# ---- irq_ctrl ----
irq_ctrl, met1 routing:
Scale bar: 10 microns. Cells faint in the background.
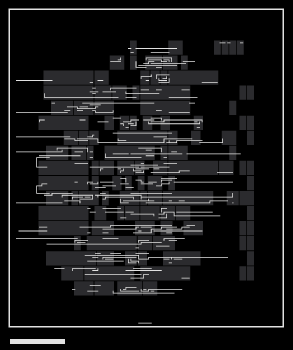

--- src/rtl/irq_ctrl.sv ---
// Programmable interrupt controller: per-source mask, level/edge pending, lowest-index priority,
// and an IDLE/REQ/SERV handshake with the CPU. Define IRQ_EDGE_EN to build in edge mode and PEND W1C.
module irq_ctrl #(
  parameter int NSRC = 6
) (
  input  logic            clk,
  input  logic            rst,
  input  logic [NSRC-1:0] src,
  input  logic            ie,
  input  logic            exl,
  input  logic            ack,
  input  logic            eoi,
  input  logic            we,
  input  logic [1:0]      addr,
  input  logic [31:0]     wdata,
  output logic [31:0]     rdata,
  output logic            irq,
  output logic [NSRC-1:0] cause_ip,
  output logic [2:0]      cur_id
);

  localparam logic [1:0] IDLE = 2'd0;
  localparam logic [1:0] REQ  = 2'd1;
  localparam logic [1:0] SERV = 2'd2;

  localparam logic [1:0] A_MASK   = 2'd0;
  localparam logic [1:0] A_PEND   = 2'd1;
  localparam logic [1:0] A_MODE   = 2'd2;
  localparam logic [1:0] A_STATUS = 2'd3;

  logic [1:0]      state;
  logic [NSRC-1:0] mask;
  logic [NSRC-1:0] pend;
  logic [NSRC-1:0] pend_nxt;
  logic [NSRC-1:0] mode;
  logic [2:0]      req_id;
  logic            accept;

  // Write-data bits above the source count have no backing storage.
  logic unused_wdata;
  assign unused_wdata = ^wdata[31:NSRC];

  assign cause_ip = pend & mask;
  assign accept   = (state == REQ) && ack;

  // NOTE: every always_comb output gets a default before any conditional update, so no latch is inferred.
  always_comb begin
    req_id = 3'd0;
    for (int i = NSRC - 1; i >= 0; i--) begin
      if (cause_ip[i]) req_id = 3'(i);
    end
  end

`ifdef IRQ_EDGE_EN
  logic [NSRC-1:0] src_q;
  logic [NSRC-1:0] edge_set;
  logic [NSRC-1:0] w1c;
  logic [NSRC-1:0] acc_clr;

  always_comb begin
    acc_clr = '0;
    for (int i = 0; i < NSRC; i++) begin
      if (accept && (req_id == 3'(i))) acc_clr[i] = 1'b1;
    end
  end

  assign edge_set = src & ~src_q;
  assign w1c      = (we && (addr == A_PEND)) ? wdata[NSRC-1:0] : '0;
  // Edge bits: a fresh edge beats a clear landing in the same cycle. Level bits follow src.
  assign pend_nxt = (mode & (edge_set | (pend & ~(w1c | acc_clr)))) | (~mode & src);

  always_ff @(posedge clk or negedge rst) begin
    if (!rst) begin
      src_q <= '0;
      mode  <= '0;
    end else begin
      src_q <= src;
      if (we && (addr == A_MODE)) mode <= wdata[NSRC-1:0];
    end
  end
`else
  assign mode     = '0;
  assign pend_nxt = src;
`endif

  // NOTE: state is updated with non-blocking assignments only, and the reset term is asynchronous.
  always_ff @(posedge clk or negedge rst) begin
    if (!rst) begin
      mask <= '0;
      pend <= '0;
    end else begin
      pend <= pend_nxt;
      if (we && (addr == A_MASK)) mask <= wdata[NSRC-1:0];
    end
  end

  always_ff @(posedge clk or negedge rst) begin
    if (!rst) begin
      state  <= IDLE;
      irq    <= 1'b0;
      cur_id <= 3'd0;
    end else begin
      case (state)
        IDLE: begin
          if ((cause_ip != '0) && ie && !exl) begin
            state <= REQ;
            irq   <= 1'b1;
          end
        end
        REQ: begin
          // Acceptance takes precedence over a withdrawal seen in the same cycle.
          if (ack) begin
            state  <= SERV;
            irq    <= 1'b0;
            cur_id <= req_id;
          end else if (cause_ip == '0) begin
            state <= IDLE;
            irq   <= 1'b0;
          end
        end
        SERV: begin
          if (eoi) state <= IDLE;
        end
        default: begin
          state <= IDLE;
          irq   <= 1'b0;
        end
      endcase
    end
  end

  always_comb begin
    rdata = 32'd0;
    case (addr)
      A_MASK:   rdata = {{(32 - NSRC){1'b0}}, mask};
      A_PEND:   rdata = {{(32 - NSRC){1'b0}}, pend};
      A_MODE:   rdata = {{(32 - NSRC){1'b0}}, mode};
      A_STATUS: rdata = {21'd0, req_id, 1'b0, cur_id, 2'b00, state};
      default:  rdata = 32'd0;
    endcase
  end

endmodule

--- config.mk ---
export PLATFORM = sky130hd
export DESIGN_NAME = irq_ctrl
export DESIGN_NICKNAME = d
export VERILOG_FILES = /design/src/rtl/irq_ctrl.sv
export SDC_FILE = /design/constraint.sdc
export NUM_CORES = 1
export LEC_CHECK = 0
export CORE_ASPECT_RATIO = 1.2
export CORE_MARGIN = 5
export CORE_UTILIZATION = 55
export DETAILED_ROUTE_END_ITERATION = 16
export DONT_BUFFER_PORTS = 1
export PLACE_DENSITY = 0.71
export SLEW_MARGIN = 10
export SYNTH_ARGS = -nofsm -noshare
export SYNTH_HDL_FRONTEND = slang
export SYNTH_SLANG_ARGS = --single-unit
--- constraint.sdc ---
create_clock -name clk -period 1.82 [get_ports clk]
set_input_delay 0.455 -clock clk [delete_from_list [all_inputs] [get_ports clk]]
set_output_delay 0.455 -clock clk [all_outputs]
set_load 0.02 [all_outputs]
# ---- std_pipe_skid ----
--- src/rtl/std_pipe_skid.sv ---
// std_pipe_skid: fully registered 2-entry valid/ready skid slice.
// Every output decodes from flops only, so data, valid and ready paths are all cut.
module std_pipe_skid #(
    parameter int unsigned DATA_WIDTH = 8,
    parameter bit          FLUSH_EN   = 1'b1
) (
    input  logic                  clk,
    input  logic                  aresetn,
    input  logic                  flush,
    input  logic                  s_valid,
    output logic                  s_ready,
    input  logic [DATA_WIDTH-1:0] s_data,
    output logic                  m_valid,
    input  logic                  m_ready,
    output logic [DATA_WIDTH-1:0] m_data,
    output logic [1:0]            count
);

    localparam logic [1:0] ST_EMPTY = 2'd0;
    localparam logic [1:0] ST_BUSY  = 2'd1;
    localparam logic [1:0] ST_FULL  = 2'd2;

    logic [1:0]            state_q;
    logic [1:0]            state_d;
    logic [DATA_WIDTH-1:0] main_q;
    logic [DATA_WIDTH-1:0] skid_q;
    logic                  flush_eff;
    logic                  in_hs;
    logic                  out_hs;
    logic                  main_ld_in;
    logic                  main_ld_skid;
    logic                  skid_ld;

    assign flush_eff = FLUSH_EN & flush;
    assign m_valid   = (state_q != ST_EMPTY);
    assign s_ready   = (state_q != ST_FULL);
    assign m_data    = main_q;
    // State encoding equals occupancy, so count needs no extra decode.
    assign count     = state_q;
    assign in_hs     = s_valid & s_ready;
    assign out_hs    = m_valid & m_ready;

    always_comb begin
        state_d      = state_q;
        main_ld_in   = 1'b0;
        main_ld_skid = 1'b0;
        skid_ld      = 1'b0;
        if (flush_eff) begin
            state_d = ST_EMPTY;
        end else begin
            case (state_q)
                ST_EMPTY: begin
                    if (in_hs) begin
                        state_d    = ST_BUSY;
                        main_ld_in = 1'b1;
                    end
                end
                ST_BUSY: begin
                    if (in_hs && out_hs) begin
                        main_ld_in = 1'b1;
                    end else if (in_hs) begin
                        state_d = ST_FULL;
                        skid_ld = 1'b1;
                    end else if (out_hs) begin
                        state_d = ST_EMPTY;
                    end
                end
                ST_FULL: begin
                    if (out_hs) begin
                        state_d      = ST_BUSY;
                        main_ld_skid = 1'b1;
                    end
                end
                default: state_d = ST_EMPTY;
            endcase
        end
    end

    always_ff @(posedge clk or negedge aresetn) begin
        if (!aresetn) begin
            state_q <= ST_EMPTY;
            main_q  <= '0;
            skid_q  <= '0;
        end else begin
            state_q <= state_d;
            if (main_ld_in) begin
                main_q <= s_data;
            end else if (main_ld_skid) begin
                main_q <= skid_q;
            end
            if (skid_ld) begin
                skid_q <= s_data;
            end
        end
    end

    // Upstream must hold its payload while stalled; a flush releases that obligation.
    property p_upstream_hold;
        @(posedge clk) disable iff (!aresetn)
            (s_valid && !s_ready && !flush_eff) |=> $stable(s_data);
    endproperty
    a_upstream_hold: assert property (p_upstream_hold);

endmodule
--- config.mk ---
export PLATFORM = sky130hd
export DESIGN_NAME = std_pipe_skid
export DESIGN_NICKNAME = d
export VERILOG_FILES = /design/src/rtl/std_pipe_skid.sv
export SDC_FILE = /design/constraint.sdc
export NUM_CORES = 1
export LEC_CHECK = 0
export CELL_PAD_IN_SITES_DETAIL_PLACEMENT = 1
export CELL_PAD_IN_SITES_GLOBAL_PLACEMENT = 1
export CORE_MARGIN = 2
export CORE_UTILIZATION = 40
export CTS_CLUSTER_SIZE = 20
export DETAILED_ROUTE_END_ITERATION = 10
export PLACE_DENSITY_LB_ADDON = 0.1
export SLEW_MARGIN = 20
export SYNTH_ARGS = -nofsm -noshare
export SYNTH_HDL_FRONTEND = slang
export SYNTH_SLANG_ARGS = --single-unit
--- constraint.sdc ---
create_clock -name clk -period 2.8 [get_ports clk]
set_clock_uncertainty 0.05 [all_clocks]
set_input_delay 0.56 -clock clk [delete_from_list [all_inputs] [get_ports clk]]
set_output_delay 0.56 -clock clk [all_outputs]
set_load 0.01 [all_outputs]
# ---- interrupt_controller_flat ----
[src/rtl/rk2040_pkg.sv]
// -----------------------------------------------------------------------------
// rk2040_pkg
//   Shared definitions for the interrupt controller slice:
//     - default line count and vector width
//     - controller FSM state type
//     - lowest-index-wins priority encoder
//   No ports; imported by the interface, the edge synchronizer and the top.
// -----------------------------------------------------------------------------
package rk2040_pkg;

  localparam int NUM_IRQ_DEFAULT = 24;
  localparam int VEC_W_DEFAULT   = 5;

  // The priority encoder works on a fixed-width vector so one function serves
  // every NUM_IRQ up to IRQ_MAX. Callers zero-extend their request vector.
  localparam int IRQ_MAX = 64;
  localparam int IDX_W   = 6;

  typedef enum logic [1:0] {
    IDLE,
    REQUEST,
    SERVICE
  } ctrlState_e;

  // Returns the index of the lowest set bit (0 when nothing is set; callers
  // qualify the result with a reduction-OR of the same vector). Scanning from
  // the top down lets the lowest set bit make the final assignment.
  function automatic logic [IDX_W-1:0] lowestSetIndex(input logic [IRQ_MAX-1:0] reqVec);
    logic [IDX_W-1:0] idx;
    idx = '0;
    for (int i = IRQ_MAX - 1; i >= 0; i--) begin
      if (reqVec[i]) idx = IDX_W'(i);
    end
    return idx;
  endfunction

endpackage

[src/rtl/interrupt_controller_if.sv]
// -----------------------------------------------------------------------------
// interrupt_controller_if
//   Bundles the interrupt lines, configuration port and CPU handshake.
//   Signals:
//     inputPort [NUM_IRQ]  asynchronous external interrupt lines
//     cfgWe                configuration write strobe
//     cfgSel               0 = mask register, 1 = polarity register
//     cfgData   [NUM_IRQ]  configuration write data
//     irqAck               CPU accepts the presented vector
//     irqDone              CPU return-from-interrupt pulse
//     irqReq               interrupt request to the CPU
//     irqVector [VEC_W]    index of the requested line
//     pending   [NUM_IRQ]  latched pending bits
//     inService            high while a handler runs
//   Modports: master = CPU/system side, slave = controller side.
// -----------------------------------------------------------------------------
interface interrupt_controller_if
  import rk2040_pkg::*;
#(
  parameter int NUM_IRQ = NUM_IRQ_DEFAULT,
  parameter int VEC_W   = VEC_W_DEFAULT
) ();

  logic [NUM_IRQ-1:0] inputPort;
  logic               cfgWe;
  logic               cfgSel;
  logic [NUM_IRQ-1:0] cfgData;
  logic               irqAck;
  logic               irqDone;
  logic               irqReq;
  logic [VEC_W-1:0]   irqVector;
  logic [NUM_IRQ-1:0] pending;
  logic               inService;

  modport master (
    output inputPort, cfgWe, cfgSel, cfgData, irqAck, irqDone,
    input  irqReq, irqVector, pending, inService
  );

  modport slave (
    input  inputPort, cfgWe, cfgSel, cfgData, irqAck, irqDone,
    output irqReq, irqVector, pending, inService
  );

endinterface

[src/rtl/irq_edge_sync.sv]
// -----------------------------------------------------------------------------
// irq_edge_sync
//   Per-line 2-flop synchronizer followed by a polarity-selectable edge
//   detector. A one-cycle pulse appears on edgePulse[i] while sync2 and prev
//   differ in the direction chosen by polarity[i].
//   Ports:
//     clk                  system clock
//     rst                  synchronous active-high reset
//     asyncIn   [NUM_IRQ]  raw asynchronous lines
//     polarity  [NUM_IRQ]  0 = falling edge, 1 = rising edge
//     edgePulse [NUM_IRQ]  detected edge, valid for one cycle
// -----------------------------------------------------------------------------
module irq_edge_sync
  import rk2040_pkg::*;
#(
  parameter int NUM_IRQ = NUM_IRQ_DEFAULT
) (
  input  logic               clk,
  input  logic               rst,
  input  logic [NUM_IRQ-1:0] asyncIn,
  input  logic [NUM_IRQ-1:0] polarity,
  output logic [NUM_IRQ-1:0] edgePulse
);

  logic [NUM_IRQ-1:0] sync1;
  logic [NUM_IRQ-1:0] sync2;
  logic [NUM_IRQ-1:0] prev;

  // Clearing the whole pipeline on reset means any line activity sampled
  // while rst is high is dropped, and the first edges after reset are judged
  // against an all-zero history.
  always_ff @(posedge clk) begin
    if (rst) begin
      sync1 <= '0;
      sync2 <= '0;
      prev  <= '0;
    end else begin
      // NOTE: non-blocking assignments make each stage capture the previous
      // stage's old value; blocking ones would collapse the chain to one flop.
      sync1 <= asyncIn;
      sync2 <= sync1;
      prev  <= sync2;
    end
  end

  assign edgePulse = ( polarity &  sync2 & ~prev)
                   | (~polarity & ~sync2 &  prev);

endmodule

[src/rtl/interrupt_controller.sv]
// -----------------------------------------------------------------------------
// interrupt_controller
//   Edge-triggered, single-level interrupt controller. Lines are synchronized
//   and edge-detected, latched into one-deep pending bits, masked, and the
//   lowest pending unmasked index is presented to the CPU. A three-state FSM
//   (IDLE -> REQUEST -> SERVICE -> IDLE) runs the handshake; no nesting.
//   Ports:
//     clk   system clock, all state changes on the rising edge
//     rst   synchronous active-high reset
//     bus   interrupt_controller_if.slave (lines, config, CPU handshake)
//   Register state: mask (reset all-ones), polarity (reset 0), pending,
//   FSM state, latched vector, registered irqReq / inService.
// -----------------------------------------------------------------------------
module interrupt_controller
  import rk2040_pkg::*;
#(
  parameter int NUM_IRQ = NUM_IRQ_DEFAULT,
  parameter int VEC_W   = VEC_W_DEFAULT
) (
  input  logic                  clk,
  input  logic                  rst,
  interrupt_controller_if.slave bus
);

  logic [NUM_IRQ-1:0] maskReg;
  logic [NUM_IRQ-1:0] polarityReg;
  logic [NUM_IRQ-1:0] pendingReg;
  logic [NUM_IRQ-1:0] edgePulse;
  logic [NUM_IRQ-1:0] ackClear;
  logic [IRQ_MAX-1:0] candidates;
  logic [VEC_W-1:0]   nextVector;
  logic               ackFire;

  ctrlState_e         state;
  logic               irqReqReg;
  logic               inServiceReg;
  logic [VEC_W-1:0]   vectorReg;

  // ---------------------------------------------------------------------------
  // Line synchronization and edge detection
  // ---------------------------------------------------------------------------
  irq_edge_sync #(
    .NUM_IRQ (NUM_IRQ)
  ) edgeSyncInst (
    .clk       (clk),
    .rst       (rst),
    .asyncIn   (bus.inputPort),
    .polarity  (polarityReg),
    .edgePulse (edgePulse)
  );

  // ---------------------------------------------------------------------------
  // Configuration registers: a write lands on the same edge as cfgWe, so the
  // FSM and edge detector see the new value from the following cycle on.
  // ---------------------------------------------------------------------------
  always_ff @(posedge clk) begin
    if (rst) begin
      maskReg     <= '1;
      polarityReg <= '0;
    end else if (bus.cfgWe) begin
      if (bus.cfgSel) polarityReg <= bus.cfgData;
      else            maskReg     <= bus.cfgData;
    end
  end

  // ---------------------------------------------------------------------------
  // Arbitration and acknowledge decode
  // ---------------------------------------------------------------------------
  assign ackFire = (state == REQUEST) && bus.irqAck;

  always_comb begin
    // NOTE: every variable gets a default before any conditional update so
    // that no path leaves it unassigned and no latch is inferred.
    candidates                = '0;
    candidates[NUM_IRQ-1:0]   = pendingReg & maskReg;
    nextVector                = VEC_W'(lowestSetIndex(candidates));
    ackClear                  = '0;
    if (ackFire) ackClear[vectorReg] = 1'b1;
  end

  // ---------------------------------------------------------------------------
  // Pending bits: one deep per line. A fresh edge is OR-ed in after the ack
  // clear, so an edge landing in the ack cycle re-pends the line rather than
  // being lost; repeated edges on an already pending line simply merge.
  // ---------------------------------------------------------------------------
  always_ff @(posedge clk) begin
    if (rst) pendingReg <= '0;
    else     pendingReg <= (pendingReg & ~ackClear) | edgePulse;
  end

  // ---------------------------------------------------------------------------
  // Controller FSM with registered outputs. IDLE always lasts at least one
  // cycle, which gives the CPU a gap between back-to-back requests. Mask
  // clears are seen through the registered mask, and an ack in the same
  // cycle takes precedence over withdrawing the request.
  // ---------------------------------------------------------------------------
  always_ff @(posedge clk) begin
    if (rst) begin
      state        <= IDLE;
      irqReqReg    <= 1'b0;
      inServiceReg <= 1'b0;
      vectorReg    <= '0;
    end else begin
      case (state)
        IDLE: begin
          if (|candidates) begin
            vectorReg <= nextVector;
            irqReqReg <= 1'b1;
            state     <= REQUEST;
          end
        end
        REQUEST: begin
          if (bus.irqAck) begin
            irqReqReg    <= 1'b0;
            inServiceReg <= 1'b1;
            state        <= SERVICE;
          end else if (!maskReg[vectorReg]) begin
            // Request withdrawn; the pending bit stays for later service.
            irqReqReg <= 1'b0;
            state     <= IDLE;
          end
        end
        SERVICE: begin
          if (bus.irqDone) begin
            inServiceReg <= 1'b0;
            state        <= IDLE;
          end
        end
        default: begin
          irqReqReg    <= 1'b0;
          inServiceReg <= 1'b0;
          state        <= IDLE;
        end
      endcase
    end
  end

  assign bus.irqReq    = irqReqReg;
  assign bus.irqVector = vectorReg;
  assign bus.pending   = pendingReg;
  assign bus.inService = inServiceReg;

endmodule
[src/flat_wrapper.sv]
// flat-port wrapper written by rule: the top's interface ports become plain ports
module interrupt_controller_flat import rk2040_pkg::*;
#(
  parameter int NUM_IRQ = NUM_IRQ_DEFAULT,
  parameter int VEC_W   = VEC_W_DEFAULT
)
  (clk, rst, bus_inputPort, bus_cfgWe, bus_cfgSel, bus_cfgData, bus_irqAck, bus_irqDone, bus_irqReq, bus_irqVector, bus_pending, bus_inService);
  interrupt_controller_if #(.NUM_IRQ(NUM_IRQ), .VEC_W(VEC_W)) bus_i ();
  input  logic clk;
  input  logic rst;
  input wire logic [$bits(bus_i.inputPort)-1:0] bus_inputPort;
  input wire logic [$bits(bus_i.cfgWe)-1:0] bus_cfgWe;
  input wire logic [$bits(bus_i.cfgSel)-1:0] bus_cfgSel;
  input wire logic [$bits(bus_i.cfgData)-1:0] bus_cfgData;
  input wire logic [$bits(bus_i.irqAck)-1:0] bus_irqAck;
  input wire logic [$bits(bus_i.irqDone)-1:0] bus_irqDone;
  output wire logic [$bits(bus_i.irqReq)-1:0] bus_irqReq;
  output wire logic [$bits(bus_i.irqVector)-1:0] bus_irqVector;
  output wire logic [$bits(bus_i.pending)-1:0] bus_pending;
  output wire logic [$bits(bus_i.inService)-1:0] bus_inService;
  assign bus_i.inputPort = bus_inputPort;
  assign bus_i.cfgWe = bus_cfgWe;
  assign bus_i.cfgSel = bus_cfgSel;
  assign bus_i.cfgData = bus_cfgData;
  assign bus_i.irqAck = bus_irqAck;
  assign bus_i.irqDone = bus_irqDone;
  assign bus_irqReq = bus_i.irqReq;
  assign bus_irqVector = bus_i.irqVector;
  assign bus_pending = bus_i.pending;
  assign bus_inService = bus_i.inService;
  interrupt_controller #(.NUM_IRQ(NUM_IRQ), .VEC_W(VEC_W)) u_core (.clk(clk), .rst(rst), .bus(bus_i));
endmodule
[config.mk]
export PLATFORM = sky130hd
export DESIGN_NAME = interrupt_controller_flat
export DESIGN_NICKNAME = d
export VERILOG_FILES = /design/src/rtl/rk2040_pkg.sv /design/src/rtl/interrupt_controller_if.sv /design/src/rtl/irq_edge_sync.sv /design/src/rtl/interrupt_controller.sv /design/src/flat_wrapper.sv
export SDC_FILE = /design/constraint.sdc
export NUM_CORES = 1
export LEC_CHECK = 0
export CORE_MARGIN = 5
export CORE_UTILIZATION = 30
export DETAILED_ROUTE_END_ITERATION = 8
export GPL_TIMING_DRIVEN = 0
export PLACE_DENSITY = 0.54
export SYNTH_ARGS = -nofsm -noshare
export SYNTH_HDL_FRONTEND = slang
export SYNTH_SLANG_ARGS = --single-unit
[constraint.sdc]
create_clock -name clk -period 2.1 [get_ports clk]
set_input_delay 0.63 -clock clk [delete_from_list [all_inputs] [get_ports clk]]
set_output_delay 0.63 -clock clk [all_outputs]
set_load 0.005 [all_outputs]
std_pipe_skid, sequential cells coloured by netlist name:
Other sequential cells in the stronger grey, the rest of the logic in the fainter grey.
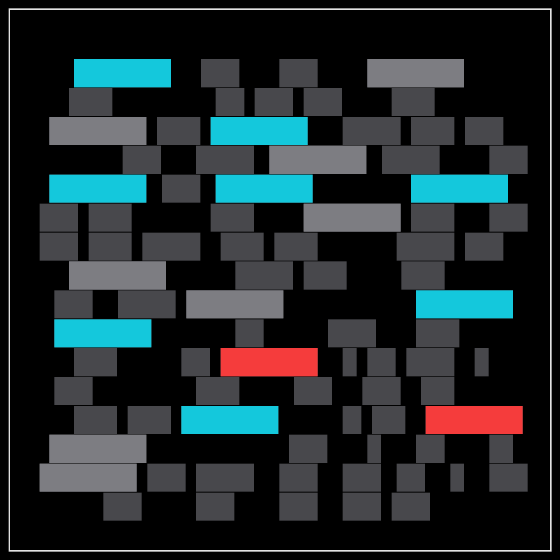
Key: cyan = m_data [flops 8]; red = count [flops 2]

==> results.py, std_pipe_skid <==
# Auto-generated metrics
metrics = {
    "worst_setup_path": {
        "cp.depth": 2,
        "path_buffers": 1,
        "crit_type": "flip-flop to primary output",
        "cp.required_ns": 2.19,
    },
    "final_timing": {
        "worstMarginPinSlew_ns": 0.810,
        "fin_ws_ns": 0.639,
    },
    "power": {
        "swShare_pct": 24.8,
    },
    "drt": {
        "routed-wl-met2_microns": 819,
        "top_layer_used": "met4",
    },
    "synth": {
        "synth-edff-count": 0,
        "synth_warnings": 0,
        "top_area_cell": "dfrtp_1",
    },
    "job": {
        "tool_warnings": 26,
    },
    "place": {
        "dp_cells": 109,
    },
    "clock_tree": {
        "path_clk_slew_ns": 0.09,
    },
    "grt": {
        "grt_pass1_wl_microns": 2860,
    },
    "layout": {
        "antenna_cells": 0,
    },
    "outcome": {
        "status": "finished clean",
    },
}
## std_pipe_skid: final cells by class
| class | count | area, sq um | share of cell area (%) |
|---|---|---|---|
| Sequential cell | 18 | 450 | 38.5 |
| Multi-Input combinational cell | 38 | 412 | 35.2 |
| Timing Repair Buffer | 25 | 248 | 21.2 |
| Tap cell | 27 | 33.8 | 2.89 |
| Clock buffer | 3 | 22.5 | 1.93 |
| Inverter | 1 | 3.75 | 0.321 |
## std_pipe_skid: flip-flops by register name, summed over array words and instances, names as in the netlist
name,cells
m_data,8
skid_q,8
count,2
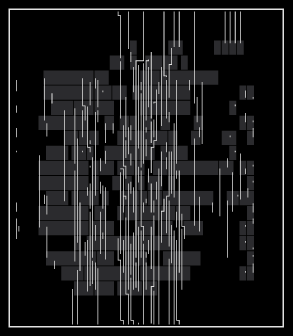
irq_ctrl: M2 wires
Cells faint in the background.
The layer holds 51% of the routed length. The longest straight run is 35.5 microns.
Via Count: 725
routed wire length: 2190 microns

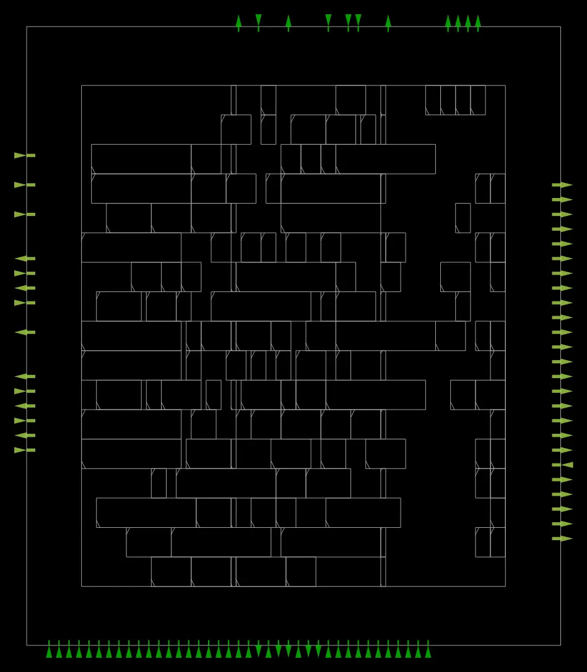
irq_ctrl: placement view
Core ar.: 0.00181 sq mm
fill count: 151
Post-Layout Cell Count: 136
# Taps: 19
row count: 17

Notes on 'met1 routing' of irq_ctrl above:
The layer carries 767 microns of wire. 105 nets have wire on it.
met1 usage: 17.9%

==> results.py, irq_ctrl <==
# Auto-generated metrics
metrics = {
    "grt": {
        "met2_usage_pct": 28.2,
        "grt_pass1_wl_microns": 3620,
        "grt_pass1_vias": 785,
    },
    "outcome": {
        "status": "finished with violations",
        "violations": "setup timing",
    },
    "floorplan": {
        "die_x_microns": 49.3,
        "ios": 89,
        "die_h_microns": 57.1,
    },
    "final_timing": {
        "setup_viol": 1,
        "slew_violations": 0,
        "fin_ws_ns": -0.0160,
    },
    "worst_setup_path": {
        "reg2reg_to": "irq$_DFFE_PN0P_",
        "cp_max_fo": 4,
        "endpoint": "rdata[8]",
        "cp-start-kind": "flip-flop",
    },
    "drt": {
        "routed-wl-met2_microns": 1110,
    },
    "layout": {
        "seq_area_sq_um": 450,
    },
    "synth": {
        "adder_share_pct": 0,
        "yosys_cells": 104,
        "compound_area_share_pct": 8.00,
        "synth-edff-count": 0,
    },
    "clock_tree": {
        "cts_tree": "built",
        "h-tree-depth": 1,
    },
    "worst_hold_path": {
        "hp-start": "src[5]",
    },
}
irq_ctrl: metrics by stage:
| stage | worst slack (ns) | power, mW |
|---|---|---|
| 2_1_floorplan | 0.0647 | 0.857 |
| 3_3_place_gp | 0.132 | 0.891 |
| 3_5_place_dp | 0.106 | 0.903 |
| 4_1_cts | -0.00193 | 1.13 |
| 5_1_grt | -0.123 | 1.22 |
| 6_report | -0.0160 | 1.13 |
irq_ctrl: final cells by class:
class	count	area share, %
multi-input combinational	78	43.8
sequential	18	41.1
timing repair buffer	13	9.13
tap	19	2.17
clock buffer	3	2.05
inverter	5	1.71
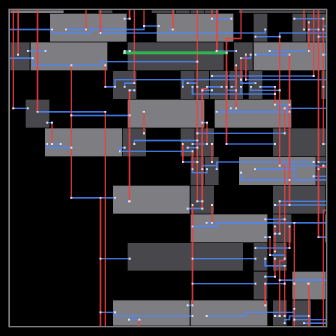
interrupt_controller_flat: zoomed window
Window x 22 to 52, y 22 to 52 microns. Cells in grey, sequential cells in the stronger grey; small squares are vias.
Key: blue = metal 1; green = metal 3; red = metal 2
Most frequent: dfxtp_1 (12). Sequential cells in the window: 12. Netlist names of flops here include u_core.polarityReg (5), u_core.edgeSyncInst.prev (4), u_core.edgeSyncInst.sync2 (3). 41 logic cells have their middle in the window.

==> results.py, interrupt_controller_flat <==
# Auto-generated metrics
metrics = {
    "final_timing": {
        "finalHoldViolCount": 0,
    },
    "layout": {
        "clock_area_share_pct": 8.38,
        "antenna_cells": 0,
    },
    "grt": {
        "grt_usage_pct": 15.4,
        "overflow": 0,
    },
    "clock_tree": {
        "post-cts-setup-buffer-count": 0,
        "h-tree-depth": 4,
    },
    "synth": {
        "synth_warnings": 0,
        "synth_cell_type_count": 43,
        "async_flop_share_pct": 0,
        "synth_seq_share_pct": 53.7,
    },
    "job": {
        "maxCapViolCount": 0,
    },
    "worst_setup_path": {
        "r2r_cells": 7,
        "rrSetupSlack_ns": 0.10,
    },
    "floorplan": {
        "rows": 50,
    },
    "power": {
        "finalPower_mw": 7.49,
    },
    "outcome": {
        "status": "finished clean",
    },
    "drt": {
        "drtPass1Iterations": 8,
    },
}
[interrupt_controller_flat: report_power, final]
part | switching (mW) | internal [mW] | total (mW)
clock | 1.16 | 2.10 | 3.26
combinational | 0.529 | 0.480 | 1.01
sequential | 0.144 | 3.08 | 3.22
[interrupt_controller_flat: cells by family after synthesis]
| logic type | count (synthesis) | share of synthesized area [%] |
|---|---|---|
| multiplexers | 6 | 2.37 |
| flip-flops | 153 | 53.7 |
| buffers and inverters | 34 | 2.26 |
| AND/OR/NAND/NOR | 329 | 27.0 |
| AND-OR/OR-AND | 139 | 14.6 |

## Gallery

Signal wires on met3.
image #1
Scale bar: 50 microns. Cells faint in the background.
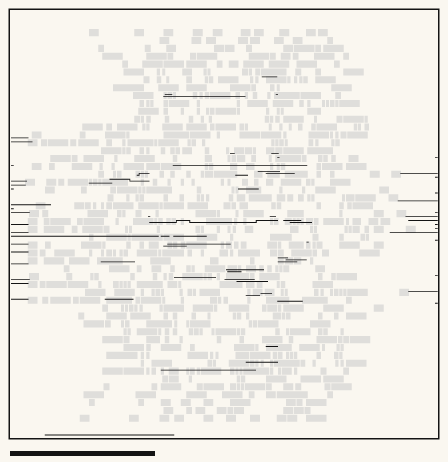
image #2
Scale bar: 20 microns. Cells faint in the background.
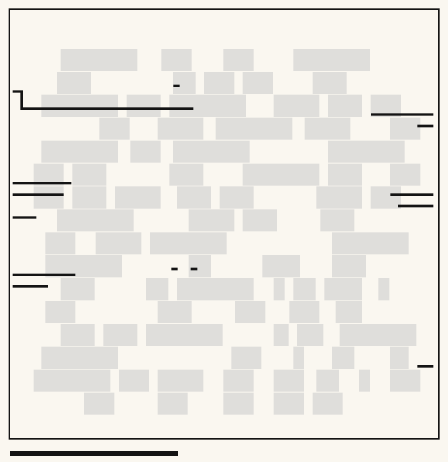
image #3
Scale bar: 10 microns. Cells faint in the background.
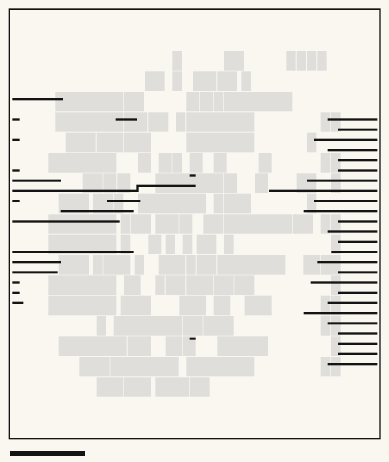
For irq_ctrl, see image #3.
For std_pipe_skid, see image #2.
For interrupt_controller_flat, see image #1.
The one with the largest die is image #1.


# ---- mux41_rr_sel ----
$ cat src/rtl/mux41_rr_sel.sv
// -----------------------------------------------------------------------------
// mux41_rr_sel
//
// Round-robin select sequencer for a downstream 4:1 mux. Arbitrates among four
// request lines, drives the mux select pair {s1,s2}, a one-hot grant and a
// valid flag. A granted channel is held for at least DWELL cycles while others
// compete (or indefinitely while lock is high). Every release inserts one dead
// cycle (GAP) so the mux output can settle before the next grant.
//
// Parameters:
//   DWELL  minimum grant length before a competing request may take over (1..255)
//   CW     dwell counter width, 2**CW > DWELL
//
// Ports:
//   clk    in   rising-edge clock
//   rst_n  in   asynchronous active-low reset
//   req    in   [3:0] per-channel request (req[0]=a .. req[3]=d)
//   lock   in   hold the current grant regardless of dwell/request state
//   s1     out  mux select MSB (registered)
//   s2     out  mux select LSB (registered); {s1,s2} = granted channel
//   gnt    out  [3:0] one-hot grant (registered), 0 when nothing granted
//   valid  out  grant active and mux output usable (registered)
// -----------------------------------------------------------------------------
module mux41_rr_sel #(
    parameter int unsigned DWELL = 4,
    parameter int unsigned CW    = 8
) (
    input  logic       clk,
    input  logic       rst_n,
    input  logic [3:0] req,
    input  logic       lock,
    output logic       s1,
    output logic       s2,
    output logic [3:0] gnt,
    output logic       valid
);

    typedef enum logic [1:0] {
        IDLE  = 2'd0,
        GRANT = 2'd1,
        GAP   = 2'd2
    } state_t;

    localparam logic [CW-1:0] DWELL_C    = CW'(DWELL);
    localparam logic [CW-1:0] DWELL_M1_C = CW'(DWELL - 1);

    state_t        state_q, state_d;
    logic [CW-1:0] cnt_q,   cnt_d;
    logic [1:0]    last_q,  last_d;
    logic [1:0]    sel_q,   sel_d;
    logic [3:0]    gnt_q,   gnt_d;
    logic          valid_q, valid_d;

    logic [1:0]    winner;
    logic          any_req;
    logic          other_req;
    logic          release_grant;

    // First requester scanning last+1, last+2, last+3, last (mod 4). The loop
    // runs from the farthest offset down so the nearest requester overwrites.
    function automatic logic [1:0] rr_pick(input logic [3:0] r, input logic [1:0] last);
        logic [1:0] idx;
        logic [1:0] pick;
        pick = last;
        for (int k = 4; k >= 1; k--) begin
            idx = last + 2'(k);
            if (r[idx]) pick = idx;
        end
        return pick;
    endfunction

    assign winner    = rr_pick(req, last_q);
    assign any_req   = |req;
    assign other_req = |(req & ~gnt_q);

    // The current channel is sel_q; it stays valid through GRANT.
    assign release_grant = !lock &&
                           (!req[sel_q] || ((cnt_q >= DWELL_M1_C) && other_req));

    always_comb begin
        // NOTE: every next-state signal gets a hold default first so no path
        // through the case below can infer a latch.
        state_d = state_q;
        cnt_d   = cnt_q;
        last_d  = last_q;
        sel_d   = sel_q;
        gnt_d   = gnt_q;
        valid_d = valid_q;

        case (state_q)
            IDLE, GAP: begin
                if (any_req) begin
                    state_d = GRANT;
                    sel_d   = winner;
                    gnt_d   = 4'b0001 << winner;
                    valid_d = 1'b1;
                    cnt_d   = '0;
                end else begin
                    state_d = IDLE;
                    gnt_d   = '0;
                    valid_d = 1'b0;
                end
            end

            GRANT: begin
                // Saturate at DWELL so a long lock never wraps the counter.
                if (cnt_q != DWELL_C) cnt_d = cnt_q + 1'b1;
                if (release_grant) begin
                    state_d = GAP;
                    gnt_d   = '0;
                    valid_d = 1'b0;
                    last_d  = sel_q;   // select stays put through the gap
                end
            end

            default: begin
                state_d = IDLE;
                gnt_d   = '0;
                valid_d = 1'b0;
            end
        endcase
    end

    // last resets to 3 so channel 0 has first priority out of reset.
    always_ff @(posedge clk or negedge rst_n) begin
        if (!rst_n) begin
            state_q <= IDLE;
            cnt_q   <= '0;
            last_q  <= 2'd3;
            sel_q   <= 2'd0;
            gnt_q   <= 4'b0000;
            valid_q <= 1'b0;
        end else begin
            // NOTE: non-blocking assignments so all registers update together
            // from the values sampled at this edge.
            state_q <= state_d;
            cnt_q   <= cnt_d;
            last_q  <= last_d;
            sel_q   <= sel_d;
            gnt_q   <= gnt_d;
            valid_q <= valid_d;
        end
    end

    assign s1    = sel_q[1];
    assign s2    = sel_q[0];
    assign gnt   = gnt_q;
    assign valid = valid_q;

endmodule
$ cat config.mk
export PLATFORM = sky130hd
export DESIGN_NAME = mux41_rr_sel
export DESIGN_NICKNAME = d
export VERILOG_FILES = /design/src/rtl/mux41_rr_sel.sv
export SDC_FILE = /design/constraint.sdc
export NUM_CORES = 1
export LEC_CHECK = 0
export ABC_AREA = 1
export CAP_MARGIN = 5
export CORE_MARGIN = 5
export CORE_UTILIZATION = 54
export CTS_CLUSTER_SIZE = 10
export DETAILED_ROUTE_END_ITERATION = 10
export PLACE_DENSITY = 0.77
export SYNTH_ARGS = -nofsm -noshare
export SYNTH_HDL_FRONTEND = slang
export SYNTH_SLANG_ARGS = --single-unit
$ cat constraint.sdc
create_clock -name clk -period 1.9 [get_ports clk]
set_input_delay 0.19 -clock clk [delete_from_list [all_inputs] [get_ports clk]]
set_output_delay 0.19 -clock clk [all_outputs]
set_load 0.03 [all_outputs]
# ---- f_pc_seq ----
### src/rtl/f_pc_seq_pkg.sv
// Shared constants for the fetch-stage PC sequencer: FSM encodings and the
// default boot PC (text-segment base), also used by the testbench.
package f_pc_seq_pkg;

  localparam logic [1:0] FPC_BOOT  = 2'd0;
  localparam logic [1:0] FPC_FETCH = 2'd1;
  localparam logic [1:0] FPC_HOLD  = 2'd2;

  localparam logic [31:0] DEF_RESET_PC = 32'h0000_3000;

  // A PC is only fetchable when word aligned.
  function automatic logic pc_misaligned(input logic [1:0] pc_lo);
    return pc_lo != 2'b00;
  endfunction

endpackage

### src/rtl/f_pc_seq.sv
// Fetch-stage PC sequencer. Owns the F-stage PC, issues one instruction
// fetch at a time, presents the fetched word to the F/D register, advances
// to npc when the hazard unit releases stall and retargets on flush.
//
// Memory handshake: im_req is the request valid, im_ack the completion.
// While im_req is high im_addr stays stable until the cycle im_ack is seen;
// that cycle completes the transfer. An im_ack with no outstanding request
// (outside FETCH) is ignored. A request already issued cannot be withdrawn,
// so a flush during a fetch is remembered (drop/pend_pc) and applied when
// the stale data arrives.
module f_pc_seq
  import f_pc_seq_pkg::*;
#(
  parameter int            AW       = 32,
  parameter logic [AW-1:0] RESET_PC = AW'(DEF_RESET_PC)
) (
  input  logic          clk,
  input  logic          reset,
  input  logic          stall,
  input  logic [AW-1:0] npc,
  input  logic          flush,
  input  logic [AW-1:0] flush_pc,
  output logic          im_req,
  output logic [AW-1:0] im_addr,
  input  logic          im_ack,
  input  logic [31:0]   im_rdata,
  output logic [AW-1:0] f_pc,
  output logic [31:0]   f_instr,
  output logic          f_valid,
  output logic          f_adel,
  output logic [1:0]    dbg_state_o
);

  logic [1:0]    state_q,   state_d;
  logic [AW-1:0] f_pc_q,    f_pc_d;
  logic [31:0]   f_instr_q, f_instr_d;
  logic          f_valid_q, f_valid_d;
  logic          f_adel_q,  f_adel_d;
  logic          drop_q,    drop_d;
  logic [AW-1:0] pend_pc_q, pend_pc_d;

  // PC load request raised by the state decode, applied uniformly below.
  logic          load_en;
  logic [AW-1:0] load_pc;

  // Next-state decode: decide what happens this cycle, then apply any PC load.
  always_comb begin
    state_d   = state_q;
    f_pc_d    = f_pc_q;
    f_instr_d = f_instr_q;
    f_valid_d = f_valid_q;
    f_adel_d  = f_adel_q;
    drop_d    = drop_q;
    pend_pc_d = pend_pc_q;
    load_en   = 1'b0;
    load_pc   = f_pc_q;

    case (state_q)
      FPC_BOOT: begin
        // Reloading the reset PC routes a misaligned RESET_PC to HOLD.
        load_en = 1'b1;
        load_pc = flush ? flush_pc : f_pc_q;
      end
      FPC_FETCH: begin
        if (im_ack) begin
          if (flush) begin
            load_en = 1'b1;
            load_pc = flush_pc;
          end else if (drop_q) begin
            load_en = 1'b1;
            load_pc = pend_pc_q;
          end else begin
            f_instr_d = im_rdata;
            f_valid_d = 1'b1;
            state_d   = FPC_HOLD;
          end
        end else if (flush) begin
          // Latest flush target wins until the stale ack arrives.
          drop_d    = 1'b1;
          pend_pc_d = flush_pc;
        end
      end
      FPC_HOLD: begin
        if (flush) begin
          load_en = 1'b1;
          load_pc = flush_pc;
        end else if (!stall) begin
          load_en = 1'b1;
          load_pc = npc;
        end
      end
      default: begin
        state_d = FPC_BOOT;
      end
    endcase

    if (load_en) begin
      f_pc_d = load_pc;
      drop_d = 1'b0;
      if (pc_misaligned(load_pc[1:0])) begin
        // No fetch for a misaligned PC: present a nop flagged f_adel.
        state_d   = FPC_HOLD;
        f_instr_d = 32'h0;
        f_valid_d = 1'b1;
        f_adel_d  = 1'b1;
      end else begin
        state_d   = FPC_FETCH;
        f_valid_d = 1'b0;
        f_adel_d  = 1'b0;
      end
    end
  end

  // State and output registers with asynchronous active-low reset.
  always_ff @(posedge clk or negedge reset) begin
    if (!reset) begin
      state_q   <= FPC_BOOT;
      f_pc_q    <= RESET_PC;
      f_instr_q <= 32'h0;
      f_valid_q <= 1'b0;
      f_adel_q  <= 1'b0;
      drop_q    <= 1'b0;
      pend_pc_q <= '0;
    end else begin
      state_q   <= state_d;
      f_pc_q    <= f_pc_d;
      f_instr_q <= f_instr_d;
      f_valid_q <= f_valid_d;
      f_adel_q  <= f_adel_d;
      drop_q    <= drop_d;
      pend_pc_q <= pend_pc_d;
    end
  end

  // The ack of a dropped fetch ends that request; the retargeted request
  // is raised from the following cycle.
  assign im_req      = (state_q == FPC_FETCH) && !(drop_q && im_ack);
  assign im_addr     = f_pc_q;
  assign f_pc        = f_pc_q;
  assign f_instr     = f_instr_q;
  assign f_valid     = f_valid_q;
  assign f_adel      = f_adel_q;
  assign dbg_state_o = state_q;

endmodule

### config.mk
export PLATFORM = sky130hd
export DESIGN_NAME = f_pc_seq
export DESIGN_NICKNAME = d
export VERILOG_FILES = /design/src/rtl/f_pc_seq_pkg.sv /design/src/rtl/f_pc_seq.sv
export SDC_FILE = /design/constraint.sdc
export NUM_CORES = 1
export LEC_CHECK = 0
export CAP_MARGIN = 25
export CORE_ASPECT_RATIO = 1.75
export CORE_UTILIZATION = 44
export DETAILED_ROUTE_END_ITERATION = 12
export HOLD_SLACK_MARGIN = 0.06
export MAX_ROUTING_LAYER = met4
export PLACE_DENSITY = 0.91
export SKIP_LAST_GASP = 1
export SLEW_MARGIN = 20
export SYNTH_ARGS = -nofsm -noshare
export SYNTH_HDL_FRONTEND = slang
export SYNTH_SLANG_ARGS = --single-unit
### constraint.sdc
create_clock -name clk -period 2.2 [get_ports clk]
set_input_delay 0.33 -clock clk [delete_from_list [all_inputs] [get_ports clk]]
set_output_delay 0.33 -clock clk [all_outputs]
set_load 0.01 [all_outputs]
# ---- bus_target ----
==> config.mk <==
export PLATFORM = sky130hd
export DESIGN_NAME = bus_target
export DESIGN_NICKNAME = d
export VERILOG_FILES = /design/src/rtl/bus_pkg.sv /design/src/rtl/bus_sync2.sv /design/src/rtl/bus_target.sv
export SDC_FILE = /design/constraint.sdc
export NUM_CORES = 1
export LEC_CHECK = 0
export CAP_MARGIN = 0
export CORE_UTILIZATION = 32
export DETAILED_ROUTE_END_ITERATION = 6
export GPL_TIMING_DRIVEN = 0
export SYNTH_ARGS = -nofsm -noshare
export SYNTH_HDL_FRONTEND = slang
export SYNTH_HIERARCHICAL = 1
export SYNTH_SLANG_ARGS = --single-unit
==> constraint.sdc <==
create_clock -name clk -period 2.3 [get_ports clk]
set_input_delay 0.46 -clock clk [delete_from_list [all_inputs] [get_ports clk]]
set_output_delay 0.46 -clock clk [all_outputs]
set_load 0.05 [all_outputs]
==> src/rtl/bus_pkg.sv <==
// Shared encodings for the bus_target slice: bus phases, FSM states and
// the expected-phase tracker values.
package bus_pkg;

   localparam logic [1:0] PH_ADDR_LO = 2'b00;
   localparam logic [1:0] PH_ADDR_HI = 2'b01;
   localparam logic [1:0] PH_READ    = 2'b10;
   localparam logic [1:0] PH_WRITE   = 2'b11;

   localparam logic [1:0] ST_IDLE = 2'b00;
   localparam logic [1:0] ST_MEM  = 2'b01;
   localparam logic [1:0] ST_ACK  = 2'b10;

   // What the phase-order tracker expects next; EXP_DATA accepts 10 or 11.
   localparam logic [1:0] EXP_LO   = 2'b00;
   localparam logic [1:0] EXP_HI   = 2'b01;
   localparam logic [1:0] EXP_DATA = 2'b10;

endpackage

==> src/rtl/bus_sync2.sv <==
// Two-flop synchronizer for the asynchronous initiator request.
module bus_sync2 (
   input  logic clk,
   input  logic rst,
   input  logic d,
   output logic q
);

   logic meta;

   always_ff @(posedge clk or posedge rst) begin
      if (rst) begin
         meta <= 1'b0;
         q    <= 1'b0;
      end else begin
         meta <= d;
         q    <= meta;
      end
   end

endmodule

==> src/rtl/bus_target.sv <==
// 4-phase handshake bus target: address/data phases mapped onto a local
// level-based memory request interface, with phase-order checking.
module bus_target
   import bus_pkg::*;
(
   input  logic        clk,
   input  logic        rst,
   input  logic        bus_handshake_req,
   output logic        bus_handshake_ack,
   input  logic [1:0]  bus_state,
   input  logic [7:0]  bus_data_in,
   output logic [7:0]  bus_data_out,
   output logic        bus_output_enable,
   output logic        mem_read,
   output logic        mem_write,
   output logic [15:0] mem_addr,
   output logic [7:0]  mem_wdata,
   input  logic [7:0]  mem_rdata,
   input  logic        mem_ready,
   output logic        seq_error
);

   logic       req_s;
   logic [1:0] state;
   logic [1:0] exp_ph;
   logic [7:0] rd_reg;
   logic       phase_ok;

   bus_sync2 u_sync (
      .clk (clk),
      .rst (rst),
      .d   (bus_handshake_req),
      .q   (req_s)
   );

   always_comb begin
      case (exp_ph)
         EXP_LO:  phase_ok = (bus_state == PH_ADDR_LO);
         EXP_HI:  phase_ok = (bus_state == PH_ADDR_HI);
         default: phase_ok = bus_state[1];
      endcase
   end

   assign bus_data_out = rd_reg;

   always_ff @(posedge clk or posedge rst) begin
      if (rst) begin
         state             <= ST_IDLE;
         exp_ph            <= EXP_LO;
         bus_handshake_ack <= 1'b0;
         bus_output_enable <= 1'b0;
         mem_read          <= 1'b0;
         mem_write         <= 1'b0;
         mem_addr          <= 16'h0000;
         mem_wdata         <= 8'h00;
         rd_reg            <= 8'h00;
         seq_error         <= 1'b0;
      end else begin
         seq_error <= 1'b0;
         case (state)
            ST_IDLE: begin
               if (req_s) begin
                  // Out-of-order phases are flagged but still executed.
                  seq_error <= ~phase_ok;
                  case (bus_state)
                     PH_ADDR_LO: begin
                        mem_addr[7:0]     <= bus_data_in;
                        exp_ph            <= EXP_HI;
                        bus_handshake_ack <= 1'b1;
                        state             <= ST_ACK;
                     end
                     PH_ADDR_HI: begin
                        mem_addr[15:8]    <= bus_data_in;
                        exp_ph            <= EXP_DATA;
                        bus_handshake_ack <= 1'b1;
                        state             <= ST_ACK;
                     end
                     PH_READ: begin
                        mem_read <= 1'b1;
                        exp_ph   <= EXP_LO;
                        state    <= ST_MEM;
                     end
                     default: begin
                        mem_wdata <= bus_data_in;
                        mem_write <= 1'b1;
                        exp_ph    <= EXP_LO;
                        state     <= ST_MEM;
                     end
                  endcase
               end
            end
            ST_MEM: begin
               if (mem_ready) begin
                  if (mem_read) begin
                     rd_reg            <= mem_rdata;
                     bus_output_enable <= 1'b1;
                  end
                  mem_read          <= 1'b0;
                  mem_write         <= 1'b0;
                  bus_handshake_ack <= 1'b1;
                  state             <= ST_ACK;
               end
            end
            default: begin
               if (!req_s) begin
                  bus_handshake_ack <= 1'b0;
                  bus_output_enable <= 1'b0;
                  state             <= ST_IDLE;
               end
            end
         endcase
      end
   end

endmodule

f_pc_seq, sequential cells coloured by netlist name:
Other sequential cells in the stronger grey, the rest of the logic in the fainter grey.
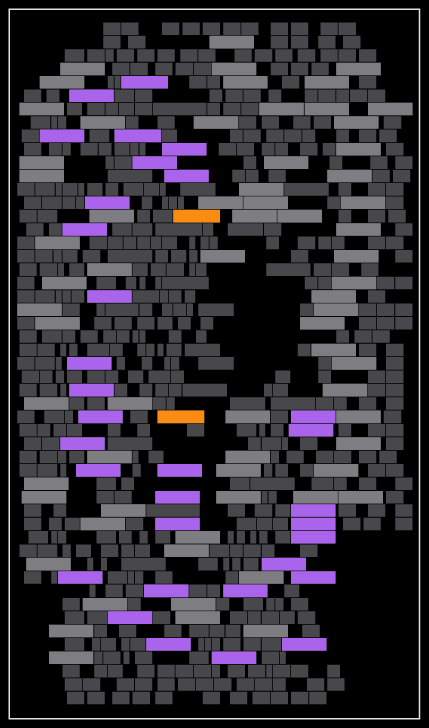
Key: purple = f_pc [flops 32]; orange = dbg_state_o [flops 2]
Another 67 sequential cells are not coloured.

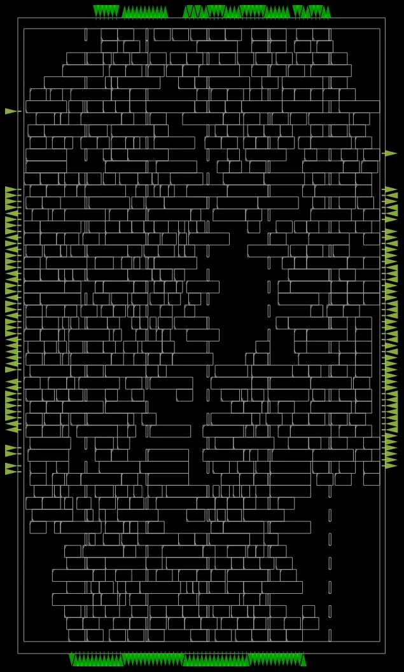
f_pc_seq: placement view
fill count: 834
Post-Layout Cell Count: 746
Core ar.: 0.0112 sq mm
flip-flops: 101
# Taps: 132

==> results.py, f_pc_seq <==
# Auto-generated metrics
metrics = {
    "outcome": {
        "status": "finished clean",
    },
    "power": {
        "p_per_area_mw_per_mm2": 1140,
        "combPwrFrac_pct": 44.5,
    },
    "worst_hold_path": {
        "hold_path_depth": 1,
    },
    "synth": {
        "mux_share_pct": 13.9,
        "synthFlopType": "dfrtp_1",
        "synth_top_area_share_pct": 48.9,
    },
    "drt": {
        "post_drt_wl_per_cell_microns": 18.8,
    },
    "grt": {
        "grt_util_met1_pct": 25.5,
        "overflow": 0,
        "grt_max_degree": 61,
    },
    "final_timing": {
        "finalSetupTns_ns": 0,
        "worstMarginPinSlew_ns": 0.520,
    },
    "worst_setup_path": {
        "r2r_cells": 6,
        "cp-start-kind": "primary input",
    },
    "layout": {
        "drive_gt1_share_pct": 14.3,
        "num-nonclk-inverters": 4,
        "seq-cell-share_pct": 34.3,
    },
}
f_pc_seq: repair_timing:
| item | in CTS | in global routing |
|---|---|---|
| hold endpoints to repair | 35 | 0 |
| setup buffers | 0 | 0 |
| resized | 2 | 2 |
| setup endpoints to repair | 1 | 1 |
| hold buffers | 1 | 0 |
f_pc_seq: through the flow:
stage | setup slack [ns] | power, mW
final | 0.282 | 8.46
after global routing | 0.182 | 8.90
after CTS | 0.0146 | 8.52
after detailed placement | -0.0542 | 6.78
after global placement | 0.0779 | 6.62
after floorplan | 0.425 | 5.08
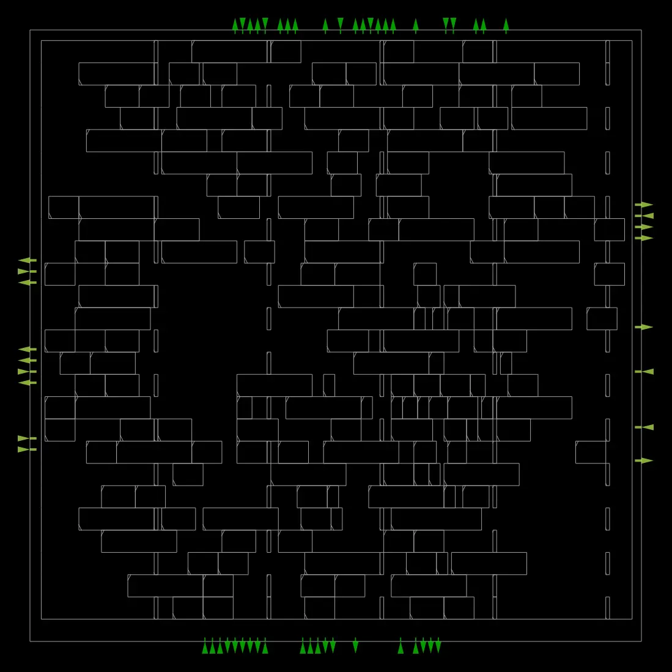
bus_target: placement view
row count: 26
flop share of the area: 43.6%
Core ar.: 0.00511 sq mm
fill count: 460

==> results.py, bus_target <==
# Auto-generated metrics
metrics = {
    "outcome": {
        "status": "finished clean",
    },
    "worst_setup_path": {
        "crit_start": "state[0]$_DFFE_PP0P_",
        "path_buffers": 2,
        "crit_chain": "buf_6 > or3b_1 > buf_2 > nor3b_4 > mux2_2",
    },
    "floorplan": {
        "floorplan.core_util_pct": 33.1,
        "die_h_microns": 74.7,
    },
    "clock_tree": {
        "clock_path_buffers": 2,
    },
    "synth": {
        "ys_seq_elements": 43,
        "syn_area_per_cell_sq_um": 15.3,
        "async_flop_share_pct": 100,
        "top_area_cell": "dfrtp_1",
        "ys_sh_simple_pct": 7.76,
    },
    "layout": {
        "final_common_cell": "clkdlybuf4s50_1",
        "final_util_pct": 48.3,
        "n_all_buffers": 61,
    },
    "final_timing": {
        "rsz0062_at_grt": "false",
        "finalSetupTns_ns": 0,
        "worstMarginPinSlew_ns": 0.854,
    },
    "place": {
        "io_buffers": 57,
        "dp_hpwl_microns": 2530,
    },
    "grt": {
        "overflow": 0,
    },
    "job": {
        "maxCapViolCount": 0,
    },
    "power": {
        "powerClk_mw": 0.607,
    },
}
## bus_target: metal layers
metal / GRT usage (%) / vias up / routed length, microns
met3: 3.61 / 6 / 129
met5: 0 / - / 0
met1: 17.0 / 568 / 1480
met4: 6.29 / 0 / 44
met2: 22.8 / 29 / 1940
li1: - / 521 / -
## bus_target: flip-flops by register name (all words and copies together) (netlist names), 2 cells and up
signal,cells
mem_addr,16
bus_data_out,8
mem_wdata,8
exp_ph,2
state,2
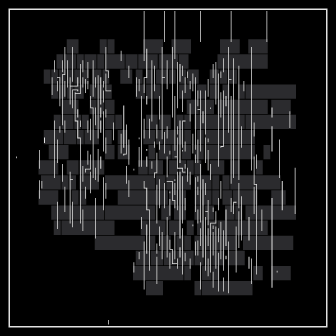
mux41_rr_sel: M2 wires
Cells faint in the background.
153 nets have wire on it. The longest straight run is 22.1 microns. The wires run mostly vertical. The layer carries 1140 microns of wire.
met2 usage: 27.4%
routed wire length: 2580 microns
Via Count: 1123

==> results.py, mux41_rr_sel <==
# Auto-generated metrics
metrics = {
    "outcome": {
        "status": "finished clean",
    },
    "grt": {
        "use_met3_pct": 2.30,
        "antenna_found_initial": 0,
    },
    "final_timing": {
        "slew_violations": 0,
    },
    "worst_setup_path": {
        "slowest_delay_ns": 0.67,
        "cp-start-kind": "flip-flop",
        "reg2reg_to": "sel_q[0]$_DFFE_PN0P_",
    },
    "clock_tree": {
        "post-cts-setup-buffer-count": 0,
        "clock_path_buffers": 2,
    },
    "floorplan": {
        "die_h_microns": 56.9,
    },
    "drt": {
        "wl_met1_microns": 1250,
        "drtPass1Iterations": 4,
        "wl_met3_microns": 125,
    },
    "synth": {
        "ys_area_sq_mm": 0.00119,
        "yosys_cells": 161,
        "yosys-top-cells-count": "nand2_1, inv_1, dfrtp_1",
        "top_area_cell": "dfrtp_1",
        "synth-edff-count": 0,
        "floorplan.nets": 170,
    },
    "layout": {
        "seq-cell-share_pct": 34.7,
        "sh_comb_area_pct": 44.0,
        "largest_register_ffs": 8,
        "antenna_cells": 0,
    },
    "power": {
        "swShare_pct": 50.1,
        "p_per_area_mw_per_mm2": 1490,
    },
    "place": {
        "dp_slack_ns": 0.228,
        "place_area_sq_mm": 0.00135,
        "dp_hpwl_microns": 2070,
    },
    "worst_hold_path": {
        "hold_path_class": "primary input to async pin",
    },
}
## mux41_rr_sel: power by group through the flow
stage / combinational (mW) / clock [mW] / sequential (mW)
floorplan: 0.795 / 0 / 0.729
detailed placement: 1.17 / 0 / 0.687
global route: 1.31 / 0.225 / 0.699
CTS: 1.17 / 0.203 / 0.680
finish: 1.17 / 0.205 / 0.679
global placement: 1.13 / 0 / 0.682

## Gallery

Met1 routing.
Scale bar: 20 microns. Cells faint in the background.
shot_01.png
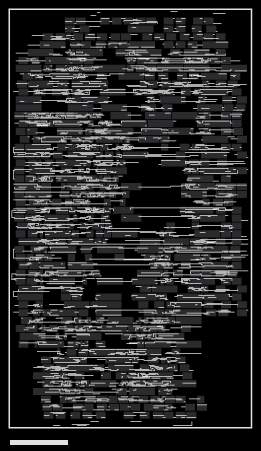
shot_02.png
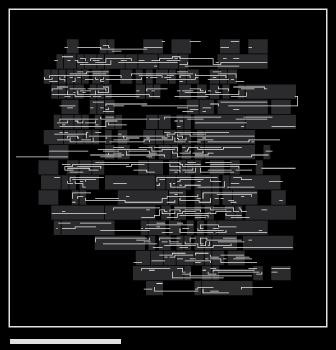
shot_03.png
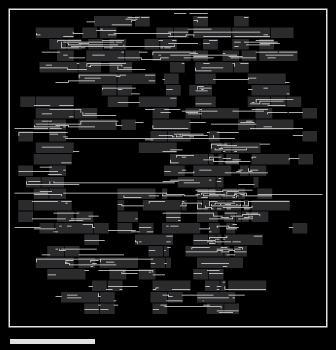
The one with the smallest die is shot_02.png.
The one with the largest die is shot_01.png.
| picture | from |
|---|---|
| shot_02.png | mux41_rr_sel |
| shot_03.png | bus_target |
| shot_01.png | f_pc_seq |


# ---- fetch_prefetch_stage ----
fetch_prefetch_stage, placement view:
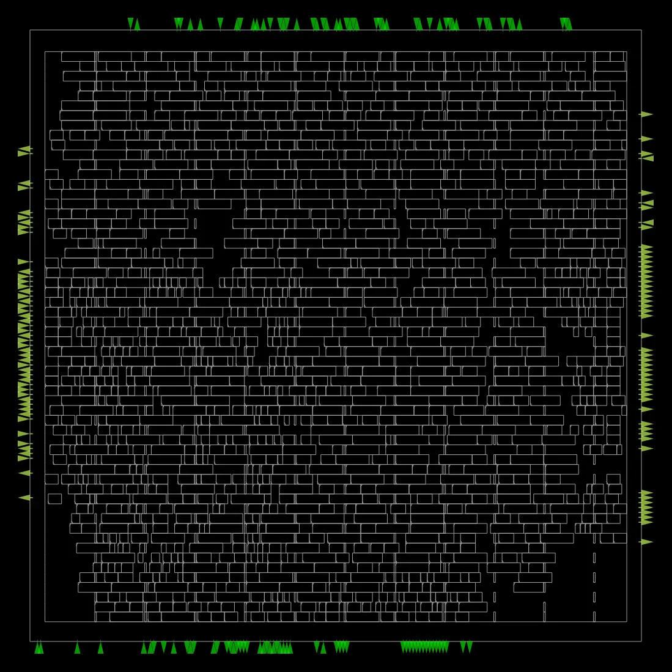

==> config.mk <==
export PLATFORM = sky130hd
export DESIGN_NAME = fetch_prefetch_stage
export DESIGN_NICKNAME = d
export VERILOG_FILES = /design/src/rtl/fetch_prefetch_stage.sv
export SDC_FILE = /design/constraint.sdc
export NUM_CORES = 1
export LEC_CHECK = 0
export CAP_MARGIN = 10
export CORE_MARGIN = 4
export CORE_UTILIZATION = 60
export DETAILED_ROUTE_END_ITERATION = 7
export PLACE_DENSITY = 0.86
export SLEW_MARGIN = 20
export SYNTH_ARGS = -nofsm -noshare
export SYNTH_HDL_FRONTEND = slang
export SYNTH_SLANG_ARGS = --single-unit
==> constraint.sdc <==
create_clock -name clk -period 7.3 [get_ports clk]
set_input_delay 2.19 -clock clk [delete_from_list [all_inputs] [get_ports clk]]
set_output_delay 2.19 -clock clk [all_outputs]
set_load 0.02 [all_outputs]
==> src/rtl/fetch_prefetch_stage.sv <==
// Instruction prefetch stage. Keeps up to FIFO_DEPTH instructions either
// buffered or in flight toward a pipelined, in-order instruction memory.
// A redirect from execute flushes the buffer and drops the responses that
// are still in flight for the abandoned path.
module fetch_prefetch_stage #(
  parameter int                    ADDR_WIDTH = 32,
  parameter int                    INST_WIDTH = 32,
  parameter int                    FIFO_DEPTH = 4,
  parameter logic [ADDR_WIDTH-1:0] RESET_PC   = '0
) (
  input  logic                  clk,
  input  logic                  rst,
  input  logic                  i_PCSrc_F,
  input  logic [ADDR_WIDTH-1:0] i_PC_Target_F,
  input  logic                  i_Ready_D,
  output logic                  o_Mem_Req,
  output logic [ADDR_WIDTH-1:0] o_Mem_Addr,
  input  logic                  i_Mem_Gnt,
  input  logic                  i_Mem_Rvalid,
  input  logic [INST_WIDTH-1:0] i_Mem_Rdata,
  output logic                  o_Valid_F,
  output logic [INST_WIDTH-1:0] o_Instr_F,
  output logic [ADDR_WIDTH-1:0] o_PC_F,
  output logic [ADDR_WIDTH-1:0] o_PCPluse4_F
);

  localparam int                    PW        = $clog2(FIFO_DEPTH);
  localparam int                    CW        = $clog2(FIFO_DEPTH) + 1;
  localparam logic [CW:0]           DEPTH_LIM = (CW+1)'(FIFO_DEPTH);
  localparam logic [ADDR_WIDTH-1:0] PC_STEP   = ADDR_WIDTH'(4);
  localparam logic [ADDR_WIDTH-1:0] ALIGN_MSK = ~(ADDR_WIDTH'(3));
  localparam logic [PW-1:0]         PTR_ONE   = PW'(1);
  localparam logic [CW-1:0]         CNT_ONE   = CW'(1);

  typedef enum logic {RUN, FLUSH} state_t;

  state_t                state;
  logic [ADDR_WIDTH-1:0] issue_pc;
  logic [ADDR_WIDTH-1:0] rsp_pc;
  logic [ADDR_WIDTH-1:0] pc_mem    [FIFO_DEPTH];
  logic [INST_WIDTH-1:0] instr_mem [FIFO_DEPTH];
  logic [PW-1:0]         rd_ptr;
  logic [PW-1:0]         wr_ptr;
  logic [CW-1:0]         count;
  logic [CW-1:0]         outstanding;
  logic [CW-1:0]         drop_cnt;

  logic [CW-1:0]         count_next;
  logic [CW-1:0]         outstanding_next;
  logic [CW-1:0]         drop_cnt_next;
  logic [CW:0]           credit_used;
  logic [ADDR_WIDTH-1:0] redirect_pc;
  logic                  mem_req;
  logic                  gnt_fire;
  logic                  rsp_fire;
  logic                  rsp_drop;
  logic                  push;
  logic                  head_valid;
  logic                  pop;

  // A slot is reserved at request time, so buffered plus in-flight entries
  // can never exceed the buffer size and a response always finds room.
  assign credit_used = {1'b0, count} + {1'b0, outstanding};
  assign mem_req     = rst && !i_PCSrc_F && (credit_used < DEPTH_LIM);
  assign gnt_fire    = mem_req && i_Mem_Gnt;
  // A response with nothing outstanding is spurious and ignored.
  assign rsp_fire    = i_Mem_Rvalid && (outstanding != '0);
  assign rsp_drop    = rsp_fire && (state == FLUSH);
  assign push        = rsp_fire && (state == RUN) && !i_PCSrc_F;
  assign head_valid  = (count != '0) && !i_PCSrc_F;
  assign pop         = head_valid && i_Ready_D;
  assign redirect_pc = i_PC_Target_F & ALIGN_MSK;

  assign o_Mem_Req    = mem_req;
  assign o_Mem_Addr   = issue_pc;
  assign o_Valid_F    = head_valid;
  assign o_Instr_F    = instr_mem[rd_ptr];
  assign o_PC_F       = pc_mem[rd_ptr];
  assign o_PCPluse4_F = pc_mem[rd_ptr] + PC_STEP;

  // Next values of the occupancy, in-flight and stale-response counters.
  always_comb begin
    count_next       = count;
    outstanding_next = outstanding;
    drop_cnt_next    = drop_cnt;
    if (push && !pop)
      count_next = count + CNT_ONE;
    else if (!push && pop)
      count_next = count - CNT_ONE;
    if (gnt_fire && !rsp_fire)
      outstanding_next = outstanding + CNT_ONE;
    else if (!gnt_fire && rsp_fire)
      outstanding_next = outstanding - CNT_ONE;
    if (i_PCSrc_F) begin
      // Everything still in flight after this cycle belongs to the old path.
      count_next    = '0;
      drop_cnt_next = outstanding - CW'(rsp_fire);
    end else if (rsp_drop) begin
      drop_cnt_next = drop_cnt - CNT_ONE;
    end
  end

  // Control state: PCs, pointers, counters and the RUN/FLUSH state.
  always_ff @(posedge clk or negedge rst) begin
    if (!rst) begin
      state       <= RUN;
      issue_pc    <= RESET_PC;
      rsp_pc      <= RESET_PC;
      rd_ptr      <= '0;
      wr_ptr      <= '0;
      count       <= '0;
      outstanding <= '0;
      drop_cnt    <= '0;
    end else begin
      if (i_PCSrc_F) begin
        issue_pc <= redirect_pc;
        rsp_pc   <= redirect_pc;
        rd_ptr   <= '0;
        wr_ptr   <= '0;
      end else begin
        if (gnt_fire)
          issue_pc <= issue_pc + PC_STEP;
        if (push) begin
          rsp_pc <= rsp_pc + PC_STEP;
          wr_ptr <= wr_ptr + PTR_ONE;
        end
        if (pop)
          rd_ptr <= rd_ptr + PTR_ONE;
      end
      count       <= count_next;
      outstanding <= outstanding_next;
      drop_cnt    <= drop_cnt_next;
      state       <= (drop_cnt_next != '0) ? FLUSH : RUN;
    end
  end

  // Buffer storage: write the accepted response at the tail.
  always_ff @(posedge clk or negedge rst) begin
    if (!rst) begin
      for (int i = 0; i < FIFO_DEPTH; i++) begin
        pc_mem[i]    <= '0;
        instr_mem[i] <= '0;
      end
    end else if (push) begin
      pc_mem[wr_ptr]    <= rsp_pc;
      instr_mem[wr_ptr] <= i_Mem_Rdata;
    end
  end

endmodule
# ---- bcd_counter_chain ----
<file path="src/rtl/bcd_counter_chain.sv">
// bcd_counter_chain: cascaded up/down BCD digits with per-digit terminal values,
// saturating parallel load, combinational carry/borrow out and a sticky wrap flag.
// Optional lap capture register enabled by defining BCD_LAP_CAPTURE_EN.
module bcd_counter_chain #(
    parameter int                      NUM_DIGITS = 4,
    parameter logic [4*NUM_DIGITS-1:0] DIGIT_MAX  = {NUM_DIGITS{4'd9}}
) (
    input  logic                      clk,
    input  logic                      reset,
    input  logic                      c_in,
    input  logic                      up_dn,
    input  logic                      load,
    input  logic [4*NUM_DIGITS-1:0]   load_val,
    input  logic                      lap,
    output logic [4*NUM_DIGITS-1:0]   digits,
    output logic [4*NUM_DIGITS-1:0]   lap_digits,
    output logic                      c_out,
    output logic                      wrapped
);

    localparam int W = 4 * NUM_DIGITS;

    logic [W-1:0]          r_digits;
    logic                  r_wrapped;
    logic [NUM_DIGITS-1:0] w_en;
    logic [NUM_DIGITS-1:0] w_term;
    logic [W-1:0]          w_load_sat;
    logic                  w_c_out;

    // Clamp every load field to its digit's terminal value so out-of-range
    // digit values can never be reached.
    function automatic logic [W-1:0] saturate(input logic [W-1:0] v);
        logic [W-1:0] s;
        s = '0;
        for (int i = 0; i < NUM_DIGITS; i++) begin
            if (v[4*i +: 4] > DIGIT_MAX[4*i +: 4])
                s[4*i +: 4] = DIGIT_MAX[4*i +: 4];
            else
                s[4*i +: 4] = v[4*i +: 4];
        end
        return s;
    endfunction

    assign w_load_sat = saturate(load_val);

    // Terminal detect and enable chain; load and reset suppress all counting
    // (and therefore c_out) in the same cycle.
    always_comb begin
        logic w_run;
        logic w_t;
        w_en   = '0;
        w_term = '0;
        w_run  = c_in & ~load & ~reset;
        for (int i = 0; i < NUM_DIGITS; i++) begin
            if (up_dn)
                w_t = (r_digits[4*i +: 4] == DIGIT_MAX[4*i +: 4]);
            else
                w_t = (r_digits[4*i +: 4] == 4'd0);
            w_term[i] = w_t;
            w_en[i]   = w_run;
            w_run     = w_run & w_t;
        end
    end

    assign w_c_out = w_en[NUM_DIGITS-1] & w_term[NUM_DIGITS-1];

    // Digit register: reset > load > count > hold, all digits on one edge.
    always_ff @(posedge clk) begin
        if (reset) begin
            r_digits <= '0;
        end else if (load) begin
            r_digits <= w_load_sat;
        end else begin
            for (int i = 0; i < NUM_DIGITS; i++) begin
                if (w_en[i]) begin
                    if (up_dn)
                        r_digits[4*i +: 4] <= w_term[i] ? 4'd0 : r_digits[4*i +: 4] + 4'd1;
                    else
                        r_digits[4*i +: 4] <= w_term[i] ? DIGIT_MAX[4*i +: 4]
                                                        : r_digits[4*i +: 4] - 4'd1;
                end
            end
        end
    end

    // Sticky wrap flag: set when the whole chain rolls over, cleared by reset or load.
    always_ff @(posedge clk) begin
        if (reset)
            r_wrapped <= 1'b0;
        else if (load)
            r_wrapped <= 1'b0;
        else if (w_c_out)
            r_wrapped <= 1'b1;
    end

`ifdef BCD_LAP_CAPTURE_EN
    logic [W-1:0] r_lap;

    // Lap capture samples the pre-edge digits, independent of load or counting.
    always_ff @(posedge clk) begin
        if (reset)
            r_lap <= '0;
        else if (lap)
            r_lap <= r_digits;
    end

    assign lap_digits = r_lap;
`else
    logic w_unused_lap;
    assign w_unused_lap = lap;
    assign lap_digits   = '0;
`endif

    assign digits  = r_digits;
    assign wrapped = r_wrapped;
    assign c_out   = w_c_out;

endmodule

</file>
<file path="config.mk">
export PLATFORM = sky130hd
export DESIGN_NAME = bcd_counter_chain
export DESIGN_NICKNAME = d
export VERILOG_FILES = /design/src/rtl/bcd_counter_chain.sv
export SDC_FILE = /design/constraint.sdc
export NUM_CORES = 1
export LEC_CHECK = 0
export ABC_AREA = 0
export CAP_MARGIN = 20
export CORE_AREA = 8 8 80 82
export DETAILED_ROUTE_END_ITERATION = 7
export DIE_AREA = 0 0 88 90
export DONT_BUFFER_PORTS = 1
export GPL_TIMING_DRIVEN = 0
export HOLD_SLACK_MARGIN = 0.06
export SETUP_SLACK_MARGIN = 0.5
export SLEW_MARGIN = 20
export SYNTH_ARGS = -nofsm -noshare
export SYNTH_HDL_FRONTEND = slang
export SYNTH_SLANG_ARGS = --single-unit
</file>
<file path="constraint.sdc">
create_clock -name clk -period 2 [get_ports clk]
set_input_delay 0.4 -clock clk [delete_from_list [all_inputs] [get_ports clk]]
set_output_delay 0.4 -clock clk [all_outputs]
set_load 0.01 [all_outputs]
</file>
bcd_counter_chain, met1 routing:
Scale bar: 20 microns. Cells faint in the background.
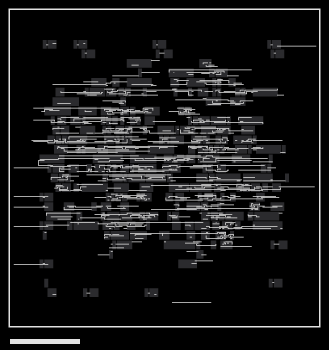
The longest straight run is 26.2 microns. The layer holds 44% of the routed length.

==> results.py, bcd_counter_chain <==
# Auto-generated metrics
metrics = {
    "drt": {
        "num_vias": 1728,
    },
    "worst_setup_path": {
        "setup.worst_path.end_class": "primary output",
        "cp_max_fo": 6,
    },
    "layout": {
        "stdcell_count": 335,
        "largest_register_ffs": 16,
    },
    "floorplan": {
        "chipArea_sq_mm": 0.00792,
    },
    "outcome": {
        "status": "finished with violations",
        "violations": "setup timing",
    },
    "synth": {
        "async_flop_share_pct": 0,
        "netlist_instances": 231,
    },
    "final_timing": {
        "period_needed_ns": 2.06,
        "setup_viol": 3,
        "fin_ws_ns": -0.0597,
    },
    "power": {
        "p_per_area_mw_per_mm2": 500,
        "powerSeq_mw": 0.412,
    },
}
[bcd_counter_chain: cell type report]
| cell class | instances | area (sq um) |
|---|---|---|
| Fill cell | 555 | 3060 |
| Multi-Input combinational cell | 183 | 1330 |
| Sequential cell | 17 | 355 |
| Buffer | 32 | 206 |
| Timing Repair Buffer | 13 | 101 |
| Tap cell | 72 | 90.1 |
| Inverter | 14 | 55.1 |
| Clock buffer | 4 | 45.0 |
[bcd_counter_chain: worst max-delay path, delay by kind of cell (launching register included)]
family,cells,cell delay (ns)
fa+ha+maj,1,0.13
flops,1,0.38
simple gates,3,0.66
compound gates,1,0.17
buf+inv,1,0.07
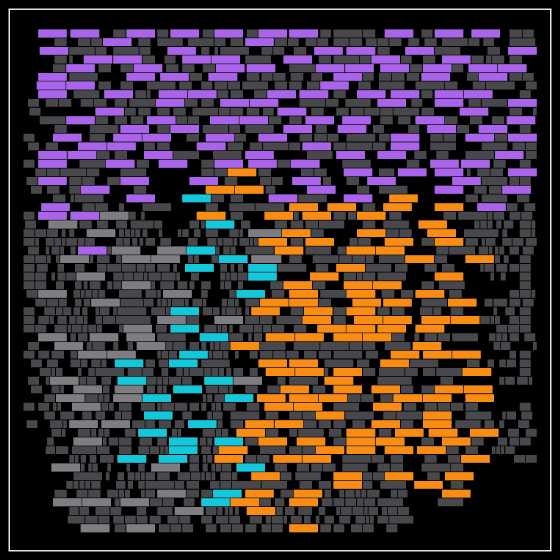
fetch_prefetch_stage: sequential cells coloured by netlist name
Other sequential cells in the stronger grey, the rest of the logic in the fainter grey.
Key: cyan = rsp_pc [flops 30]; orange = pc_mem [flops 120]; purple = instr_mem [flops 128, where a horizontal strip, top]

## Picture notes: 'placement view' of fetch_prefetch_stage
Post-Layout Cell Count: 1666
row count: 58
flip-flops: 322
# Taps: 330
final core utilization: 74.3%

==> results.py, fetch_prefetch_stage <==
# Auto-generated metrics
metrics = {
    "outcome": {
        "status": "finished clean",
    },
    "layout": {
        "non_clock_buffer_area_share_pct": 10.8,
        "area_growth_syn_to_layout_pct": 21.1,
        "num-nonclk-inverters": 22,
        "clock_area_share_pct": 6.18,
        "logic_gates": 726,
        "dominant_cells": "registers",
        "final.fill_count": 1602,
        "seq_area_sq_mm": 0.00806,
    },
    "synth": {
        "yosys-top-cells-count": "dfrtp_1, mux2_2, mux4_2",
        "topCellsByArea": "dfrtp_1, mux2_2, mux4_2",
        "ys_sh_simple_pct": 7.83,
        "compound_area_share_pct": 1.93,
        "synth_top_area_share_pct": 51.7,
    },
    "final_timing": {
        "period_needed_ns": 6.06,
        "setup_viol": 0,
    },
    "power": {
        "finalPower_mw": 6.26,
    },
    "grt": {
        "grt_pass1_vias": 10500,
    },
    "clock_tree": {
        "clock_path_buffers": 3,
        "post-cts-setup-buffer-count": 0,
    },
    "drt": {
        "top_layer_used": "met4",
    },
    "floorplan": {
        "chipArea_sq_mm": 0.0286,
        "die_h_microns": 169,
    },
    "place": {
        "io_buffers": 191,
    },
    "worst_hold_path": {
        "hold_path_class": "flip-flop to flip-flop",
    },
    "worst_setup_path": {
        "rr_startpoint": "outstanding[2]$_DFFE_PN0P_",
    },
}
## fetch_prefetch_stage: cell usage in the layout, fill, tap and decap left out, types with 21 or more instances in the layout
master and n:
dfrtp_1 320, mux2_2 283, clkdlybuf4s50_1 190, mux4_2 62
xnor2_1 51, nand2_1 50, clkbuf_16 37, xor2_1 33
nand3_1 32, nor3_1 29, nor2_1 28, inv_1 21

==> screenshots <==
M2 wires.
Cells faint in the background.
panel A
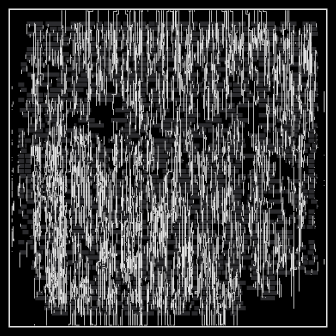
panel B
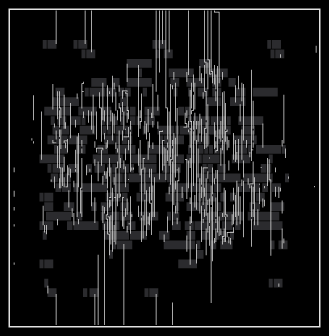
panel A: fetch_prefetch_stage
panel B: bcd_counter_chain

Key to panel A:
The layer carries 17400 microns of wire. The wires run mostly vertical. The longest straight run is 51.7 microns. 1275 nets have wire on it.


# ---- mac_acc_ctrl ----
===== config.mk =====
export PLATFORM = sky130hd
export DESIGN_NAME = mac_acc_ctrl
export DESIGN_NICKNAME = d
export VERILOG_FILES = /design/src/rtl/mac_acc_ctrl.sv
export SDC_FILE = /design/constraint.sdc
export NUM_CORES = 1
export LEC_CHECK = 0
export CORE_UTILIZATION = 45
export DETAILED_ROUTE_END_ITERATION = 6
export DONT_BUFFER_PORTS = 1
export PLACE_DENSITY_LB_ADDON = 0.2
export SETUP_SLACK_MARGIN = 0.05
export SLEW_MARGIN = 20
export SYNTH_ARGS = -nofsm -noshare
export SYNTH_HDL_FRONTEND = slang
export SYNTH_SLANG_ARGS = --single-unit

===== constraint.sdc =====
create_clock -name clk -period 3.7 [get_ports clk]
set_input_delay 0.37 -clock clk [delete_from_list [all_inputs] [get_ports clk]]
set_output_delay 0.37 -clock clk [all_outputs]
set_load 0.05 [all_outputs]

===== src/rtl/mac_acc_ctrl.sv =====
// Dot-product accumulation controller: steers an external adder, counts terms,
// tracks signed overflow and holds each finished sum until the consumer takes it.
module mac_acc_ctrl #(
    parameter int unsigned PROD_W = 16,
    parameter int unsigned ACC_W  = 24,
    parameter int unsigned CNT_W  = 8
) (
    input  logic              clk,
    input  logic              rst_n,
    input  logic              in_valid,
    output logic              in_ready,
    input  logic [PROD_W-1:0] in_prod,
    input  logic              in_last,
    input  logic              acc_clr,
    output logic [PROD_W-1:0] add_a,
    output logic [ACC_W-1:0]  add_b,
    input  logic [ACC_W-1:0]  add_z,
    output logic              out_valid,
    input  logic              out_ready,
    output logic [ACC_W-1:0]  out_sum,
    output logic [CNT_W-1:0]  out_count,
    output logic              out_ovf
);

    typedef enum logic {StAcc, StDone} state_e;

    state_e             r_state;
    state_e             w_state_d;
    logic [ACC_W-1:0]   r_acc;
    logic [CNT_W-1:0]   r_cnt;
    logic               r_ovf;
    logic [ACC_W-1:0]   r_out_sum;
    logic [CNT_W-1:0]   r_out_count;
    logic               r_out_ovf;

    logic               w_accept;
    logic               w_ovf_now;
    logic [CNT_W-1:0]   w_cnt_inc;

    assign add_a     = in_prod;
    assign add_b     = r_acc;
    assign in_ready  = (r_state == StAcc) && !acc_clr;
    assign out_valid = (r_state == StDone);
    assign out_sum   = r_out_sum;
    assign out_count = r_out_count;
    assign out_ovf   = r_out_ovf;

    assign w_accept  = in_valid && in_ready;
    // Same-sign operands producing a result of the other sign.
    assign w_ovf_now = (add_a[PROD_W-1] == add_b[ACC_W-1]) &&
                       (add_z[ACC_W-1] != add_b[ACC_W-1]);
    assign w_cnt_inc = (r_cnt == {CNT_W{1'b1}}) ? r_cnt : r_cnt + CNT_W'(1);

    always_comb begin
        w_state_d = r_state;
        unique case (r_state)
            StAcc:   if (w_accept && in_last) w_state_d = StDone;
            StDone:  if (out_ready) w_state_d = StAcc;
            default: w_state_d = StAcc;
        endcase
    end

    always_ff @(posedge clk or negedge rst_n) begin
        if (!rst_n) begin
            r_state     <= StAcc;
            r_acc       <= '0;
            r_cnt       <= '0;
            r_ovf       <= 1'b0;
            r_out_sum   <= '0;
            r_out_count <= '0;
            r_out_ovf   <= 1'b0;
        end else begin
            r_state <= w_state_d;
            if (r_state == StAcc && acc_clr) begin
                r_acc <= '0;
                r_cnt <= '0;
                r_ovf <= 1'b0;
            end else if (w_accept) begin
                if (in_last) begin
                    r_out_sum   <= add_z;
                    r_out_count <= w_cnt_inc;
                    r_out_ovf   <= r_ovf | w_ovf_now;
                    r_acc       <= '0;
                    r_cnt       <= '0;
                    r_ovf       <= 1'b0;
                end else begin
                    r_acc <= add_z;
                    r_cnt <= w_cnt_inc;
                    r_ovf <= r_ovf | w_ovf_now;
                end
            end
        end
    end

endmodule


# ---- spi_target_if ----
<file path="src/rtl/spi_pkg.sv">
`default_nettype none
// ---------------------------------------------------------------------------
// Module   : spi_pkg
// Brief    : Shared types and helpers for the SPI target endpoint.
// Revision : 1.0 - initial release
// ---------------------------------------------------------------------------
package spi_pkg;

    typedef enum logic [1:0] {
        ST_WAIT_IDLE = 2'd0,
        ST_IDLE      = 2'd1,
        ST_ACTIVE    = 2'd2
    } spi_state_t;

    // {CPOL, CPHA}
    localparam logic [1:0] SPI_MODE0 = 2'b00;
    localparam logic [1:0] SPI_MODE1 = 2'b01;
    localparam logic [1:0] SPI_MODE2 = 2'b10;
    localparam logic [1:0] SPI_MODE3 = 2'b11;

    typedef struct packed {
        logic sample_rise;
        logic shift_rise;
    } spi_edge_sel_t;

    // Sampling happens on the rising sclk edge exactly when CPOL equals CPHA.
    function automatic spi_edge_sel_t spi_edge_sel(input logic cpol, input logic cpha);
        spi_edge_sel_t sel;
        sel.sample_rise = (cpol == cpha);
        sel.shift_rise  = (cpol != cpha);
        return sel;
    endfunction

endpackage
`default_nettype wire

</file>
<file path="src/rtl/spi_in_sync.sv">
`default_nettype none
// ---------------------------------------------------------------------------
// Module   : spi_in_sync
// Brief    : Two-flop synchronizer with history flop for edge pulses.
// Revision : 1.0 - initial release
// ---------------------------------------------------------------------------
module spi_in_sync #(
    parameter bit RST_VAL = 1'b0
) (
    input  logic i_clk,
    input  logic i_rst,
    input  logic i_async,
    output logic o_level,
    output logic o_rise,
    output logic o_fall
);

    logic r_meta;
    logic r_sync;
    logic r_hist;

    always_ff @(posedge i_clk) begin
        if (i_rst) begin
            r_meta <= RST_VAL;
            r_sync <= RST_VAL;
            r_hist <= RST_VAL;
        end else begin
            r_meta <= i_async;
            r_sync <= r_meta;
            r_hist <= r_sync;
        end
    end

    assign o_level = r_sync;
    assign o_rise  = r_sync & ~r_hist;
    assign o_fall  = ~r_sync & r_hist;

endmodule
`default_nettype wire

</file>
<file path="src/rtl/spi_target_if.sv">
`default_nettype none
// ---------------------------------------------------------------------------
// Module   : spi_target_if
// Brief    : Oversampled SPI target: MOSI deserialiser, MISO serialiser, 1-deep tx buffer.
// Revision : 1.0 - initial release
// ---------------------------------------------------------------------------
module spi_target_if
    import spi_pkg::*;
#(
    parameter int DATA_W    = 8,
    parameter bit CPOL      = 1'b0,
    parameter bit CPHA      = 1'b0,
    parameter bit MSB_FIRST = 1'b1
) (
    input  logic              i_clk,
    input  logic              i_rst,
    input  logic              i_sclk,
    input  logic              i_cs_n,
    input  logic              i_mosi,
    output logic              o_miso,
    output logic              o_miso_oe,
    input  logic [DATA_W-1:0] i_tx_data,
    input  logic              i_tx_valid,
    output logic              o_tx_ready,
    output logic [DATA_W-1:0] o_rx_data,
    output logic              o_rx_valid,
    output logic              o_tx_underrun,
    output logic              o_busy
);

    localparam int                 c_CNT_W = $clog2(DATA_W);
    localparam logic [c_CNT_W-1:0] c_LAST  = c_CNT_W'(DATA_W - 1);
    localparam spi_edge_sel_t      c_EDGE  = spi_edge_sel(CPOL, CPHA);

    function automatic logic first_bit(input logic [DATA_W-1:0] w);
        return MSB_FIRST ? w[DATA_W-1] : w[0];
    endfunction

    function automatic logic [DATA_W-1:0] shift_out(input logic [DATA_W-1:0] w);
        return MSB_FIRST ? {w[DATA_W-2:0], 1'b0} : {1'b0, w[DATA_W-1:1]};
    endfunction

    logic w_sclk_level_unused, w_sclk_rise, w_sclk_fall;
    logic w_cs_level, w_cs_rise, w_cs_fall;
    logic w_mosi, w_mosi_rise_unused, w_mosi_fall_unused;

    spi_in_sync #(.RST_VAL(CPOL)) u_sync_sclk (
        .i_clk(i_clk), .i_rst(i_rst), .i_async(i_sclk),
        .o_level(w_sclk_level_unused), .o_rise(w_sclk_rise), .o_fall(w_sclk_fall)
    );
    spi_in_sync #(.RST_VAL(1'b1)) u_sync_cs (
        .i_clk(i_clk), .i_rst(i_rst), .i_async(i_cs_n),
        .o_level(w_cs_level), .o_rise(w_cs_rise), .o_fall(w_cs_fall)
    );
    spi_in_sync #(.RST_VAL(1'b0)) u_sync_mosi (
        .i_clk(i_clk), .i_rst(i_rst), .i_async(i_mosi),
        .o_level(w_mosi), .o_rise(w_mosi_rise_unused), .o_fall(w_mosi_fall_unused)
    );

    spi_state_t          r_state, w_state_nxt;
    logic [1:0]          r_settle;
    logic [c_CNT_W-1:0]  r_bit_cnt;
    logic [DATA_W-1:0]   r_rx_shift, r_tx_shift, r_buf, r_rx_data;
    logic                r_buf_full, r_tx_ready, r_rx_valid, r_underrun, r_miso, r_load_pending;

    logic                w_active, w_sample, w_shift, w_word_done, w_frame_start, w_load;
    logic                w_capture, w_buf_full_nxt;
    logic [DATA_W-1:0]   w_load_word, w_rx_next;

    assign w_active      = (r_state == ST_ACTIVE);
    assign w_sample      = w_active && !w_cs_rise && (c_EDGE.sample_rise ? w_sclk_rise : w_sclk_fall);
    assign w_shift       = w_active && !w_cs_rise && (c_EDGE.shift_rise  ? w_sclk_rise : w_sclk_fall);
    assign w_word_done   = w_sample && (r_bit_cnt == c_LAST);
    assign w_frame_start = (r_state == ST_IDLE) && w_cs_fall;
    assign w_load        = w_frame_start || ((CPHA == 1'b1) ? (w_shift && r_load_pending) : w_word_done);
    assign w_load_word   = r_buf_full ? r_buf : '0;
    assign w_rx_next     = MSB_FIRST ? {r_rx_shift[DATA_W-2:0], w_mosi} : {w_mosi, r_rx_shift[DATA_W-1:1]};
    assign w_capture     = i_tx_valid && r_tx_ready;
    assign w_buf_full_nxt = w_capture || (r_buf_full && !w_load);

    always_ff @(posedge i_clk) begin
        if (i_rst) begin
            r_state <= ST_WAIT_IDLE;
        end else begin
            r_state <= w_state_nxt;
        end
    end

    // The settle wait lets the cs_n chain hold real pin samples before leaving WAIT_IDLE.
    always_comb begin
        w_state_nxt = r_state;
        case (r_state)
            ST_WAIT_IDLE: if (r_settle == 2'd2 && w_cs_level) w_state_nxt = ST_IDLE;
            ST_IDLE:      if (w_cs_fall)                      w_state_nxt = ST_ACTIVE;
            ST_ACTIVE:    if (w_cs_rise)                      w_state_nxt = ST_IDLE;
            default:                                          w_state_nxt = ST_WAIT_IDLE;
        endcase
    end

    always_ff @(posedge i_clk) begin
        if (i_rst) begin
            r_settle       <= 2'd0;
            r_bit_cnt      <= '0;
            r_rx_shift     <= '0;
            r_tx_shift     <= '0;
            r_buf          <= '0;
            r_rx_data      <= '0;
            r_buf_full     <= 1'b0;
            r_tx_ready     <= 1'b1;
            r_rx_valid     <= 1'b0;
            r_underrun     <= 1'b0;
            r_miso         <= 1'b0;
            r_load_pending <= 1'b0;
        end else begin
            r_rx_valid <= 1'b0;
            r_underrun <= w_load && !r_buf_full;
            r_buf_full <= w_buf_full_nxt;
            r_tx_ready <= !w_buf_full_nxt;
            if (w_capture) r_buf <= i_tx_data;
            if (r_state == ST_WAIT_IDLE && r_settle != 2'd2) r_settle <= r_settle + 2'd1;

            if (w_active && w_cs_rise) begin
                r_bit_cnt      <= '0;
                r_load_pending <= 1'b0;
            end else begin
                if (w_frame_start) begin
                    r_bit_cnt      <= '0;
                    r_load_pending <= 1'b0;
                    r_rx_shift     <= '0;
                    if (CPHA == 1'b0) begin
                        r_miso     <= first_bit(w_load_word);
                        r_tx_shift <= shift_out(w_load_word);
                    end else begin
                        r_miso     <= 1'b0;
                        r_tx_shift <= w_load_word;
                    end
                end
                if (w_sample) begin
                    r_rx_shift <= w_rx_next;
                    if (r_bit_cnt == c_LAST) begin
                        r_bit_cnt  <= '0;
                        r_rx_data  <= w_rx_next;
                        r_rx_valid <= 1'b1;
                        if (CPHA == 1'b0) begin
                            r_miso     <= first_bit(w_load_word);
                            r_tx_shift <= shift_out(w_load_word);
                        end else begin
                            r_load_pending <= 1'b1;
                        end
                    end else begin
                        r_bit_cnt <= r_bit_cnt + 1'b1;
                    end
                end
                // With CPHA=0 a word's first bit is driven at load, so its first shift edge is skipped.
                if (w_shift) begin
                    if (r_load_pending) begin
                        r_load_pending <= 1'b0;
                        r_miso         <= first_bit(w_load_word);
                        r_tx_shift     <= shift_out(w_load_word);
                    end else if (CPHA == 1'b1 || r_bit_cnt != '0) begin
                        r_miso     <= first_bit(r_tx_shift);
                        r_tx_shift <= shift_out(r_tx_shift);
                    end
                end
            end
        end
    end

    assign o_miso        = w_active && r_miso;
    assign o_miso_oe     = w_active;
    assign o_busy        = w_active;
    assign o_tx_ready    = r_tx_ready;
    assign o_rx_data     = r_rx_data;
    assign o_rx_valid    = r_rx_valid;
    assign o_tx_underrun = r_underrun;

endmodule
`default_nettype wire

</file>
<file path="config.mk">
export PLATFORM = sky130hd
export DESIGN_NAME = spi_target_if
export DESIGN_NICKNAME = d
export VERILOG_FILES = /design/src/rtl/spi_pkg.sv /design/src/rtl/spi_in_sync.sv /design/src/rtl/spi_target_if.sv
export SDC_FILE = /design/constraint.sdc
export NUM_CORES = 1
export LEC_CHECK = 0
export CORE_MARGIN = 2
export CORE_UTILIZATION = 54
export CTS_CLUSTER_DIAMETER = 50
export DETAILED_ROUTE_END_ITERATION = 8
export GPL_ROUTABILITY_DRIVEN = 0
export PLACE_DENSITY = 0.79
export REMOVE_ABC_BUFFERS = 1
export SETUP_SLACK_MARGIN = 0.02
export SLEW_MARGIN = 20
export SYNTH_ARGS = -nofsm -noshare
export SYNTH_HDL_FRONTEND = slang
export SYNTH_SLANG_ARGS = --single-unit
</file>
<file path="constraint.sdc">
create_clock -name i_clk -period 2 [get_ports i_clk]
set_input_delay 0.3 -clock i_clk [delete_from_list [all_inputs] [get_ports i_clk]]
set_output_delay 0.3 -clock i_clk [all_outputs]
set_load 0.02 [all_outputs]
</file>
# ---- lieat_axi_rd_arbiter ----
## src/rtl/lieat_axi_rd_arbiter.sv

```systemverilog
//------------------------------------------------------------------------------
// Module   : lieat_axi_rd_arbiter
// Purpose  : Two-master (IFU id 0, LSU id 1) to one-slave AXI read arbiter,
//            single outstanding read. Define LIEAT_ARB_RR_EN for round-robin
//            tie-breaking; otherwise LSU wins every tie.
// Revision : 1.0 - initial release
//------------------------------------------------------------------------------
`default_nettype none

module lieat_axi_rd_arbiter #(
  parameter int AW = 32,
  parameter int DW = 64
) (
  input  logic          clock,
  input  logic          reset,
  input  logic          ifu_arvalid,
  output logic          ifu_arready,
  input  logic [AW-1:0] ifu_araddr,
  input  logic [2:0]    ifu_arsize,
  output logic          ifu_rvalid,
  input  logic          ifu_rready,
  output logic [DW-1:0] ifu_rdata,
  input  logic          lsu_arvalid,
  output logic          lsu_arready,
  input  logic [AW-1:0] lsu_araddr,
  input  logic [2:0]    lsu_arsize,
  output logic          lsu_rvalid,
  input  logic          lsu_rready,
  output logic [DW-1:0] lsu_rdata,
  output logic          m_axi_arvalid,
  input  logic          m_axi_arready,
  output logic [AW-1:0] m_axi_araddr,
  output logic [2:0]    m_axi_arsize,
  output logic [3:0]    m_axi_arid,
  input  logic          m_axi_rvalid,
  output logic          m_axi_rready,
  input  logic [DW-1:0] m_axi_rdata,
  input  logic [3:0]    m_axi_rid,
  output logic          rid_err
);

  typedef enum logic [1:0] {
    IDLE = 2'd0,
    REQ  = 2'd1,
    RESP = 2'd2
  } state_t;

  state_t        r_state;
  state_t        w_state_nxt;
  logic          w_grant_lsu;
  logic          w_ar_hs;
  logic          w_r_hs;
  logic          w_sel_lsu;
  logic          w_idle;
  logic          w_resp;
  logic [AW-1:0] r_araddr;
  logic [2:0]    r_arsize;
  logic [3:0]    r_arid;
  logic          r_rid_err;

`ifdef LIEAT_ARB_RR_EN
  logic r_last_grant_lsu;

  always_ff @(posedge clock or negedge reset) begin
    if (!reset) begin
      r_last_grant_lsu <= 1'b1;
    end else if (w_ar_hs) begin
      r_last_grant_lsu <= w_grant_lsu;
    end
  end

  // On a tie, the master that did not win last time gets the grant
  always_comb begin
    w_grant_lsu = ~ifu_arvalid;
    if (ifu_arvalid && lsu_arvalid) begin
      w_grant_lsu = ~r_last_grant_lsu;
    end
  end
`else
  assign w_grant_lsu = lsu_arvalid | ~ifu_arvalid;
`endif

  assign w_idle      = (r_state == IDLE);
  assign w_resp      = (r_state == RESP);
  assign ifu_arready = w_idle & ~w_grant_lsu;
  assign lsu_arready = w_idle &  w_grant_lsu;
  assign w_ar_hs     = (ifu_arvalid & ifu_arready) | (lsu_arvalid & lsu_arready);

  // Response routing follows the latched id, never the returned rid
  assign w_sel_lsu     = r_arid[0];
  assign m_axi_arvalid = (r_state == REQ);
  assign m_axi_araddr  = r_araddr;
  assign m_axi_arsize  = r_arsize;
  assign m_axi_arid    = r_arid;
  assign m_axi_rready  = w_resp & (w_sel_lsu ? lsu_rready : ifu_rready);
  assign ifu_rvalid    = w_resp & ~w_sel_lsu & m_axi_rvalid;
  assign lsu_rvalid    = w_resp &  w_sel_lsu & m_axi_rvalid;
  assign ifu_rdata     = m_axi_rdata;
  assign lsu_rdata     = m_axi_rdata;
  assign w_r_hs        = m_axi_rvalid & m_axi_rready;
  assign rid_err       = r_rid_err;

  always_comb begin
    w_state_nxt = r_state;
    case (r_state)
      IDLE:    if (w_ar_hs) w_state_nxt = REQ;
      REQ:     if (m_axi_arready) w_state_nxt = RESP;
      RESP:    if (w_r_hs) w_state_nxt = IDLE;
      default: w_state_nxt = IDLE;
    endcase
  end

  always_ff @(posedge clock or negedge reset) begin
    if (!reset) begin
      r_state   <= IDLE;
      r_araddr  <= '0;
      r_arsize  <= '0;
      r_arid    <= '0;
      r_rid_err <= 1'b0;
    end else begin
      r_state <= w_state_nxt;
      if (w_ar_hs) begin
        r_araddr <= w_grant_lsu ? lsu_araddr : ifu_araddr;
        r_arsize <= w_grant_lsu ? lsu_arsize : ifu_arsize;
        r_arid   <= {3'b000, w_grant_lsu};
      end
      if (w_resp && m_axi_rvalid && (m_axi_rid != r_arid)) begin
        r_rid_err <= 1'b1;
      end
    end
  end

endmodule

`default_nettype wire

```

## config.mk

```make
export PLATFORM = sky130hd
export DESIGN_NAME = lieat_axi_rd_arbiter
export DESIGN_NICKNAME = d
export VERILOG_FILES = /design/src/rtl/lieat_axi_rd_arbiter.sv
export SDC_FILE = /design/constraint.sdc
export NUM_CORES = 1
export LEC_CHECK = 0
export ABC_AREA = 1
export CAP_MARGIN = 20
export CORE_AREA = 2 2 126 128
export CTS_CLUSTER_SIZE = 28
export DETAILED_ROUTE_END_ITERATION = 8
export DIE_AREA = 0 0 128 130
export SETUP_SLACK_MARGIN = 0.2
export SLEW_MARGIN = 20
export SYNTH_ARGS = -nofsm -noshare
export SYNTH_HDL_FRONTEND = slang
export SYNTH_SLANG_ARGS = --single-unit
```

## constraint.sdc

```tcl
create_clock -name clock -period 2.7 [get_ports clock]
set_input_delay 0.405 -clock clock [delete_from_list [all_inputs] [get_ports clock]]
set_output_delay 0.405 -clock clock [all_outputs]
set_load 0.01 [all_outputs]
```

# ---- prio_mux_reg ----
**src/rtl/prio_mux_reg.sv**
```systemverilog
// prio_mux_reg: fixed-priority N:1 mux into a one-deep output register.
// Define PRIO_MUX_AGING_EN to add per-channel wait counters that promote starved channels.
module prio_mux_reg #(
    parameter int N         = 4,
    parameter int W         = 8,
    parameter int AGE_LIMIT = 7
) (
    input  logic                               clk,
    input  logic                               rst,
    input  logic [N-1:0]                       in_valid,
    input  logic [N*W-1:0]                     in_data,
    output logic [N-1:0]                       in_ready,
    output logic                               out_valid,
    output logic [W-1:0]                       out_data,
    output logic [((N > 1) ? $clog2(N) : 1)-1:0] out_chan,
    input  logic                               out_ready,
    output logic                               out_aged
);
    localparam int CW = (N > 1) ? $clog2(N) : 1;

    logic          r_valid;
    logic [W-1:0]  r_data;
    logic [CW-1:0] r_chan;
    logic [N-1:0]  w_cand;
    logic [CW-1:0] w_idx;
    logic          w_any;
    logic          w_load;
    logic          w_fire;

    // Walk from the top down so the lowest-index candidate is the last write and wins.
    always_comb begin
        w_idx = '0;
        w_any = 1'b0;
        for (int i = N - 1; i >= 0; i--) begin
            if (w_cand[i]) begin
                w_idx = CW'(i);
                w_any = 1'b1;
            end
        end
    end

    assign w_load    = !r_valid || out_ready;
    assign w_fire    = w_any && w_load && !rst;
    assign in_ready  = w_fire ? (N'(1) << w_idx) : '0;
    assign out_valid = r_valid;
    assign out_data  = r_data;
    assign out_chan  = r_chan;

    always_ff @(posedge clk) begin
        if (rst) begin
            r_valid <= 1'b0;
            r_data  <= '0;
            r_chan  <= '0;
        end else if (w_load) begin
            r_valid <= w_any;
            if (w_any) begin
                r_data <= in_data[w_idx*W +: W];
                r_chan <= w_idx;
            end
        end
    end

`ifdef PRIO_MUX_AGING_EN
    localparam logic [7:0] AL = 8'(AGE_LIMIT);

    logic [7:0]   r_age [N];
    logic [N-1:0] w_aged;
    logic         r_aged;

    // A counter can still read AL the cycle its requester drops, so qualify with in_valid.
    always_comb begin
        w_aged = '0;
        for (int i = 0; i < N; i++) w_aged[i] = in_valid[i] && (r_age[i] == AL);
    end

    assign w_cand   = (|w_aged) ? w_aged : in_valid;
    assign out_aged = r_aged;

    always_ff @(posedge clk) begin
        for (int i = 0; i < N; i++) begin
            if (rst || !in_valid[i] || in_ready[i])
                r_age[i] <= '0;
            else if (r_age[i] != AL)
                r_age[i] <= r_age[i] + 8'd1;
        end
    end

    always_ff @(posedge clk) begin
        if (rst)
            r_aged <= 1'b0;
        else if (w_fire)
            r_aged <= |w_aged;
    end
`else
    assign w_cand   = in_valid;
    assign out_aged = 1'b0 && (AGE_LIMIT > 0);
`endif

endmodule
```
**config.mk**
```make
export PLATFORM = sky130hd
export DESIGN_NAME = prio_mux_reg
export DESIGN_NICKNAME = d
export VERILOG_FILES = /design/src/rtl/prio_mux_reg.sv
export SDC_FILE = /design/constraint.sdc
export NUM_CORES = 1
export LEC_CHECK = 0
export CELL_PAD_IN_SITES_DETAIL_PLACEMENT = 1
export CELL_PAD_IN_SITES_GLOBAL_PLACEMENT = 1
export CORE_ASPECT_RATIO = 1.5
export CORE_MARGIN = 2
export CORE_UTILIZATION = 26
export CTS_BUF_LIST = sky130_fd_sc_hd__clkbuf_2
export CTS_CLUSTER_SIZE = 30
export DETAILED_ROUTE_END_ITERATION = 10
export PLACE_DENSITY = 0.93
export SYNTH_ARGS = -nofsm -noshare
export SYNTH_HDL_FRONTEND = slang
export SYNTH_SLANG_ARGS = --single-unit
export TNS_END_PERCENT = 30
```
**constraint.sdc**
```tcl
create_clock -name clk -period 1.8 [get_ports clk]
set_clock_uncertainty 0.15 [all_clocks]
set_input_delay 0.36 -clock clk [delete_from_list [all_inputs] [get_ports clk]]
set_output_delay 0.36 -clock clk [all_outputs]
set_load 0.1 [all_outputs]
```
# ---- alarm_tone_sequencer ----
[config.mk]
export PLATFORM = sky130hd
export DESIGN_NAME = alarm_tone_sequencer
export DESIGN_NICKNAME = d
export VERILOG_FILES = /design/src/rtl/alarm_tone_sequencer.sv
export SDC_FILE = /design/constraint.sdc
export NUM_CORES = 1
export LEC_CHECK = 0
export CORE_UTILIZATION = 39
export DETAILED_ROUTE_END_ITERATION = 10
export PLACE_DENSITY = 0.66
export SLEW_MARGIN = 10
export SYNTH_ARGS = -nofsm -noshare
export SYNTH_HDL_FRONTEND = slang
export SYNTH_SLANG_ARGS = --single-unit
export TNS_END_PERCENT = 5
[constraint.sdc]
create_clock -name clk -period 3.8 [get_ports clk]
set_input_delay 0.38 -clock clk [delete_from_list [all_inputs] [get_ports clk]]
set_output_delay 0.38 -clock clk [all_outputs]
set_load 0.02 [all_outputs]
[src/rtl/alarm_tone_sequencer.sv]
// Alarm buzzer: steps through NUM_TONES square-wave pitches in an on/off beep cadence
// until stopped. Define ALARM_TIMEOUT_EN to auto-stop after TIMEOUT_N completed beeps.
module alarm_tone_sequencer #(
    parameter int DIV_W     = 22,
    parameter int NUM_TONES = 4,
    parameter int CAD_W     = 26,
    parameter int TIMEOUT_N = 60,
    localparam int IDX_W    = (NUM_TONES > 1) ? $clog2(NUM_TONES) : 1
) (
    input  logic                       clk,
    input  logic                       rst_n,
    input  logic                       start,
    input  logic                       stop,
    input  logic [NUM_TONES*DIV_W-1:0] tone_tbl,
    input  logic [CAD_W-1:0]           on_cyc,
    input  logic [CAD_W-1:0]           off_cyc,
    output logic                       sound,
    output logic                       ringing,
    output logic [IDX_W-1:0]           tone_idx,
    output logic                       timeout
);

    typedef enum logic [1:0] {S_IDLE, S_BEEP, S_GAP} state_t;

    state_t           state_q, state_d;
    logic [DIV_W-1:0] div_cnt, div_d;
    logic [CAD_W-1:0] cad_cnt, cad_d, on_end;
    logic [IDX_W-1:0] idx_d, idx_next;
    logic             sound_d, on_last, off_last, div_hit, beep_limit;
    logic [DIV_W-1:0] tone_arr [NUM_TONES];

    for (genvar k = 0; k < NUM_TONES; k++) begin : g_tone
        assign tone_arr[k] = tone_tbl[k*DIV_W +: DIV_W];
    end

    // A zero beep length still produces a one-cycle beep.
    assign on_end   = (on_cyc == '0) ? '0 : on_cyc - CAD_W'(1);
    assign on_last  = (cad_cnt == on_end);
    assign off_last = (cad_cnt == off_cyc - CAD_W'(1));
    assign div_hit  = (div_cnt == tone_arr[tone_idx]);
    assign idx_next = (tone_idx == IDX_W'(NUM_TONES - 1)) ? '0 : tone_idx + IDX_W'(1);

    always_ff @(posedge clk or negedge rst_n) begin
        if (!rst_n) begin
            state_q  <= S_IDLE;
            div_cnt  <= '0;
            cad_cnt  <= '0;
            tone_idx <= '0;
            sound    <= 1'b0;
            ringing  <= 1'b0;
        end else begin
            state_q  <= state_d;
            div_cnt  <= div_d;
            cad_cnt  <= cad_d;
            tone_idx <= idx_d;
            sound    <= sound_d;
            ringing  <= (state_d != S_IDLE);
        end
    end

    always_comb begin
        state_d = state_q;
        if (stop) begin
            state_d = S_IDLE;
        end else begin
            case (state_q)
                S_IDLE:  if (start) state_d = S_BEEP;
                S_BEEP:  if (on_last) state_d = beep_limit ? S_IDLE :
                                                (off_cyc != '0) ? S_GAP : S_BEEP;
                S_GAP:   if (off_last) state_d = S_BEEP;
                default: state_d = S_IDLE;
            endcase
        end
    end

    always_comb begin
        div_d   = div_cnt;
        cad_d   = cad_cnt;
        idx_d   = tone_idx;
        sound_d = sound;
        case (state_q)
            S_BEEP: begin
                if (on_last) begin
                    cad_d   = '0;
                    div_d   = '0;
                    sound_d = 1'b0;
                    if (off_cyc == '0) idx_d = idx_next;
                end else begin
                    cad_d = cad_cnt + CAD_W'(1);
                    if (div_hit) begin
                        div_d   = '0;
                        sound_d = ~sound;
                    end else begin
                        div_d = div_cnt + DIV_W'(1);
                    end
                end
            end
            S_GAP: begin
                sound_d = 1'b0;
                div_d   = '0;
                if (off_last) begin
                    cad_d = '0;
                    idx_d = idx_next;
                end else begin
                    cad_d = cad_cnt + CAD_W'(1);
                end
            end
            default: begin
                div_d   = '0;
                cad_d   = '0;
                idx_d   = '0;
                sound_d = 1'b0;
            end
        endcase
        // Stop or auto-stop: everything returns to its idle value.
        if (state_d == S_IDLE) begin
            div_d   = '0;
            cad_d   = '0;
            idx_d   = '0;
            sound_d = 1'b0;
        end
    end

`ifdef ALARM_TIMEOUT_EN
    localparam int BC_W = $clog2(TIMEOUT_N + 1);

    logic [BC_W-1:0] beep_cnt, beep_d;
    logic            timeout_d;

    assign beep_limit = (beep_cnt == BC_W'(TIMEOUT_N - 1));
    assign timeout_d  = !stop && (state_q == S_BEEP) && on_last && beep_limit;

    always_comb begin
        beep_d = beep_cnt;
        if (state_d == S_IDLE)
            beep_d = '0;
        else if (state_q == S_BEEP && on_last)
            beep_d = beep_cnt + BC_W'(1);
    end

    always_ff @(posedge clk or negedge rst_n) begin
        if (!rst_n) begin
            beep_cnt <= '0;
            timeout  <= 1'b0;
        end else begin
            beep_cnt <= beep_d;
            timeout  <= timeout_d;
        end
    end
`else
    assign beep_limit = 1'b0;
    assign timeout    = 1'b0;
`endif

endmodule
mac_acc_ctrl, placement view:
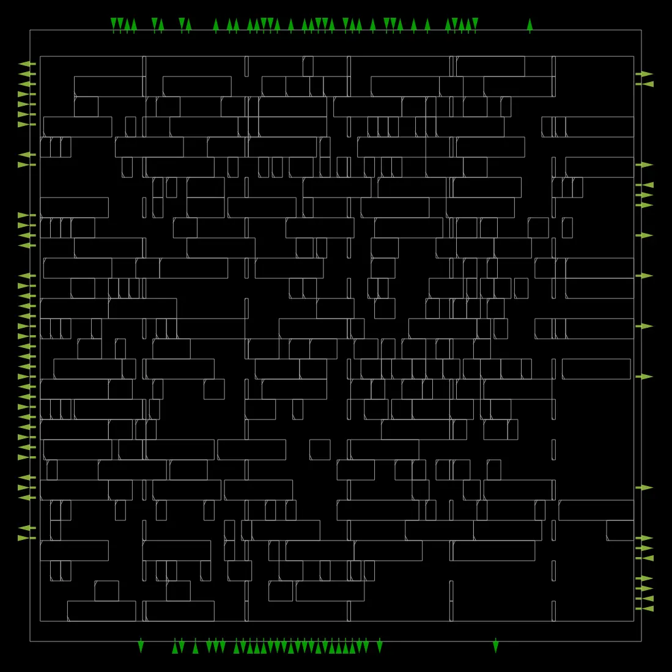
flop share of the area: 54.8%
Core ar.: 0.00610 sq mm
final core utilization: 50.2%
flip-flops: 67
# Taps: 75

==> results.py, mac_acc_ctrl <==
# Auto-generated metrics
metrics = {
    "synth": {
        "synth_seq_share_pct": 57.6,
        "xor_share_pct": 0.301,
        "async_flop_share_pct": 100,
    },
    "clock_tree": {
        "cts_tree": "built",
        "cts-buffers-inserted": 9,
        "clock_path_buffers": 2,
    },
    "power": {
        "vdd_ir_drop_max_v": 0.000341,
        "power_frac_clock_pct": 34.0,
        "swShare_pct": 35.8,
        "intPower_mw": 1.27,
        "p_per_area_mw_per_mm2": 649,
    },
    "layout": {
        "combGateArea_sq_mm": 0.00101,
    },
    "grt": {
        "use_met3_pct": 6.48,
        "overflow": 0,
        "grt_max_degree": 68,
    },
    "worst_setup_path": {
        "worst_path_max_delay_cell": "nor2_1",
        "cp.required_ns": 3.33,
        "rrSetupSlack_ns": 1.59,
        "reg2reg_to": "r_cnt[3]$_DFFE_PN0P_",
        "setup.worst_path.end_class": "primary output",
    },
    "final_timing": {
        "period_needed_ns": 2.21,
    },
    "place": {
        "dp_cells": 324,
    },
    "drt": {
        "top_layer_used": "met4",
        "num_vias": 2000,
    },
    "outcome": {
        "status": "finished clean",
    },
    "job": {
        "tool_warnings": 26,
    },
}
[mac_acc_ctrl: power groups by stage]
stage / registers [mW] / clock network, mW / logic [mW]
after floorplan: 1.16 / 0 / 0.153
after global placement: 1.19 / 0 / 0.120
after detailed placement: 1.19 / 0 / 0.125
after CTS: 1.17 / 0.685 / 0.143
after global routing: 1.18 / 0.710 / 0.165
final: 1.17 / 0.674 / 0.140
[mac_acc_ctrl: flip-flops by register name (all words and copies together) (netlist names)]
| register | count |
|---|---|
| out_count | 8 |
| r_ovf | 1 |
| out_valid | 1 |
| out_sum | 24 |
| r_cnt | 8 |
| out_ovf | 1 |
| add_b | 24 |
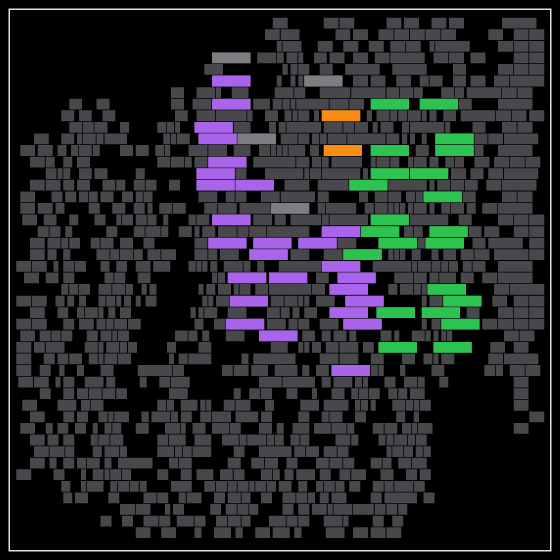
alarm_tone_sequencer: sequential cells coloured by netlist name
Other sequential cells in the stronger grey, the rest of the logic in the fainter grey.
Key: green = div_cnt [flops 22]; orange = tone_idx [flops 2]; purple = cad_cnt [flops 26, where centre]

==> results.py, alarm_tone_sequencer <==
# Auto-generated metrics
metrics = {
    "synth": {
        "topCellsByArea": "dfrtp_1, xnor2_1, mux4_2",
        "async_flop_share_pct": 100,
        "compound_area_share_pct": 16.7,
        "top_area_cell": "dfrtp_1",
        "ys_sh_simple_pct": 25.3,
    },
    "power": {
        "swShare_pct": 29.4,
    },
    "place": {
        "dp_cells": 1091,
        "io_buffers": 147,
        "dp_hpwl_microns": 16400,
    },
    "worst_setup_path": {
        "cpMostUsedCell": "buf_6",
        "crit_chain": "buf_6 > or4_4 > or4b_4 > or3_4 > buf_6 > buf_8 > nor3_4 > a21oi_2 > a311oi_2 > nand4_1 > buf_6 > mux2i_4 > o31ai_4 > buf_12 > clkbuf_16 > nor2_2",
    },
    "grt": {
        "grt_usage_pct": 25.3,
    },
    "drt": {
        "wl_met3_microns": 1320,
    },
    "layout": {
        "largest_register_ffs": 26,
    },
    "final_timing": {
        "rsz0062_at_grt": "true",
        "max_freq_mhz": 266,
    },
    "outcome": {
        "status": "finished clean",
    },
}
-- alarm_tone_sequencer: cell type report --
cell class | count | area (sq um) | area share (%)
Sequential cell | 54 | 1350 | 14.8
Multi-Input combinational cell | 561 | 4640 | 50.8
Clock inverter | 3 | 25.0 | 0.274
Inverter | 25 | 93.8 | 1.03
Clock buffer | 5 | 125 | 1.37
Timing Repair Buffer | 279 | 2670 | 29.2
Tap cell | 188 | 235 | 2.57
-- alarm_tone_sequencer: timing repair --
action	CTS	global route
hold buffers	0	0
buffers inserted	5	4
pin swaps	23	29
gates resized	50	41
cloned	4	3
setup endpoints to repair	54	54
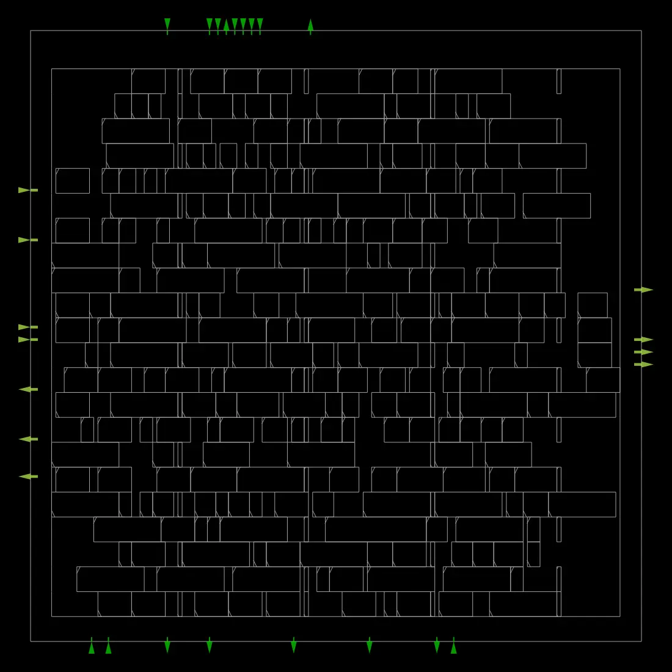
spi_target_if: placement view
row count: 22
# Taps: 48
final core utilization: 70.3%

==> results.py, spi_target_if <==
# Auto-generated metrics
metrics = {
    "power": {
        "seqPwrFrac_pct": 53.8,
        "p_switching_mw": 0.445,
        "intPower_mw": 1.63,
    },
    "place": {
        "place_area_sq_mm": 0.00248,
        "dp_cells": 290,
    },
    "drt": {
        "drt-initial-drc-count": 140,
        "wl_met3_microns": 156,
        "routed-wl-met2_microns": 1770,
        "drtPass1Iterations": 4,
        "num_vias": 1627,
    },
    "floorplan": {
        "die_h_microns": 66.7,
        "chipArea_sq_mm": 0.00445,
    },
    "final_timing": {
        "slew_violations": 0,
    },
    "layout": {
        "n_all_buffers": 39,
        "lay_top_cells": "dfxtp_1, nor2_1, clkdlybuf4s50_1",
        "sh_comb_area_pct": 38.6,
        "final_common_cell": "dfxtp_1",
        "seq_area_sq_mm": 0.00104,
    },
    "clock_tree": {
        "cts-root-buf": "clkbuf_8",
        "cts_tree": "built",
    },
    "grt": {
        "antenna_found_initial": 0,
        "grt_pass1_vias": 1477,
        "grt_util_met1_pct": 26.6,
    },
    "job": {
        "maxCapViolCount": 0,
        "tool_warnings": 26,
    },
    "outcome": {
        "status": "finished clean",
    },
}
-- spi_target_if: timing repair --
item                                    4_1_cts  5_1_grt
resized                                       1        1
setup buffers                                 0        1
hold buffers                                  0        0
gates cloned                                  0        0
endpoints found under the setup margin        1        6
-- spi_target_if: worst max-delay path, cell delays in order, from the launching register on --
cell	delay, ns
dfxtp_1	0.41
nand2b_4	0.19
clkinv_1	0.11
clkdlybuf4s50_1	0.55
-- spi_target_if: sequential cells by signal, indices dropped and copies added, names as in the netlist, 2 cells and up --
signal	cells
o_rx_data	8
r_bit_cnt	3
r_rx_shift	7
r_settle	2
r_tx_shift	8
r_state	2
r_buf	8
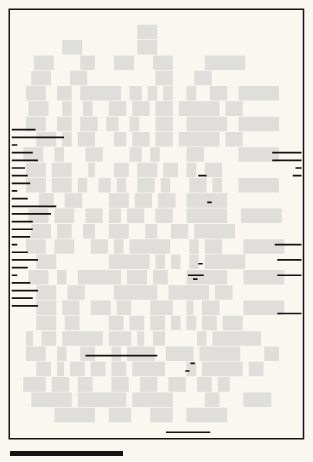
prio_mux_reg: signal wires on met3
Scale bar: 20 microns. Cells faint in the background.
The layer carries 135 microns of wire. The layer holds 3.7% of the routed length. The wires run mostly horizontal.
Via Count: 1141
met3 track demand over resource: 1.76%

==> results.py, prio_mux_reg <==
# Auto-generated metrics
metrics = {
    "worst_setup_path": {
        "crit_family": "buffers and inverters",
        "slowest_delay_ns": 0.25,
        "setup.worst_path.end_class": "primary output",
        "worst_path_max_delay_cell": "dlygate4sd2_1",
    },
    "outcome": {
        "violations": "setup timing",
        "status": "finished with violations",
    },
    "final_timing": {
        "fin_ws_ns": -0.000606,
        "setup_viol": 1,
        "worstMarginPinSlew_ns": 0.495,
        "finalHoldViolCount": 0,
    },
    "worst_hold_path": {
        "hp-start": "out_data[5]$_SDFFE_PP0P_",
    },
    "synth": {
        "xor_share_pct": 0,
        "ys_seq_elements": 11,
    },
    "place": {
        "place.gp.congestion": 0.763,
    },
    "layout": {
        "nClkBuffers": 4,
        "nNetsFinal": 216,
    },
    "clock_tree": {
        "post-cts-setup-buffer-count": 2,
    },
}
[prio_mux_reg: sequential cells by signal, indices dropped and copies added, names as in the netlist]
name and count:
out_valid 1, out_data 8, out_chan 2
[prio_mux_reg: worst reg2reg max path: cells and delay by family (launching register included)]
family | cells | cell delay (ns)
AOI/OAI and AO/OA | 1 | 0.18
and+or+nand+nor | 2 | 0.55
DFF | 1 | 0.36
buffers and inverters | 1 | 0.14
[prio_mux_reg: power breakdown]
group	switching (mW)	total [mW]	leakage [nW]	internal [mW]
registers	0.0258	0.291	0.0920	0.265
logic	0.318	0.576	0.623	0.257
clock network	0.0786	0.138	0.0166	0.0590
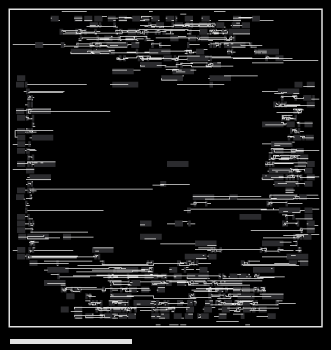
lieat_axi_rd_arbiter: met1 routing
Scale bar: 50 microns. Cells faint in the background.
The layer holds 40% of the routed length. The wires run mostly horizontal. The longest straight run is 50.6 microns. 431 nets have wire on it.
met1 usage: 11.8%
Via Count: 2386
routed wire length: 8470 microns

==> results.py, lieat_axi_rd_arbiter <==
# Auto-generated metrics
metrics = {
    "outcome": {
        "status": "finished clean",
    },
    "layout": {
        "non_clock_buffer_area_share_pct": 34.6,
        "largest_register_ffs": 32,
        "final_area_sq_mm": 0.00373,
        "combGateArea_sq_um": 993,
        "ff_count": 39,
    },
    "grt": {
        "grt_usage_pct": 10.5,
    },
    "synth": {
        "syn_area_per_cell_sq_um": 7.09,
    },
    "final_timing": {
        "worstMarginPinSlew_ns": 0.534,
        "slew_headroom_pct": 64.4,
        "rsz0062_at_grt": "false",
        "finalHoldViolCount": 0,
        "max_freq_mhz": 460,
    },
    "worst_setup_path": {
        "rr_startpoint": "r_state[1]$_DFFE_PN0P_",
        "cp.required_ns": 2.30,
    },
    "floorplan": {
        "ios": 320,
    },
    "clock_tree": {
        "cts-buffers-inserted": 5,
        "clock_path_buffers": 2,
    },
    "job": {
        "tool_warnings": 26,
    },
    "worst_hold_path": {
        "hold_path_class": "primary input to async pin",
    },
    "power": {
        "finalPower_mw": 3.24,
    },
}
-- lieat_axi_rd_arbiter: power breakdown --
part	internal, mW	switching [mW]	total, mW	leakage, nW
Clock	0.460	0.259	0.720	0.0868
Sequential	0.855	0.155	1.01	0.480
Combinational	0.767	0.739	1.51	1.27
Total	2.08	1.15	3.24	1.83
-- lieat_axi_rd_arbiter: logic make-up after synthesis --
logic type | synth area share, %
flops | 31.3
other cells | 0.120
compound gates | 1.08
simple gates | 30.4
buf+inv | 37.1

# ---- cla_adder ----
cla_adder, placement view:
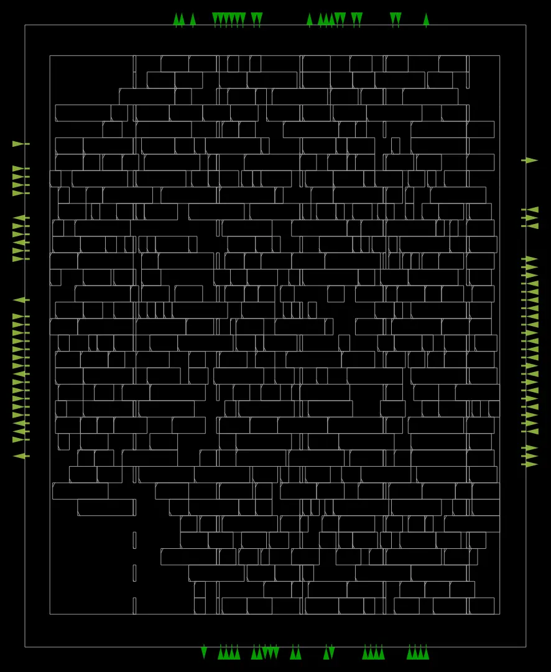

## src/rtl/cla_pkg.sv

```systemverilog
// Shared sizing and types for the two-level carry-lookahead adder.
package cla_pkg;

   localparam int CLA_WIDTH = 32;
   localparam int CLA_GRP   = 4;
   localparam int CLA_NGRP  = CLA_WIDTH / CLA_GRP;

   typedef logic [CLA_WIDTH-1:0] cla_word_t;

   // Carry-out plus sum, packed as one value, for callers that want a WIDTH+1 result.
   typedef logic [CLA_WIDTH:0] cla_wide_t;

endpackage

```

## src/rtl/cla_grp.sv

```systemverilog
// First-level lookahead block: GRP-bit sum from a group carry-in, plus group generate/propagate.
// Group G/P do not depend on c_i, so the second level can resolve all group carries in parallel.
module cla_grp
   import cla_pkg::*;
#(
   parameter int GRP = CLA_GRP
) (
   input  logic [GRP-1:0] a_i,
   input  logic [GRP-1:0] b_i,
   input  logic           c_i,
   output logic [GRP-1:0] s_o,
   output logic           g_o,
   output logic           p_o
);

   logic [GRP-1:0] g;
   logic [GRP-1:0] p;

   assign g = a_i & b_i;
   assign p = a_i ^ b_i;

   always_comb begin
      logic cc;
      cc  = c_i;
      s_o = '0;
      for (int j = 0; j < GRP; j++) begin
         s_o[j] = p[j] ^ cc;
         cc     = g[j] | (p[j] & cc);
      end
   end

   always_comb begin
      logic gg;
      gg = 1'b0;
      for (int j = 0; j < GRP; j++) begin
         gg = g[j] | (p[j] & gg);
      end
      g_o = gg;
      p_o = &p;
   end

endmodule

```

## src/rtl/cla_adder.sv

```systemverilog
// 32-bit two-level carry-lookahead adder with registered sum/carry and a travelling valid.
// Define CLA_IN_REG_EN to add an unconditional input register stage (latency 2 instead of 1).
module cla_adder
   import cla_pkg::*;
#(
   parameter int WIDTH = CLA_WIDTH,
   parameter int GRP   = CLA_GRP
) (
   input  logic             i_clk,
   input  logic             i_rst,
   input  logic             i_vld,
   input  logic [WIDTH-1:0] i_a,
   input  logic [WIDTH-1:0] i_b,
   input  logic             i_c,
   output logic             o_vld,
   output logic [WIDTH-1:0] o_s,
   output logic             o_c
);

   localparam int NGRP = WIDTH / GRP;

   logic [WIDTH-1:0] core_a;
   logic [WIDTH-1:0] core_b;
   logic             core_c;
   logic             core_vld;

`ifdef CLA_IN_REG_EN
   logic [WIDTH-1:0] a_q;
   logic [WIDTH-1:0] b_q;
   logic             c_q;
   logic             vld_in_q;

   always_ff @(posedge i_clk or posedge i_rst) begin
      if (i_rst) begin
         a_q      <= '0;
         b_q      <= '0;
         c_q      <= 1'b0;
         vld_in_q <= 1'b0;
      end else begin
         a_q      <= i_a;
         b_q      <= i_b;
         c_q      <= i_c;
         vld_in_q <= i_vld;
      end
   end

   assign core_a   = a_q;
   assign core_b   = b_q;
   assign core_c   = c_q;
   assign core_vld = vld_in_q;
`else
   assign core_a   = i_a;
   assign core_b   = i_b;
   assign core_c   = i_c;
   assign core_vld = i_vld;
`endif

   logic [NGRP-1:0]  grp_g;
   logic [NGRP-1:0]  grp_p;
   logic [NGRP:0]    grp_c;
   logic [WIDTH-1:0] sum;

   for (genvar k = 0; k < NGRP; k++) begin : g_grp
      cla_grp #(.GRP(GRP)) u_grp (
         .a_i (core_a[k*GRP +: GRP]),
         .b_i (core_b[k*GRP +: GRP]),
         .c_i (grp_c[k]),
         .s_o (sum[k*GRP +: GRP]),
         .g_o (grp_g[k]),
         .p_o (grp_p[k])
      );
   end

   // Each group carry is a flat sum-of-products of G/P terms and the carry-in,
   // so no carry waits on another group's carry.
   always_comb begin
      logic acc;
      logic pp;
      grp_c    = '0;
      grp_c[0] = core_c;
      for (int k = 0; k < NGRP; k++) begin
         acc = grp_g[k];
         pp  = grp_p[k];
         for (int j = k - 1; j >= 0; j--) begin
            acc = acc | (pp & grp_g[j]);
            pp  = pp & grp_p[j];
         end
         grp_c[k+1] = acc | (pp & core_c);
      end
   end

   logic [WIDTH-1:0] s_q, s_d;
   logic             c_q, c_d;
   logic             vld_q, vld_d;

   always_comb begin
      s_d   = s_q;
      c_d   = c_q;
      vld_d = core_vld;
      if (core_vld) begin
         s_d = sum;
         c_d = grp_c[NGRP];
      end
   end

   always_ff @(posedge i_clk or posedge i_rst) begin
      if (i_rst) begin
         s_q   <= '0;
         c_q   <= 1'b0;
         vld_q <= 1'b0;
      end else begin
         s_q   <= s_d;
         c_q   <= c_d;
         vld_q <= vld_d;
      end
   end

   assign o_s   = s_q;
   assign o_c   = c_q;
   assign o_vld = vld_q;

endmodule

```

## config.mk

```make
export PLATFORM = sky130hd
export DESIGN_NAME = cla_adder
export DESIGN_NICKNAME = d
export VERILOG_FILES = /design/src/rtl/cla_pkg.sv /design/src/rtl/cla_grp.sv /design/src/rtl/cla_adder.sv
export SDC_FILE = /design/constraint.sdc
export NUM_CORES = 1
export LEC_CHECK = 0
export CORE_AREA = 4 4 79 99
export CTS_CLUSTER_DIAMETER = 100
export DETAILED_ROUTE_END_ITERATION = 16
export DIE_AREA = 0 0 83 103
export MAX_ROUTING_LAYER = met4
export PLACE_DENSITY = 0.72
export SETUP_SLACK_MARGIN = 0.1
export SKIP_CTS_REPAIR_TIMING = 1
export SLEW_MARGIN = 15
export SYNTH_ARGS = -nofsm -noshare
export SYNTH_HDL_FRONTEND = slang
export SYNTH_HIERARCHICAL = 1
export SYNTH_SLANG_ARGS = --single-unit
```

## constraint.sdc

```tcl
create_clock -name i_clk -period 1.3 [get_ports i_clk]
set_input_delay 0.26 -clock i_clk [delete_from_list [all_inputs] [get_ports i_clk]]
set_output_delay 0.26 -clock i_clk [all_outputs]
set_load 0.005 [all_outputs]
```

# ---- im_loader ----
### config.mk
export PLATFORM = sky130hd
export DESIGN_NAME = im_loader
export DESIGN_NICKNAME = d
export VERILOG_FILES = /design/src/rtl/im_pkg.sv /design/src/rtl/byte_packer.sv /design/src/rtl/im_loader.sv
export SDC_FILE = /design/constraint.sdc
export NUM_CORES = 1
export LEC_CHECK = 0
export CAP_MARGIN = 20
export CORE_MARGIN = 4
export CORE_UTILIZATION = 35
export DETAILED_ROUTE_END_ITERATION = 10
export SETUP_SLACK_MARGIN = 0.3
export SLEW_MARGIN = 15
export SYNTH_ARGS = -nofsm -noshare
export SYNTH_HDL_FRONTEND = slang
export SYNTH_HIERARCHICAL = 1
export SYNTH_SLANG_ARGS = --single-unit
### constraint.sdc
create_clock -name clk -period 2.35 [get_ports clk]
set_input_delay 0.705 -clock clk [delete_from_list [all_inputs] [get_ports clk]]
set_output_delay 0.705 -clock clk [all_outputs]
set_load 0.05 [all_outputs]
### src/rtl/im_pkg.sv
// Shared definitions for the instruction memory and its program loader.
//   IM_ADDR_BITS  : default instruction memory address width (depth = 2**IM_ADDR_BITS words)
//   IM_WORD_WIDTH : instruction width in bits (a multiple of 8)
//   load_state_t  : loader FSM states
package im_pkg;

    localparam int IM_ADDR_BITS  = 5;
    localparam int IM_WORD_WIDTH = 32;

    typedef enum logic [2:0] {
        ST_IDLE  = 3'd0,
        ST_HDR   = 3'd1,
        ST_BYTES = 3'd2,
        ST_WRITE = 3'd3,
        ST_DONE  = 3'd4,
        ST_ERR   = 3'd5
    } load_state_t;

endpackage

### src/rtl/byte_packer.sv
// Little-endian byte-to-word assembler.
// The first byte after a clear lands in bits [7:0], the next in [15:8], and so on.
// Ports:
//   clk, rst_n     : clock, asynchronous active-low reset
//   clear          : drop any partial word and restart at lane 0
//   load           : data is consumed into the current lane this cycle
//   data           : incoming byte
//   word           : assembled word (lanes as last written)
//   word_complete  : high while the byte filling the last lane is being consumed
module byte_packer #(
    parameter int WORD_WIDTH = 32,
    localparam int LANES     = WORD_WIDTH / 8,
    localparam int IDX_BITS  = (LANES > 1) ? $clog2(LANES) : 1
) (
    input  logic                  clk,
    input  logic                  rst_n,
    input  logic                  clear,
    input  logic                  load,
    input  logic [7:0]            data,
    output logic [WORD_WIDTH-1:0] word,
    output logic                  word_complete
);

    localparam logic [IDX_BITS-1:0] LAST_IDX = IDX_BITS'(LANES - 1);

    logic [IDX_BITS-1:0] byte_idx_reg;

    always_ff @(posedge clk or negedge rst_n) begin
        if (!rst_n) begin
            byte_idx_reg <= '0;
        end else if (clear) begin
            byte_idx_reg <= '0;
        end else if (load) begin
            // Wraps naturally back to lane 0 after the last lane.
            byte_idx_reg <= (byte_idx_reg == LAST_IDX) ? '0 : byte_idx_reg + 1'b1;
        end
    end

    assign word_complete = load && (byte_idx_reg == LAST_IDX);

    // One register per byte lane; each lane only captures when the index points at it.
    for (genvar gi = 0; gi < LANES; gi++) begin : g_lane
        logic [7:0] lane_reg;

        always_ff @(posedge clk or negedge rst_n) begin
            if (!rst_n) begin
                lane_reg <= '0;
            end else if (clear) begin
                lane_reg <= '0;
            end else if (load && (byte_idx_reg == IDX_BITS'(gi))) begin
                lane_reg <= data;
            end
        end

        assign word[gi*8 +: 8] = lane_reg;
    end

endmodule

### src/rtl/im_loader.sv
// Program loader for the writable instruction memory.
// Accepts a header byte N (word count), then 4*N little-endian instruction bytes,
// and writes N words to addresses 0..N-1. The core is held in reset while loading
// and after a bad header.
// Ports:
//   clk, rst_n               : clock, asynchronous active-low reset
//   start                    : begins a load (honoured in IDLE, DONE, ERR)
//   byte_valid, byte_data    : byte stream source
//   byte_ready               : loader will consume a valid byte this cycle
//   im_we, im_addr, im_wdata : instruction memory write port
//   busy, done, error        : status (HDR/BYTES/WRITE, DONE, ERR)
//   word_count               : words written in the current or last load
//   cpu_hold                 : core reset, high when busy or error
module im_loader
    import im_pkg::*;
#(
    parameter int ADDR_BITS  = IM_ADDR_BITS,
    parameter int WORD_WIDTH = IM_WORD_WIDTH
) (
    input  logic                  clk,
    input  logic                  rst_n,
    input  logic                  start,
    input  logic                  byte_valid,
    input  logic [7:0]            byte_data,
    output logic                  byte_ready,
    output logic                  im_we,
    output logic [ADDR_BITS-1:0]  im_addr,
    output logic [WORD_WIDTH-1:0] im_wdata,
    output logic                  busy,
    output logic                  done,
    output logic                  error,
    output logic [ADDR_BITS:0]    word_count,
    output logic                  cpu_hold
);

    localparam int DEPTH = 2 ** ADDR_BITS;

    load_state_t          state_reg;
    logic [ADDR_BITS:0]   n_reg;
    logic [ADDR_BITS:0]   word_count_reg;

    logic                 can_start;
    logic                 xfer;
    logic                 hdr_bad;
    logic                 pack_load;
    logic                 pack_clear;
    logic                 word_complete;
    logic [WORD_WIDTH-1:0] packed_word;
    logic [ADDR_BITS:0]   count_inc;

    assign can_start  = (state_reg == ST_IDLE) || (state_reg == ST_DONE) || (state_reg == ST_ERR);
    // byte_ready is a pure state decode, so xfer never feeds back into byte_ready.
    assign xfer       = byte_valid && byte_ready;
    assign hdr_bad    = (byte_data == 8'd0) || (int'({24'd0, byte_data}) > DEPTH);
    assign pack_load  = xfer && (state_reg == ST_BYTES);
    assign pack_clear = start && can_start;
    assign count_inc  = word_count_reg + (ADDR_BITS + 1)'(1);

    byte_packer #(
        .WORD_WIDTH (WORD_WIDTH)
    ) u_packer (
        .clk           (clk),
        .rst_n         (rst_n),
        .clear         (pack_clear),
        .load          (pack_load),
        .data          (byte_data),
        .word          (packed_word),
        .word_complete (word_complete)
    );

    always_ff @(posedge clk or negedge rst_n) begin
        if (!rst_n) begin
            state_reg      <= ST_IDLE;
            n_reg          <= '0;
            word_count_reg <= '0;
        end else begin
            case (state_reg)
                ST_IDLE, ST_DONE, ST_ERR: begin
                    if (start) begin
                        state_reg      <= ST_HDR;
                        word_count_reg <= '0;
                    end
                end
                ST_HDR: begin
                    if (xfer) begin
                        if (hdr_bad) begin
                            state_reg <= ST_ERR;
                        end else begin
                            n_reg     <= (ADDR_BITS + 1)'(byte_data);
                            state_reg <= ST_BYTES;
                        end
                    end
                end
                ST_BYTES: begin
                    if (word_complete) begin
                        state_reg <= ST_WRITE;
                    end
                end
                ST_WRITE: begin
                    word_count_reg <= count_inc;
                    state_reg      <= (count_inc == n_reg) ? ST_DONE : ST_BYTES;
                end
                default: begin
                    state_reg <= ST_IDLE;
                end
            endcase
        end
    end

    assign byte_ready = (state_reg == ST_HDR) || (state_reg == ST_BYTES);
    assign im_we      = (state_reg == ST_WRITE);
    assign im_addr    = word_count_reg[ADDR_BITS-1:0];
    assign im_wdata   = packed_word;
    assign busy       = (state_reg == ST_HDR) || (state_reg == ST_BYTES) || (state_reg == ST_WRITE);
    assign done       = (state_reg == ST_DONE);
    assign error      = (state_reg == ST_ERR);
    assign word_count = word_count_reg;
    assign cpu_hold   = busy || error;

endmodule
# ---- short_line_xfer_ctl_flat ----
==> src/rtl/short_line_xfer_ctl_pkg.sv <==
`default_nettype none
// ============================================================================
// Package     : g15_xfer_pkg
// Description : Shared types and constants for the short-line transfer
//               controller. It holds the controller state encoding, the
//               destination line codes and the recirculation length.
// Revision    : 1.0 - initial release
// ============================================================================
package g15_xfer_pkg;

   // One recirculation of a short line is 4 words of 29 bit times.
   localparam int LINE_BITS = 116;

   typedef enum logic [1:0] {
      ST_IDLE  = 2'd0,
      ST_ALIGN = 2'd1,
      ST_XFER  = 2'd2,
      ST_FIN   = 2'd3
   } xfer_state_e;

   typedef enum logic [1:0] {
      DEST_M20 = 2'd0,
      DEST_M21 = 2'd1,
      DEST_M22 = 2'd2,
      DEST_ILL = 2'd3
   } dest_e;

endpackage
`default_nettype wire

==> src/rtl/short_line_xfer_ctl_if.sv <==
`default_nettype none
// ============================================================================
// Interface   : short_line_xfer_ctl_if
// Description : Request/grant channel between one requester and the
//               short-line transfer controller.
//   req  : transfer request, level
//   dest : destination line (M20/M21/M22, 3 = illegal)
//   blk  : 1 = whole line, 0 = single word at wadr
//   wadr : word address for single-word transfers
//   gnt  : grant, level, held until done
//   done : one-cycle completion pulse
//   modport master = requester side, slave = controller side
// Revision    : 1.0 - initial release
// ============================================================================
interface short_line_xfer_ctl_if;
   import g15_xfer_pkg::*;

   logic       req;
   dest_e      dest;
   logic       blk;
   logic [1:0] wadr;
   logic       gnt;
   logic       done;

   modport master (output req, output dest, output blk, output wadr,
                   input  gnt, input  done);
   modport slave  (input  req, input  dest, input  blk, input  wadr,
                   output gnt, output done);
endinterface
`default_nettype wire

==> src/rtl/short_line_timer.sv <==
`default_nettype none
// ============================================================================
// Module      : short_line_timer
// Description : Bit-time / word-time counters for the short-line
//               recirculation, with drum-origin reload.
//   clk, rst   : clock (one bit time per cycle), async active-high reset
//   origin     : drum origin; next cycle is bit 0, word 0
//   bit_time   : current bit time, 0..WORD_BITS-1
//   word_time  : current word time, 0..WORDS-1
//   next_bit   : bit time of the next cycle (after any reload)
//   next_word  : word time of the next cycle (after any reload)
//   t0         : bit_time == 0
//   mismatch   : origin seen where the free-running count disagrees
// Revision    : 1.0 - initial release
// ============================================================================
module short_line_timer #(
   parameter int WORD_BITS = 29,
   parameter int WORDS     = 4,
   parameter int BIT_W     = $clog2(WORD_BITS),
   parameter int WORD_W    = $clog2(WORDS)
) (
   input  wire logic              clk,
   input  wire logic              rst,
   input  wire logic              origin,
   output logic [BIT_W-1:0]       bit_time,
   output logic [WORD_W-1:0]      word_time,
   output logic [BIT_W-1:0]       next_bit,
   output logic [WORD_W-1:0]      next_word,
   output logic                   t0,
   output logic                   mismatch
);

   logic last_bit;
   logic last_word;

   assign last_bit  = (bit_time  == BIT_W'(WORD_BITS - 1));
   assign last_word = (word_time == WORD_W'(WORDS - 1));
   assign t0        = (bit_time == '0);

   // An origin that lands where the count would wrap to 0/0 anyway agrees
   // with the drum and is harmless; anywhere else the count had slipped.
   assign mismatch  = origin && !(last_bit && last_word);

   always_comb begin
      next_bit  = last_bit ? '0 : bit_time + BIT_W'(1);
      next_word = word_time;
      if (last_bit) begin
         next_word = last_word ? '0 : word_time + WORD_W'(1);
      end
      if (origin) begin
         next_bit  = '0;
         next_word = '0;
      end
   end

   always_ff @(posedge clk or posedge rst) begin
      if (rst) begin
         bit_time  <= '0;
         word_time <= '0;
      end else begin
         bit_time  <= next_bit;
         word_time <= next_word;
      end
   end

endmodule
`default_nettype wire

==> src/rtl/short_line_xfer_ctl.sv <==
`default_nettype none
// ============================================================================
// Module      : short_line_xfer_ctl
// Description : Transfer sequencer and fixed-priority arbiter for the
//               4-word short lines M20/M21/M22. Requester A (command unit)
//               has priority over B (I/O). The granted transfer drives the
//               gate d5 and one destination select du/dv/dw over exactly
//               the requested word window.
//   clk, rst    : clock, async active-high reset
//   origin      : drum origin pulse
//   port_a/b    : requester channels (slave side)
//   err         : pulse on illegal destination or aborted transfer
//   busy        : controller not idle
//   bit_time    : bit-time counter 0..28
//   word_time   : word-time counter 0..3
//   t0          : bit_time == 0
//   d5          : transfer gate
//   du, dv, dw  : destination selects for M20, M21, M22
// Revision    : 1.0 - initial release
// ============================================================================
module short_line_xfer_ctl
   import g15_xfer_pkg::*;
#(
   parameter int WORD_BITS = 29,
   parameter int WORDS     = 4,
   parameter int BIT_W     = $clog2(WORD_BITS),
   parameter int WORD_W    = $clog2(WORDS)
) (
   input  wire logic              clk,
   input  wire logic              rst,
   input  wire logic              origin,
   short_line_xfer_ctl_if.slave   port_a,
   short_line_xfer_ctl_if.slave   port_b,
   output logic                   err,
   output logic                   busy,
   output logic [BIT_W-1:0]       bit_time,
   output logic [WORD_W-1:0]      word_time,
   output logic                   t0,
   output logic                   d5,
   output logic                   du,
   output logic                   dv,
   output logic                   dw
);

   logic [BIT_W-1:0]  next_bit;
   logic [WORD_W-1:0] next_word;
   logic              mismatch;

   short_line_timer #(
      .WORD_BITS (WORD_BITS),
      .WORDS     (WORDS),
      .BIT_W     (BIT_W),
      .WORD_W    (WORD_W)
   ) u_timer (
      .clk       (clk),
      .rst       (rst),
      .origin    (origin),
      .bit_time  (bit_time),
      .word_time (word_time),
      .next_bit  (next_bit),
      .next_word (next_word),
      .t0        (t0),
      .mismatch  (mismatch)
   );

   xfer_state_e       state;
   logic              sel_b;       // 1 = B holds the grant
   dest_e             dest_r;
   logic              blk_r;
   logic [WORD_W-1:0] wadr_r;
   logic [WORD_W-1:0] words_left;  // whole words still to gate after this one
   logic              illegal_r;   // current FIN is an illegal-destination reject
   logic              abort_r;     // origin slip killed the transfer last cycle

   // Request selection: A always wins a tie.
   logic              any_req;
   dest_e             req_dest;
   logic              req_blk;
   logic [WORD_W-1:0] req_wadr;

   always_comb begin
      any_req  = port_a.req || port_b.req;
      req_dest = port_b.dest;
      req_blk  = port_b.blk;
      req_wadr = port_b.wadr;
      if (port_a.req) begin
         req_dest = port_a.dest;
         req_blk  = port_a.blk;
         req_wadr = port_a.wadr;
      end
   end

   // The gate opens on the edge into a qualifying cycle, so qualification is
   // judged on the counter values of the next cycle. A grant that lands on a
   // qualifying cycle therefore waits for the following one.
   logic start_ok;
   assign start_ok = (next_bit == '0) && (blk_r || (next_word == wadr_r));

   logic last_bit;
   assign last_bit = (bit_time == BIT_W'(WORD_BITS - 1));

   always_ff @(posedge clk or posedge rst) begin
      if (rst) begin
         state      <= ST_IDLE;
         sel_b      <= 1'b0;
         dest_r     <= DEST_M20;
         blk_r      <= 1'b0;
         wadr_r     <= '0;
         words_left <= '0;
         illegal_r  <= 1'b0;
         abort_r    <= 1'b0;
      end else begin
         abort_r   <= 1'b0;
         illegal_r <= 1'b0;
         case (state)
            ST_IDLE: begin
               if (any_req) begin
                  sel_b     <= !port_a.req;
                  dest_r    <= req_dest;
                  blk_r     <= req_blk;
                  wadr_r    <= req_wadr;
                  illegal_r <= (req_dest == DEST_ILL);
                  state     <= (req_dest == DEST_ILL) ? ST_FIN : ST_ALIGN;
               end
            end
            ST_ALIGN: begin
               if (mismatch) begin
                  abort_r <= 1'b1;
                  state   <= ST_IDLE;
               end else if (start_ok) begin
                  words_left <= blk_r ? WORD_W'(WORDS - 1) : '0;
                  state      <= ST_XFER;
               end
            end
            ST_XFER: begin
               if (mismatch) begin
                  abort_r <= 1'b1;
                  state   <= ST_IDLE;
               end else if (last_bit) begin
                  if (words_left == '0) begin
                     state <= ST_FIN;
                  end else begin
                     words_left <= words_left - WORD_W'(1);
                  end
               end
            end
            default: begin
               state <= ST_IDLE;
            end
         endcase
      end
   end

   // An illegal-destination reject shows grant, done and err together in
   // its single FIN cycle; a normal FIN has the grant already dropped.
   logic gnt_on;
   logic fin;
   assign fin    = (state == ST_FIN);
   assign gnt_on = (state == ST_ALIGN) || (state == ST_XFER) || (fin && illegal_r);

   assign port_a.gnt  = gnt_on && !sel_b;
   assign port_b.gnt  = gnt_on && sel_b;
   assign port_a.done = fin && !sel_b;
   assign port_b.done = fin && sel_b;
   assign err         = abort_r || (fin && illegal_r);
   assign busy        = (state != ST_IDLE);

   assign d5 = (state == ST_XFER);
   assign du = d5 && (dest_r == DEST_M20);
   assign dv = d5 && (dest_r == DEST_M21);
   assign dw = d5 && (dest_r == DEST_M22);

endmodule
`default_nettype wire

==> src/flat_wrapper.sv <==
// flat-port wrapper written by rule: the top's interface ports become plain ports
module short_line_xfer_ctl_flat import g15_xfer_pkg::*;
#(
   parameter int WORD_BITS = 29,
   parameter int WORDS     = 4,
   parameter int BIT_W     = $clog2(WORD_BITS),
   parameter int WORD_W    = $clog2(WORDS)
)
  (clk, rst, origin, err, busy, bit_time, word_time, t0, d5, du, dv, dw, port_a_req, port_a_dest, port_a_blk, port_a_wadr, port_a_gnt, port_a_done, port_b_req, port_b_dest, port_b_blk, port_b_wadr, port_b_gnt, port_b_done);
  short_line_xfer_ctl_if port_a_i ();
  short_line_xfer_ctl_if port_b_i ();
  input  wire logic clk;
  input  wire logic rst;
  input  wire logic origin;
  output logic err;
  output logic busy;
  output logic [BIT_W-1:0] bit_time;
  output logic [WORD_W-1:0] word_time;
  output logic t0;
  output logic d5;
  output logic du;
  output logic dv;
  output logic dw;
  input wire logic [$bits(port_a_i.req)-1:0] port_a_req;
  input wire logic [$bits(port_a_i.dest)-1:0] port_a_dest;
  input wire logic [$bits(port_a_i.blk)-1:0] port_a_blk;
  input wire logic [$bits(port_a_i.wadr)-1:0] port_a_wadr;
  output wire logic [$bits(port_a_i.gnt)-1:0] port_a_gnt;
  output wire logic [$bits(port_a_i.done)-1:0] port_a_done;
  input wire logic [$bits(port_b_i.req)-1:0] port_b_req;
  input wire logic [$bits(port_b_i.dest)-1:0] port_b_dest;
  input wire logic [$bits(port_b_i.blk)-1:0] port_b_blk;
  input wire logic [$bits(port_b_i.wadr)-1:0] port_b_wadr;
  output wire logic [$bits(port_b_i.gnt)-1:0] port_b_gnt;
  output wire logic [$bits(port_b_i.done)-1:0] port_b_done;
  assign port_a_i.req = port_a_req;
  assign port_a_i.dest = port_a_dest;
  assign port_a_i.blk = port_a_blk;
  assign port_a_i.wadr = port_a_wadr;
  assign port_a_gnt = port_a_i.gnt;
  assign port_a_done = port_a_i.done;
  assign port_b_i.req = port_b_req;
  assign port_b_i.dest = port_b_dest;
  assign port_b_i.blk = port_b_blk;
  assign port_b_i.wadr = port_b_wadr;
  assign port_b_gnt = port_b_i.gnt;
  assign port_b_done = port_b_i.done;
  short_line_xfer_ctl #(.WORD_BITS(WORD_BITS), .WORDS(WORDS), .BIT_W(BIT_W), .WORD_W(WORD_W)) u_core (.clk(clk), .rst(rst), .origin(origin), .port_a(port_a_i), .port_b(port_b_i), .err(err), .busy(busy), .bit_time(bit_time), .word_time(word_time), .t0(t0), .d5(d5), .du(du), .dv(dv), .dw(dw));
endmodule
==> config.mk <==
export PLATFORM = sky130hd
export DESIGN_NAME = short_line_xfer_ctl_flat
export DESIGN_NICKNAME = d
export VERILOG_FILES = /design/src/rtl/short_line_xfer_ctl_pkg.sv /design/src/rtl/short_line_xfer_ctl_if.sv /design/src/rtl/short_line_timer.sv /design/src/rtl/short_line_xfer_ctl.sv /design/src/flat_wrapper.sv
export SDC_FILE = /design/constraint.sdc
export NUM_CORES = 1
export LEC_CHECK = 0
export CAP_MARGIN = 20
export CORE_MARGIN = 2
export CORE_UTILIZATION = 53
export CTS_CLUSTER_SIZE = 30
export DETAILED_ROUTE_END_ITERATION = 10
export HOLD_SLACK_MARGIN = 0.03
export PLACE_DENSITY_LB_ADDON = 0.15
export SYNTH_ARGS = -nofsm -noshare
export SYNTH_HDL_FRONTEND = slang
export SYNTH_SLANG_ARGS = --single-unit
==> constraint.sdc <==
create_clock -name clk -period 5.35 [get_ports clk]
set_input_delay 1.3375 -clock clk [delete_from_list [all_inputs] [get_ports clk]]
set_output_delay 1.3375 -clock clk [all_outputs]
set_load 0.005 [all_outputs]
# ---- seq_detect_param ----
==> config.mk <==
export PLATFORM = sky130hd
export DESIGN_NAME = seq_detect_param
export DESIGN_NICKNAME = d
export VERILOG_FILES = /design/src/rtl/seq_detect_pkg.sv /design/src/rtl/sat_counter.sv /design/src/rtl/seq_detect_param.sv
export SDC_FILE = /design/constraint.sdc
export NUM_CORES = 1
export LEC_CHECK = 0
export CORE_MARGIN = 2
export CORE_UTILIZATION = 49
export DETAILED_ROUTE_END_ITERATION = 12
export HOLD_SLACK_MARGIN = 0.06
export PLACE_DENSITY = 0.77
export SLEW_MARGIN = 20
export SYNTH_ARGS = -nofsm -noshare
export SYNTH_HDL_FRONTEND = slang
export SYNTH_SLANG_ARGS = --single-unit
export TNS_END_PERCENT = 50
==> constraint.sdc <==
create_clock -name clk -period 1.6 [get_ports clk]
set_input_delay 0.32 -clock clk [delete_from_list [all_inputs] [get_ports clk]]
set_output_delay 0.32 -clock clk [all_outputs]
set_load 0.01 [all_outputs]
==> src/rtl/seq_detect_pkg.sv <==
// Shared definitions for the programmable serial pattern detector.
// Holds the detection mode encoding, legal pattern length bounds and pattern helpers.
package seq_detect_pkg;

   typedef enum logic {
      MODE_NONOVERLAP = 1'b0,
      MODE_OVERLAP    = 1'b1
   } mode_e;

   localparam int PAT_LEN_MIN = 2;
   localparam int PAT_LEN_MAX = 32;

   // Widest pattern any instance can carry; narrower instances use the low bits.
   typedef logic [PAT_LEN_MAX-1:0] pat_t;

   function automatic bit pat_len_ok(input int len);
      return (len >= PAT_LEN_MIN) && (len <= PAT_LEN_MAX);
   endfunction

endpackage

==> src/rtl/sat_counter.sv <==
// Saturating up-counter with a synchronous clear.
// It holds at all-ones instead of wrapping.
module sat_counter #(
   parameter int WIDTH = 8
) (
   input  logic             clk,
   input  logic             reset,
   input  logic             inc,
   input  logic             clr,
   output logic [WIDTH-1:0] count
);

   logic [WIDTH-1:0] count_q;
   logic [WIDTH-1:0] count_d;

   always_comb begin
      count_d = count_q;
      if (clr) begin
         count_d = '0;
      end else if (inc && (count_q != {WIDTH{1'b1}})) begin
         count_d = count_q + 1'b1;
      end
   end

   always_ff @(posedge clk or posedge reset) begin
      if (reset) begin
         count_q <= '0;
      end else begin
         count_q <= count_d;
      end
   end

   assign count = count_q;

endmodule

==> src/rtl/seq_detect_param.sv <==
// Runtime-programmable serial pattern detector with a registered one-cycle match pulse.
// It supports overlapping and non-overlapping detection and keeps a saturating match count.
module seq_detect_param
   import seq_detect_pkg::*;
#(
   parameter int                 PAT_LEN = 4,
   parameter logic [PAT_LEN-1:0] RST_PAT = 4'b0100,
   parameter int                 CNT_W   = 8
) (
   input  logic               clk,
   input  logic               reset,
   input  logic               in,
   input  logic               in_valid,
   input  logic               overlap,
   input  logic               pat_load,
   input  logic [PAT_LEN-1:0] pat_in,
   output logic               y,
   output logic [CNT_W-1:0]   match_cnt,
   output logic               busy_fill
);

   localparam int FILL_W = $clog2(PAT_LEN + 1);
   localparam logic [FILL_W-1:0] FILL_FULL = FILL_W'(PAT_LEN);

   if (!pat_len_ok(PAT_LEN)) begin : g_bad_pat_len
      $error("seq_detect_param: PAT_LEN out of range");
   end

   logic [PAT_LEN-1:0] hist_q, hist_d;
   logic [PAT_LEN-1:0] pat_q, pat_d;
   logic [FILL_W-1:0]  fill_q, fill_d;
   logic               match_q, match_d;
   logic               y_q, y_d;

   logic [PAT_LEN-1:0] hist_shift;
   logic [FILL_W-1:0]  fill_shift;

   // A load restarts the history; otherwise an accepted bit shifts in and the
   // post-shift state is compared, with the fill gate blocking matches on a partial history.
   always_comb begin
      hist_d     = hist_q;
      fill_d     = fill_q;
      pat_d      = pat_q;
      match_d    = 1'b0;
      y_d        = match_q;
      hist_shift = {hist_q[PAT_LEN-2:0], in};
      fill_shift = (fill_q == FILL_FULL) ? fill_q : fill_q + 1'b1;

      if (pat_load) begin
         pat_d  = pat_in;
         hist_d = '0;
         fill_d = '0;
      end else if (in_valid) begin
         match_d = (fill_shift == FILL_FULL) && (hist_shift == pat_q);
         hist_d  = hist_shift;
         fill_d  = (match_d && (overlap == MODE_NONOVERLAP)) ? '0 : fill_shift;
      end
   end

   always_ff @(posedge clk or posedge reset) begin
      if (reset) begin
         hist_q  <= '0;
         fill_q  <= '0;
         pat_q   <= RST_PAT;
         match_q <= 1'b0;
         y_q     <= 1'b0;
      end else begin
         hist_q  <= hist_d;
         fill_q  <= fill_d;
         pat_q   <= pat_d;
         match_q <= match_d;
         y_q     <= y_d;
      end
   end

   // Counting from match_q makes the count move on the same edge that y rises.
   sat_counter #(
      .WIDTH (CNT_W)
   ) u_match_cnt (
      .clk   (clk),
      .reset (reset),
      .inc   (match_q),
      .clr   (1'b0),
      .count (match_cnt)
   );

   assign y         = y_q;
   assign busy_fill = (fill_q < FILL_FULL);

endmodule


==> notes/layouts.md <==
Pictures saved along the way, in no particular order.

Met1 routing.
picture 1
Scale bar: 20 microns. Cells faint in the background.
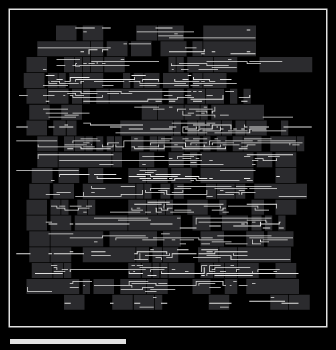
picture 2
Scale bar: 10 microns. Cells faint in the background.
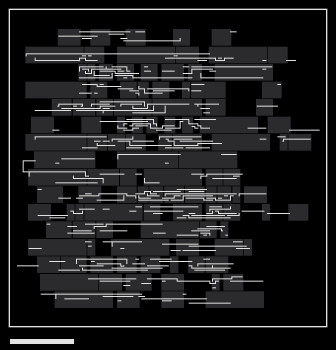
picture 3
Scale bar: 20 microns. Cells faint in the background.
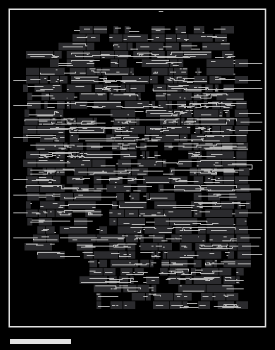
picture 4
Scale bar: 20 microns. Cells faint in the background.
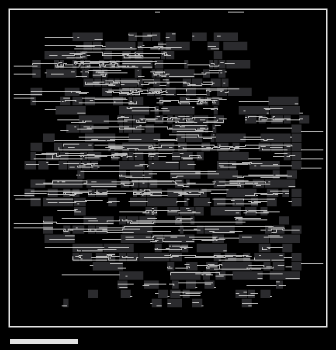
picture 2 -> seq_detect_param
picture 3 -> cla_adder
picture 1 -> short_line_xfer_ctl_flat
picture 4 -> im_loader
- smallest die: picture 2

Key to picture 2:
The layer carries 846 microns of wire. The layer holds 48% of the routed length. 112 nets have wire on it. The longest straight run is 28.5 microns.

im_loader, signal wires on met3:
Scale bar: 20 microns. Cells faint in the background.
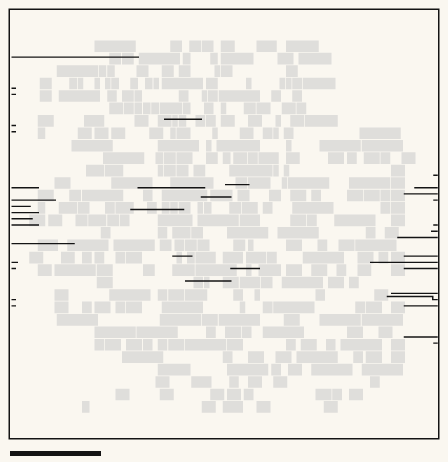
The layer carries 237 microns of wire. The longest straight run is 27.6 microns. The layer holds 3.9% of the routed length. The wires run mostly horizontal.

==> results.py, im_loader <==
# Auto-generated metrics
metrics = {
    "outcome": {
        "status": "finished clean",
    },
    "grt": {
        "grt_pass1_vias": 1994,
        "antenna_found_initial": 0,
    },
    "drt": {
        "wl_met1_microns": 2920,
        "top_layer_used": "met4",
    },
    "final_timing": {
        "rsz0062_at_grt": "true",
        "whs_ns": 0.346,
        "slew_headroom_pct": 66.7,
        "finalSetupTns_ns": 0,
        "period_needed_ns": 2.03,
    },
    "layout": {
        "antenna_cells": 0,
        "nNetsFinal": 332,
        "final_util_pct": 50.5,
    },
    "power": {
        "finalPower_mw": 2.82,
        "vdd_ir_drop_max_v": 0.000395,
    },
    "worst_setup_path": {
        "r2r_cells": 5,
        "rr_startpoint": "word_count[0]$_DFFE_PN0P_",
        "crit_type": "primary input to flip-flop",
    },
    "clock_tree": {
        "postCtsHoldBufs": 0,
    },
    "place": {
        "dp_slack_ns": -0.255,
        "dp_cells": 400,
    },
    "synth": {
        "adder_share_pct": 2.44,
        "yosys_cells": 240,
        "floorplan.nets": 257,
    },
    "floorplan": {
        "coreArea_sq_mm": 0.00694,
        "chipArea_sq_mm": 0.00876,
    },
    "job": {
        "tool_warnings": 31,
    },
}
im_loader: where the power goes:
group / internal, mW / switching [mW]
Clock: 0.245 / 0.306
Sequential: 0.933 / 0.105
Combinational: 0.531 / 0.699
im_loader: Yosys cell counts, types with 3 or more instances:
library cell and n:
nor2_1 13, nand2b_1 44, dfrtp_1 49, buf_4 6
ha_1 5, nand3_1 5, mux2i_1 33, nand2_1 10
xnor2_1 5, o31ai_1 4, mux2_2 4, inv_1 8
clkbuf_1 6, o21ai_0 11, a21oi_1 3, and3_1 3
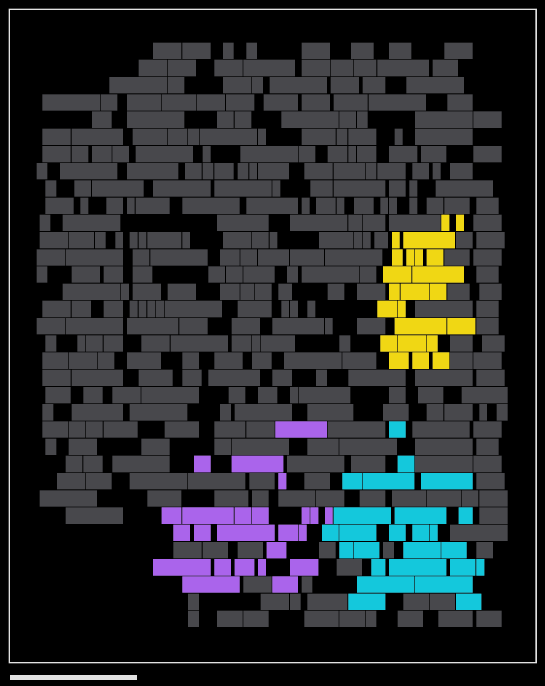
cla_adder: cells coloured by instance
Scale bar: 20 microns. Other cells in grey.
Key: yellow = g_grp[6].u_grp [cells 23, where middle right]; cyan = g_grp[0].u_grp [cells 25, where lower right]; purple = g_grp[1].u_grp [cells 24, where bottom centre]
Another 323 cells are not coloured.

## Picture notes: 'placement view' of cla_adder
fill count: 497
final core utilization: 71.3%

==> results.py, cla_adder <==
# Auto-generated metrics
metrics = {
    "final_timing": {
        "fin_ws_ns": -1.52,
        "setup_viol": 32,
        "finalSetupTns_ns": -30.04,
        "fin_skew_ns": 0,
    },
    "clock_tree": {
        "cts-root-buf": "clkbuf_8",
    },
    "floorplan": {
        "coreArea_sq_mm": 0.00689,
    },
    "power": {
        "combPwrFrac_pct": 48.0,
    },
    "grt": {
        "grt_max_degree": 35,
    },
    "drt": {
        "post_drt_wl_per_cell_microns": 14.3,
        "num_vias": 2294,
        "drtPass1Iterations": 4,
    },
    "place": {
        "place.gp.congestion": 0.811,
    },
    "synth": {
        "ys_area_sq_mm": 0.00271,
        "async_flop_share_pct": 100,
        "synth_seq_share_pct": 31.4,
    },
    "layout": {
        "combGateArea_sq_mm": 0.00217,
        "ff_count": 34,
    },
    "worst_setup_path": {
        "arrival_ns": 2.99,
        "worst_path_max_delay_cell": "fa_2",
    },
    "outcome": {
        "status": "finished with violations",
        "violations": "setup timing",
    },
}
-- cla_adder: worst paths after layout --
check                           slack, ns  depth (start not counted)             endpoint                start
max in group asynchronous            0.79                          3  o_s[13]$_DFFE_PP0P_                i_rst
min in group i_clk                   0.37                          2      o_vld$_DFF_PP0_                i_vld
worst min-delay path                 0.33                          3  o_s[25]$_DFFE_PP0P_                i_rst
worst max register to register       0.28                          2      o_c$_DFFE_PP0P_      o_c$_DFFE_PP0P_
worst min register to register       0.50                          1  o_s[29]$_DFFE_PP0P_  o_s[29]$_DFFE_PP0P_
worst max-delay path                -1.52                         15  o_s[31]$_DFFE_PP0P_              i_b[15]
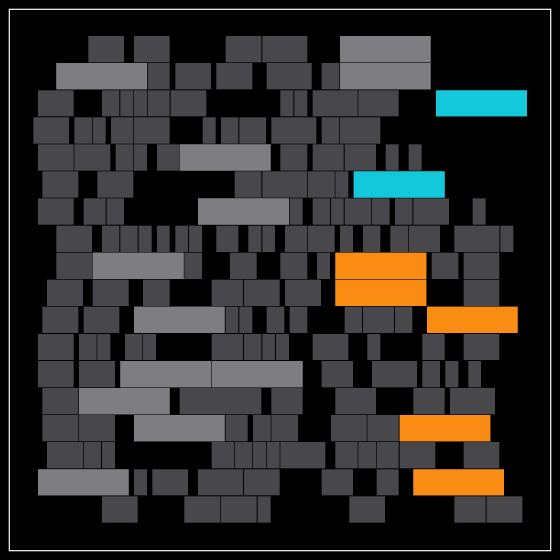
short_line_xfer_ctl_flat: sequential cells coloured by netlist name
Other sequential cells in the stronger grey, the rest of the logic in the fainter grey.
Key: orange = u_core.u_timer.bit_time [flops 5]; cyan = u_core.words_left [flops 2]

==> results.py, short_line_xfer_ctl_flat <==
# Auto-generated metrics
metrics = {
    "layout": {
        "drive_gt1_share_pct": 4.55,
        "final_common_cell": "clkdlybuf4s50_1",
        "num-nonclk-inverters": 11,
    },
    "outcome": {
        "status": "finished clean",
    },
    "clock_tree": {
        "post-cts-setup-buffer-count": 0,
        "path_clk_slew_ns": 0.11,
        "cts.sinks": 19,
        "h-tree-depth": 1,
    },
    "power": {
        "p_switching_mw": 0.234,
        "powerClk_mw": 0.0746,
        "powerSeq_mw": 0.232,
        "seqPwrFrac_pct": 38.3,
    },
    "drt": {
        "drt-initial-drc-count": 16,
        "ant_nets": 0,
        "post_drt_wl_per_cell_microns": 13.6,
    },
    "grt": {
        "use_met3_pct": 3.83,
        "overflow": 0,
    },
    "synth": {
        "synth-edff-count": 0,
        "adder_share_pct": 8.41,
        "syn_area_per_cell_sq_um": 9.17,
        "ys_seq_elements": 19,
    },
    "worst_hold_path": {
        "holdPathEnd": "u_core.words_left[0]$_DFFE_PP0P_",
        "hold_path_class": "flip-flop to flip-flop",
    },
    "place": {
        "io_buffers": 32,
    },
    "worst_setup_path": {
        "cpMostUsedCell": "inv_1",
        "rr_startpoint": "u_core.u_timer.bit_time[0]$_DFF_PP0_",
        "crit_type": "flip-flop to primary output",
    },
    "job": {
        "tool_warnings": 31,
    },
    "floorplan": {
        "coreArea_sq_mm": 0.00243,
    },
}
[short_line_xfer_ctl_flat: registers in the layout (all words and copies together), names as in the netlist]
| signal | cells |
|---|---|
| u_core.blk_r | 1 |
| u_core.wadr_r | 2 |
| u_core.illegal_r | 1 |
| u_core.state | 2 |
| u_core.abort_r | 1 |
| u_core.sel_b | 1 |
| u_core.u_timer.bit_time | 5 |
| u_core.words_left | 2 |
| u_core.dest_r | 2 |
| u_core.u_timer.word_time | 2 |
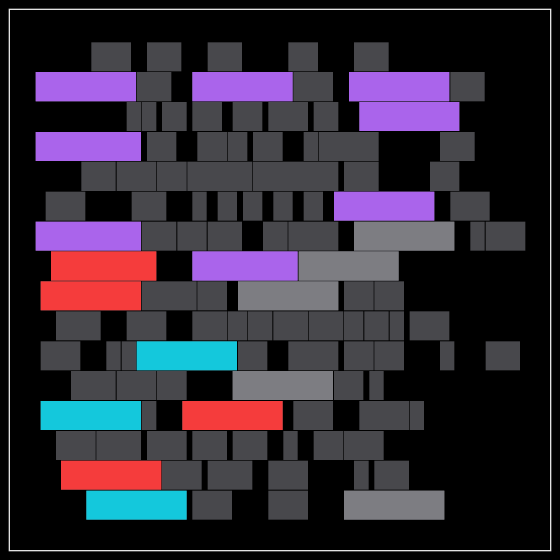
seq_detect_param: sequential cells coloured by netlist name
Other sequential cells in the stronger grey, the rest of the logic in the fainter grey.
Key: red = pat_q [flops 4]; purple = u_match_cnt.count [flops 8]; cyan = hist_q [flops 3]
Another 5 sequential cells are not coloured.

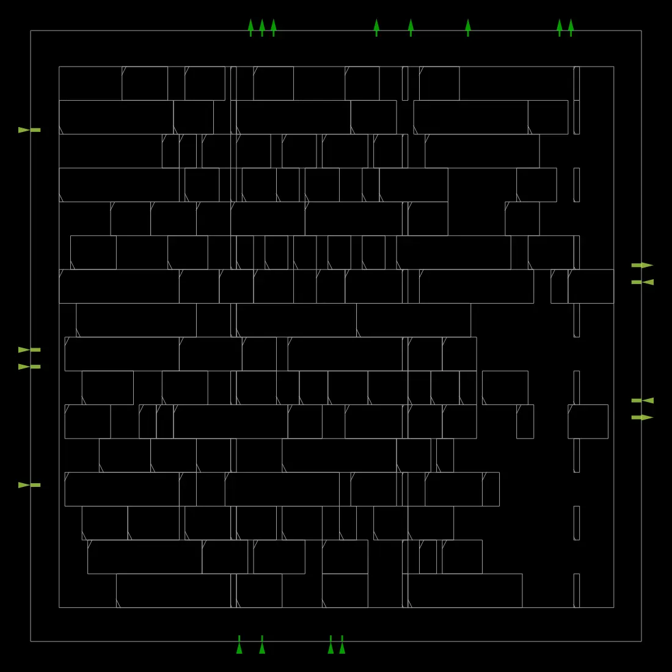
seq_detect_param: placement view
# Taps: 27
final core utilization: 66.4%
Core ar.: 0.00194 sq mm
fill count: 163

==> results.py, seq_detect_param <==
# Auto-generated metrics
metrics = {
    "outcome": {
        "status": "finished clean",
    },
    "drt": {
        "ant_nets": 0,
        "routed_wl_microns": 1760,
    },
    "worst_setup_path": {
        "worst_path_max_delay_cell": "clkdlybuf4s50_1",
        "rr_startpoint": "fill_q[0]$_DFFE_PP0P_",
        "slowest_delay_ns": 0.54,
        "crit_chain": "clkdlybuf4s50_1",
    },
    "floorplan": {
        "chipArea_sq_mm": 0.00241,
    },
    "clock_tree": {
        "post-cts-setup-buffer-count": 4,
        "h-tree-depth": 1,
        "cts-buffers-inserted": 3,
    },
    "power": {
        "vdd_ir_drop_max_v": 0.000568,
        "p_switching_mw": 0.215,
        "combPwrFrac_pct": 11.9,
        "p_per_area_mw_per_mm2": 730,
        "powerSeq_mw": 0.542,
    },
    "final_timing": {
        "finalHoldViolCount": 0,
        "period_needed_ns": 1.53,
        "slew_headroom_pct": 73.7,
    },
    "worst_hold_path": {
        "hold_path_class": "primary input to async pin",
    },
    "grt": {
        "grt_pass1_vias": 702,
        "grt_max_degree": 21,
    },
    "layout": {
        "seq-cell-share_pct": 39.2,
        "ff_count": 20,
        "final_area_sq_mm": 0.00129,
        "largest_register_ffs": 8,
    },
    "job": {
        "tool_warnings": 27,
    },
    "synth": {
        "netlist_instances": 85,
        "xor_share_pct": 7.89,
    },
}
==> seq_detect_param: worst max path at each step <==
stage / end / slack, ns / cells past startpoint
global placement: pat_q[3]$_DFFE_PP0P_ / 0.07 / 2
detailed placement: match_q$_DFF_PP0_ / 0.05 / 3
floorplan: u_match_cnt.count[1]$_DFFE_PP0P_ / 0.19 / 4
global route: match_q$_DFF_PP0_ / 0.02 / 5
finish: match_cnt[4] / 0.07 / 1
CTS: match_cnt[4] / 0.05 / 1
==> seq_detect_param: metal layers <==
layer	vias up	wire, microns
met5	-	0
met4	0	31
met3	4	56
met2	14	822
met1	352	845
li1	356	-

# ---- case_mux_rr_arbiter ----
case_mux_rr_arbiter, signal wires on met3:
Scale bar: 20 microns. Cells faint in the background.
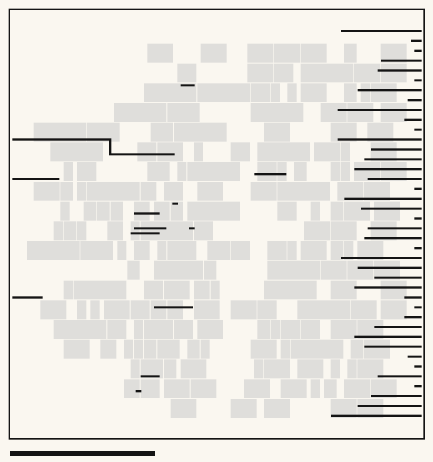

### config.mk
export PLATFORM = sky130hd
export DESIGN_NAME = case_mux_rr_arbiter
export DESIGN_NICKNAME = d
export VERILOG_FILES = /design/src/rtl/case_mux_rr_arbiter_pkg.sv /design/src/rtl/case_mux_rr_arbiter_rr_pick.sv /design/src/rtl/case_mux_rr_arbiter.sv
export SDC_FILE = /design/constraint.sdc
export NUM_CORES = 1
export LEC_CHECK = 0
export CAP_MARGIN = 15
export CORE_AREA = 2 2 55 57
export DETAILED_ROUTE_END_ITERATION = 10
export DIE_AREA = 0 0 57 59
export PLACE_DENSITY = 0.77
export SLEW_MARGIN = 20
export SYNTH_ARGS = -nofsm -noshare
export SYNTH_HDL_FRONTEND = slang
export SYNTH_SLANG_ARGS = --single-unit
### constraint.sdc
create_clock -name i_clk -period 3 [get_ports i_clk]
set_clock_uncertainty 0.2 [all_clocks]
set_input_delay 0.3 -clock i_clk [delete_from_list [all_inputs] [get_ports i_clk]]
set_output_delay 0.3 -clock i_clk [all_outputs]
set_load 0.01 [all_outputs]
### src/rtl/case_mux_rr_arbiter_pkg.sv
// Shared types and helpers for the round-robin mux arbiter.
package case_mux_arb_pkg;
    typedef enum logic {IDLE, GRANT} arb_state_t;

    localparam logic [7:0] DEFAULT_OUT_C = 8'hFF;

    function automatic int onehot_to_idx(input logic [31:0] v);
        int idx;
        idx = 0;
        for (int i = 0; i < 32; i++)
            if (v[i]) idx = i;
        return idx;
    endfunction
endpackage

### src/rtl/case_mux_rr_arbiter_rr_pick.sv
// Combinational round-robin pick: first set request at or after the pointer.
module rr_pick
    import case_mux_arb_pkg::*;
#(
    parameter int NREQ  = 4,
    parameter int SEL_W = 2
) (
    input  logic [NREQ-1:0]  i_req,
    input  logic [SEL_W-1:0] i_rr_ptr,
    output logic             o_any,
    output logic [SEL_W-1:0] o_pick_idx
);
    logic [2*NREQ-1:0] w_req2;
    logic [NREQ-1:0]   w_rot;
    logic [SEL_W:0]    w_sum;

    assign w_req2 = {i_req, i_req};
    assign w_rot  = NREQ'(w_req2 >> i_rr_ptr);
    assign o_any  = |i_req;

    // Descending scan so the smallest offset from the pointer wins.
    always_comb begin
        w_sum = '0;
        for (int k = NREQ - 1; k >= 0; k--)
            if (w_rot[k]) w_sum = {1'b0, i_rr_ptr} + (SEL_W+1)'(k);
        if (w_sum > (SEL_W+1)'(NREQ - 1))
            w_sum = w_sum - (SEL_W+1)'(NREQ);
        o_pick_idx = w_sum[SEL_W-1:0];
    end
endmodule

### src/rtl/case_mux_rr_arbiter.sv
// Round-robin arbiter driving a shared registered mux output with bounded hold.
module case_mux_rr_arbiter
    import case_mux_arb_pkg::*;
#(
    parameter int                NREQ        = 4,
    parameter int                SEL_W       = 2,
    parameter int                DATA_W      = 8,
    parameter int                MAX_HOLD    = 4,
    parameter logic [DATA_W-1:0] DEFAULT_OUT = DATA_W'(DEFAULT_OUT_C)
) (
    input  logic                   i_clk,
    input  logic                   i_rst,
    input  logic [NREQ-1:0]        i_req,
    input  logic [NREQ*DATA_W-1:0] i_req_data,
    output logic [NREQ-1:0]        o_gnt,
    output logic [SEL_W-1:0]       o_sel,
    output logic [DATA_W-1:0]      o_out,
    output logic                   o_out_valid
);
    localparam int HOLD_W = $clog2(MAX_HOLD + 1);

    arb_state_t        r_state, w_state_nx;
    logic [NREQ-1:0]   r_gnt, w_gnt_nx;
    logic [SEL_W-1:0]  r_sel, w_sel_nx;
    logic [DATA_W-1:0] r_out, w_out_nx;
    logic              r_out_valid, w_valid_nx;
    logic [SEL_W-1:0]  r_rr_ptr, w_ptr_nx;
    logic [HOLD_W-1:0] r_hold_cnt, w_hold_nx;

    logic [SEL_W-1:0]  w_owner, w_next_ptr, w_pick_ptr, w_pick_idx;
    logic [NREQ-1:0]   w_pick_oh;
    logic              w_any, w_release;

    assign w_owner    = SEL_W'(onehot_to_idx(32'(r_gnt)));
    assign w_next_ptr = (w_owner == SEL_W'(NREQ - 1)) ? '0 : w_owner + 1'b1;
    // While granted, the only pick that matters is the release re-pick, which
    // must already see the advanced pointer.
    assign w_pick_ptr = (r_state == GRANT) ? w_next_ptr : r_rr_ptr;
    assign w_pick_oh  = NREQ'(1) << w_pick_idx;

    rr_pick #(.NREQ(NREQ), .SEL_W(SEL_W)) u_pick (
        .i_req      (i_req),
        .i_rr_ptr   (w_pick_ptr),
        .o_any      (w_any),
        .o_pick_idx (w_pick_idx)
    );

    always_comb begin
        w_state_nx = r_state;
        w_gnt_nx   = r_gnt;
        w_sel_nx   = r_sel;
        w_out_nx   = DEFAULT_OUT;
        w_valid_nx = 1'b0;
        w_ptr_nx   = r_rr_ptr;
        w_hold_nx  = r_hold_cnt;
        w_release  = 1'b0;
        case (r_state)
            IDLE: begin
                if (w_any) begin
                    w_state_nx = GRANT;
                    w_gnt_nx   = w_pick_oh;
                    w_sel_nx   = w_pick_idx;
                    w_hold_nx  = '0;
                end
            end
            GRANT: begin
                if (i_req[w_owner]) begin
                    w_out_nx   = i_req_data[int'(w_owner)*DATA_W +: DATA_W];
                    w_valid_nx = 1'b1;
                    if (r_hold_cnt == HOLD_W'(MAX_HOLD - 1)) w_release = 1'b1;
                    else                                     w_hold_nx = r_hold_cnt + 1'b1;
                end else begin
                    w_release = 1'b1;
                end
                if (w_release) begin
                    w_ptr_nx  = w_next_ptr;
                    w_hold_nx = '0;
                    if (w_any) begin
                        w_gnt_nx = w_pick_oh;
                        w_sel_nx = w_pick_idx;
                    end else begin
                        w_gnt_nx   = '0;
                        w_sel_nx   = '0;
                        w_state_nx = IDLE;
                    end
                end
            end
            default: w_state_nx = IDLE;
        endcase
    end

    always_ff @(posedge i_clk) begin
        if (i_rst) begin
            r_state     <= IDLE;
            r_gnt       <= '0;
            r_sel       <= '0;
            r_out       <= DEFAULT_OUT;
            r_out_valid <= 1'b0;
            r_rr_ptr    <= '0;
            r_hold_cnt  <= '0;
        end else begin
            r_state     <= w_state_nx;
            r_gnt       <= w_gnt_nx;
            r_sel       <= w_sel_nx;
            r_out       <= w_out_nx;
            r_out_valid <= w_valid_nx;
            r_rr_ptr    <= w_ptr_nx;
            r_hold_cnt  <= w_hold_nx;
        end
    end

    assign o_gnt       = r_gnt;
    assign o_sel       = r_sel;
    assign o_out       = r_out;
    assign o_out_valid = r_out_valid;
endmodule
# ---- fft_tw_rotator ----
--- config.mk ---
export PLATFORM = sky130hd
export DESIGN_NAME = fft_tw_rotator
export DESIGN_NICKNAME = d
export VERILOG_FILES = /design/src/rtl/fft_tw_rotator.sv
export SDC_FILE = /design/constraint.sdc
export NUM_CORES = 2
export LEC_CHECK = 0
export CAP_MARGIN = 20
export CORE_ASPECT_RATIO = 1.1
export CORE_MARGIN = 2
export CORE_UTILIZATION = 54
export CTS_CLUSTER_DIAMETER = 40
export DETAILED_ROUTE_END_ITERATION = 16
export GPL_ROUTABILITY_DRIVEN = 0
export HOLD_SLACK_MARGIN = 0.08
export PLACE_DENSITY = 0.82
export SYNTH_ARGS = -nofsm -noshare
export SYNTH_HDL_FRONTEND = slang
export SYNTH_SLANG_ARGS = --single-unit
--- constraint.sdc ---
create_clock -name clk -period 9.25 [get_ports clk]
set_input_delay 2.3125 -clock clk [delete_from_list [all_inputs] [get_ports clk]]
set_output_delay 2.3125 -clock clk [all_outputs]
set_load 0.01 [all_outputs]
--- src/rtl/fft_tw_rotator.sv ---
// Twiddle rotator for one FFT stage: multiplies each complex sample by the ROM
// twiddle addressed from a per-frame pointer, with round-half-up and saturation.
module fft_tw_rotator #(
    parameter int unsigned stage_FFT      = 2,
    parameter int unsigned word_length    = 16,
    parameter int unsigned word_length_tw = 14
) (
    input  logic                             clk,
    input  logic                             rst_n,
    input  logic                             in_valid,
    input  logic signed [word_length-1:0]    in_re,
    input  logic signed [word_length-1:0]    in_im,
    input  logic                             in_last,
    output logic                             en_rd,
    output logic        [stage_FFT-2:0]      rd_ptr_angle,
    input  logic signed [word_length_tw-1:0] cos_data,
    input  logic signed [word_length_tw-1:0] sin_data,
    output logic                             out_valid,
    output logic signed [word_length-1:0]    out_re,
    output logic signed [word_length-1:0]    out_im,
    output logic                             out_last,
    output logic                             frame_err
);

    localparam int unsigned PtrW  = stage_FFT - 1;
    localparam int unsigned ProdW = word_length + word_length_tw;
    localparam int unsigned FullW = ProdW + 1;
    localparam int unsigned Frac  = word_length_tw - 2;

    localparam logic        [PtrW-1:0]  PtrMax  = {PtrW{1'b1}};
    localparam logic signed [FullW-1:0] RndBias = FullW'(1) << (Frac - 1);
    localparam logic signed [FullW-1:0] SatMax  = FullW'((2 ** (word_length - 1)) - 1);
    localparam logic signed [FullW-1:0] SatMin  = ~SatMax;

    logic [PtrW-1:0] ptr_q, ptr_d;
    logic            frame_err_q, frame_err_d;

    logic                          s1_valid_q, s1_last_q;
    logic signed [word_length-1:0] s1_re_q, s1_im_q;

    logic                    s2_valid_q, s2_last_q;
    logic signed [ProdW-1:0] p_ac_q, p_bs_q, p_as_q, p_bc_q;
    logic signed [ProdW-1:0] p_ac_d, p_bs_d, p_as_d, p_bc_d;

    logic signed [FullW-1:0] re_full, im_full, re_sh, im_sh;

    logic                          out_valid_q, out_last_q;
    logic signed [word_length-1:0] out_re_q, out_im_q;

    function automatic logic signed [word_length-1:0] sat(input logic signed [FullW-1:0] x);
        if (x > SatMax) begin
            return SatMax[word_length-1:0];
        end else if (x < SatMin) begin
            return SatMin[word_length-1:0];
        end
        return x[word_length-1:0];
    endfunction

    assign en_rd        = in_valid;
    assign rd_ptr_angle = ptr_q;

    // A frame end resets the pointer; ending anywhere but the last slot is misaligned.
    always_comb begin
        ptr_d       = ptr_q;
        frame_err_d = frame_err_q;
        if (in_valid) begin
            if (in_last) begin
                ptr_d = '0;
                if (ptr_q != PtrMax) begin
                    frame_err_d = 1'b1;
                end
            end else begin
                ptr_d = ptr_q + PtrW'(1);
            end
        end
    end

    always_comb begin
        p_ac_d = ProdW'(s1_re_q) * ProdW'(cos_data);
        p_bs_d = ProdW'(s1_im_q) * ProdW'(sin_data);
        p_as_d = ProdW'(s1_re_q) * ProdW'(sin_data);
        p_bc_d = ProdW'(s1_im_q) * ProdW'(cos_data);
    end

    // Guard bit absorbs the sum; bias then arithmetic shift gives round-half-up.
    always_comb begin
        re_full = FullW'(p_ac_q) - FullW'(p_bs_q);
        im_full = FullW'(p_as_q) + FullW'(p_bc_q);
        re_sh   = (re_full + RndBias) >>> Frac;
        im_sh   = (im_full + RndBias) >>> Frac;
    end

    always_ff @(posedge clk) begin
        if (!rst_n) begin
            ptr_q       <= '0;
            frame_err_q <= 1'b0;
            s1_valid_q  <= 1'b0;
            s1_last_q   <= 1'b0;
            s1_re_q     <= '0;
            s1_im_q     <= '0;
            s2_valid_q  <= 1'b0;
            s2_last_q   <= 1'b0;
            p_ac_q      <= '0;
            p_bs_q      <= '0;
            p_as_q      <= '0;
            p_bc_q      <= '0;
            out_valid_q <= 1'b0;
            out_last_q  <= 1'b0;
            out_re_q    <= '0;
            out_im_q    <= '0;
        end else begin
            ptr_q       <= ptr_d;
            frame_err_q <= frame_err_d;
            s1_valid_q  <= in_valid;
            s2_valid_q  <= s1_valid_q;
            out_valid_q <= s2_valid_q;
            if (in_valid) begin
                s1_re_q   <= in_re;
                s1_im_q   <= in_im;
                s1_last_q <= in_last;
            end
            if (s1_valid_q) begin
                p_ac_q    <= p_ac_d;
                p_bs_q    <= p_bs_d;
                p_as_q    <= p_as_d;
                p_bc_q    <= p_bc_d;
                s2_last_q <= s1_last_q;
            end
            if (s2_valid_q) begin
                out_re_q   <= sat(re_sh);
                out_im_q   <= sat(im_sh);
                out_last_q <= s2_last_q;
            end
        end
    end

    assign out_valid = out_valid_q;
    assign out_re    = out_re_q;
    assign out_im    = out_im_q;
    assign out_last  = out_last_q;
    assign frame_err = frame_err_q;

endmodule


## Gallery

Placement view.
Plate I
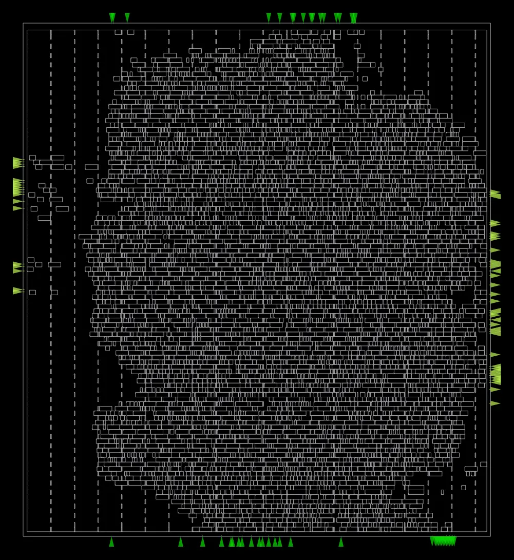
Plate II
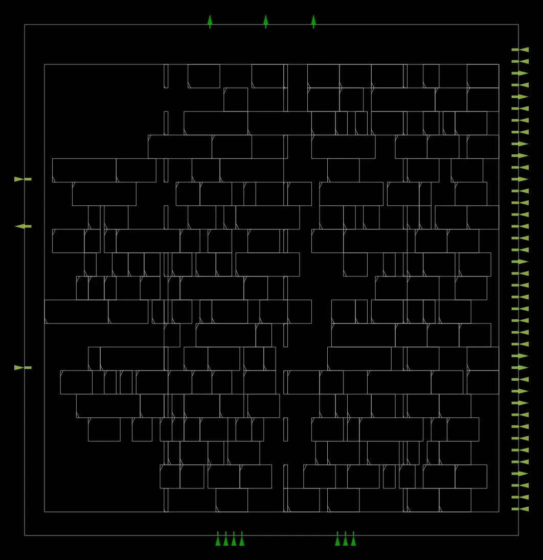
Of these, most cells: Plate I
Of these, most sequential cells: Plate I
Plate I is fft_tw_rotator.
Plate II is case_mux_rr_arbiter.

case_mux_rr_arbiter, met1 routing:
Scale bar: 20 microns. Cells faint in the background.
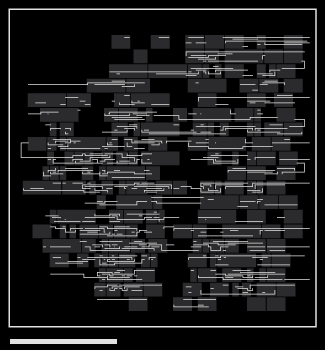
The wires run mostly horizontal. The layer holds 48% of the routed length. The longest straight run is 25.3 microns. The layer carries 1380 microns of wire. 194 nets have wire on it.

About 'signal wires on met3' of case_mux_rr_arbiter:
The layer holds 9.8% of the routed length. 50 nets have wire on it. The wires run mostly horizontal. The layer carries 283 microns of wire. The longest straight run is 13.3 microns.
Via Count: 1155
routed wire length: 2890 microns
met3 track demand over resource: 4.59%

==> results.py, case_mux_rr_arbiter <==
# Auto-generated metrics
metrics = {
    "outcome": {
        "status": "finished clean",
    },
    "grt": {
        "grt_pass1_wl_microns": 4620,
        "busiest_layer": "met2",
    },
    "layout": {
        "seq-cell-share_pct": 24.9,
        "final_common_cell": "clkdlybuf4s50_1",
        "clock_area_share_pct": 1.63,
        "logic_gates": 101,
    },
    "synth": {
        "synth_warnings": 0,
        "synth_cell_type_count": 35,
    },
    "worst_hold_path": {
        "hp-start": "o_gnt[0]$_SDFFE_PP0P_",
    },
    "worst_setup_path": {
        "cp_max_fo": 22,
    },
    "final_timing": {
        "worstMarginPinSlew_ns": 0.707,
    },
    "clock_tree": {
        "clock_path_buffers": 2,
    },
    "power": {
        "p_per_area_mw_per_mm2": 397,
        "powerClk_mw": 0.137,
    },
    "floorplan": {
        "ios": 53,
    },
    "place": {
        "io_buffers": 52,
    },
}
[case_mux_rr_arbiter: kinds of logic (layout without fill, tap and decap cells)]
family / Yosys count / after routing / share of synthesized area, %
AND/OR/NAND/NOR: 46 / 46 / 19.8
AND-OR/OR-AND: 42 / 42 / 26.9
flip-flops: 21 / 21 / 37.5
multiplexers: 11 / 11 / 9.82
buffers and inverters: 10 / 61 / 3.79
adder cells (fa/ha/maj): 2 / 2 / 2.23
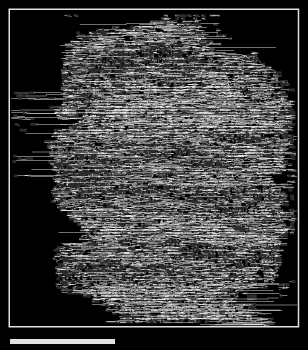
fft_tw_rotator: met1 routing
Scale bar: 100 microns. Cells faint in the background.
The wires run mostly horizontal. The layer holds 38% of the routed length. The layer carries 42.0 mm of wire. 5664 nets have wire on it. The longest straight run is 71.8 microns.
routed wire length: 111000 microns
met1 usage: 35.0%
Via Count: 32700

==> results.py, fft_tw_rotator <==
# Auto-generated metrics
metrics = {
    "layout": {
        "combGateArea_sq_mm": 0.0345,
        "antenna_cells": 5,
        "nClkBuffers": 21,
        "drive_gt1_share_pct": 3.79,
    },
    "grt": {
        "overflow": 0,
    },
    "outcome": {
        "status": "finished clean",
    },
    "drt": {
        "top_layer_used": "met4",
        "drc_errors": 0,
        "post_drt_wl_per_cell_microns": 18.8,
        "routed-wl-met2_microns": 53100,
    },
    "synth": {
        "synth_warnings": 0,
        "synth_seq_share_pct": 8.91,
    },
    "power": {
        "power_frac_clock_pct": 7.8,
    },
    "job": {
        "maxCapViolCount": 0,
        "tool_warnings": 26,
    },
    "worst_hold_path": {
        "hold_path_class": "flip-flop to flip-flop",
    },
    "worst_setup_path": {
        "r2r_cells": 24,
        "cp-start-kind": "primary input",
        "crit_start": "cos_data[3]",
    },
    "place": {
        "io_buffers": 100,
    },
}
-- fft_tw_rotator: power groups by stage --
stage                     clock, mW  combinational [mW]  sequential (mW)
after global routing          0.869                9.78             1.10
after CTS                     0.844                8.64             1.09
after detailed placement          0                8.57             1.11
after floorplan                   0                6.36             1.04
after global placement            0                8.22             1.10
final                         0.832                8.74             1.09
-- fft_tw_rotator: state kept, by name, indices dropped and copies added, names as in the netlist, 16 cells and up --
register  flops
out_im       16
out_re       16
s1_re_q      16
s1_im_q      16
p_as_q       30
p_ac_q       30
p_bc_q       30
p_bs_q       30

# ---- rx_data_sampler_flat ----
rx_data_sampler_flat, met1 routing:
Scale bar: 20 microns. Cells faint in the background.
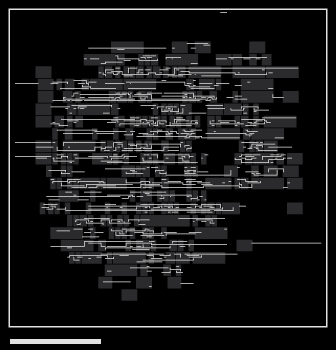

<file path="config.mk">
export PLATFORM = sky130hd
export DESIGN_NAME = rx_data_sampler_flat
export DESIGN_NICKNAME = d
export VERILOG_FILES = /design/src/rtl/rx_data_sampler_if.sv /design/src/rtl/rx_data_sampler.sv /design/src/flat_wrapper.sv
export SDC_FILE = /design/constraint.sdc
export NUM_CORES = 1
export LEC_CHECK = 0
export ABC_AREA = 1
export ABC_CLOCK_PERIOD_IN_PS = 5000
export CAP_MARGIN = 20
export CORE_MARGIN = 5
export CORE_UTILIZATION = 40
export DETAILED_ROUTE_END_ITERATION = 8
export PLACE_DENSITY = 0.71
export RECOVER_POWER = 25
export SYNTH_ARGS = -nofsm -noshare
export SYNTH_HDL_FRONTEND = slang
export SYNTH_SLANG_ARGS = --single-unit
</file>
<file path="constraint.sdc">
create_clock -name clk -period 5 [get_ports clk]
set_input_delay 0.75 -clock clk [delete_from_list [all_inputs] [get_ports clk]]
set_output_delay 0.75 -clock clk [all_outputs]
set_load 0.02 [all_outputs]
</file>
<file path="src/rtl/rx_data_sampler_if.sv">
// Handshake bundle between the RX FSM/line side and the oversampling bit sampler.
// The master side drives the line and control; the slave side is the sampler itself.
interface rx_data_sampler_if #(
    parameter int PRESCALE_W = 6
);
    logic                  rx_in;
    logic [PRESCALE_W-1:0] prescale;
    logic                  dat_samp_en;
    logic                  sampled_bit;
    logic                  finish;
    logic [PRESCALE_W-1:0] edge_cnt;
    logic [3:0]            bit_cnt;

    modport master (
        output rx_in,
        output prescale,
        output dat_samp_en,
        input  sampled_bit,
        input  finish,
        input  edge_cnt,
        input  bit_cnt
    );

    modport slave (
        input  rx_in,
        input  prescale,
        input  dat_samp_en,
        output sampled_bit,
        output finish,
        output edge_cnt,
        output bit_cnt
    );
endinterface

</file>
<file path="src/rtl/rx_data_sampler.sv">
// Oversampling RX bit sampler: synchronizes rx_in, tracks position within each bit
// and majority-votes three samples around the bit centre, strobing finish per bit.
module rx_data_sampler #(
    parameter int PRESCALE_W   = 6,
    parameter int MIN_PRESCALE = 8
) (
    input  logic               clk,
    input  logic               rst,
    rx_data_sampler_if.slave   bus
);

    localparam logic [PRESCALE_W-1:0] MIN_PS = PRESCALE_W'(MIN_PRESCALE);
    localparam logic [PRESCALE_W-1:0] ONE    = PRESCALE_W'(1);

    function automatic logic [PRESCALE_W-1:0] clamp_ps(input logic [PRESCALE_W-1:0] p);
        return (p < MIN_PS) ? MIN_PS : p;
    endfunction

    function automatic logic majority(input logic a, input logic b, input logic c);
        return (a & b) | (a & c) | (b & c);
    endfunction

    logic                  sync_ff1;
    logic                  sync_ff2;
    logic                  rx_s;
    logic [PRESCALE_W-1:0] ps_lat;
    logic [PRESCALE_W-1:0] half;
    logic [PRESCALE_W-1:0] half_m1;
    logic [PRESCALE_W-1:0] half_p1;
    logic [PRESCALE_W-1:0] last;
    logic [PRESCALE_W-1:0] edge_cnt;
    logic [3:0]            bit_cnt;
    logic                  s0;
    logic                  s1;
    logic                  sampled_bit;
    logic                  finish;

    // Two-flop synchronizer; idles high like the line itself.
    always_ff @(posedge clk) begin
        if (rst) begin
            sync_ff1 <= 1'b1;
            sync_ff2 <= 1'b1;
        end else begin
            sync_ff1 <= bus.rx_in;
            sync_ff2 <= sync_ff1;
        end
    end

    assign rx_s = sync_ff2;

    // Ratio is captured between frames only, so a mid-frame change cannot skew a bit.
    always_ff @(posedge clk) begin
        if (rst) begin
            ps_lat <= MIN_PS;
        end else if (!bus.dat_samp_en) begin
            ps_lat <= clamp_ps(bus.prescale);
        end
    end

    assign half    = ps_lat >> 1;
    assign half_m1 = half - ONE;
    assign half_p1 = half + ONE;
    assign last    = ps_lat - ONE;

    // Position within the bit and completed-bit count.
    always_ff @(posedge clk) begin
        if (rst) begin
            edge_cnt <= '0;
            bit_cnt  <= '0;
        end else if (!bus.dat_samp_en) begin
            edge_cnt <= '0;
            bit_cnt  <= '0;
        end else if (edge_cnt == last) begin
            edge_cnt <= '0;
            bit_cnt  <= bit_cnt + 4'd1;
        end else begin
            edge_cnt <= edge_cnt + ONE;
        end
    end

    // Centre samples and vote; the third sample is taken live from rx_s.
    always_ff @(posedge clk) begin
        if (rst) begin
            s0          <= 1'b0;
            s1          <= 1'b0;
            sampled_bit <= 1'b0;
            finish      <= 1'b0;
        end else begin
            finish <= 1'b0;
            if (bus.dat_samp_en) begin
                if (edge_cnt == half_m1) begin
                    s0 <= rx_s;
                end
                if (edge_cnt == half) begin
                    s1 <= rx_s;
                end
                if (edge_cnt == half_p1) begin
                    sampled_bit <= majority(s0, s1, rx_s);
                    finish      <= 1'b1;
                end
            end
        end
    end

    assign bus.sampled_bit = sampled_bit;
    assign bus.finish      = finish;
    assign bus.edge_cnt    = edge_cnt;
    assign bus.bit_cnt     = bit_cnt;

endmodule

</file>
<file path="src/flat_wrapper.sv">
// flat-port wrapper written by rule: the top's interface ports become plain ports
module rx_data_sampler_flat 
#(
    parameter int PRESCALE_W   = 6,
    parameter int MIN_PRESCALE = 8
)
  (clk, rst, bus_rx_in, bus_prescale, bus_dat_samp_en, bus_sampled_bit, bus_finish, bus_edge_cnt, bus_bit_cnt);
  rx_data_sampler_if #(.PRESCALE_W(PRESCALE_W)) bus_i ();
  input  logic clk;
  input  logic rst;
  input wire logic [$bits(bus_i.rx_in)-1:0] bus_rx_in;
  input wire logic [$bits(bus_i.prescale)-1:0] bus_prescale;
  input wire logic [$bits(bus_i.dat_samp_en)-1:0] bus_dat_samp_en;
  output wire logic [$bits(bus_i.sampled_bit)-1:0] bus_sampled_bit;
  output wire logic [$bits(bus_i.finish)-1:0] bus_finish;
  output wire logic [$bits(bus_i.edge_cnt)-1:0] bus_edge_cnt;
  output wire logic [$bits(bus_i.bit_cnt)-1:0] bus_bit_cnt;
  assign bus_i.rx_in = bus_rx_in;
  assign bus_i.prescale = bus_prescale;
  assign bus_i.dat_samp_en = bus_dat_samp_en;
  assign bus_sampled_bit = bus_i.sampled_bit;
  assign bus_finish = bus_i.finish;
  assign bus_edge_cnt = bus_i.edge_cnt;
  assign bus_bit_cnt = bus_i.bit_cnt;
  rx_data_sampler #(.PRESCALE_W(PRESCALE_W), .MIN_PRESCALE(MIN_PRESCALE)) u_core (.clk(clk), .rst(rst), .bus(bus_i));
endmodule
</file>
# ---- pht_update_scheduler ----
[src/rtl/pht_update_scheduler.sv]
// Queues resolved-branch outcomes and read-modify-writes the 2-bit PHT through a port shared with fetch.
// Build option: define PHT_FWD_EN to forward the value being written to a same-index lookup.
module pht_update_scheduler #(
  parameter int IDX_W      = 4,
  parameter int DEPTH      = 4,
  parameter int STARVE_LIM = 8
) (
  input  logic                     clk,
  input  logic                     rst_n,
  input  logic                     upd_valid,
  output logic                     upd_ready,
  input  logic [IDX_W-1:0]         upd_idx,
  input  logic                     upd_taken,
  input  logic                     stall,
  input  logic                     lk_valid,
  input  logic [IDX_W-1:0]         lk_idx,
  output logic                     lk_grant,
  output logic [1:0]               lk_ctr,
  output logic [IDX_W-1:0]         pht_rd_idx,
  input  logic [1:0]               pht_rd_data,
  output logic                     pht_we,
  output logic [IDX_W-1:0]         pht_wr_idx,
  output logic [1:0]               pht_wr_data,
  output logic [$clog2(DEPTH):0]   fifo_count
);
  localparam int PW = $clog2(DEPTH);
  localparam int CW = PW + 1;
  localparam int SW = $clog2(STARVE_LIM + 1);

  typedef struct packed {
    logic [IDX_W-1:0] idx;
    logic             taken;
  } upd_t;

  typedef enum logic {IDLE, WRITE} state_t;

  function automatic logic [1:0] sat2(input logic [1:0] c, input logic t);
    if (t) return (c == 2'd3) ? c : c + 2'd1;
    return (c == 2'd0) ? c : c - 2'd1;
  endfunction

  upd_t             fifo_q [DEPTH];
  logic [PW-1:0]    wr_ptr_q, rd_ptr_q;
  logic [CW-1:0]    cnt_q;
  state_t           state_q, state_d;
  logic [SW-1:0]    starve_q, starve_d;
  logic [1:0]       ctr_q, ctr_d;
  logic             tk_q, tk_d;
  logic [IDX_W-1:0] ix_q, ix_d;

  logic empty, full, push, pop, steal;
  logic [1:0] new_ctr;
  upd_t head;

  assign empty      = (cnt_q == '0);
  assign full       = (cnt_q == CW'(DEPTH));
  assign head       = fifo_q[rd_ptr_q];
  assign upd_ready  = !full;
  assign push       = upd_valid && !full;
  assign fifo_count = cnt_q;

  // Fetch wins the read port unless a pending update has been starved long enough.
  assign steal      = (state_q == IDLE) && !empty && (starve_q == SW'(STARVE_LIM));
  assign lk_grant   = rst_n && lk_valid && !steal;
  assign pht_rd_idx = lk_grant ? lk_idx : head.idx;

  assign new_ctr     = sat2(ctr_q, tk_q);
  assign pht_wr_idx  = ix_q;
  assign pht_wr_data = new_ctr;

`ifdef PHT_FWD_EN
  assign lk_ctr = (pht_we && lk_grant && (lk_idx == ix_q)) ? new_ctr : pht_rd_data;
`else
  assign lk_ctr = pht_rd_data;
`endif

  always_ff @(posedge clk) begin
    if (push) fifo_q[wr_ptr_q] <= '{idx: upd_idx, taken: upd_taken};
  end

  always_ff @(posedge clk or negedge rst_n) begin
    if (!rst_n) begin
      wr_ptr_q <= '0;
      rd_ptr_q <= '0;
      cnt_q    <= '0;
      state_q  <= IDLE;
      starve_q <= '0;
      ctr_q    <= '0;
      tk_q     <= 1'b0;
      ix_q     <= '0;
    end else begin
      if (push) wr_ptr_q <= wr_ptr_q + PW'(1);
      if (pop)  rd_ptr_q <= rd_ptr_q + PW'(1);
      cnt_q    <= cnt_q + CW'(push) - CW'(pop);
      state_q  <= state_d;
      starve_q <= starve_d;
      ctr_q    <= ctr_d;
      tk_q     <= tk_d;
      ix_q     <= ix_d;
    end
  end

  always_comb begin
    state_d  = state_q;
    starve_d = '0;
    ctr_d    = ctr_q;
    tk_d     = tk_q;
    ix_d     = ix_q;
    pht_we   = 1'b0;
    pop      = 1'b0;
    case (state_q)
      IDLE: begin
        if (!empty && lk_grant) begin
          starve_d = (starve_q == SW'(STARVE_LIM)) ? starve_q : starve_q + SW'(1);
        end else if (!empty) begin
          ctr_d   = pht_rd_data;
          tk_d    = head.taken;
          ix_d    = head.idx;
          state_d = WRITE;
        end
      end
      WRITE: begin
        // The entry stays at the head until its write commits, so a stall simply holds everything.
        pht_we = !stall;
        if (!stall) begin
          pop     = 1'b1;
          state_d = IDLE;
        end
      end
      default: state_d = IDLE;
    endcase
  end
endmodule

[config.mk]
export PLATFORM = sky130hd
export DESIGN_NAME = pht_update_scheduler
export DESIGN_NICKNAME = d
export VERILOG_FILES = /design/src/rtl/pht_update_scheduler.sv
export SDC_FILE = /design/constraint.sdc
export NUM_CORES = 1
export LEC_CHECK = 0
export ABC_AREA = 1
export CELL_PAD_IN_SITES_DETAIL_PLACEMENT = 0
export CELL_PAD_IN_SITES_GLOBAL_PLACEMENT = 1
export CORE_ASPECT_RATIO = 0.75
export CORE_UTILIZATION = 42
export CTS_BUF_LIST = sky130_fd_sc_hd__clkbuf_4 sky130_fd_sc_hd__clkbuf_8
export CTS_CLUSTER_SIZE = 12
export DETAILED_ROUTE_END_ITERATION = 12
export HOLD_SLACK_MARGIN = 0.12
export PLACE_DENSITY_LB_ADDON = 0.15
export SETUP_SLACK_MARGIN = 0.1
export SLEW_MARGIN = 10
export SYNTH_ARGS = -nofsm -noshare
export SYNTH_HDL_FRONTEND = slang
export SYNTH_SLANG_ARGS = --single-unit
[constraint.sdc]
create_clock -name clk -period 2.4 [get_ports clk]
set_input_delay 0.36 -clock clk [delete_from_list [all_inputs] [get_ports clk]]
set_output_delay 0.36 -clock clk [all_outputs]
set_load 0.005 [all_outputs]
# ---- pc_trace_buffer ----
[src/rtl/pc_trace_buffer.sv]
// pc_trace_buffer: captures {PC, instruction, ALU result, mem write enable}
// whenever the enabled CPU program counter changes, and queues the records
// in a first-word fall-through FIFO. Captures that arrive while the FIFO is
// full (with no same-cycle pop) are dropped and tallied.
module pc_trace_buffer #(
    parameter int          DEPTH   = 16,
    parameter logic [31:0] INIT_PC = 32'hDEADBEEF
) (
    input  logic                       clk,
    input  logic                       rst,
    input  logic                       en,
    input  logic                       clr,
    input  logic [31:0]                PC_out,
    input  logic [31:0]                inst,
    input  logic [31:0]                alu_res,
    input  logic                       mem_wen,
    output logic                       out_valid,
    input  logic                       out_ready,
    output logic [31:0]                out_pc,
    output logic [31:0]                out_inst,
    output logic [31:0]                out_alu,
    output logic                       out_wen,
    output logic [$clog2(DEPTH):0]     count,
    output logic                       overflow,
    output logic [15:0]                drop_cnt
);

    localparam int             AW       = $clog2(DEPTH);
    localparam int             CW       = AW + 1;
    localparam logic [CW-1:0]  FULL_CNT = CW'(DEPTH);

    // Drop counter holds at all-ones instead of wrapping back to zero.
    function automatic logic [15:0] sat_inc16(input logic [15:0] v);
        return (v == 16'hFFFF) ? v : v + 16'd1;
    endfunction

    // Entry storage; contents are only meaningful between head and tail.
    logic [31:0] pc_mem   [DEPTH];
    logic [31:0] inst_mem [DEPTH];
    logic [31:0] alu_mem  [DEPTH];
    logic        wen_mem  [DEPTH];

    logic [AW-1:0] head;
    logic [AW-1:0] tail;
    logic [CW-1:0] occ;
    logic [31:0]   pc_last;
    logic          ovf;
    logic [15:0]   drops;

    logic capture;
    logic full;
    logic pop;
    logic push;
    logic drop;

    // Capture qualification and push/pop/drop decisions for this edge.
    always_comb begin
        capture = en && (PC_out != pc_last);
        full    = (occ == FULL_CNT);
        pop     = (occ != '0) && out_ready;
        // A full FIFO still accepts a capture when the head leaves this cycle.
        push    = capture && (!full || pop);
        drop    = capture && full && !pop;
    end

    // Write the captured record at the tail; flush and reset cancel the write.
    always_ff @(posedge clk) begin
        if (push && !rst && !clr) begin
            pc_mem[tail]   <= PC_out;
            inst_mem[tail] <= inst;
            alu_mem[tail]  <= alu_res;
            wen_mem[tail]  <= mem_wen;
        end
    end

    // Control state: pointers, occupancy, last PC, overflow bookkeeping.
    always_ff @(posedge clk) begin
        if (rst || clr) begin
            head    <= '0;
            tail    <= '0;
            occ     <= '0;
            pc_last <= INIT_PC;
            ovf     <= 1'b0;
            drops   <= 16'd0;
        end else begin
            if (capture) begin
                pc_last <= PC_out;
            end
            if (push) begin
                tail <= tail + AW'(1);
            end
            if (pop) begin
                head <= head + AW'(1);
            end
            if (push && !pop) begin
                occ <= occ + CW'(1);
            end else if (pop && !push) begin
                occ <= occ - CW'(1);
            end
            if (drop) begin
                ovf   <= 1'b1;
                drops <= sat_inc16(drops);
            end
        end
    end

    // Head entry falls through straight from storage.
    always_comb begin
        out_valid = (occ != '0);
        out_pc    = pc_mem[head];
        out_inst  = inst_mem[head];
        out_alu   = alu_mem[head];
        out_wen   = wen_mem[head];
        count     = occ;
        overflow  = ovf;
        drop_cnt  = drops;
    end

endmodule

[config.mk]
export PLATFORM = sky130hd
export DESIGN_NAME = pc_trace_buffer
export DESIGN_NICKNAME = d
export VERILOG_FILES = /design/src/rtl/pc_trace_buffer.sv
export SDC_FILE = /design/constraint.sdc
export NUM_CORES = 1
export LEC_CHECK = 0
export CAP_MARGIN = 20
export CORE_ASPECT_RATIO = 1.25
export CORE_MARGIN = 1
export CORE_UTILIZATION = 25
export CTS_CLUSTER_SIZE = 8
export DETAILED_ROUTE_END_ITERATION = 7
export PLACE_DENSITY = 0.44
export SETUP_SLACK_MARGIN = 0.15
export SYNTH_ARGS = -nofsm -noshare
export SYNTH_HDL_FRONTEND = slang
export SYNTH_SLANG_ARGS = --single-unit
[constraint.sdc]
create_clock -name clk -period 10.6 [get_ports clk]
set_input_delay 3.18 -clock clk [delete_from_list [all_inputs] [get_ports clk]]
set_output_delay 3.18 -clock clk [all_outputs]
set_load 0.005 [all_outputs]
# ---- spi_m ----
[src/rtl/spi_m.sv]
// SPI master: one byte per transfer, MSB first, programmable sclk half-period
// and CPOL/CPHA mode latched at start.
module spi_m (
  input  logic        clk,
  input  logic        rst,
  input  logic        start,
  input  logic [7:0]  din,
  input  logic [15:0] dvsr,
  input  logic        cpol,
  input  logic        cpha,
  input  logic        miso,
  output logic [7:0]  dout,
  output logic        sclk,
  output logic        mosi,
  output logic        done,
  output logic        ready
);

  typedef enum logic [1:0] {IDLE, CPHA_DELAY, P0, P1} state_t;

  state_t      state, state_n;
  logic [15:0] cnt, cnt_n;
  logic [15:0] dvsr_r, dvsr_n;
  logic [2:0]  bitn, bitn_n;
  logic [7:0]  tx, tx_n;
  logic [7:0]  rx, rx_n;
  logic        cpol_r, cpol_n;
  logic        cpha_r, cpha_n;
  logic        done_r, done_n;
  logic        last;
  logic        pclk;

  assign last = (cnt == dvsr_r);

  always_ff @(posedge clk or negedge rst) begin
    if (!rst) state <= IDLE;
    else      state <= state_n;
  end

  always_comb begin
    state_n = state;
    cnt_n   = cnt;
    dvsr_n  = dvsr_r;
    bitn_n  = bitn;
    tx_n    = tx;
    rx_n    = rx;
    cpol_n  = cpol_r;
    cpha_n  = cpha_r;
    done_n  = 1'b0;
    case (state)
      IDLE: begin
        if (start) begin
          tx_n    = din;
          dvsr_n  = dvsr;
          cpol_n  = cpol;
          cpha_n  = cpha;
          cnt_n   = '0;
          bitn_n  = '0;
          state_n = cpha ? CPHA_DELAY : P0;
        end
      end
      CPHA_DELAY: begin
        if (last) begin
          cnt_n   = '0;
          state_n = P0;
        end else begin
          cnt_n = cnt + 16'd1;
        end
      end
      P0: begin
        if (last) begin
          rx_n    = {rx[6:0], miso};
          cnt_n   = '0;
          state_n = P1;
        end else begin
          cnt_n = cnt + 16'd1;
        end
      end
      P1: begin
        if (last) begin
          cnt_n = '0;
          if (bitn == 3'd7) begin
            done_n  = 1'b1;
            state_n = IDLE;
          end else begin
            tx_n    = {tx[6:0], 1'b0};
            bitn_n  = bitn + 3'd1;
            state_n = P0;
          end
        end else begin
          cnt_n = cnt + 16'd1;
        end
      end
      default: state_n = IDLE;
    endcase
  end

  always_ff @(posedge clk or negedge rst) begin
    if (!rst) begin
      cnt    <= '0;
      dvsr_r <= '0;
      bitn   <= '0;
      tx     <= '0;
      rx     <= '0;
      cpol_r <= 1'b0;
      cpha_r <= 1'b0;
      done_r <= 1'b0;
    end else begin
      cnt    <= cnt_n;
      dvsr_r <= dvsr_n;
      bitn   <= bitn_n;
      tx     <= tx_n;
      rx     <= rx_n;
      cpol_r <= cpol_n;
      cpha_r <= cpha_n;
      done_r <= done_n;
    end
  end

  // pclk is the mode-0 clock; cpol only inverts it, so idle states sit at cpol
  assign pclk  = ((state == P1) && !cpha_r) || ((state == P0) && cpha_r);
  assign sclk  = pclk ^ cpol_r;
  assign mosi  = tx[7];
  assign dout  = rx;
  assign done  = done_r;
  assign ready = (state == IDLE);

endmodule

[config.mk]
export PLATFORM = sky130hd
export DESIGN_NAME = spi_m
export DESIGN_NICKNAME = d
export VERILOG_FILES = /design/src/rtl/spi_m.sv
export SDC_FILE = /design/constraint.sdc
export NUM_CORES = 1
export LEC_CHECK = 0
export CORE_ASPECT_RATIO = 1.2
export CORE_MARGIN = 2
export CORE_UTILIZATION = 39
export CTS_CLUSTER_DIAMETER = 150
export DETAILED_ROUTE_END_ITERATION = 6
export SYNTH_ARGS = -nofsm -noshare
export SYNTH_HDL_FRONTEND = slang
export SYNTH_SLANG_ARGS = --single-unit
[constraint.sdc]
create_clock -name clk -period 3.3 [get_ports clk]
set_input_delay 0.825 -clock clk [delete_from_list [all_inputs] [get_ports clk]]
set_output_delay 0.825 -clock clk [all_outputs]
set_load 0.05 [all_outputs]
# ---- spi_slave_receiver ----
[src/rtl/spi_pkg.sv]
// Shared definitions for the SPI slave receiver.
//   spi_rx_state_e   : receiver FSM state encoding (idle / frame active)
//   SPI_WORD_W       : default bits per received word
//   SPI_SYNC_STAGES  : default synchronizer depth for the SPI pins
package spi_pkg;

  localparam int SPI_WORD_W      = 8;
  localparam int SPI_SYNC_STAGES = 2;

  typedef enum logic {
    SPI_RX_IDLE   = 1'b0,
    SPI_RX_ACTIVE = 1'b1
  } spi_rx_state_e;

endpackage

[src/rtl/spi_input_sync.sv]
// Multi-flop synchronizer for one asynchronous SPI pin, plus a one-cycle
// history register of the synchronized value so the parent can detect edges.
// Ports:
//   clock, reset : system clock, asynchronous active-high reset
//   din          : raw asynchronous pin
//   sync         : pin value after STAGES flops
//   last         : sync delayed by one clock (edge = sync != last)
// Parameters:
//   STAGES       : synchronizer depth (>= 2)
//   RESET_VAL    : idle level of the pin, loaded into every flop on reset
module spi_input_sync
  import spi_pkg::*;
#(
  parameter int   STAGES    = SPI_SYNC_STAGES,
  parameter logic RESET_VAL = 1'b0
) (
  input  logic clock,
  input  logic reset,
  input  logic din,
  output logic sync,
  output logic last
);

  logic [STAGES-1:0] chain;

  // NOTE: clocked state always uses non-blocking assignments so every flop
  // samples the pre-edge value of its neighbour; blocking would collapse the chain.
  always_ff @(posedge clock or posedge reset) begin
    if (reset) begin
      chain <= {STAGES{RESET_VAL}};
      last  <= RESET_VAL;
    end else begin
      chain <= {chain[STAGES-2:0], din};
      last  <= chain[STAGES-1];
    end
  end

  assign sync = chain[STAGES-1];

endmodule

[src/rtl/spi_slave_receiver.sv]
// SPI mode-0 slave receiver: synchronizes ss_n/sclk/mosi into the clock
// domain, deserializes MSB-first words and offers them on valid/ready.
// Ports:
//   clock, reset      : system clock, asynchronous active-high reset
//   ss_n, sclk, mosi  : SPI pins from the master (asynchronous)
//   rx_data, rx_valid : received word, held until rx_ready accepts it
//   rx_ready          : consumer acceptance
//   busy              : a frame is in progress
//   overrun           : 1-cycle pulse when a word is dropped (previous unaccepted)
//   frame_err         : only with SPI_RX_FRAME_ERR_EN defined; 1-cycle pulse
//                       when a frame ends part-way through a word
module spi_slave_receiver
  import spi_pkg::*;
#(
  parameter int WORD_W      = SPI_WORD_W,
  parameter int SYNC_STAGES = SPI_SYNC_STAGES
) (
  input  logic              clock,
  input  logic              reset,
  input  logic              ss_n,
  input  logic              sclk,
  input  logic              mosi,
  output logic [WORD_W-1:0] rx_data,
  output logic              rx_valid,
  input  logic              rx_ready,
  output logic              busy,
`ifdef SPI_RX_FRAME_ERR_EN
  output logic              frame_err,
`endif
  output logic              overrun
);

  localparam int CNT_W = $clog2(WORD_W);

  logic ss_sync, ss_last, sclk_sync, sclk_last, mosi_sync;
  // mosi is only sampled on sclk edges, so its history output is not needed.
  logic mosi_last_unused;

  spi_input_sync #(.STAGES(SYNC_STAGES), .RESET_VAL(1'b1)) u_sync_ss (
    .clock(clock), .reset(reset), .din(ss_n), .sync(ss_sync), .last(ss_last)
  );
  spi_input_sync #(.STAGES(SYNC_STAGES), .RESET_VAL(1'b0)) u_sync_sclk (
    .clock(clock), .reset(reset), .din(sclk), .sync(sclk_sync), .last(sclk_last)
  );
  // Same depth as sclk so the data bit lines up with its clock edge.
  spi_input_sync #(.STAGES(SYNC_STAGES), .RESET_VAL(1'b0)) u_sync_mosi (
    .clock(clock), .reset(reset), .din(mosi), .sync(mosi_sync), .last(mosi_last_unused)
  );

  logic ss_fall, ss_rise, sclk_rise;
  assign ss_fall   = ss_last & ~ss_sync;
  assign ss_rise   = ~ss_last & ss_sync;
  assign sclk_rise = ~sclk_last & sclk_sync;

  // ---------------------------------------------------------------- FSM
  spi_rx_state_e state, state_nxt;

  always_ff @(posedge clock or posedge reset) begin
    if (reset) state <= SPI_RX_IDLE;
    else       state <= state_nxt;
  end

  // NOTE: the default assignment first means every path writes state_nxt,
  // so no latch is inferred.
  always_comb begin
    state_nxt = state;
    case (state)
      SPI_RX_IDLE:   if (ss_fall) state_nxt = SPI_RX_ACTIVE;
      SPI_RX_ACTIVE: if (ss_rise) state_nxt = SPI_RX_IDLE;
      default:       state_nxt = SPI_RX_IDLE;
    endcase
  end

  assign busy = (state == SPI_RX_ACTIVE);

  // ------------------------------------------------- bit counter / shifter
  logic [CNT_W-1:0]  bit_cnt;
  logic [WORD_W-2:0] shift;
  logic [WORD_W-1:0] next_word;
  logic [WORD_W-1:0] done_word;
  logic              done;

  assign next_word = {shift, mosi_sync};

  // A finished word is parked in done_word for one cycle and handed to the
  // output register on the following clock.
  always_ff @(posedge clock or posedge reset) begin
    if (reset) begin
      bit_cnt   <= '0;
      shift     <= '0;
      done_word <= '0;
      done      <= 1'b0;
    end else begin
      done <= 1'b0;
      if (state == SPI_RX_IDLE) begin
        if (ss_fall) bit_cnt <= '0;
      end else if (ss_rise) begin
        // Frame end wins over a coincident sclk edge; any partial word is dropped.
        bit_cnt <= '0;
      end else if (sclk_rise) begin
        shift <= next_word[WORD_W-2:0];
        if (bit_cnt == CNT_W'(WORD_W - 1)) begin
          bit_cnt   <= '0;
          done      <= 1'b1;
          done_word <= next_word;
        end else begin
          bit_cnt <= bit_cnt + 1'b1;
        end
      end
    end
  end

  // ------------------------------------------------------ output handshake
  always_ff @(posedge clock or posedge reset) begin
    if (reset) begin
      rx_data  <= '0;
      rx_valid <= 1'b0;
      overrun  <= 1'b0;
    end else begin
      overrun <= 1'b0;
      if (done) begin
        if (rx_valid && !rx_ready) begin
          overrun <= 1'b1;
        end else begin
          // Either empty, or the held word is accepted this very cycle.
          rx_data  <= done_word;
          rx_valid <= 1'b1;
        end
      end else if (rx_valid && rx_ready) begin
        rx_valid <= 1'b0;
      end
    end
  end

`ifdef SPI_RX_FRAME_ERR_EN
  always_ff @(posedge clock or posedge reset) begin
    if (reset) frame_err <= 1'b0;
    else       frame_err <= (state == SPI_RX_ACTIVE) && ss_rise && (bit_cnt != '0);
  end
`endif

endmodule

[config.mk]
export PLATFORM = sky130hd
export DESIGN_NAME = spi_slave_receiver
export DESIGN_NICKNAME = d
export VERILOG_FILES = /design/src/rtl/spi_pkg.sv /design/src/rtl/spi_input_sync.sv /design/src/rtl/spi_slave_receiver.sv
export SDC_FILE = /design/constraint.sdc
export NUM_CORES = 1
export LEC_CHECK = 0
export CORE_MARGIN = 2
export CORE_UTILIZATION = 50
export CTS_BUF_LIST = sky130_fd_sc_hd__clkbuf_2 sky130_fd_sc_hd__clkbuf_4 sky130_fd_sc_hd__clkbuf_8
export CTS_CLUSTER_DIAMETER = 30
export DETAILED_ROUTE_END_ITERATION = 8
export PLACE_DENSITY = 0.73
export SYNTH_ARGS = -nofsm -noshare
export SYNTH_HDL_FRONTEND = slang
export SYNTH_SLANG_ARGS = --single-unit
[constraint.sdc]
create_clock -name clock -period 1.67 [get_ports clock]
set_input_delay 0.2505 -clock clock [delete_from_list [all_inputs] [get_ports clock]]
set_output_delay 0.2505 -clock clock [all_outputs]
set_load 0.01 [all_outputs]
spi_slave_receiver, sequential cells coloured by netlist name:
Other sequential cells in the stronger grey, the rest of the logic in the fainter grey.
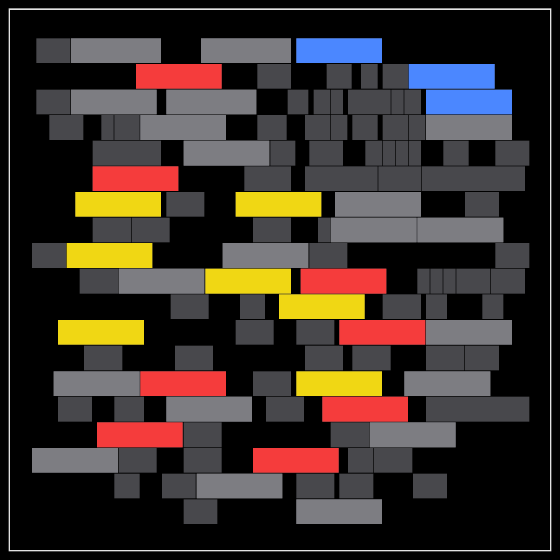
Key: red = done_word [flops 8]; blue = bit_cnt [flops 3]; yellow = shift [flops 7]
Register Area: 955 sq um
final core utilization: 64.0%

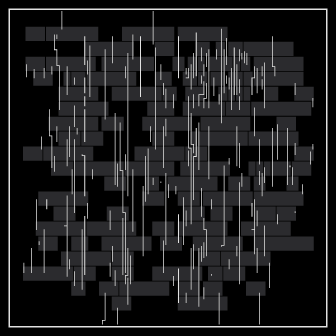
spi_slave_receiver: M2 wires
Cells faint in the background.
The longest straight run is 25.8 microns. The layer carries 902 microns of wire. The wires run mostly vertical. The layer holds 46% of the routed length.
routed wire length: 1960 microns
Via Count: 778
met2 usage: 22.4%

==> results.py, spi_slave_receiver <==
# Auto-generated metrics
metrics = {
    "final_timing": {
        "finalHoldViolCount": 0,
    },
    "place": {
        "place_area_sq_mm": 0.00164,
    },
    "power": {
        "p_per_area_mw_per_mm2": 1170,
        "top_power_group": "sequential cells",
        "powerSeq_mw": 1.09,
    },
    "layout": {
        "sh_comb_area_pct": 25.5,
        "final_area_sq_mm": 0.00175,
        "final_common_cell": "dfrtp_1",
    },
    "clock_tree": {
        "cts-root-buf": "clkbuf_4",
    },
    "worst_setup_path": {
        "setup.worst_path.end_class": "primary output",
        "path_buffers": 1,
        "r2r_cells": 4,
    },
    "outcome": {
        "status": "finished clean",
    },
    "floorplan": {
        "chipArea_sq_mm": 0.00329,
        "die_h_microns": 57.4,
    },
    "synth": {
        "ys_sh_simple_pct": 7.21,
    },
    "drt": {
        "post_drt_wl_per_cell_microns": 13.3,
        "wl_met1_microns": 886,
        "viasPerCell": 5.26,
    },
}
## spi_slave_receiver: sequential cells by signal (all words and copies together) (netlist names), 2 cells and up
signal             cells
rx_data                8
u_sync_ss.chain        2
done_word              8
u_sync_sclk.chain      2
u_sync_mosi.chain      2
shift                  7
bit_cnt                3
## spi_slave_receiver: synth_stat cells (2+ instances only)
cell	instances	area (sq um)
dfrtp_1	35	876
mux2_2	23	259
inv_1	4	15.0
a211oi_1	3	22.5
a21oi_1	3	15.0
dfstp_2	3	78.8
nand2_1	3	11.3
nor2_1	3	11.3
o21ai_0	3	15.0
ha_1	2	25.0
nand2b_1	2	12.5
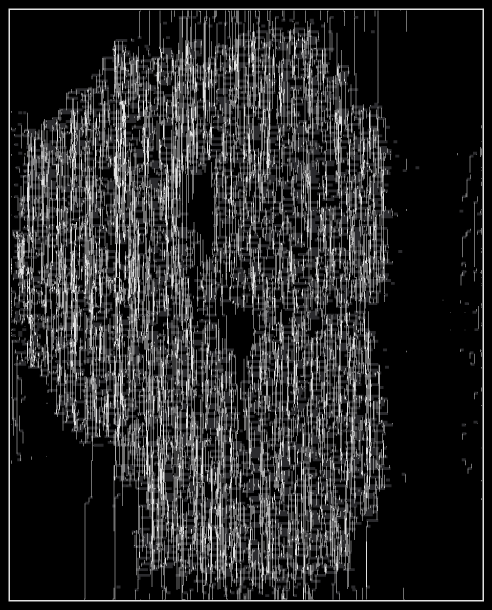
pc_trace_buffer: M2 wires
Cells faint in the background.
The wires run mostly vertical. The layer holds 49% of the routed length.

==> results.py, pc_trace_buffer <==
# Auto-generated metrics
metrics = {
    "layout": {
        "logic_gates": 786,
        "nClkBuffers": 269,
        "seq-cell-share_pct": 65.0,
        "final_area_sq_mm": 0.0737,
        "num-nonclk-inverters": 10,
        "area_growth_syn_to_layout_pct": 20.5,
    },
    "worst_setup_path": {
        "r2r_cells": 15,
        "cp.required_ns": 7.42,
        "rrSetupSlack_ns": 6.57,
        "cp.depth": 5,
    },
    "outcome": {
        "status": "finished clean",
    },
    "final_timing": {
        "slew_headroom_pct": 24.5,
        "rsz0062_at_grt": "false",
        "fin_ws_ns": 3.09,
        "setup_viol": 0,
    },
    "grt": {
        "antenna_found_initial": 29,
        "overflow": 0,
    },
    "synth": {
        "topCellsByArea": "edfxtp_1, mux4_2, dfxtp_1",
    },
    "floorplan": {
        "die_x_microns": 444,
    },
    "power": {
        "powerClk_mw": 6.34,
        "top_power_group": "sequential cells",
    },
    "clock_tree": {
        "h-tree-depth": 4,
        "post-cts-setup-buffer-count": 0,
    },
    "drt": {
        "post_drt_wl_per_cell_microns": 25.9,
    },
}
-- pc_trace_buffer: synthesized netlist by cell type (all sizes together) --
library cell	count
nor3	2
mux2i	1
dfxtp	66
o31a	2
o31ai	5
o21ai	10
nand3b	1
a21o	3
or3	9
nand4	13
clkbuf	86
nand2	75
or2b	1
nand3	38
nor2	35
buf	43
xor2	4
edfxtp	1552
xnor2	35
nor4	5
a311o	1
and3b	1
nor2b	2
or2	4
a21oi	32
o21a	5
or4	5
inv	10
and2	1
mux4	485
ha	10
fa	1
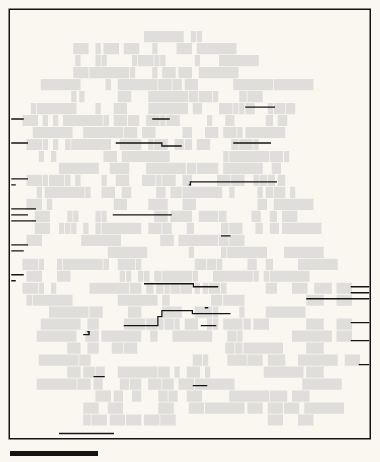
spi_m: signal wires on met3
Scale bar: 20 microns. Cells faint in the background.
29 nets have wire on it. The longest straight run is 19.6 microns.
routed wire length: 5990 microns
met3 track demand over resource: 3.35%

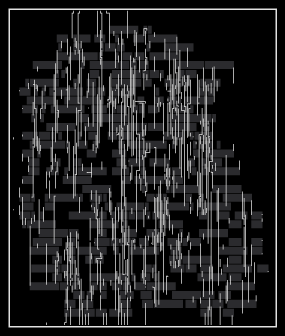
spi_m: M2 wires
Cells faint in the background.
289 nets have wire on it. The layer carries 2790 microns of wire. The layer holds 47% of the routed length. The longest straight run is 36.0 microns.
met2 usage: 25.3%
Via Count: 2219

==> results.py, spi_m <==
# Auto-generated metrics
metrics = {
    "worst_setup_path": {
        "cp.depth": 4,
    },
    "final_timing": {
        "finalHoldViolCount": 0,
        "slew_headroom_pct": 51.6,
        "max_freq_mhz": 341,
    },
    "floorplan": {
        "die_h_microns": 97.2,
        "ios": 42,
    },
    "power": {
        "p_per_area_mw_per_mm2": 351,
    },
    "layout": {
        "non_clock_buffer_area_share_pct": 13.3,
        "nNetsFinal": 362,
        "final_common_cell": "nand2_1",
    },
    "synth": {
        "floorplan.nets": 324,
    },
    "job": {
        "tool_warnings": 26,
    },
    "outcome": {
        "status": "finished clean",
    },
    "place": {
        "dp_hpwl_microns": 4270,
        "dp_slack_ns": 0.719,
    },
}
spi_m: logic make-up (layout without fill, tap and decap cells):
| kind of cell | after synthesis | count (layout) | synth area share (%) |
|---|---|---|---|
| xor+xnor | 18 | 18 | 5.59 |
| compound gates | 47 | 47 | 12.8 |
| fa+ha+maj | 3 | 3 | 1.33 |
| mux | 15 | 15 | 5.77 |
| flops | 56 | 56 | 49.7 |
| simple gates | 130 | 130 | 21.8 |
| buf+inv | 22 | 61 | 3.06 |
spi_m: through the flow:
step	std cells	instance area (sq um)
floorplan	291	2820
global placement	409	3320
detailed placement	409	3320
CTS	417	3440
global route	417	3440
finish	417	3440
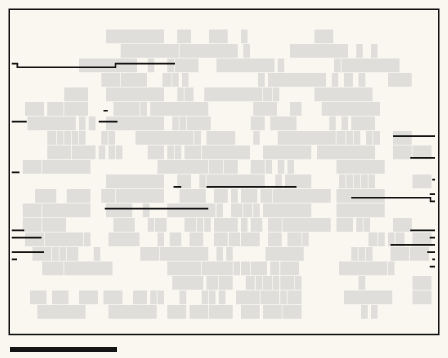
pht_update_scheduler: signal wires on met3
Scale bar: 20 microns. Cells faint in the background.
The layer holds 3.6% of the routed length. The wires run mostly horizontal. The layer carries 134 microns of wire. The longest straight run is 19.1 microns.

==> results.py, pht_update_scheduler <==
# Auto-generated metrics
metrics = {
    "place": {
        "dp_cells": 268,
        "place.gp.congestion": 0.704,
        "io_buffers": 33,
    },
    "worst_setup_path": {
        "crit_type": "flip-flop to primary output",
        "worst_path_max_delay_cell": "clkdlybuf4s50_1",
        "cp.depth": 9,
        "arrival_ns": 1.86,
        "endpoint": "lk_grant",
    },
    "layout": {
        "non_clock_buffer_area_share_pct": 17.4,
        "num-nonclk-inverters": 24,
        "seq-cell-share_pct": 42.9,
    },
    "grt": {
        "overflow": 0,
    },
    "drt": {
        "ant_nets": 0,
        "viasPerCell": 4.62,
        "drt-initial-drc-count": 42,
    },
    "outcome": {
        "status": "finished clean",
    },
    "power": {
        "powerSeq_mw": 1.08,
        "combPwrFrac_pct": 44.5,
    },
    "final_timing": {
        "worstMarginPinSlew_ns": 0.545,
        "finalHoldViolCount": 0,
    },
    "synth": {
        "floorplan.nets": 209,
        "top_cell": "nand2_1",
    },
    "clock_tree": {
        "cts-root-buf": "clkbuf_8",
    },
}
pht_update_scheduler: registers in the layout, indices dropped and copies added (netlist names):
signal / count
pht_wr_idx: 4
ctr_q: 2
rd_ptr_q: 2
fifo_count: 3
tk_q: 1
fifo_q: 20
starve_q: 4
wr_ptr_q: 2
state_q: 1
pht_update_scheduler: metal layers:
layer	vias up	wire length (microns)	track usage, %
li1	679	-	-
met5	-	0	0
met1	628	1790	21.6
met2	25	1800	28.0
met4	0	41	7.65
met3	4	133	4.36
pht_update_scheduler: what timing repair did:
item	in CTS	in global routing
pin swaps	2	2
endpoints found under the setup margin	4	3
buffers inserted	5	8
resized	5	5
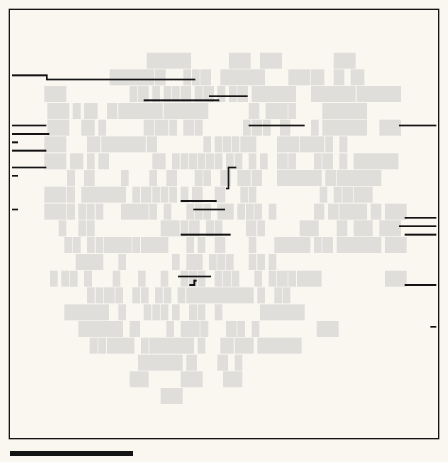
rx_data_sampler_flat: signal wires on met3
Scale bar: 20 microns. Cells faint in the background.
The layer holds 4.2% of the routed length. 21 nets have wire on it. The wires run mostly horizontal. The layer carries 137 microns of wire. The longest straight run is 23.9 microns.

Notes on 'met1 routing' of rx_data_sampler_flat above:
The layer holds 47% of the routed length. The layer carries 1560 microns of wire. 237 nets have wire on it.
met1 usage: 17.2%
Via Count: 1415
routed wire length: 3300 microns

==> results.py, rx_data_sampler_flat <==
# Auto-generated metrics
metrics = {
    "outcome": {
        "status": "finished clean",
    },
    "worst_setup_path": {
        "cp.depth": 1,
        "rr_startpoint": "u_core.ps_lat[1]$_SDFFE_PP0N_",
    },
    "clock_tree": {
        "postCtsHoldBufs": 0,
        "insertion_delay_ns": 0.33,
    },
    "floorplan": {
        "die_x_microns": 69.4,
        "floorplan.core_util_pct": 41.6,
    },
    "final_timing": {
        "whs_ns": 0.425,
        "slew_violations": 0,
        "worstMarginPinSlew_ns": 0.392,
        "slew_headroom_pct": 73.8,
    },
    "layout": {
        "ff_count": 22,
        "combGateArea_sq_um": 830,
        "final_util_pct": 50.4,
        "stdcell_count": 293,
        "nNetsFinal": 264,
    },
    "drt": {
        "drt-initial-drc-count": 41,
        "top_layer_used": "met4",
    },
    "synth": {
        "synth_top_area_share_pct": 31.2,
        "mux_share_pct": 0,
        "topCellsByArea": "dfxtp_1, nand2_1, nand3_1",
        "synthFlopType": "dfxtp_1",
        "xor_share_pct": 6.03,
    },
    "grt": {
        "grt_pass1_wl_microns": 5550,
        "grt_pass1_vias": 1276,
    },
    "place": {
        "dp_cells": 289,
        "dp_slack_ns": 2.67,
    },
    "worst_hold_path": {
        "hold_path_depth": 1,
    },
}
==> rx_data_sampler_flat: per-layer routing <==
layer | vias up | global-route usage (%)
li1 | 749 | -
met1 | 633 | 17.2
met2 | 31 | 24.5
met3 | 2 | 2.17
met4 | 0 | 3.90
met5 | - | 0
==> rx_data_sampler_flat: report_power, final <==
| part | switching, mW | total, mW | internal [mW] |
|---|---|---|---|
| Sequential | 0.00740 | 0.188 | 0.180 |
| Clock | 0.0617 | 0.143 | 0.0810 |
| Combinational | 0.0394 | 0.0652 | 0.0258 |

==> notes/layouts.md <==
Pictures saved along the way, in no particular order.

Met1 routing.
(a)
Scale bar: 100 microns. Cells faint in the background.
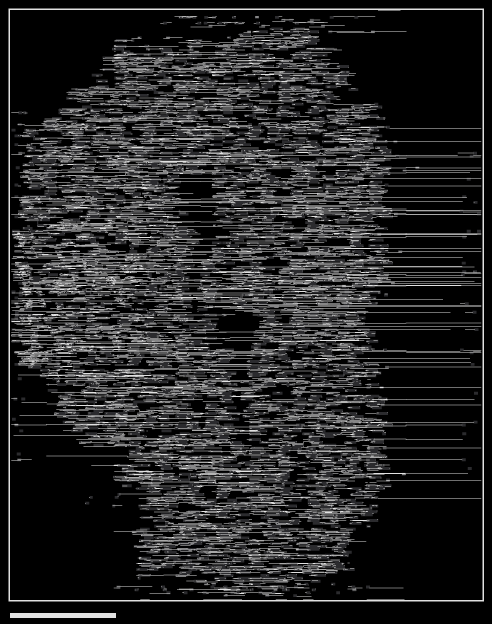
(b)
Scale bar: 20 microns. Cells faint in the background.
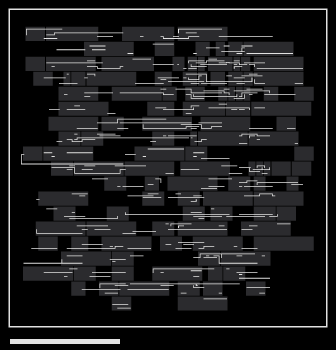
(c)
Scale bar: 20 microns. Cells faint in the background.
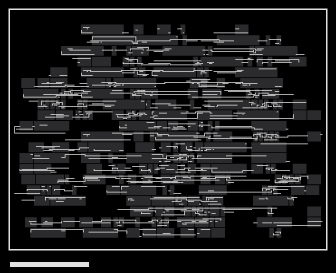
(d)
Scale bar: 20 microns. Cells faint in the background.
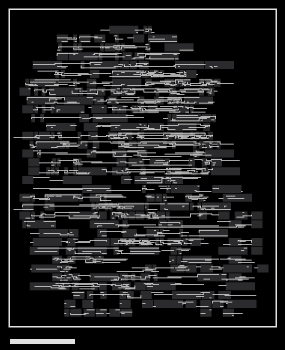
- largest die: (a)
| from | picture |
|---|---|
| spi_slave_receiver | (b) |
| pht_update_scheduler | (c) |
| spi_m | (d) |
| pc_trace_buffer | (a) |

Key to (c):
The longest straight run is 32.7 microns. The layer holds 48% of the routed length. The wires run mostly horizontal. The layer carries 1790 microns of wire. 230 nets have wire on it.


# ---- if_stage_prefetch ----
if_stage_prefetch, placement view:
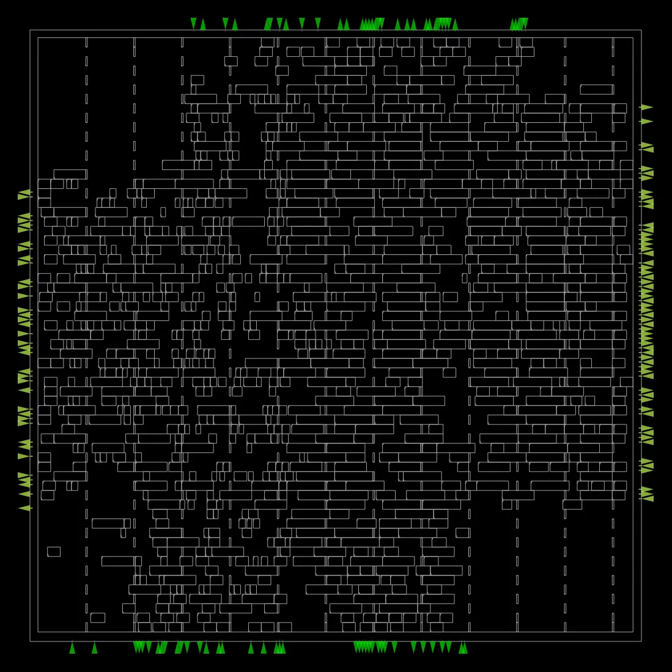

==> src/rtl/if_stage_prefetch_pkg.sv <==
// Shared types for the instruction-fetch stage: fetch FSM states and the
// prefetch FIFO entry layout.
package if_pkg;

    typedef enum logic [1:0] {
        IDLE,
        REQ,
        WAIT
    } fetch_state_t;

    localparam logic [31:0] NOP_INSTR_DEFAULT = 32'h0000_0000;

    typedef struct packed {
        logic [31:0] pc_plus4;
        logic [31:0] instr;
    } fetch_entry_t;

endpackage

==> src/rtl/if_stage_prefetch_fifo.sv <==
// Small power-of-two prefetch FIFO with synchronous flush; read data is
// presented combinationally from the head entry.
module prefetch_fifo
    import if_pkg::*;
#(
    parameter int  DEPTH = 2,
    parameter type T     = fetch_entry_t
) (
    input  logic                     clk,
    input  logic                     rst,
    input  logic                     push,
    input  logic                     pop,
    input  logic                     flush,
    input  T                         din,
    output T                         dout,
    output logic [$clog2(DEPTH):0]   count,
    output logic                     full,
    output logic                     empty
);

    localparam int AW = $clog2(DEPTH);
    localparam int CW = AW + 1;

    T              r_mem [DEPTH];
    logic [AW-1:0] r_wr_ptr;
    logic [AW-1:0] r_rd_ptr;
    logic [CW-1:0] r_count;

    always_ff @(posedge clk or negedge rst) begin
        if (!rst) begin
            r_wr_ptr <= '0;
            r_rd_ptr <= '0;
            r_count  <= '0;
        end else if (flush) begin
            r_wr_ptr <= '0;
            r_rd_ptr <= '0;
            r_count  <= '0;
        end else begin
            if (push) r_wr_ptr <= r_wr_ptr + AW'(1);
            if (pop)  r_rd_ptr <= r_rd_ptr + AW'(1);
            case ({push, pop})
                2'b10:   r_count <= r_count + CW'(1);
                2'b01:   r_count <= r_count - CW'(1);
                default: r_count <= r_count;
            endcase
        end
    end

    // Storage carries no reset; only pointers and count define validity.
    always_ff @(posedge clk) begin
        if (push) r_mem[r_wr_ptr] <= din;
    end

    assign dout  = r_mem[r_rd_ptr];
    assign count = r_count;
    assign full  = (r_count == CW'(DEPTH));
    assign empty = (r_count == '0);

endmodule

==> src/rtl/if_stage_prefetch.sv <==
// Instruction-fetch stage: one-outstanding request FSM to instruction memory,
// prefetch FIFO, and a registered {pc+4, instruction, valid} toward decode.
module if_stage_prefetch
    import if_pkg::*;
#(
    parameter int          DEPTH     = 2,
    parameter logic [31:0] RESET_PC  = 32'h0000_0000,
    parameter logic [31:0] NOP_INSTR = NOP_INSTR_DEFAULT
) (
    input  logic        clk,
    input  logic        rst,
    input  logic        freeze,
    input  logic        branch_taken,
    input  logic [31:0] branch_address,
    output logic        imem_req,
    output logic [31:0] imem_addr,
    input  logic        imem_ack,
    input  logic        imem_rvalid,
    input  logic [31:0] imem_rdata,
    output logic [31:0] pc,
    output logic [31:0] instruction,
    output logic        valid
);

    localparam int CW = $clog2(DEPTH) + 1;

    fetch_state_t  r_state;
    logic [31:0]   r_fetch_pc;
    logic          r_drop;
    logic          r_imem_req;
    logic [31:0]   r_imem_addr;
    logic [31:0]   r_pc;
    logic [31:0]   r_instr;
    logic          r_valid;

    fetch_entry_t  w_din;
    fetch_entry_t  w_dout;
    logic [CW-1:0] w_count;
    logic          w_full;
    logic          w_empty;
    logic          w_push;
    logic          w_pop;

    // After an ack fetch_pc already points one word past the request, so it is the entry's pc+4.
    assign w_push           = (r_state == WAIT) && imem_rvalid && !r_drop && !branch_taken;
    assign w_pop            = !branch_taken && !freeze && !w_empty;
    assign w_din.pc_plus4   = r_fetch_pc;
    assign w_din.instr      = imem_rdata;

    prefetch_fifo #(
        .DEPTH (DEPTH),
        .T     (fetch_entry_t)
    ) u_fifo (
        .clk   (clk),
        .rst   (rst),
        .push  (w_push),
        .pop   (w_pop),
        .flush (branch_taken),
        .din   (w_din),
        .dout  (w_dout),
        .count (w_count),
        .full  (w_full),
        .empty (w_empty)
    );

    always_ff @(posedge clk or negedge rst) begin
        if (!rst) begin
            r_state     <= IDLE;
            r_fetch_pc  <= RESET_PC;
            r_drop      <= 1'b0;
            r_imem_req  <= 1'b0;
            r_imem_addr <= RESET_PC;
        end else begin
            case (r_state)
                IDLE: begin
                    if (branch_taken) begin
                        r_fetch_pc  <= branch_address;
                        r_imem_addr <= branch_address;
                        r_imem_req  <= 1'b1;
                        r_state     <= REQ;
                    end else if (w_count < CW'(DEPTH)) begin
                        r_imem_addr <= r_fetch_pc;
                        r_imem_req  <= 1'b1;
                        r_state     <= REQ;
                    end
                end
                REQ: begin
                    // A redirect while the request is pending keeps fetch_pc on the target.
                    if (branch_taken) begin
                        r_fetch_pc <= branch_address;
                        r_drop     <= 1'b1;
                    end else if (imem_ack && !r_drop) begin
                        r_fetch_pc <= r_fetch_pc + 32'd4;
                    end
                    if (imem_ack) begin
                        r_imem_req <= 1'b0;
                        r_state    <= WAIT;
                    end
                end
                WAIT: begin
                    if (imem_rvalid) begin
                        r_drop  <= 1'b0;
                        r_state <= IDLE;
                        if (branch_taken) r_fetch_pc <= branch_address;
                    end else if (branch_taken) begin
                        r_fetch_pc <= branch_address;
                        r_drop     <= 1'b1;
                    end
                end
                default: r_state <= IDLE;
            endcase
        end
    end

    always_ff @(posedge clk or negedge rst) begin
        if (!rst) begin
            r_valid <= 1'b0;
            r_pc    <= 32'h0000_0000;
            r_instr <= NOP_INSTR;
        end else if (branch_taken) begin
            r_valid <= 1'b0;
            r_instr <= NOP_INSTR;
        end else if (!freeze) begin
            if (!w_empty) begin
                r_valid <= 1'b1;
                r_pc    <= w_dout.pc_plus4;
                r_instr <= w_dout.instr;
            end else begin
                r_valid <= 1'b0;
                r_instr <= NOP_INSTR;
            end
        end
    end

    a_no_overflow: assert property (@(posedge clk) disable iff (!rst) !(w_push && w_full && !w_pop));

    assign imem_req    = r_imem_req;
    assign imem_addr   = r_imem_addr;
    assign pc          = r_pc;
    assign instruction = r_instr;
    assign valid       = r_valid;

endmodule
==> config.mk <==
export PLATFORM = sky130hd
export DESIGN_NAME = if_stage_prefetch
export DESIGN_NICKNAME = d
export VERILOG_FILES = /design/src/rtl/if_stage_prefetch_pkg.sv /design/src/rtl/if_stage_prefetch_fifo.sv /design/src/rtl/if_stage_prefetch.sv
export SDC_FILE = /design/constraint.sdc
export NUM_CORES = 1
export LEC_CHECK = 0
export CAP_MARGIN = 20
export CELL_PAD_IN_SITES_DETAIL_PLACEMENT = 0
export CELL_PAD_IN_SITES_GLOBAL_PLACEMENT = 2
export CORE_MARGIN = 2
export CORE_UTILIZATION = 38
export DETAILED_ROUTE_END_ITERATION = 8
export PLACE_DENSITY = 0.85
export SKIP_CTS_REPAIR_TIMING = 1
export SLEW_MARGIN = 20
export SYNTH_ARGS = -nofsm -noshare
export SYNTH_HDL_FRONTEND = slang
export SYNTH_HIERARCHICAL = 1
export SYNTH_SLANG_ARGS = --single-unit
==> constraint.sdc <==
create_clock -name clk -period 6.6 [get_ports clk]
set_clock_uncertainty 0.15 [all_clocks]
set_input_delay 1.32 -clock clk [delete_from_list [all_inputs] [get_ports clk]]
set_output_delay 1.32 -clock clk [all_outputs]
set_load 0.1 [all_outputs]
# ---- johnson_decode ----
**src/rtl/johnson_pkg.sv**
```systemverilog
// Shared types and helpers for Johnson-code receive blocks.
// Used by johnson_decode and johnson_seq_checker (optional JOHNSON_HOLD_ALLOW_EN lives in the top).
package johnson_pkg;

  typedef enum logic [1:0] {
    IDLE   = 2'd0,
    HUNT   = 2'd1,
    LOCKED = 2'd2
  } state_t;

  function automatic int idx_w(input int width);
    return $clog2(2 * width);
  endfunction

  // Index that should follow idx in a sequence of length len.
  function automatic int unsigned succ_idx(input int unsigned idx, input int unsigned len);
    return (idx + 1 == len) ? 0 : idx + 1;
  endfunction

endpackage

```
**src/rtl/johnson_decode.sv**
```systemverilog
// Combinational Johnson codeword decoder: legality check and state index.
// Index is forced to 0 for illegal words.
module johnson_decode
  import johnson_pkg::*;
#(
  parameter  int WIDTH = 8,
  localparam int IDX_W = idx_w(WIDTH)
) (
  input  logic [WIDTH-1:0] code,
  output logic             legal,
  output logic [IDX_W-1:0] index
);

  localparam logic [WIDTH-1:0] ONE     = WIDTH'(1);
  localparam logic [IDX_W-1:0] SEQ_LEN = IDX_W'(2 * WIDTH);

  logic [WIDTH-1:0] inv;
  logic [IDX_W-1:0] pop;
  logic [IDX_W-1:0] idx_raw;

  always_comb begin
    inv = ~code;
    pop = '0;
    for (int i = 0; i < WIDTH; i++) pop = pop + IDX_W'(code[i]);
    // Upper half of the sequence drains ones from the LSB end.
    if (!code[WIDTH-1]) begin
      legal   = ((code & (code + ONE)) == '0);
      idx_raw = pop;
    end else begin
      legal   = ((inv & (inv + ONE)) == '0);
      idx_raw = SEQ_LEN - pop;
    end
    index = legal ? idx_raw : '0;
  end

endmodule

```
**config.mk**
```make
export PLATFORM = sky130hd
export DESIGN_NAME = johnson_decode
export DESIGN_NICKNAME = d
export VERILOG_FILES = /design/src/rtl/johnson_pkg.sv /design/src/rtl/johnson_decode.sv
export SDC_FILE = /design/constraint.sdc
export NUM_CORES = 1
export LEC_CHECK = 0
export CORE_AREA = 2 2 39 41
export DETAILED_ROUTE_END_ITERATION = 7
export DIE_AREA = 0 0 41 43
export GPL_TIMING_DRIVEN = 1
export PLACE_DENSITY_LB_ADDON = 0.1
export SLEW_MARGIN = 20
export SYNTH_ARGS = -nofsm -noshare
export SYNTH_HDL_FRONTEND = slang
export SYNTH_SLANG_ARGS = --single-unit
export TNS_END_PERCENT = 5
```
**constraint.sdc**
```tcl
create_clock -name vclk -period 10.5
set_input_delay 1.575 -clock vclk [all_inputs]
set_output_delay 1.575 -clock vclk [all_outputs]
set_load 0.05 [all_outputs]
```
# ---- alu ----
File: config.mk
export PLATFORM = sky130hd
export DESIGN_NAME = alu
export DESIGN_NICKNAME = d
export VERILOG_FILES = /design/src/rtl/alu.sv
export SDC_FILE = /design/constraint.sdc
export NUM_CORES = 1
export LEC_CHECK = 0
export ABC_CLOCK_PERIOD_IN_PS = 800
export CORE_MARGIN = 2
export CORE_UTILIZATION = 50
export CTS_BUF_LIST = sky130_fd_sc_hd__clkbuf_4 sky130_fd_sc_hd__clkbuf_8
export DETAILED_ROUTE_END_ITERATION = 8
export MAX_ROUTING_LAYER = met4
export PLACE_DENSITY = 0.81
export SYNTH_ARGS = -nofsm -noshare
export SYNTH_HDL_FRONTEND = slang
export SYNTH_SLANG_ARGS = --single-unit
File: constraint.sdc
create_clock -name clk -period 0.8 [get_ports clk]
set_input_delay 0.16 -clock clk [delete_from_list [all_inputs] [get_ports clk]]
set_output_delay 0.16 -clock clk [all_outputs]
set_load 0.02 [all_outputs]
File: src/rtl/alu.sv
// Y86-64 execute-stage ALU: add, sub, and, xor on 64-bit signed operands.
// The result and the signed-overflow flag are registered, so both appear one cycle later.
module alu (
  input  logic        clk,
  input  logic        rst_n,
  input  logic [63:0] num1,
  input  logic [63:0] num2,
  input  logic [1:0]  operation,
  output logic [63:0] result,
  output logic        overflow_flag
);

  typedef enum logic [1:0] {
    OpAdd = 2'b00,
    OpSub = 2'b01,
    OpAnd = 2'b10,
    OpXor = 2'b11
  } alu_op_e;

  alu_op_e     op;
  logic        sub;
  logic [63:0] operand_b;
  logic [63:0] sum;
  logic        carry_out;
  logic        arith_ovf;
  logic [63:0] result_d;
  logic        overflow_d;

  assign op = alu_op_e'(operation);
  assign sub = (op == OpSub);

  // Add and sub share one adder: sub inverts B and forces carry-in to 1.
  assign operand_b = sub ? ~num2 : num2;
  assign {carry_out, sum} = {1'b0, num1} + {1'b0, operand_b} + {64'd0, sub};

  // The effective B sign folds the add and sub overflow rules into one test.
  assign arith_ovf = (num1[63] == operand_b[63]) && (sum[63] != num1[63]);

  always_comb begin
    result_d   = sum;
    overflow_d = 1'b0;
    unique case (op)
      OpAdd, OpSub: begin
        result_d   = sum;
        overflow_d = arith_ovf;
      end
      OpAnd: result_d = num1 & num2;
      OpXor: result_d = num1 ^ num2;
      default: begin
        result_d   = sum;
        overflow_d = 1'b0;
      end
    endcase
  end

  always_ff @(posedge clk or negedge rst_n) begin
    if (!rst_n) begin
      result        <= 64'h0;
      overflow_flag <= 1'b0;
    end else begin
      result        <= result_d;
      overflow_flag <= overflow_d;
    end
  end

  logic unused_carry;
  assign unused_carry = carry_out;

endmodule


==> layout pictures side by side <==
M2 wires.
Cells faint in the background.
picture 1
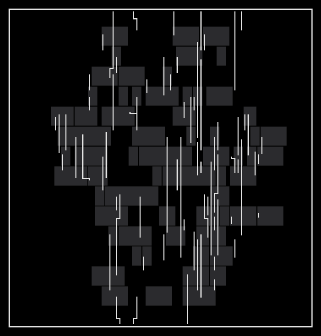
picture 2
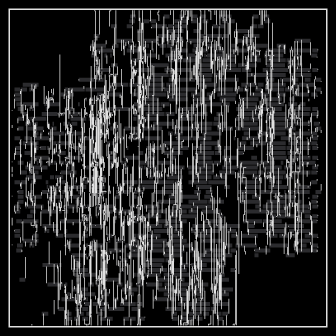
picture 3
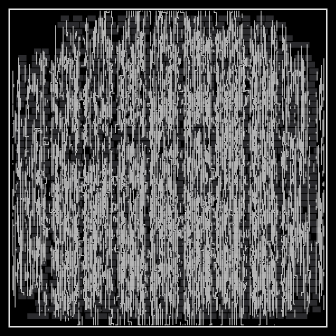
- picture 3 = alu
- picture 2 = if_stage_prefetch
- picture 1 = johnson_decode

alu, signal wires on met3:
Scale bar: 50 microns. Cells faint in the background.
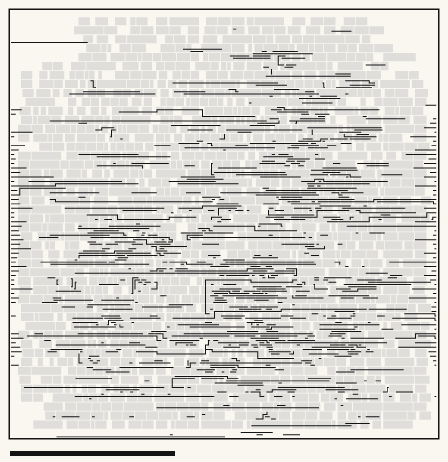
The layer holds 11% of the routed length. 422 nets have wire on it. The layer carries 4610 microns of wire.
Via Count: 10500
met3 track demand over resource: 7.46%
routed wire length: 40600 microns

==> results.py, alu <==
# Auto-generated metrics
metrics = {
    "final_timing": {
        "fin_ws_ns": -2.51,
        "finalSetupTns_ns": -149.88,
        "setup_viol": 130,
        "finalHoldViolCount": 0,
        "slew_violations": 0,
        "rsz0062_at_grt": "true",
    },
    "worst_setup_path": {
        "worst_path_max_delay_cell": "o21ai_1",
        "cp.required_ns": 1.04,
        "cp-start-kind": "primary input",
        "endpoint": "result[18]$_DFF_PN0_",
        "cp_max_fo": 6,
    },
    "layout": {
        "lay_top_cells": "buf_4, clkdlybuf4s50_1, ha_1",
        "drive_gt1_share_pct": 39.7,
        "nNetsFinal": 1657,
    },
    "outcome": {
        "status": "finished with violations",
        "violations": "setup timing",
    },
    "clock_tree": {
        "cts-resized-gates": 527,
        "h-tree-depth": 3,
        "cts-buffers-inserted": 9,
    },
    "floorplan": {
        "taps": 216,
    },
    "synth": {
        "synth_seq_share_pct": 20.5,
        "ys_sh_simple_pct": 12.4,
        "synth_area_sq_mm": 0.00793,
        "ys_area_sq_mm": 0.00793,
    },
    "drt": {
        "drt-initial-drc-count": 1173,
        "wl_met1_microns": 13800,
        "routed-wl-met2_microns": 18300,
    },
    "place": {
        "io_buffers": 196,
        "place.gp.congestion": 0.956,
    },
}
[alu: cells in the mapped netlist, types with 10 or more instances]
master / count
ha_1: 126
a21oi_1: 105
xnor2_1: 96
nand2_1: 72
nor2_1: 66
dfrtp_1: 65
o21ai_0: 53
clkbuf_1: 50
a21o_1: 44
mux2i_1: 40
xor2_1: 23
mux2_2: 22
inv_1: 20
nand4_1: 15
nand3_1: 14
nor3_1: 10
[alu: flip-flops by register name, indices dropped and copies added, names as in the netlist]
name           cells
overflow_flag      1
result            64
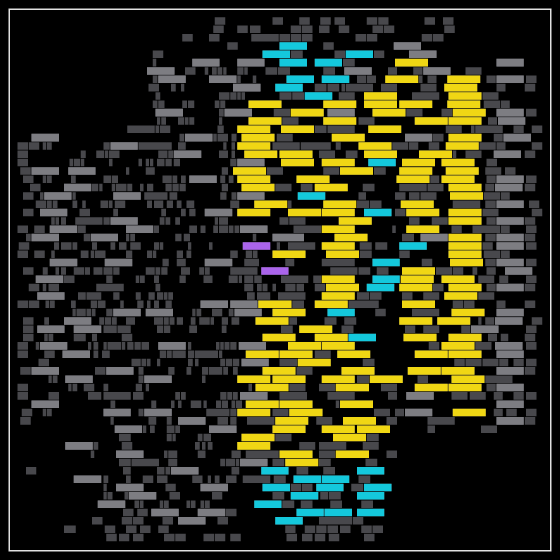
if_stage_prefetch: sequential cells coloured by netlist name
Other sequential cells in the stronger grey, the rest of the logic in the fainter grey.
Key: purple = u_fifo/count [flops 2]; yellow = u_fifo/r_mem [flops 128]; cyan = pc [flops 32, where a column down the middle]

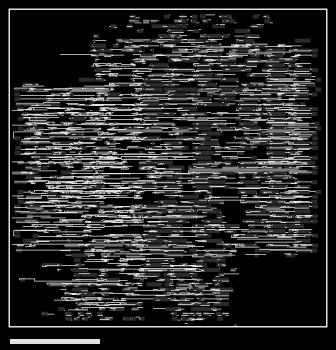
if_stage_prefetch: met1 routing
Scale bar: 50 microns. Cells faint in the background.
The layer carries 11900 microns of wire. 942 nets have wire on it. The wires run mostly horizontal. The layer holds 46% of the routed length.
met1 usage: 24.3%
routed wire length: 25700 microns
Via Count: 7120

About 'placement view' of if_stage_prefetch:
final core utilization: 48.4%
fill count: 2537
flop share of the area: 51.1%
# Taps: 390
row count: 63

==> results.py, if_stage_prefetch <==
# Auto-generated metrics
metrics = {
    "layout": {
        "clock_area_share_pct": 6.48,
        "ff_count": 265,
    },
    "outcome": {
        "status": "finished clean",
    },
    "drt": {
        "post_drt_wl_per_cell_microns": 18.7,
        "drc_errors": 0,
        "viasPerCell": 5.17,
    },
    "clock_tree": {
        "path_clk_slew_ns": 0.06,
        "insertion_delay_ns": 0.55,
    },
    "power": {
        "p_switching_mw": 2.88,
        "combPwrFrac_pct": 39.1,
        "p_leak_nw": 5.54,
    },
    "floorplan": {
        "coreArea_sq_mm": 0.0294,
        "ios": 168,
    },
    "job": {
        "maxCapViolCount": 0,
    },
    "worst_setup_path": {
        "endpoint": "u_fifo/r_mem[0][28]$_DFFE_PP_",
        "r2r_cells": 6,
        "arrival_ns": 4.01,
    },
}
==> if_stage_prefetch: state kept, by name, indices dropped and copies added, names as in the netlist <==
register,count
u_fifo/r_rd_ptr,1
valid,1
r_drop,1
imem_req,1
u_fifo/r_mem,128
imem_addr,32
u_fifo/count,2
u_fifo/r_wr_ptr,1
pc,32
r_state,2
r_fetch_pc,32
instruction,32
==> if_stage_prefetch: layer usage <==
layer / part of all wire [%] / GRT usage (%) / up-vias
met2: 46 / 25.8 / 212
met1: 46 / 24.3 / 3500
met4: 2.0 / 4.48 / 0
met5: 0 / 0 / -
met3: 6.2 / 2.20 / 40
li1: - / - / 3368
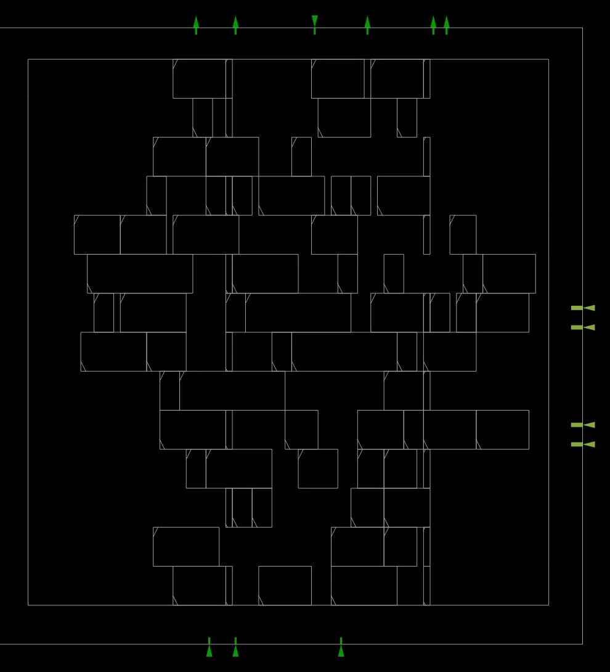
johnson_decode: placement view
# Taps: 16
fill count: 148
flop share of the area: 0%
final core utilization: 40.2%
row count: 14

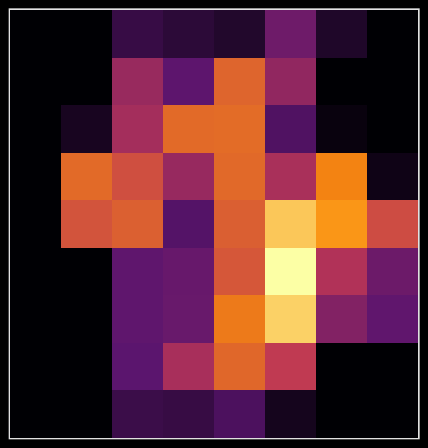
johnson_decode: wire density map
The die is cut into 8 by 9 equal tiles; black is low, pale yellow is high, scaled to the fullest tile. Values are wire area over tile area, all layers added.
The densest ninth of the die: middle right. The mean over all tiles is 0.064. 26% of the tiles are over half the peak. 32% of the tiles are nearly empty. The emptiest ninth of the die: lower left.

==> results.py, johnson_decode <==
# Auto-generated metrics
metrics = {
    "floorplan": {
        "floorplan.core_util_pct": 29.4,
        "ios": 13,
    },
    "grt": {
        "grt_max_degree": 6,
        "grt_usage_pct": 10.4,
    },
    "synth": {
        "synth_warnings": 0,
        "ys_sh_simple_pct": 18.5,
        "top_cell": "inv_1",
        "synth_cell_type_count": 19,
        "floorplan.nets": 72,
        "yosys-top-cells-count": "inv_1, ha_1, nor2_1",
    },
    "place": {
        "place.gp.congestion": 0.705,
        "dp_cells": 81,
    },
    "power": {
        "powerClk_mw": 0,
        "vdd_ir_drop_max_v": 0.0000462,
    },
    "layout": {
        "final_common_cell": "inv_1",
    },
    "drt": {
        "post_drt_wl_per_cell_microns": 8.94,
        "wl_met1_microns": 358,
        "routed_wl_microns": 724,
    },
    "outcome": {
        "status": "finished clean",
    },
    "worst_setup_path": {
        "cp_max_fo": 5,
    },
    "job": {
        "tool_warnings": 37,
    },
}
## johnson_decode: layout make-up
class / instances / area (sq um)
multi-input cells: 38 / 354
fillers: 148 / 827
inverters: 14 / 52.6
well taps: 16 / 20.0
repair buffers: 13 / 130
## johnson_decode: stage by stage
stage | hold slack (ns) | setup WS, ns
2_1_floorplan | 3.47 | 4.04
3_3_place_gp | 4.61 | 3.08
3_5_place_dp | 4.62 | 3.08
4_1_cts | 4.62 | 3.08
5_1_grt | 4.67 | 2.94
6_report | 4.60 | 3.11


## Gallery

M2 wires.
Cells faint in the background.
picture 1
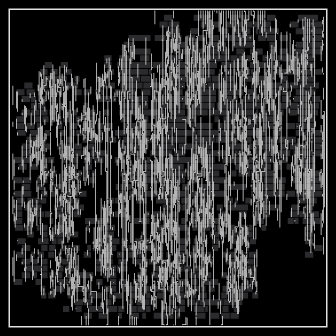
picture 2
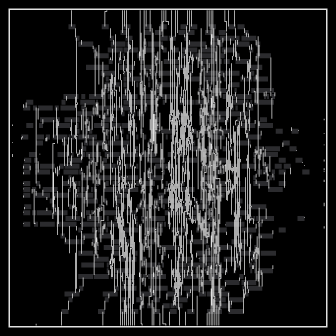
picture 3
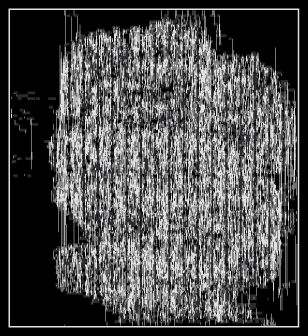
picture 4
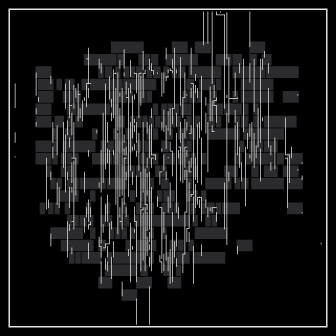
picture 5
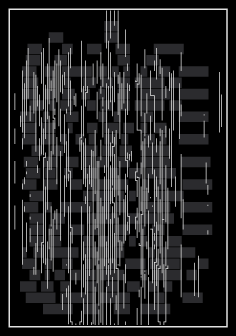
picture 6
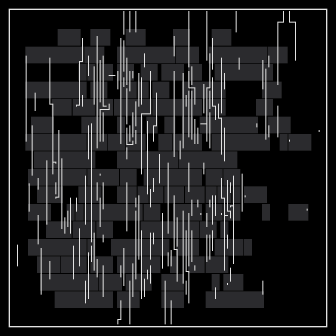
picture 2 -> interrupt_controller_flat
picture 3 -> fft_tw_rotator
picture 1 -> alarm_tone_sequencer
picture 4 -> rx_data_sampler_flat
picture 5 -> prio_mux_reg
picture 6 -> seq_detect_param


==> gallery <==
Met1 routing.
image #1
Scale bar: 50 microns. Cells faint in the background.
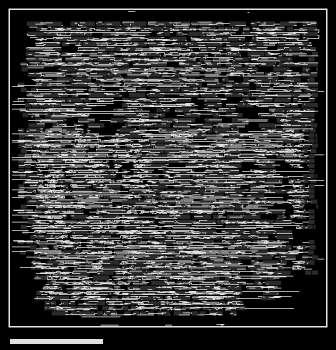
image #2
Scale bar: 20 microns. Cells faint in the background.
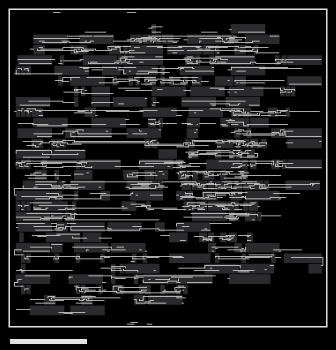
image #3
Scale bar: 20 microns. Cells faint in the background.
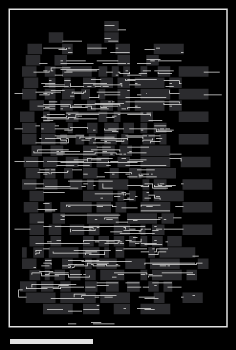
image #4
Scale bar: 10 microns. Cells faint in the background.
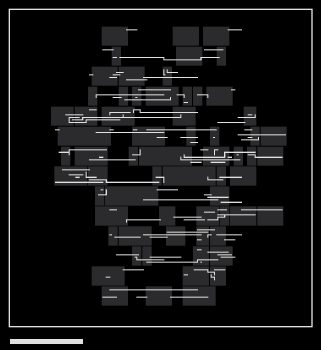
image #5
Scale bar: 20 microns. Cells faint in the background.
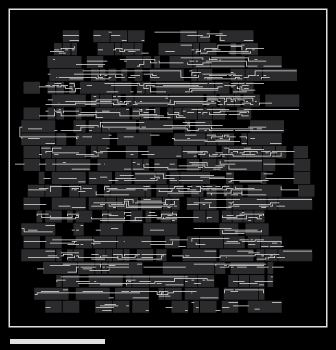
image #6
Scale bar: 50 microns. Cells faint in the background.
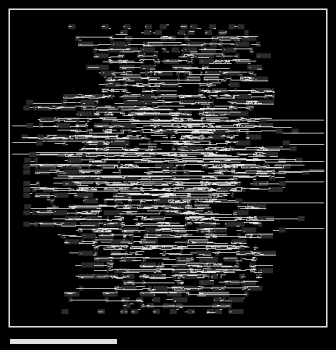
prio_mux_reg is image #3.
spi_target_if is image #5.
fetch_prefetch_stage is image #1.
interrupt_controller_flat is image #6.
johnson_decode is image #4.
mac_acc_ctrl is image #2.

Power is estimated from default activity; no workload was simulated.
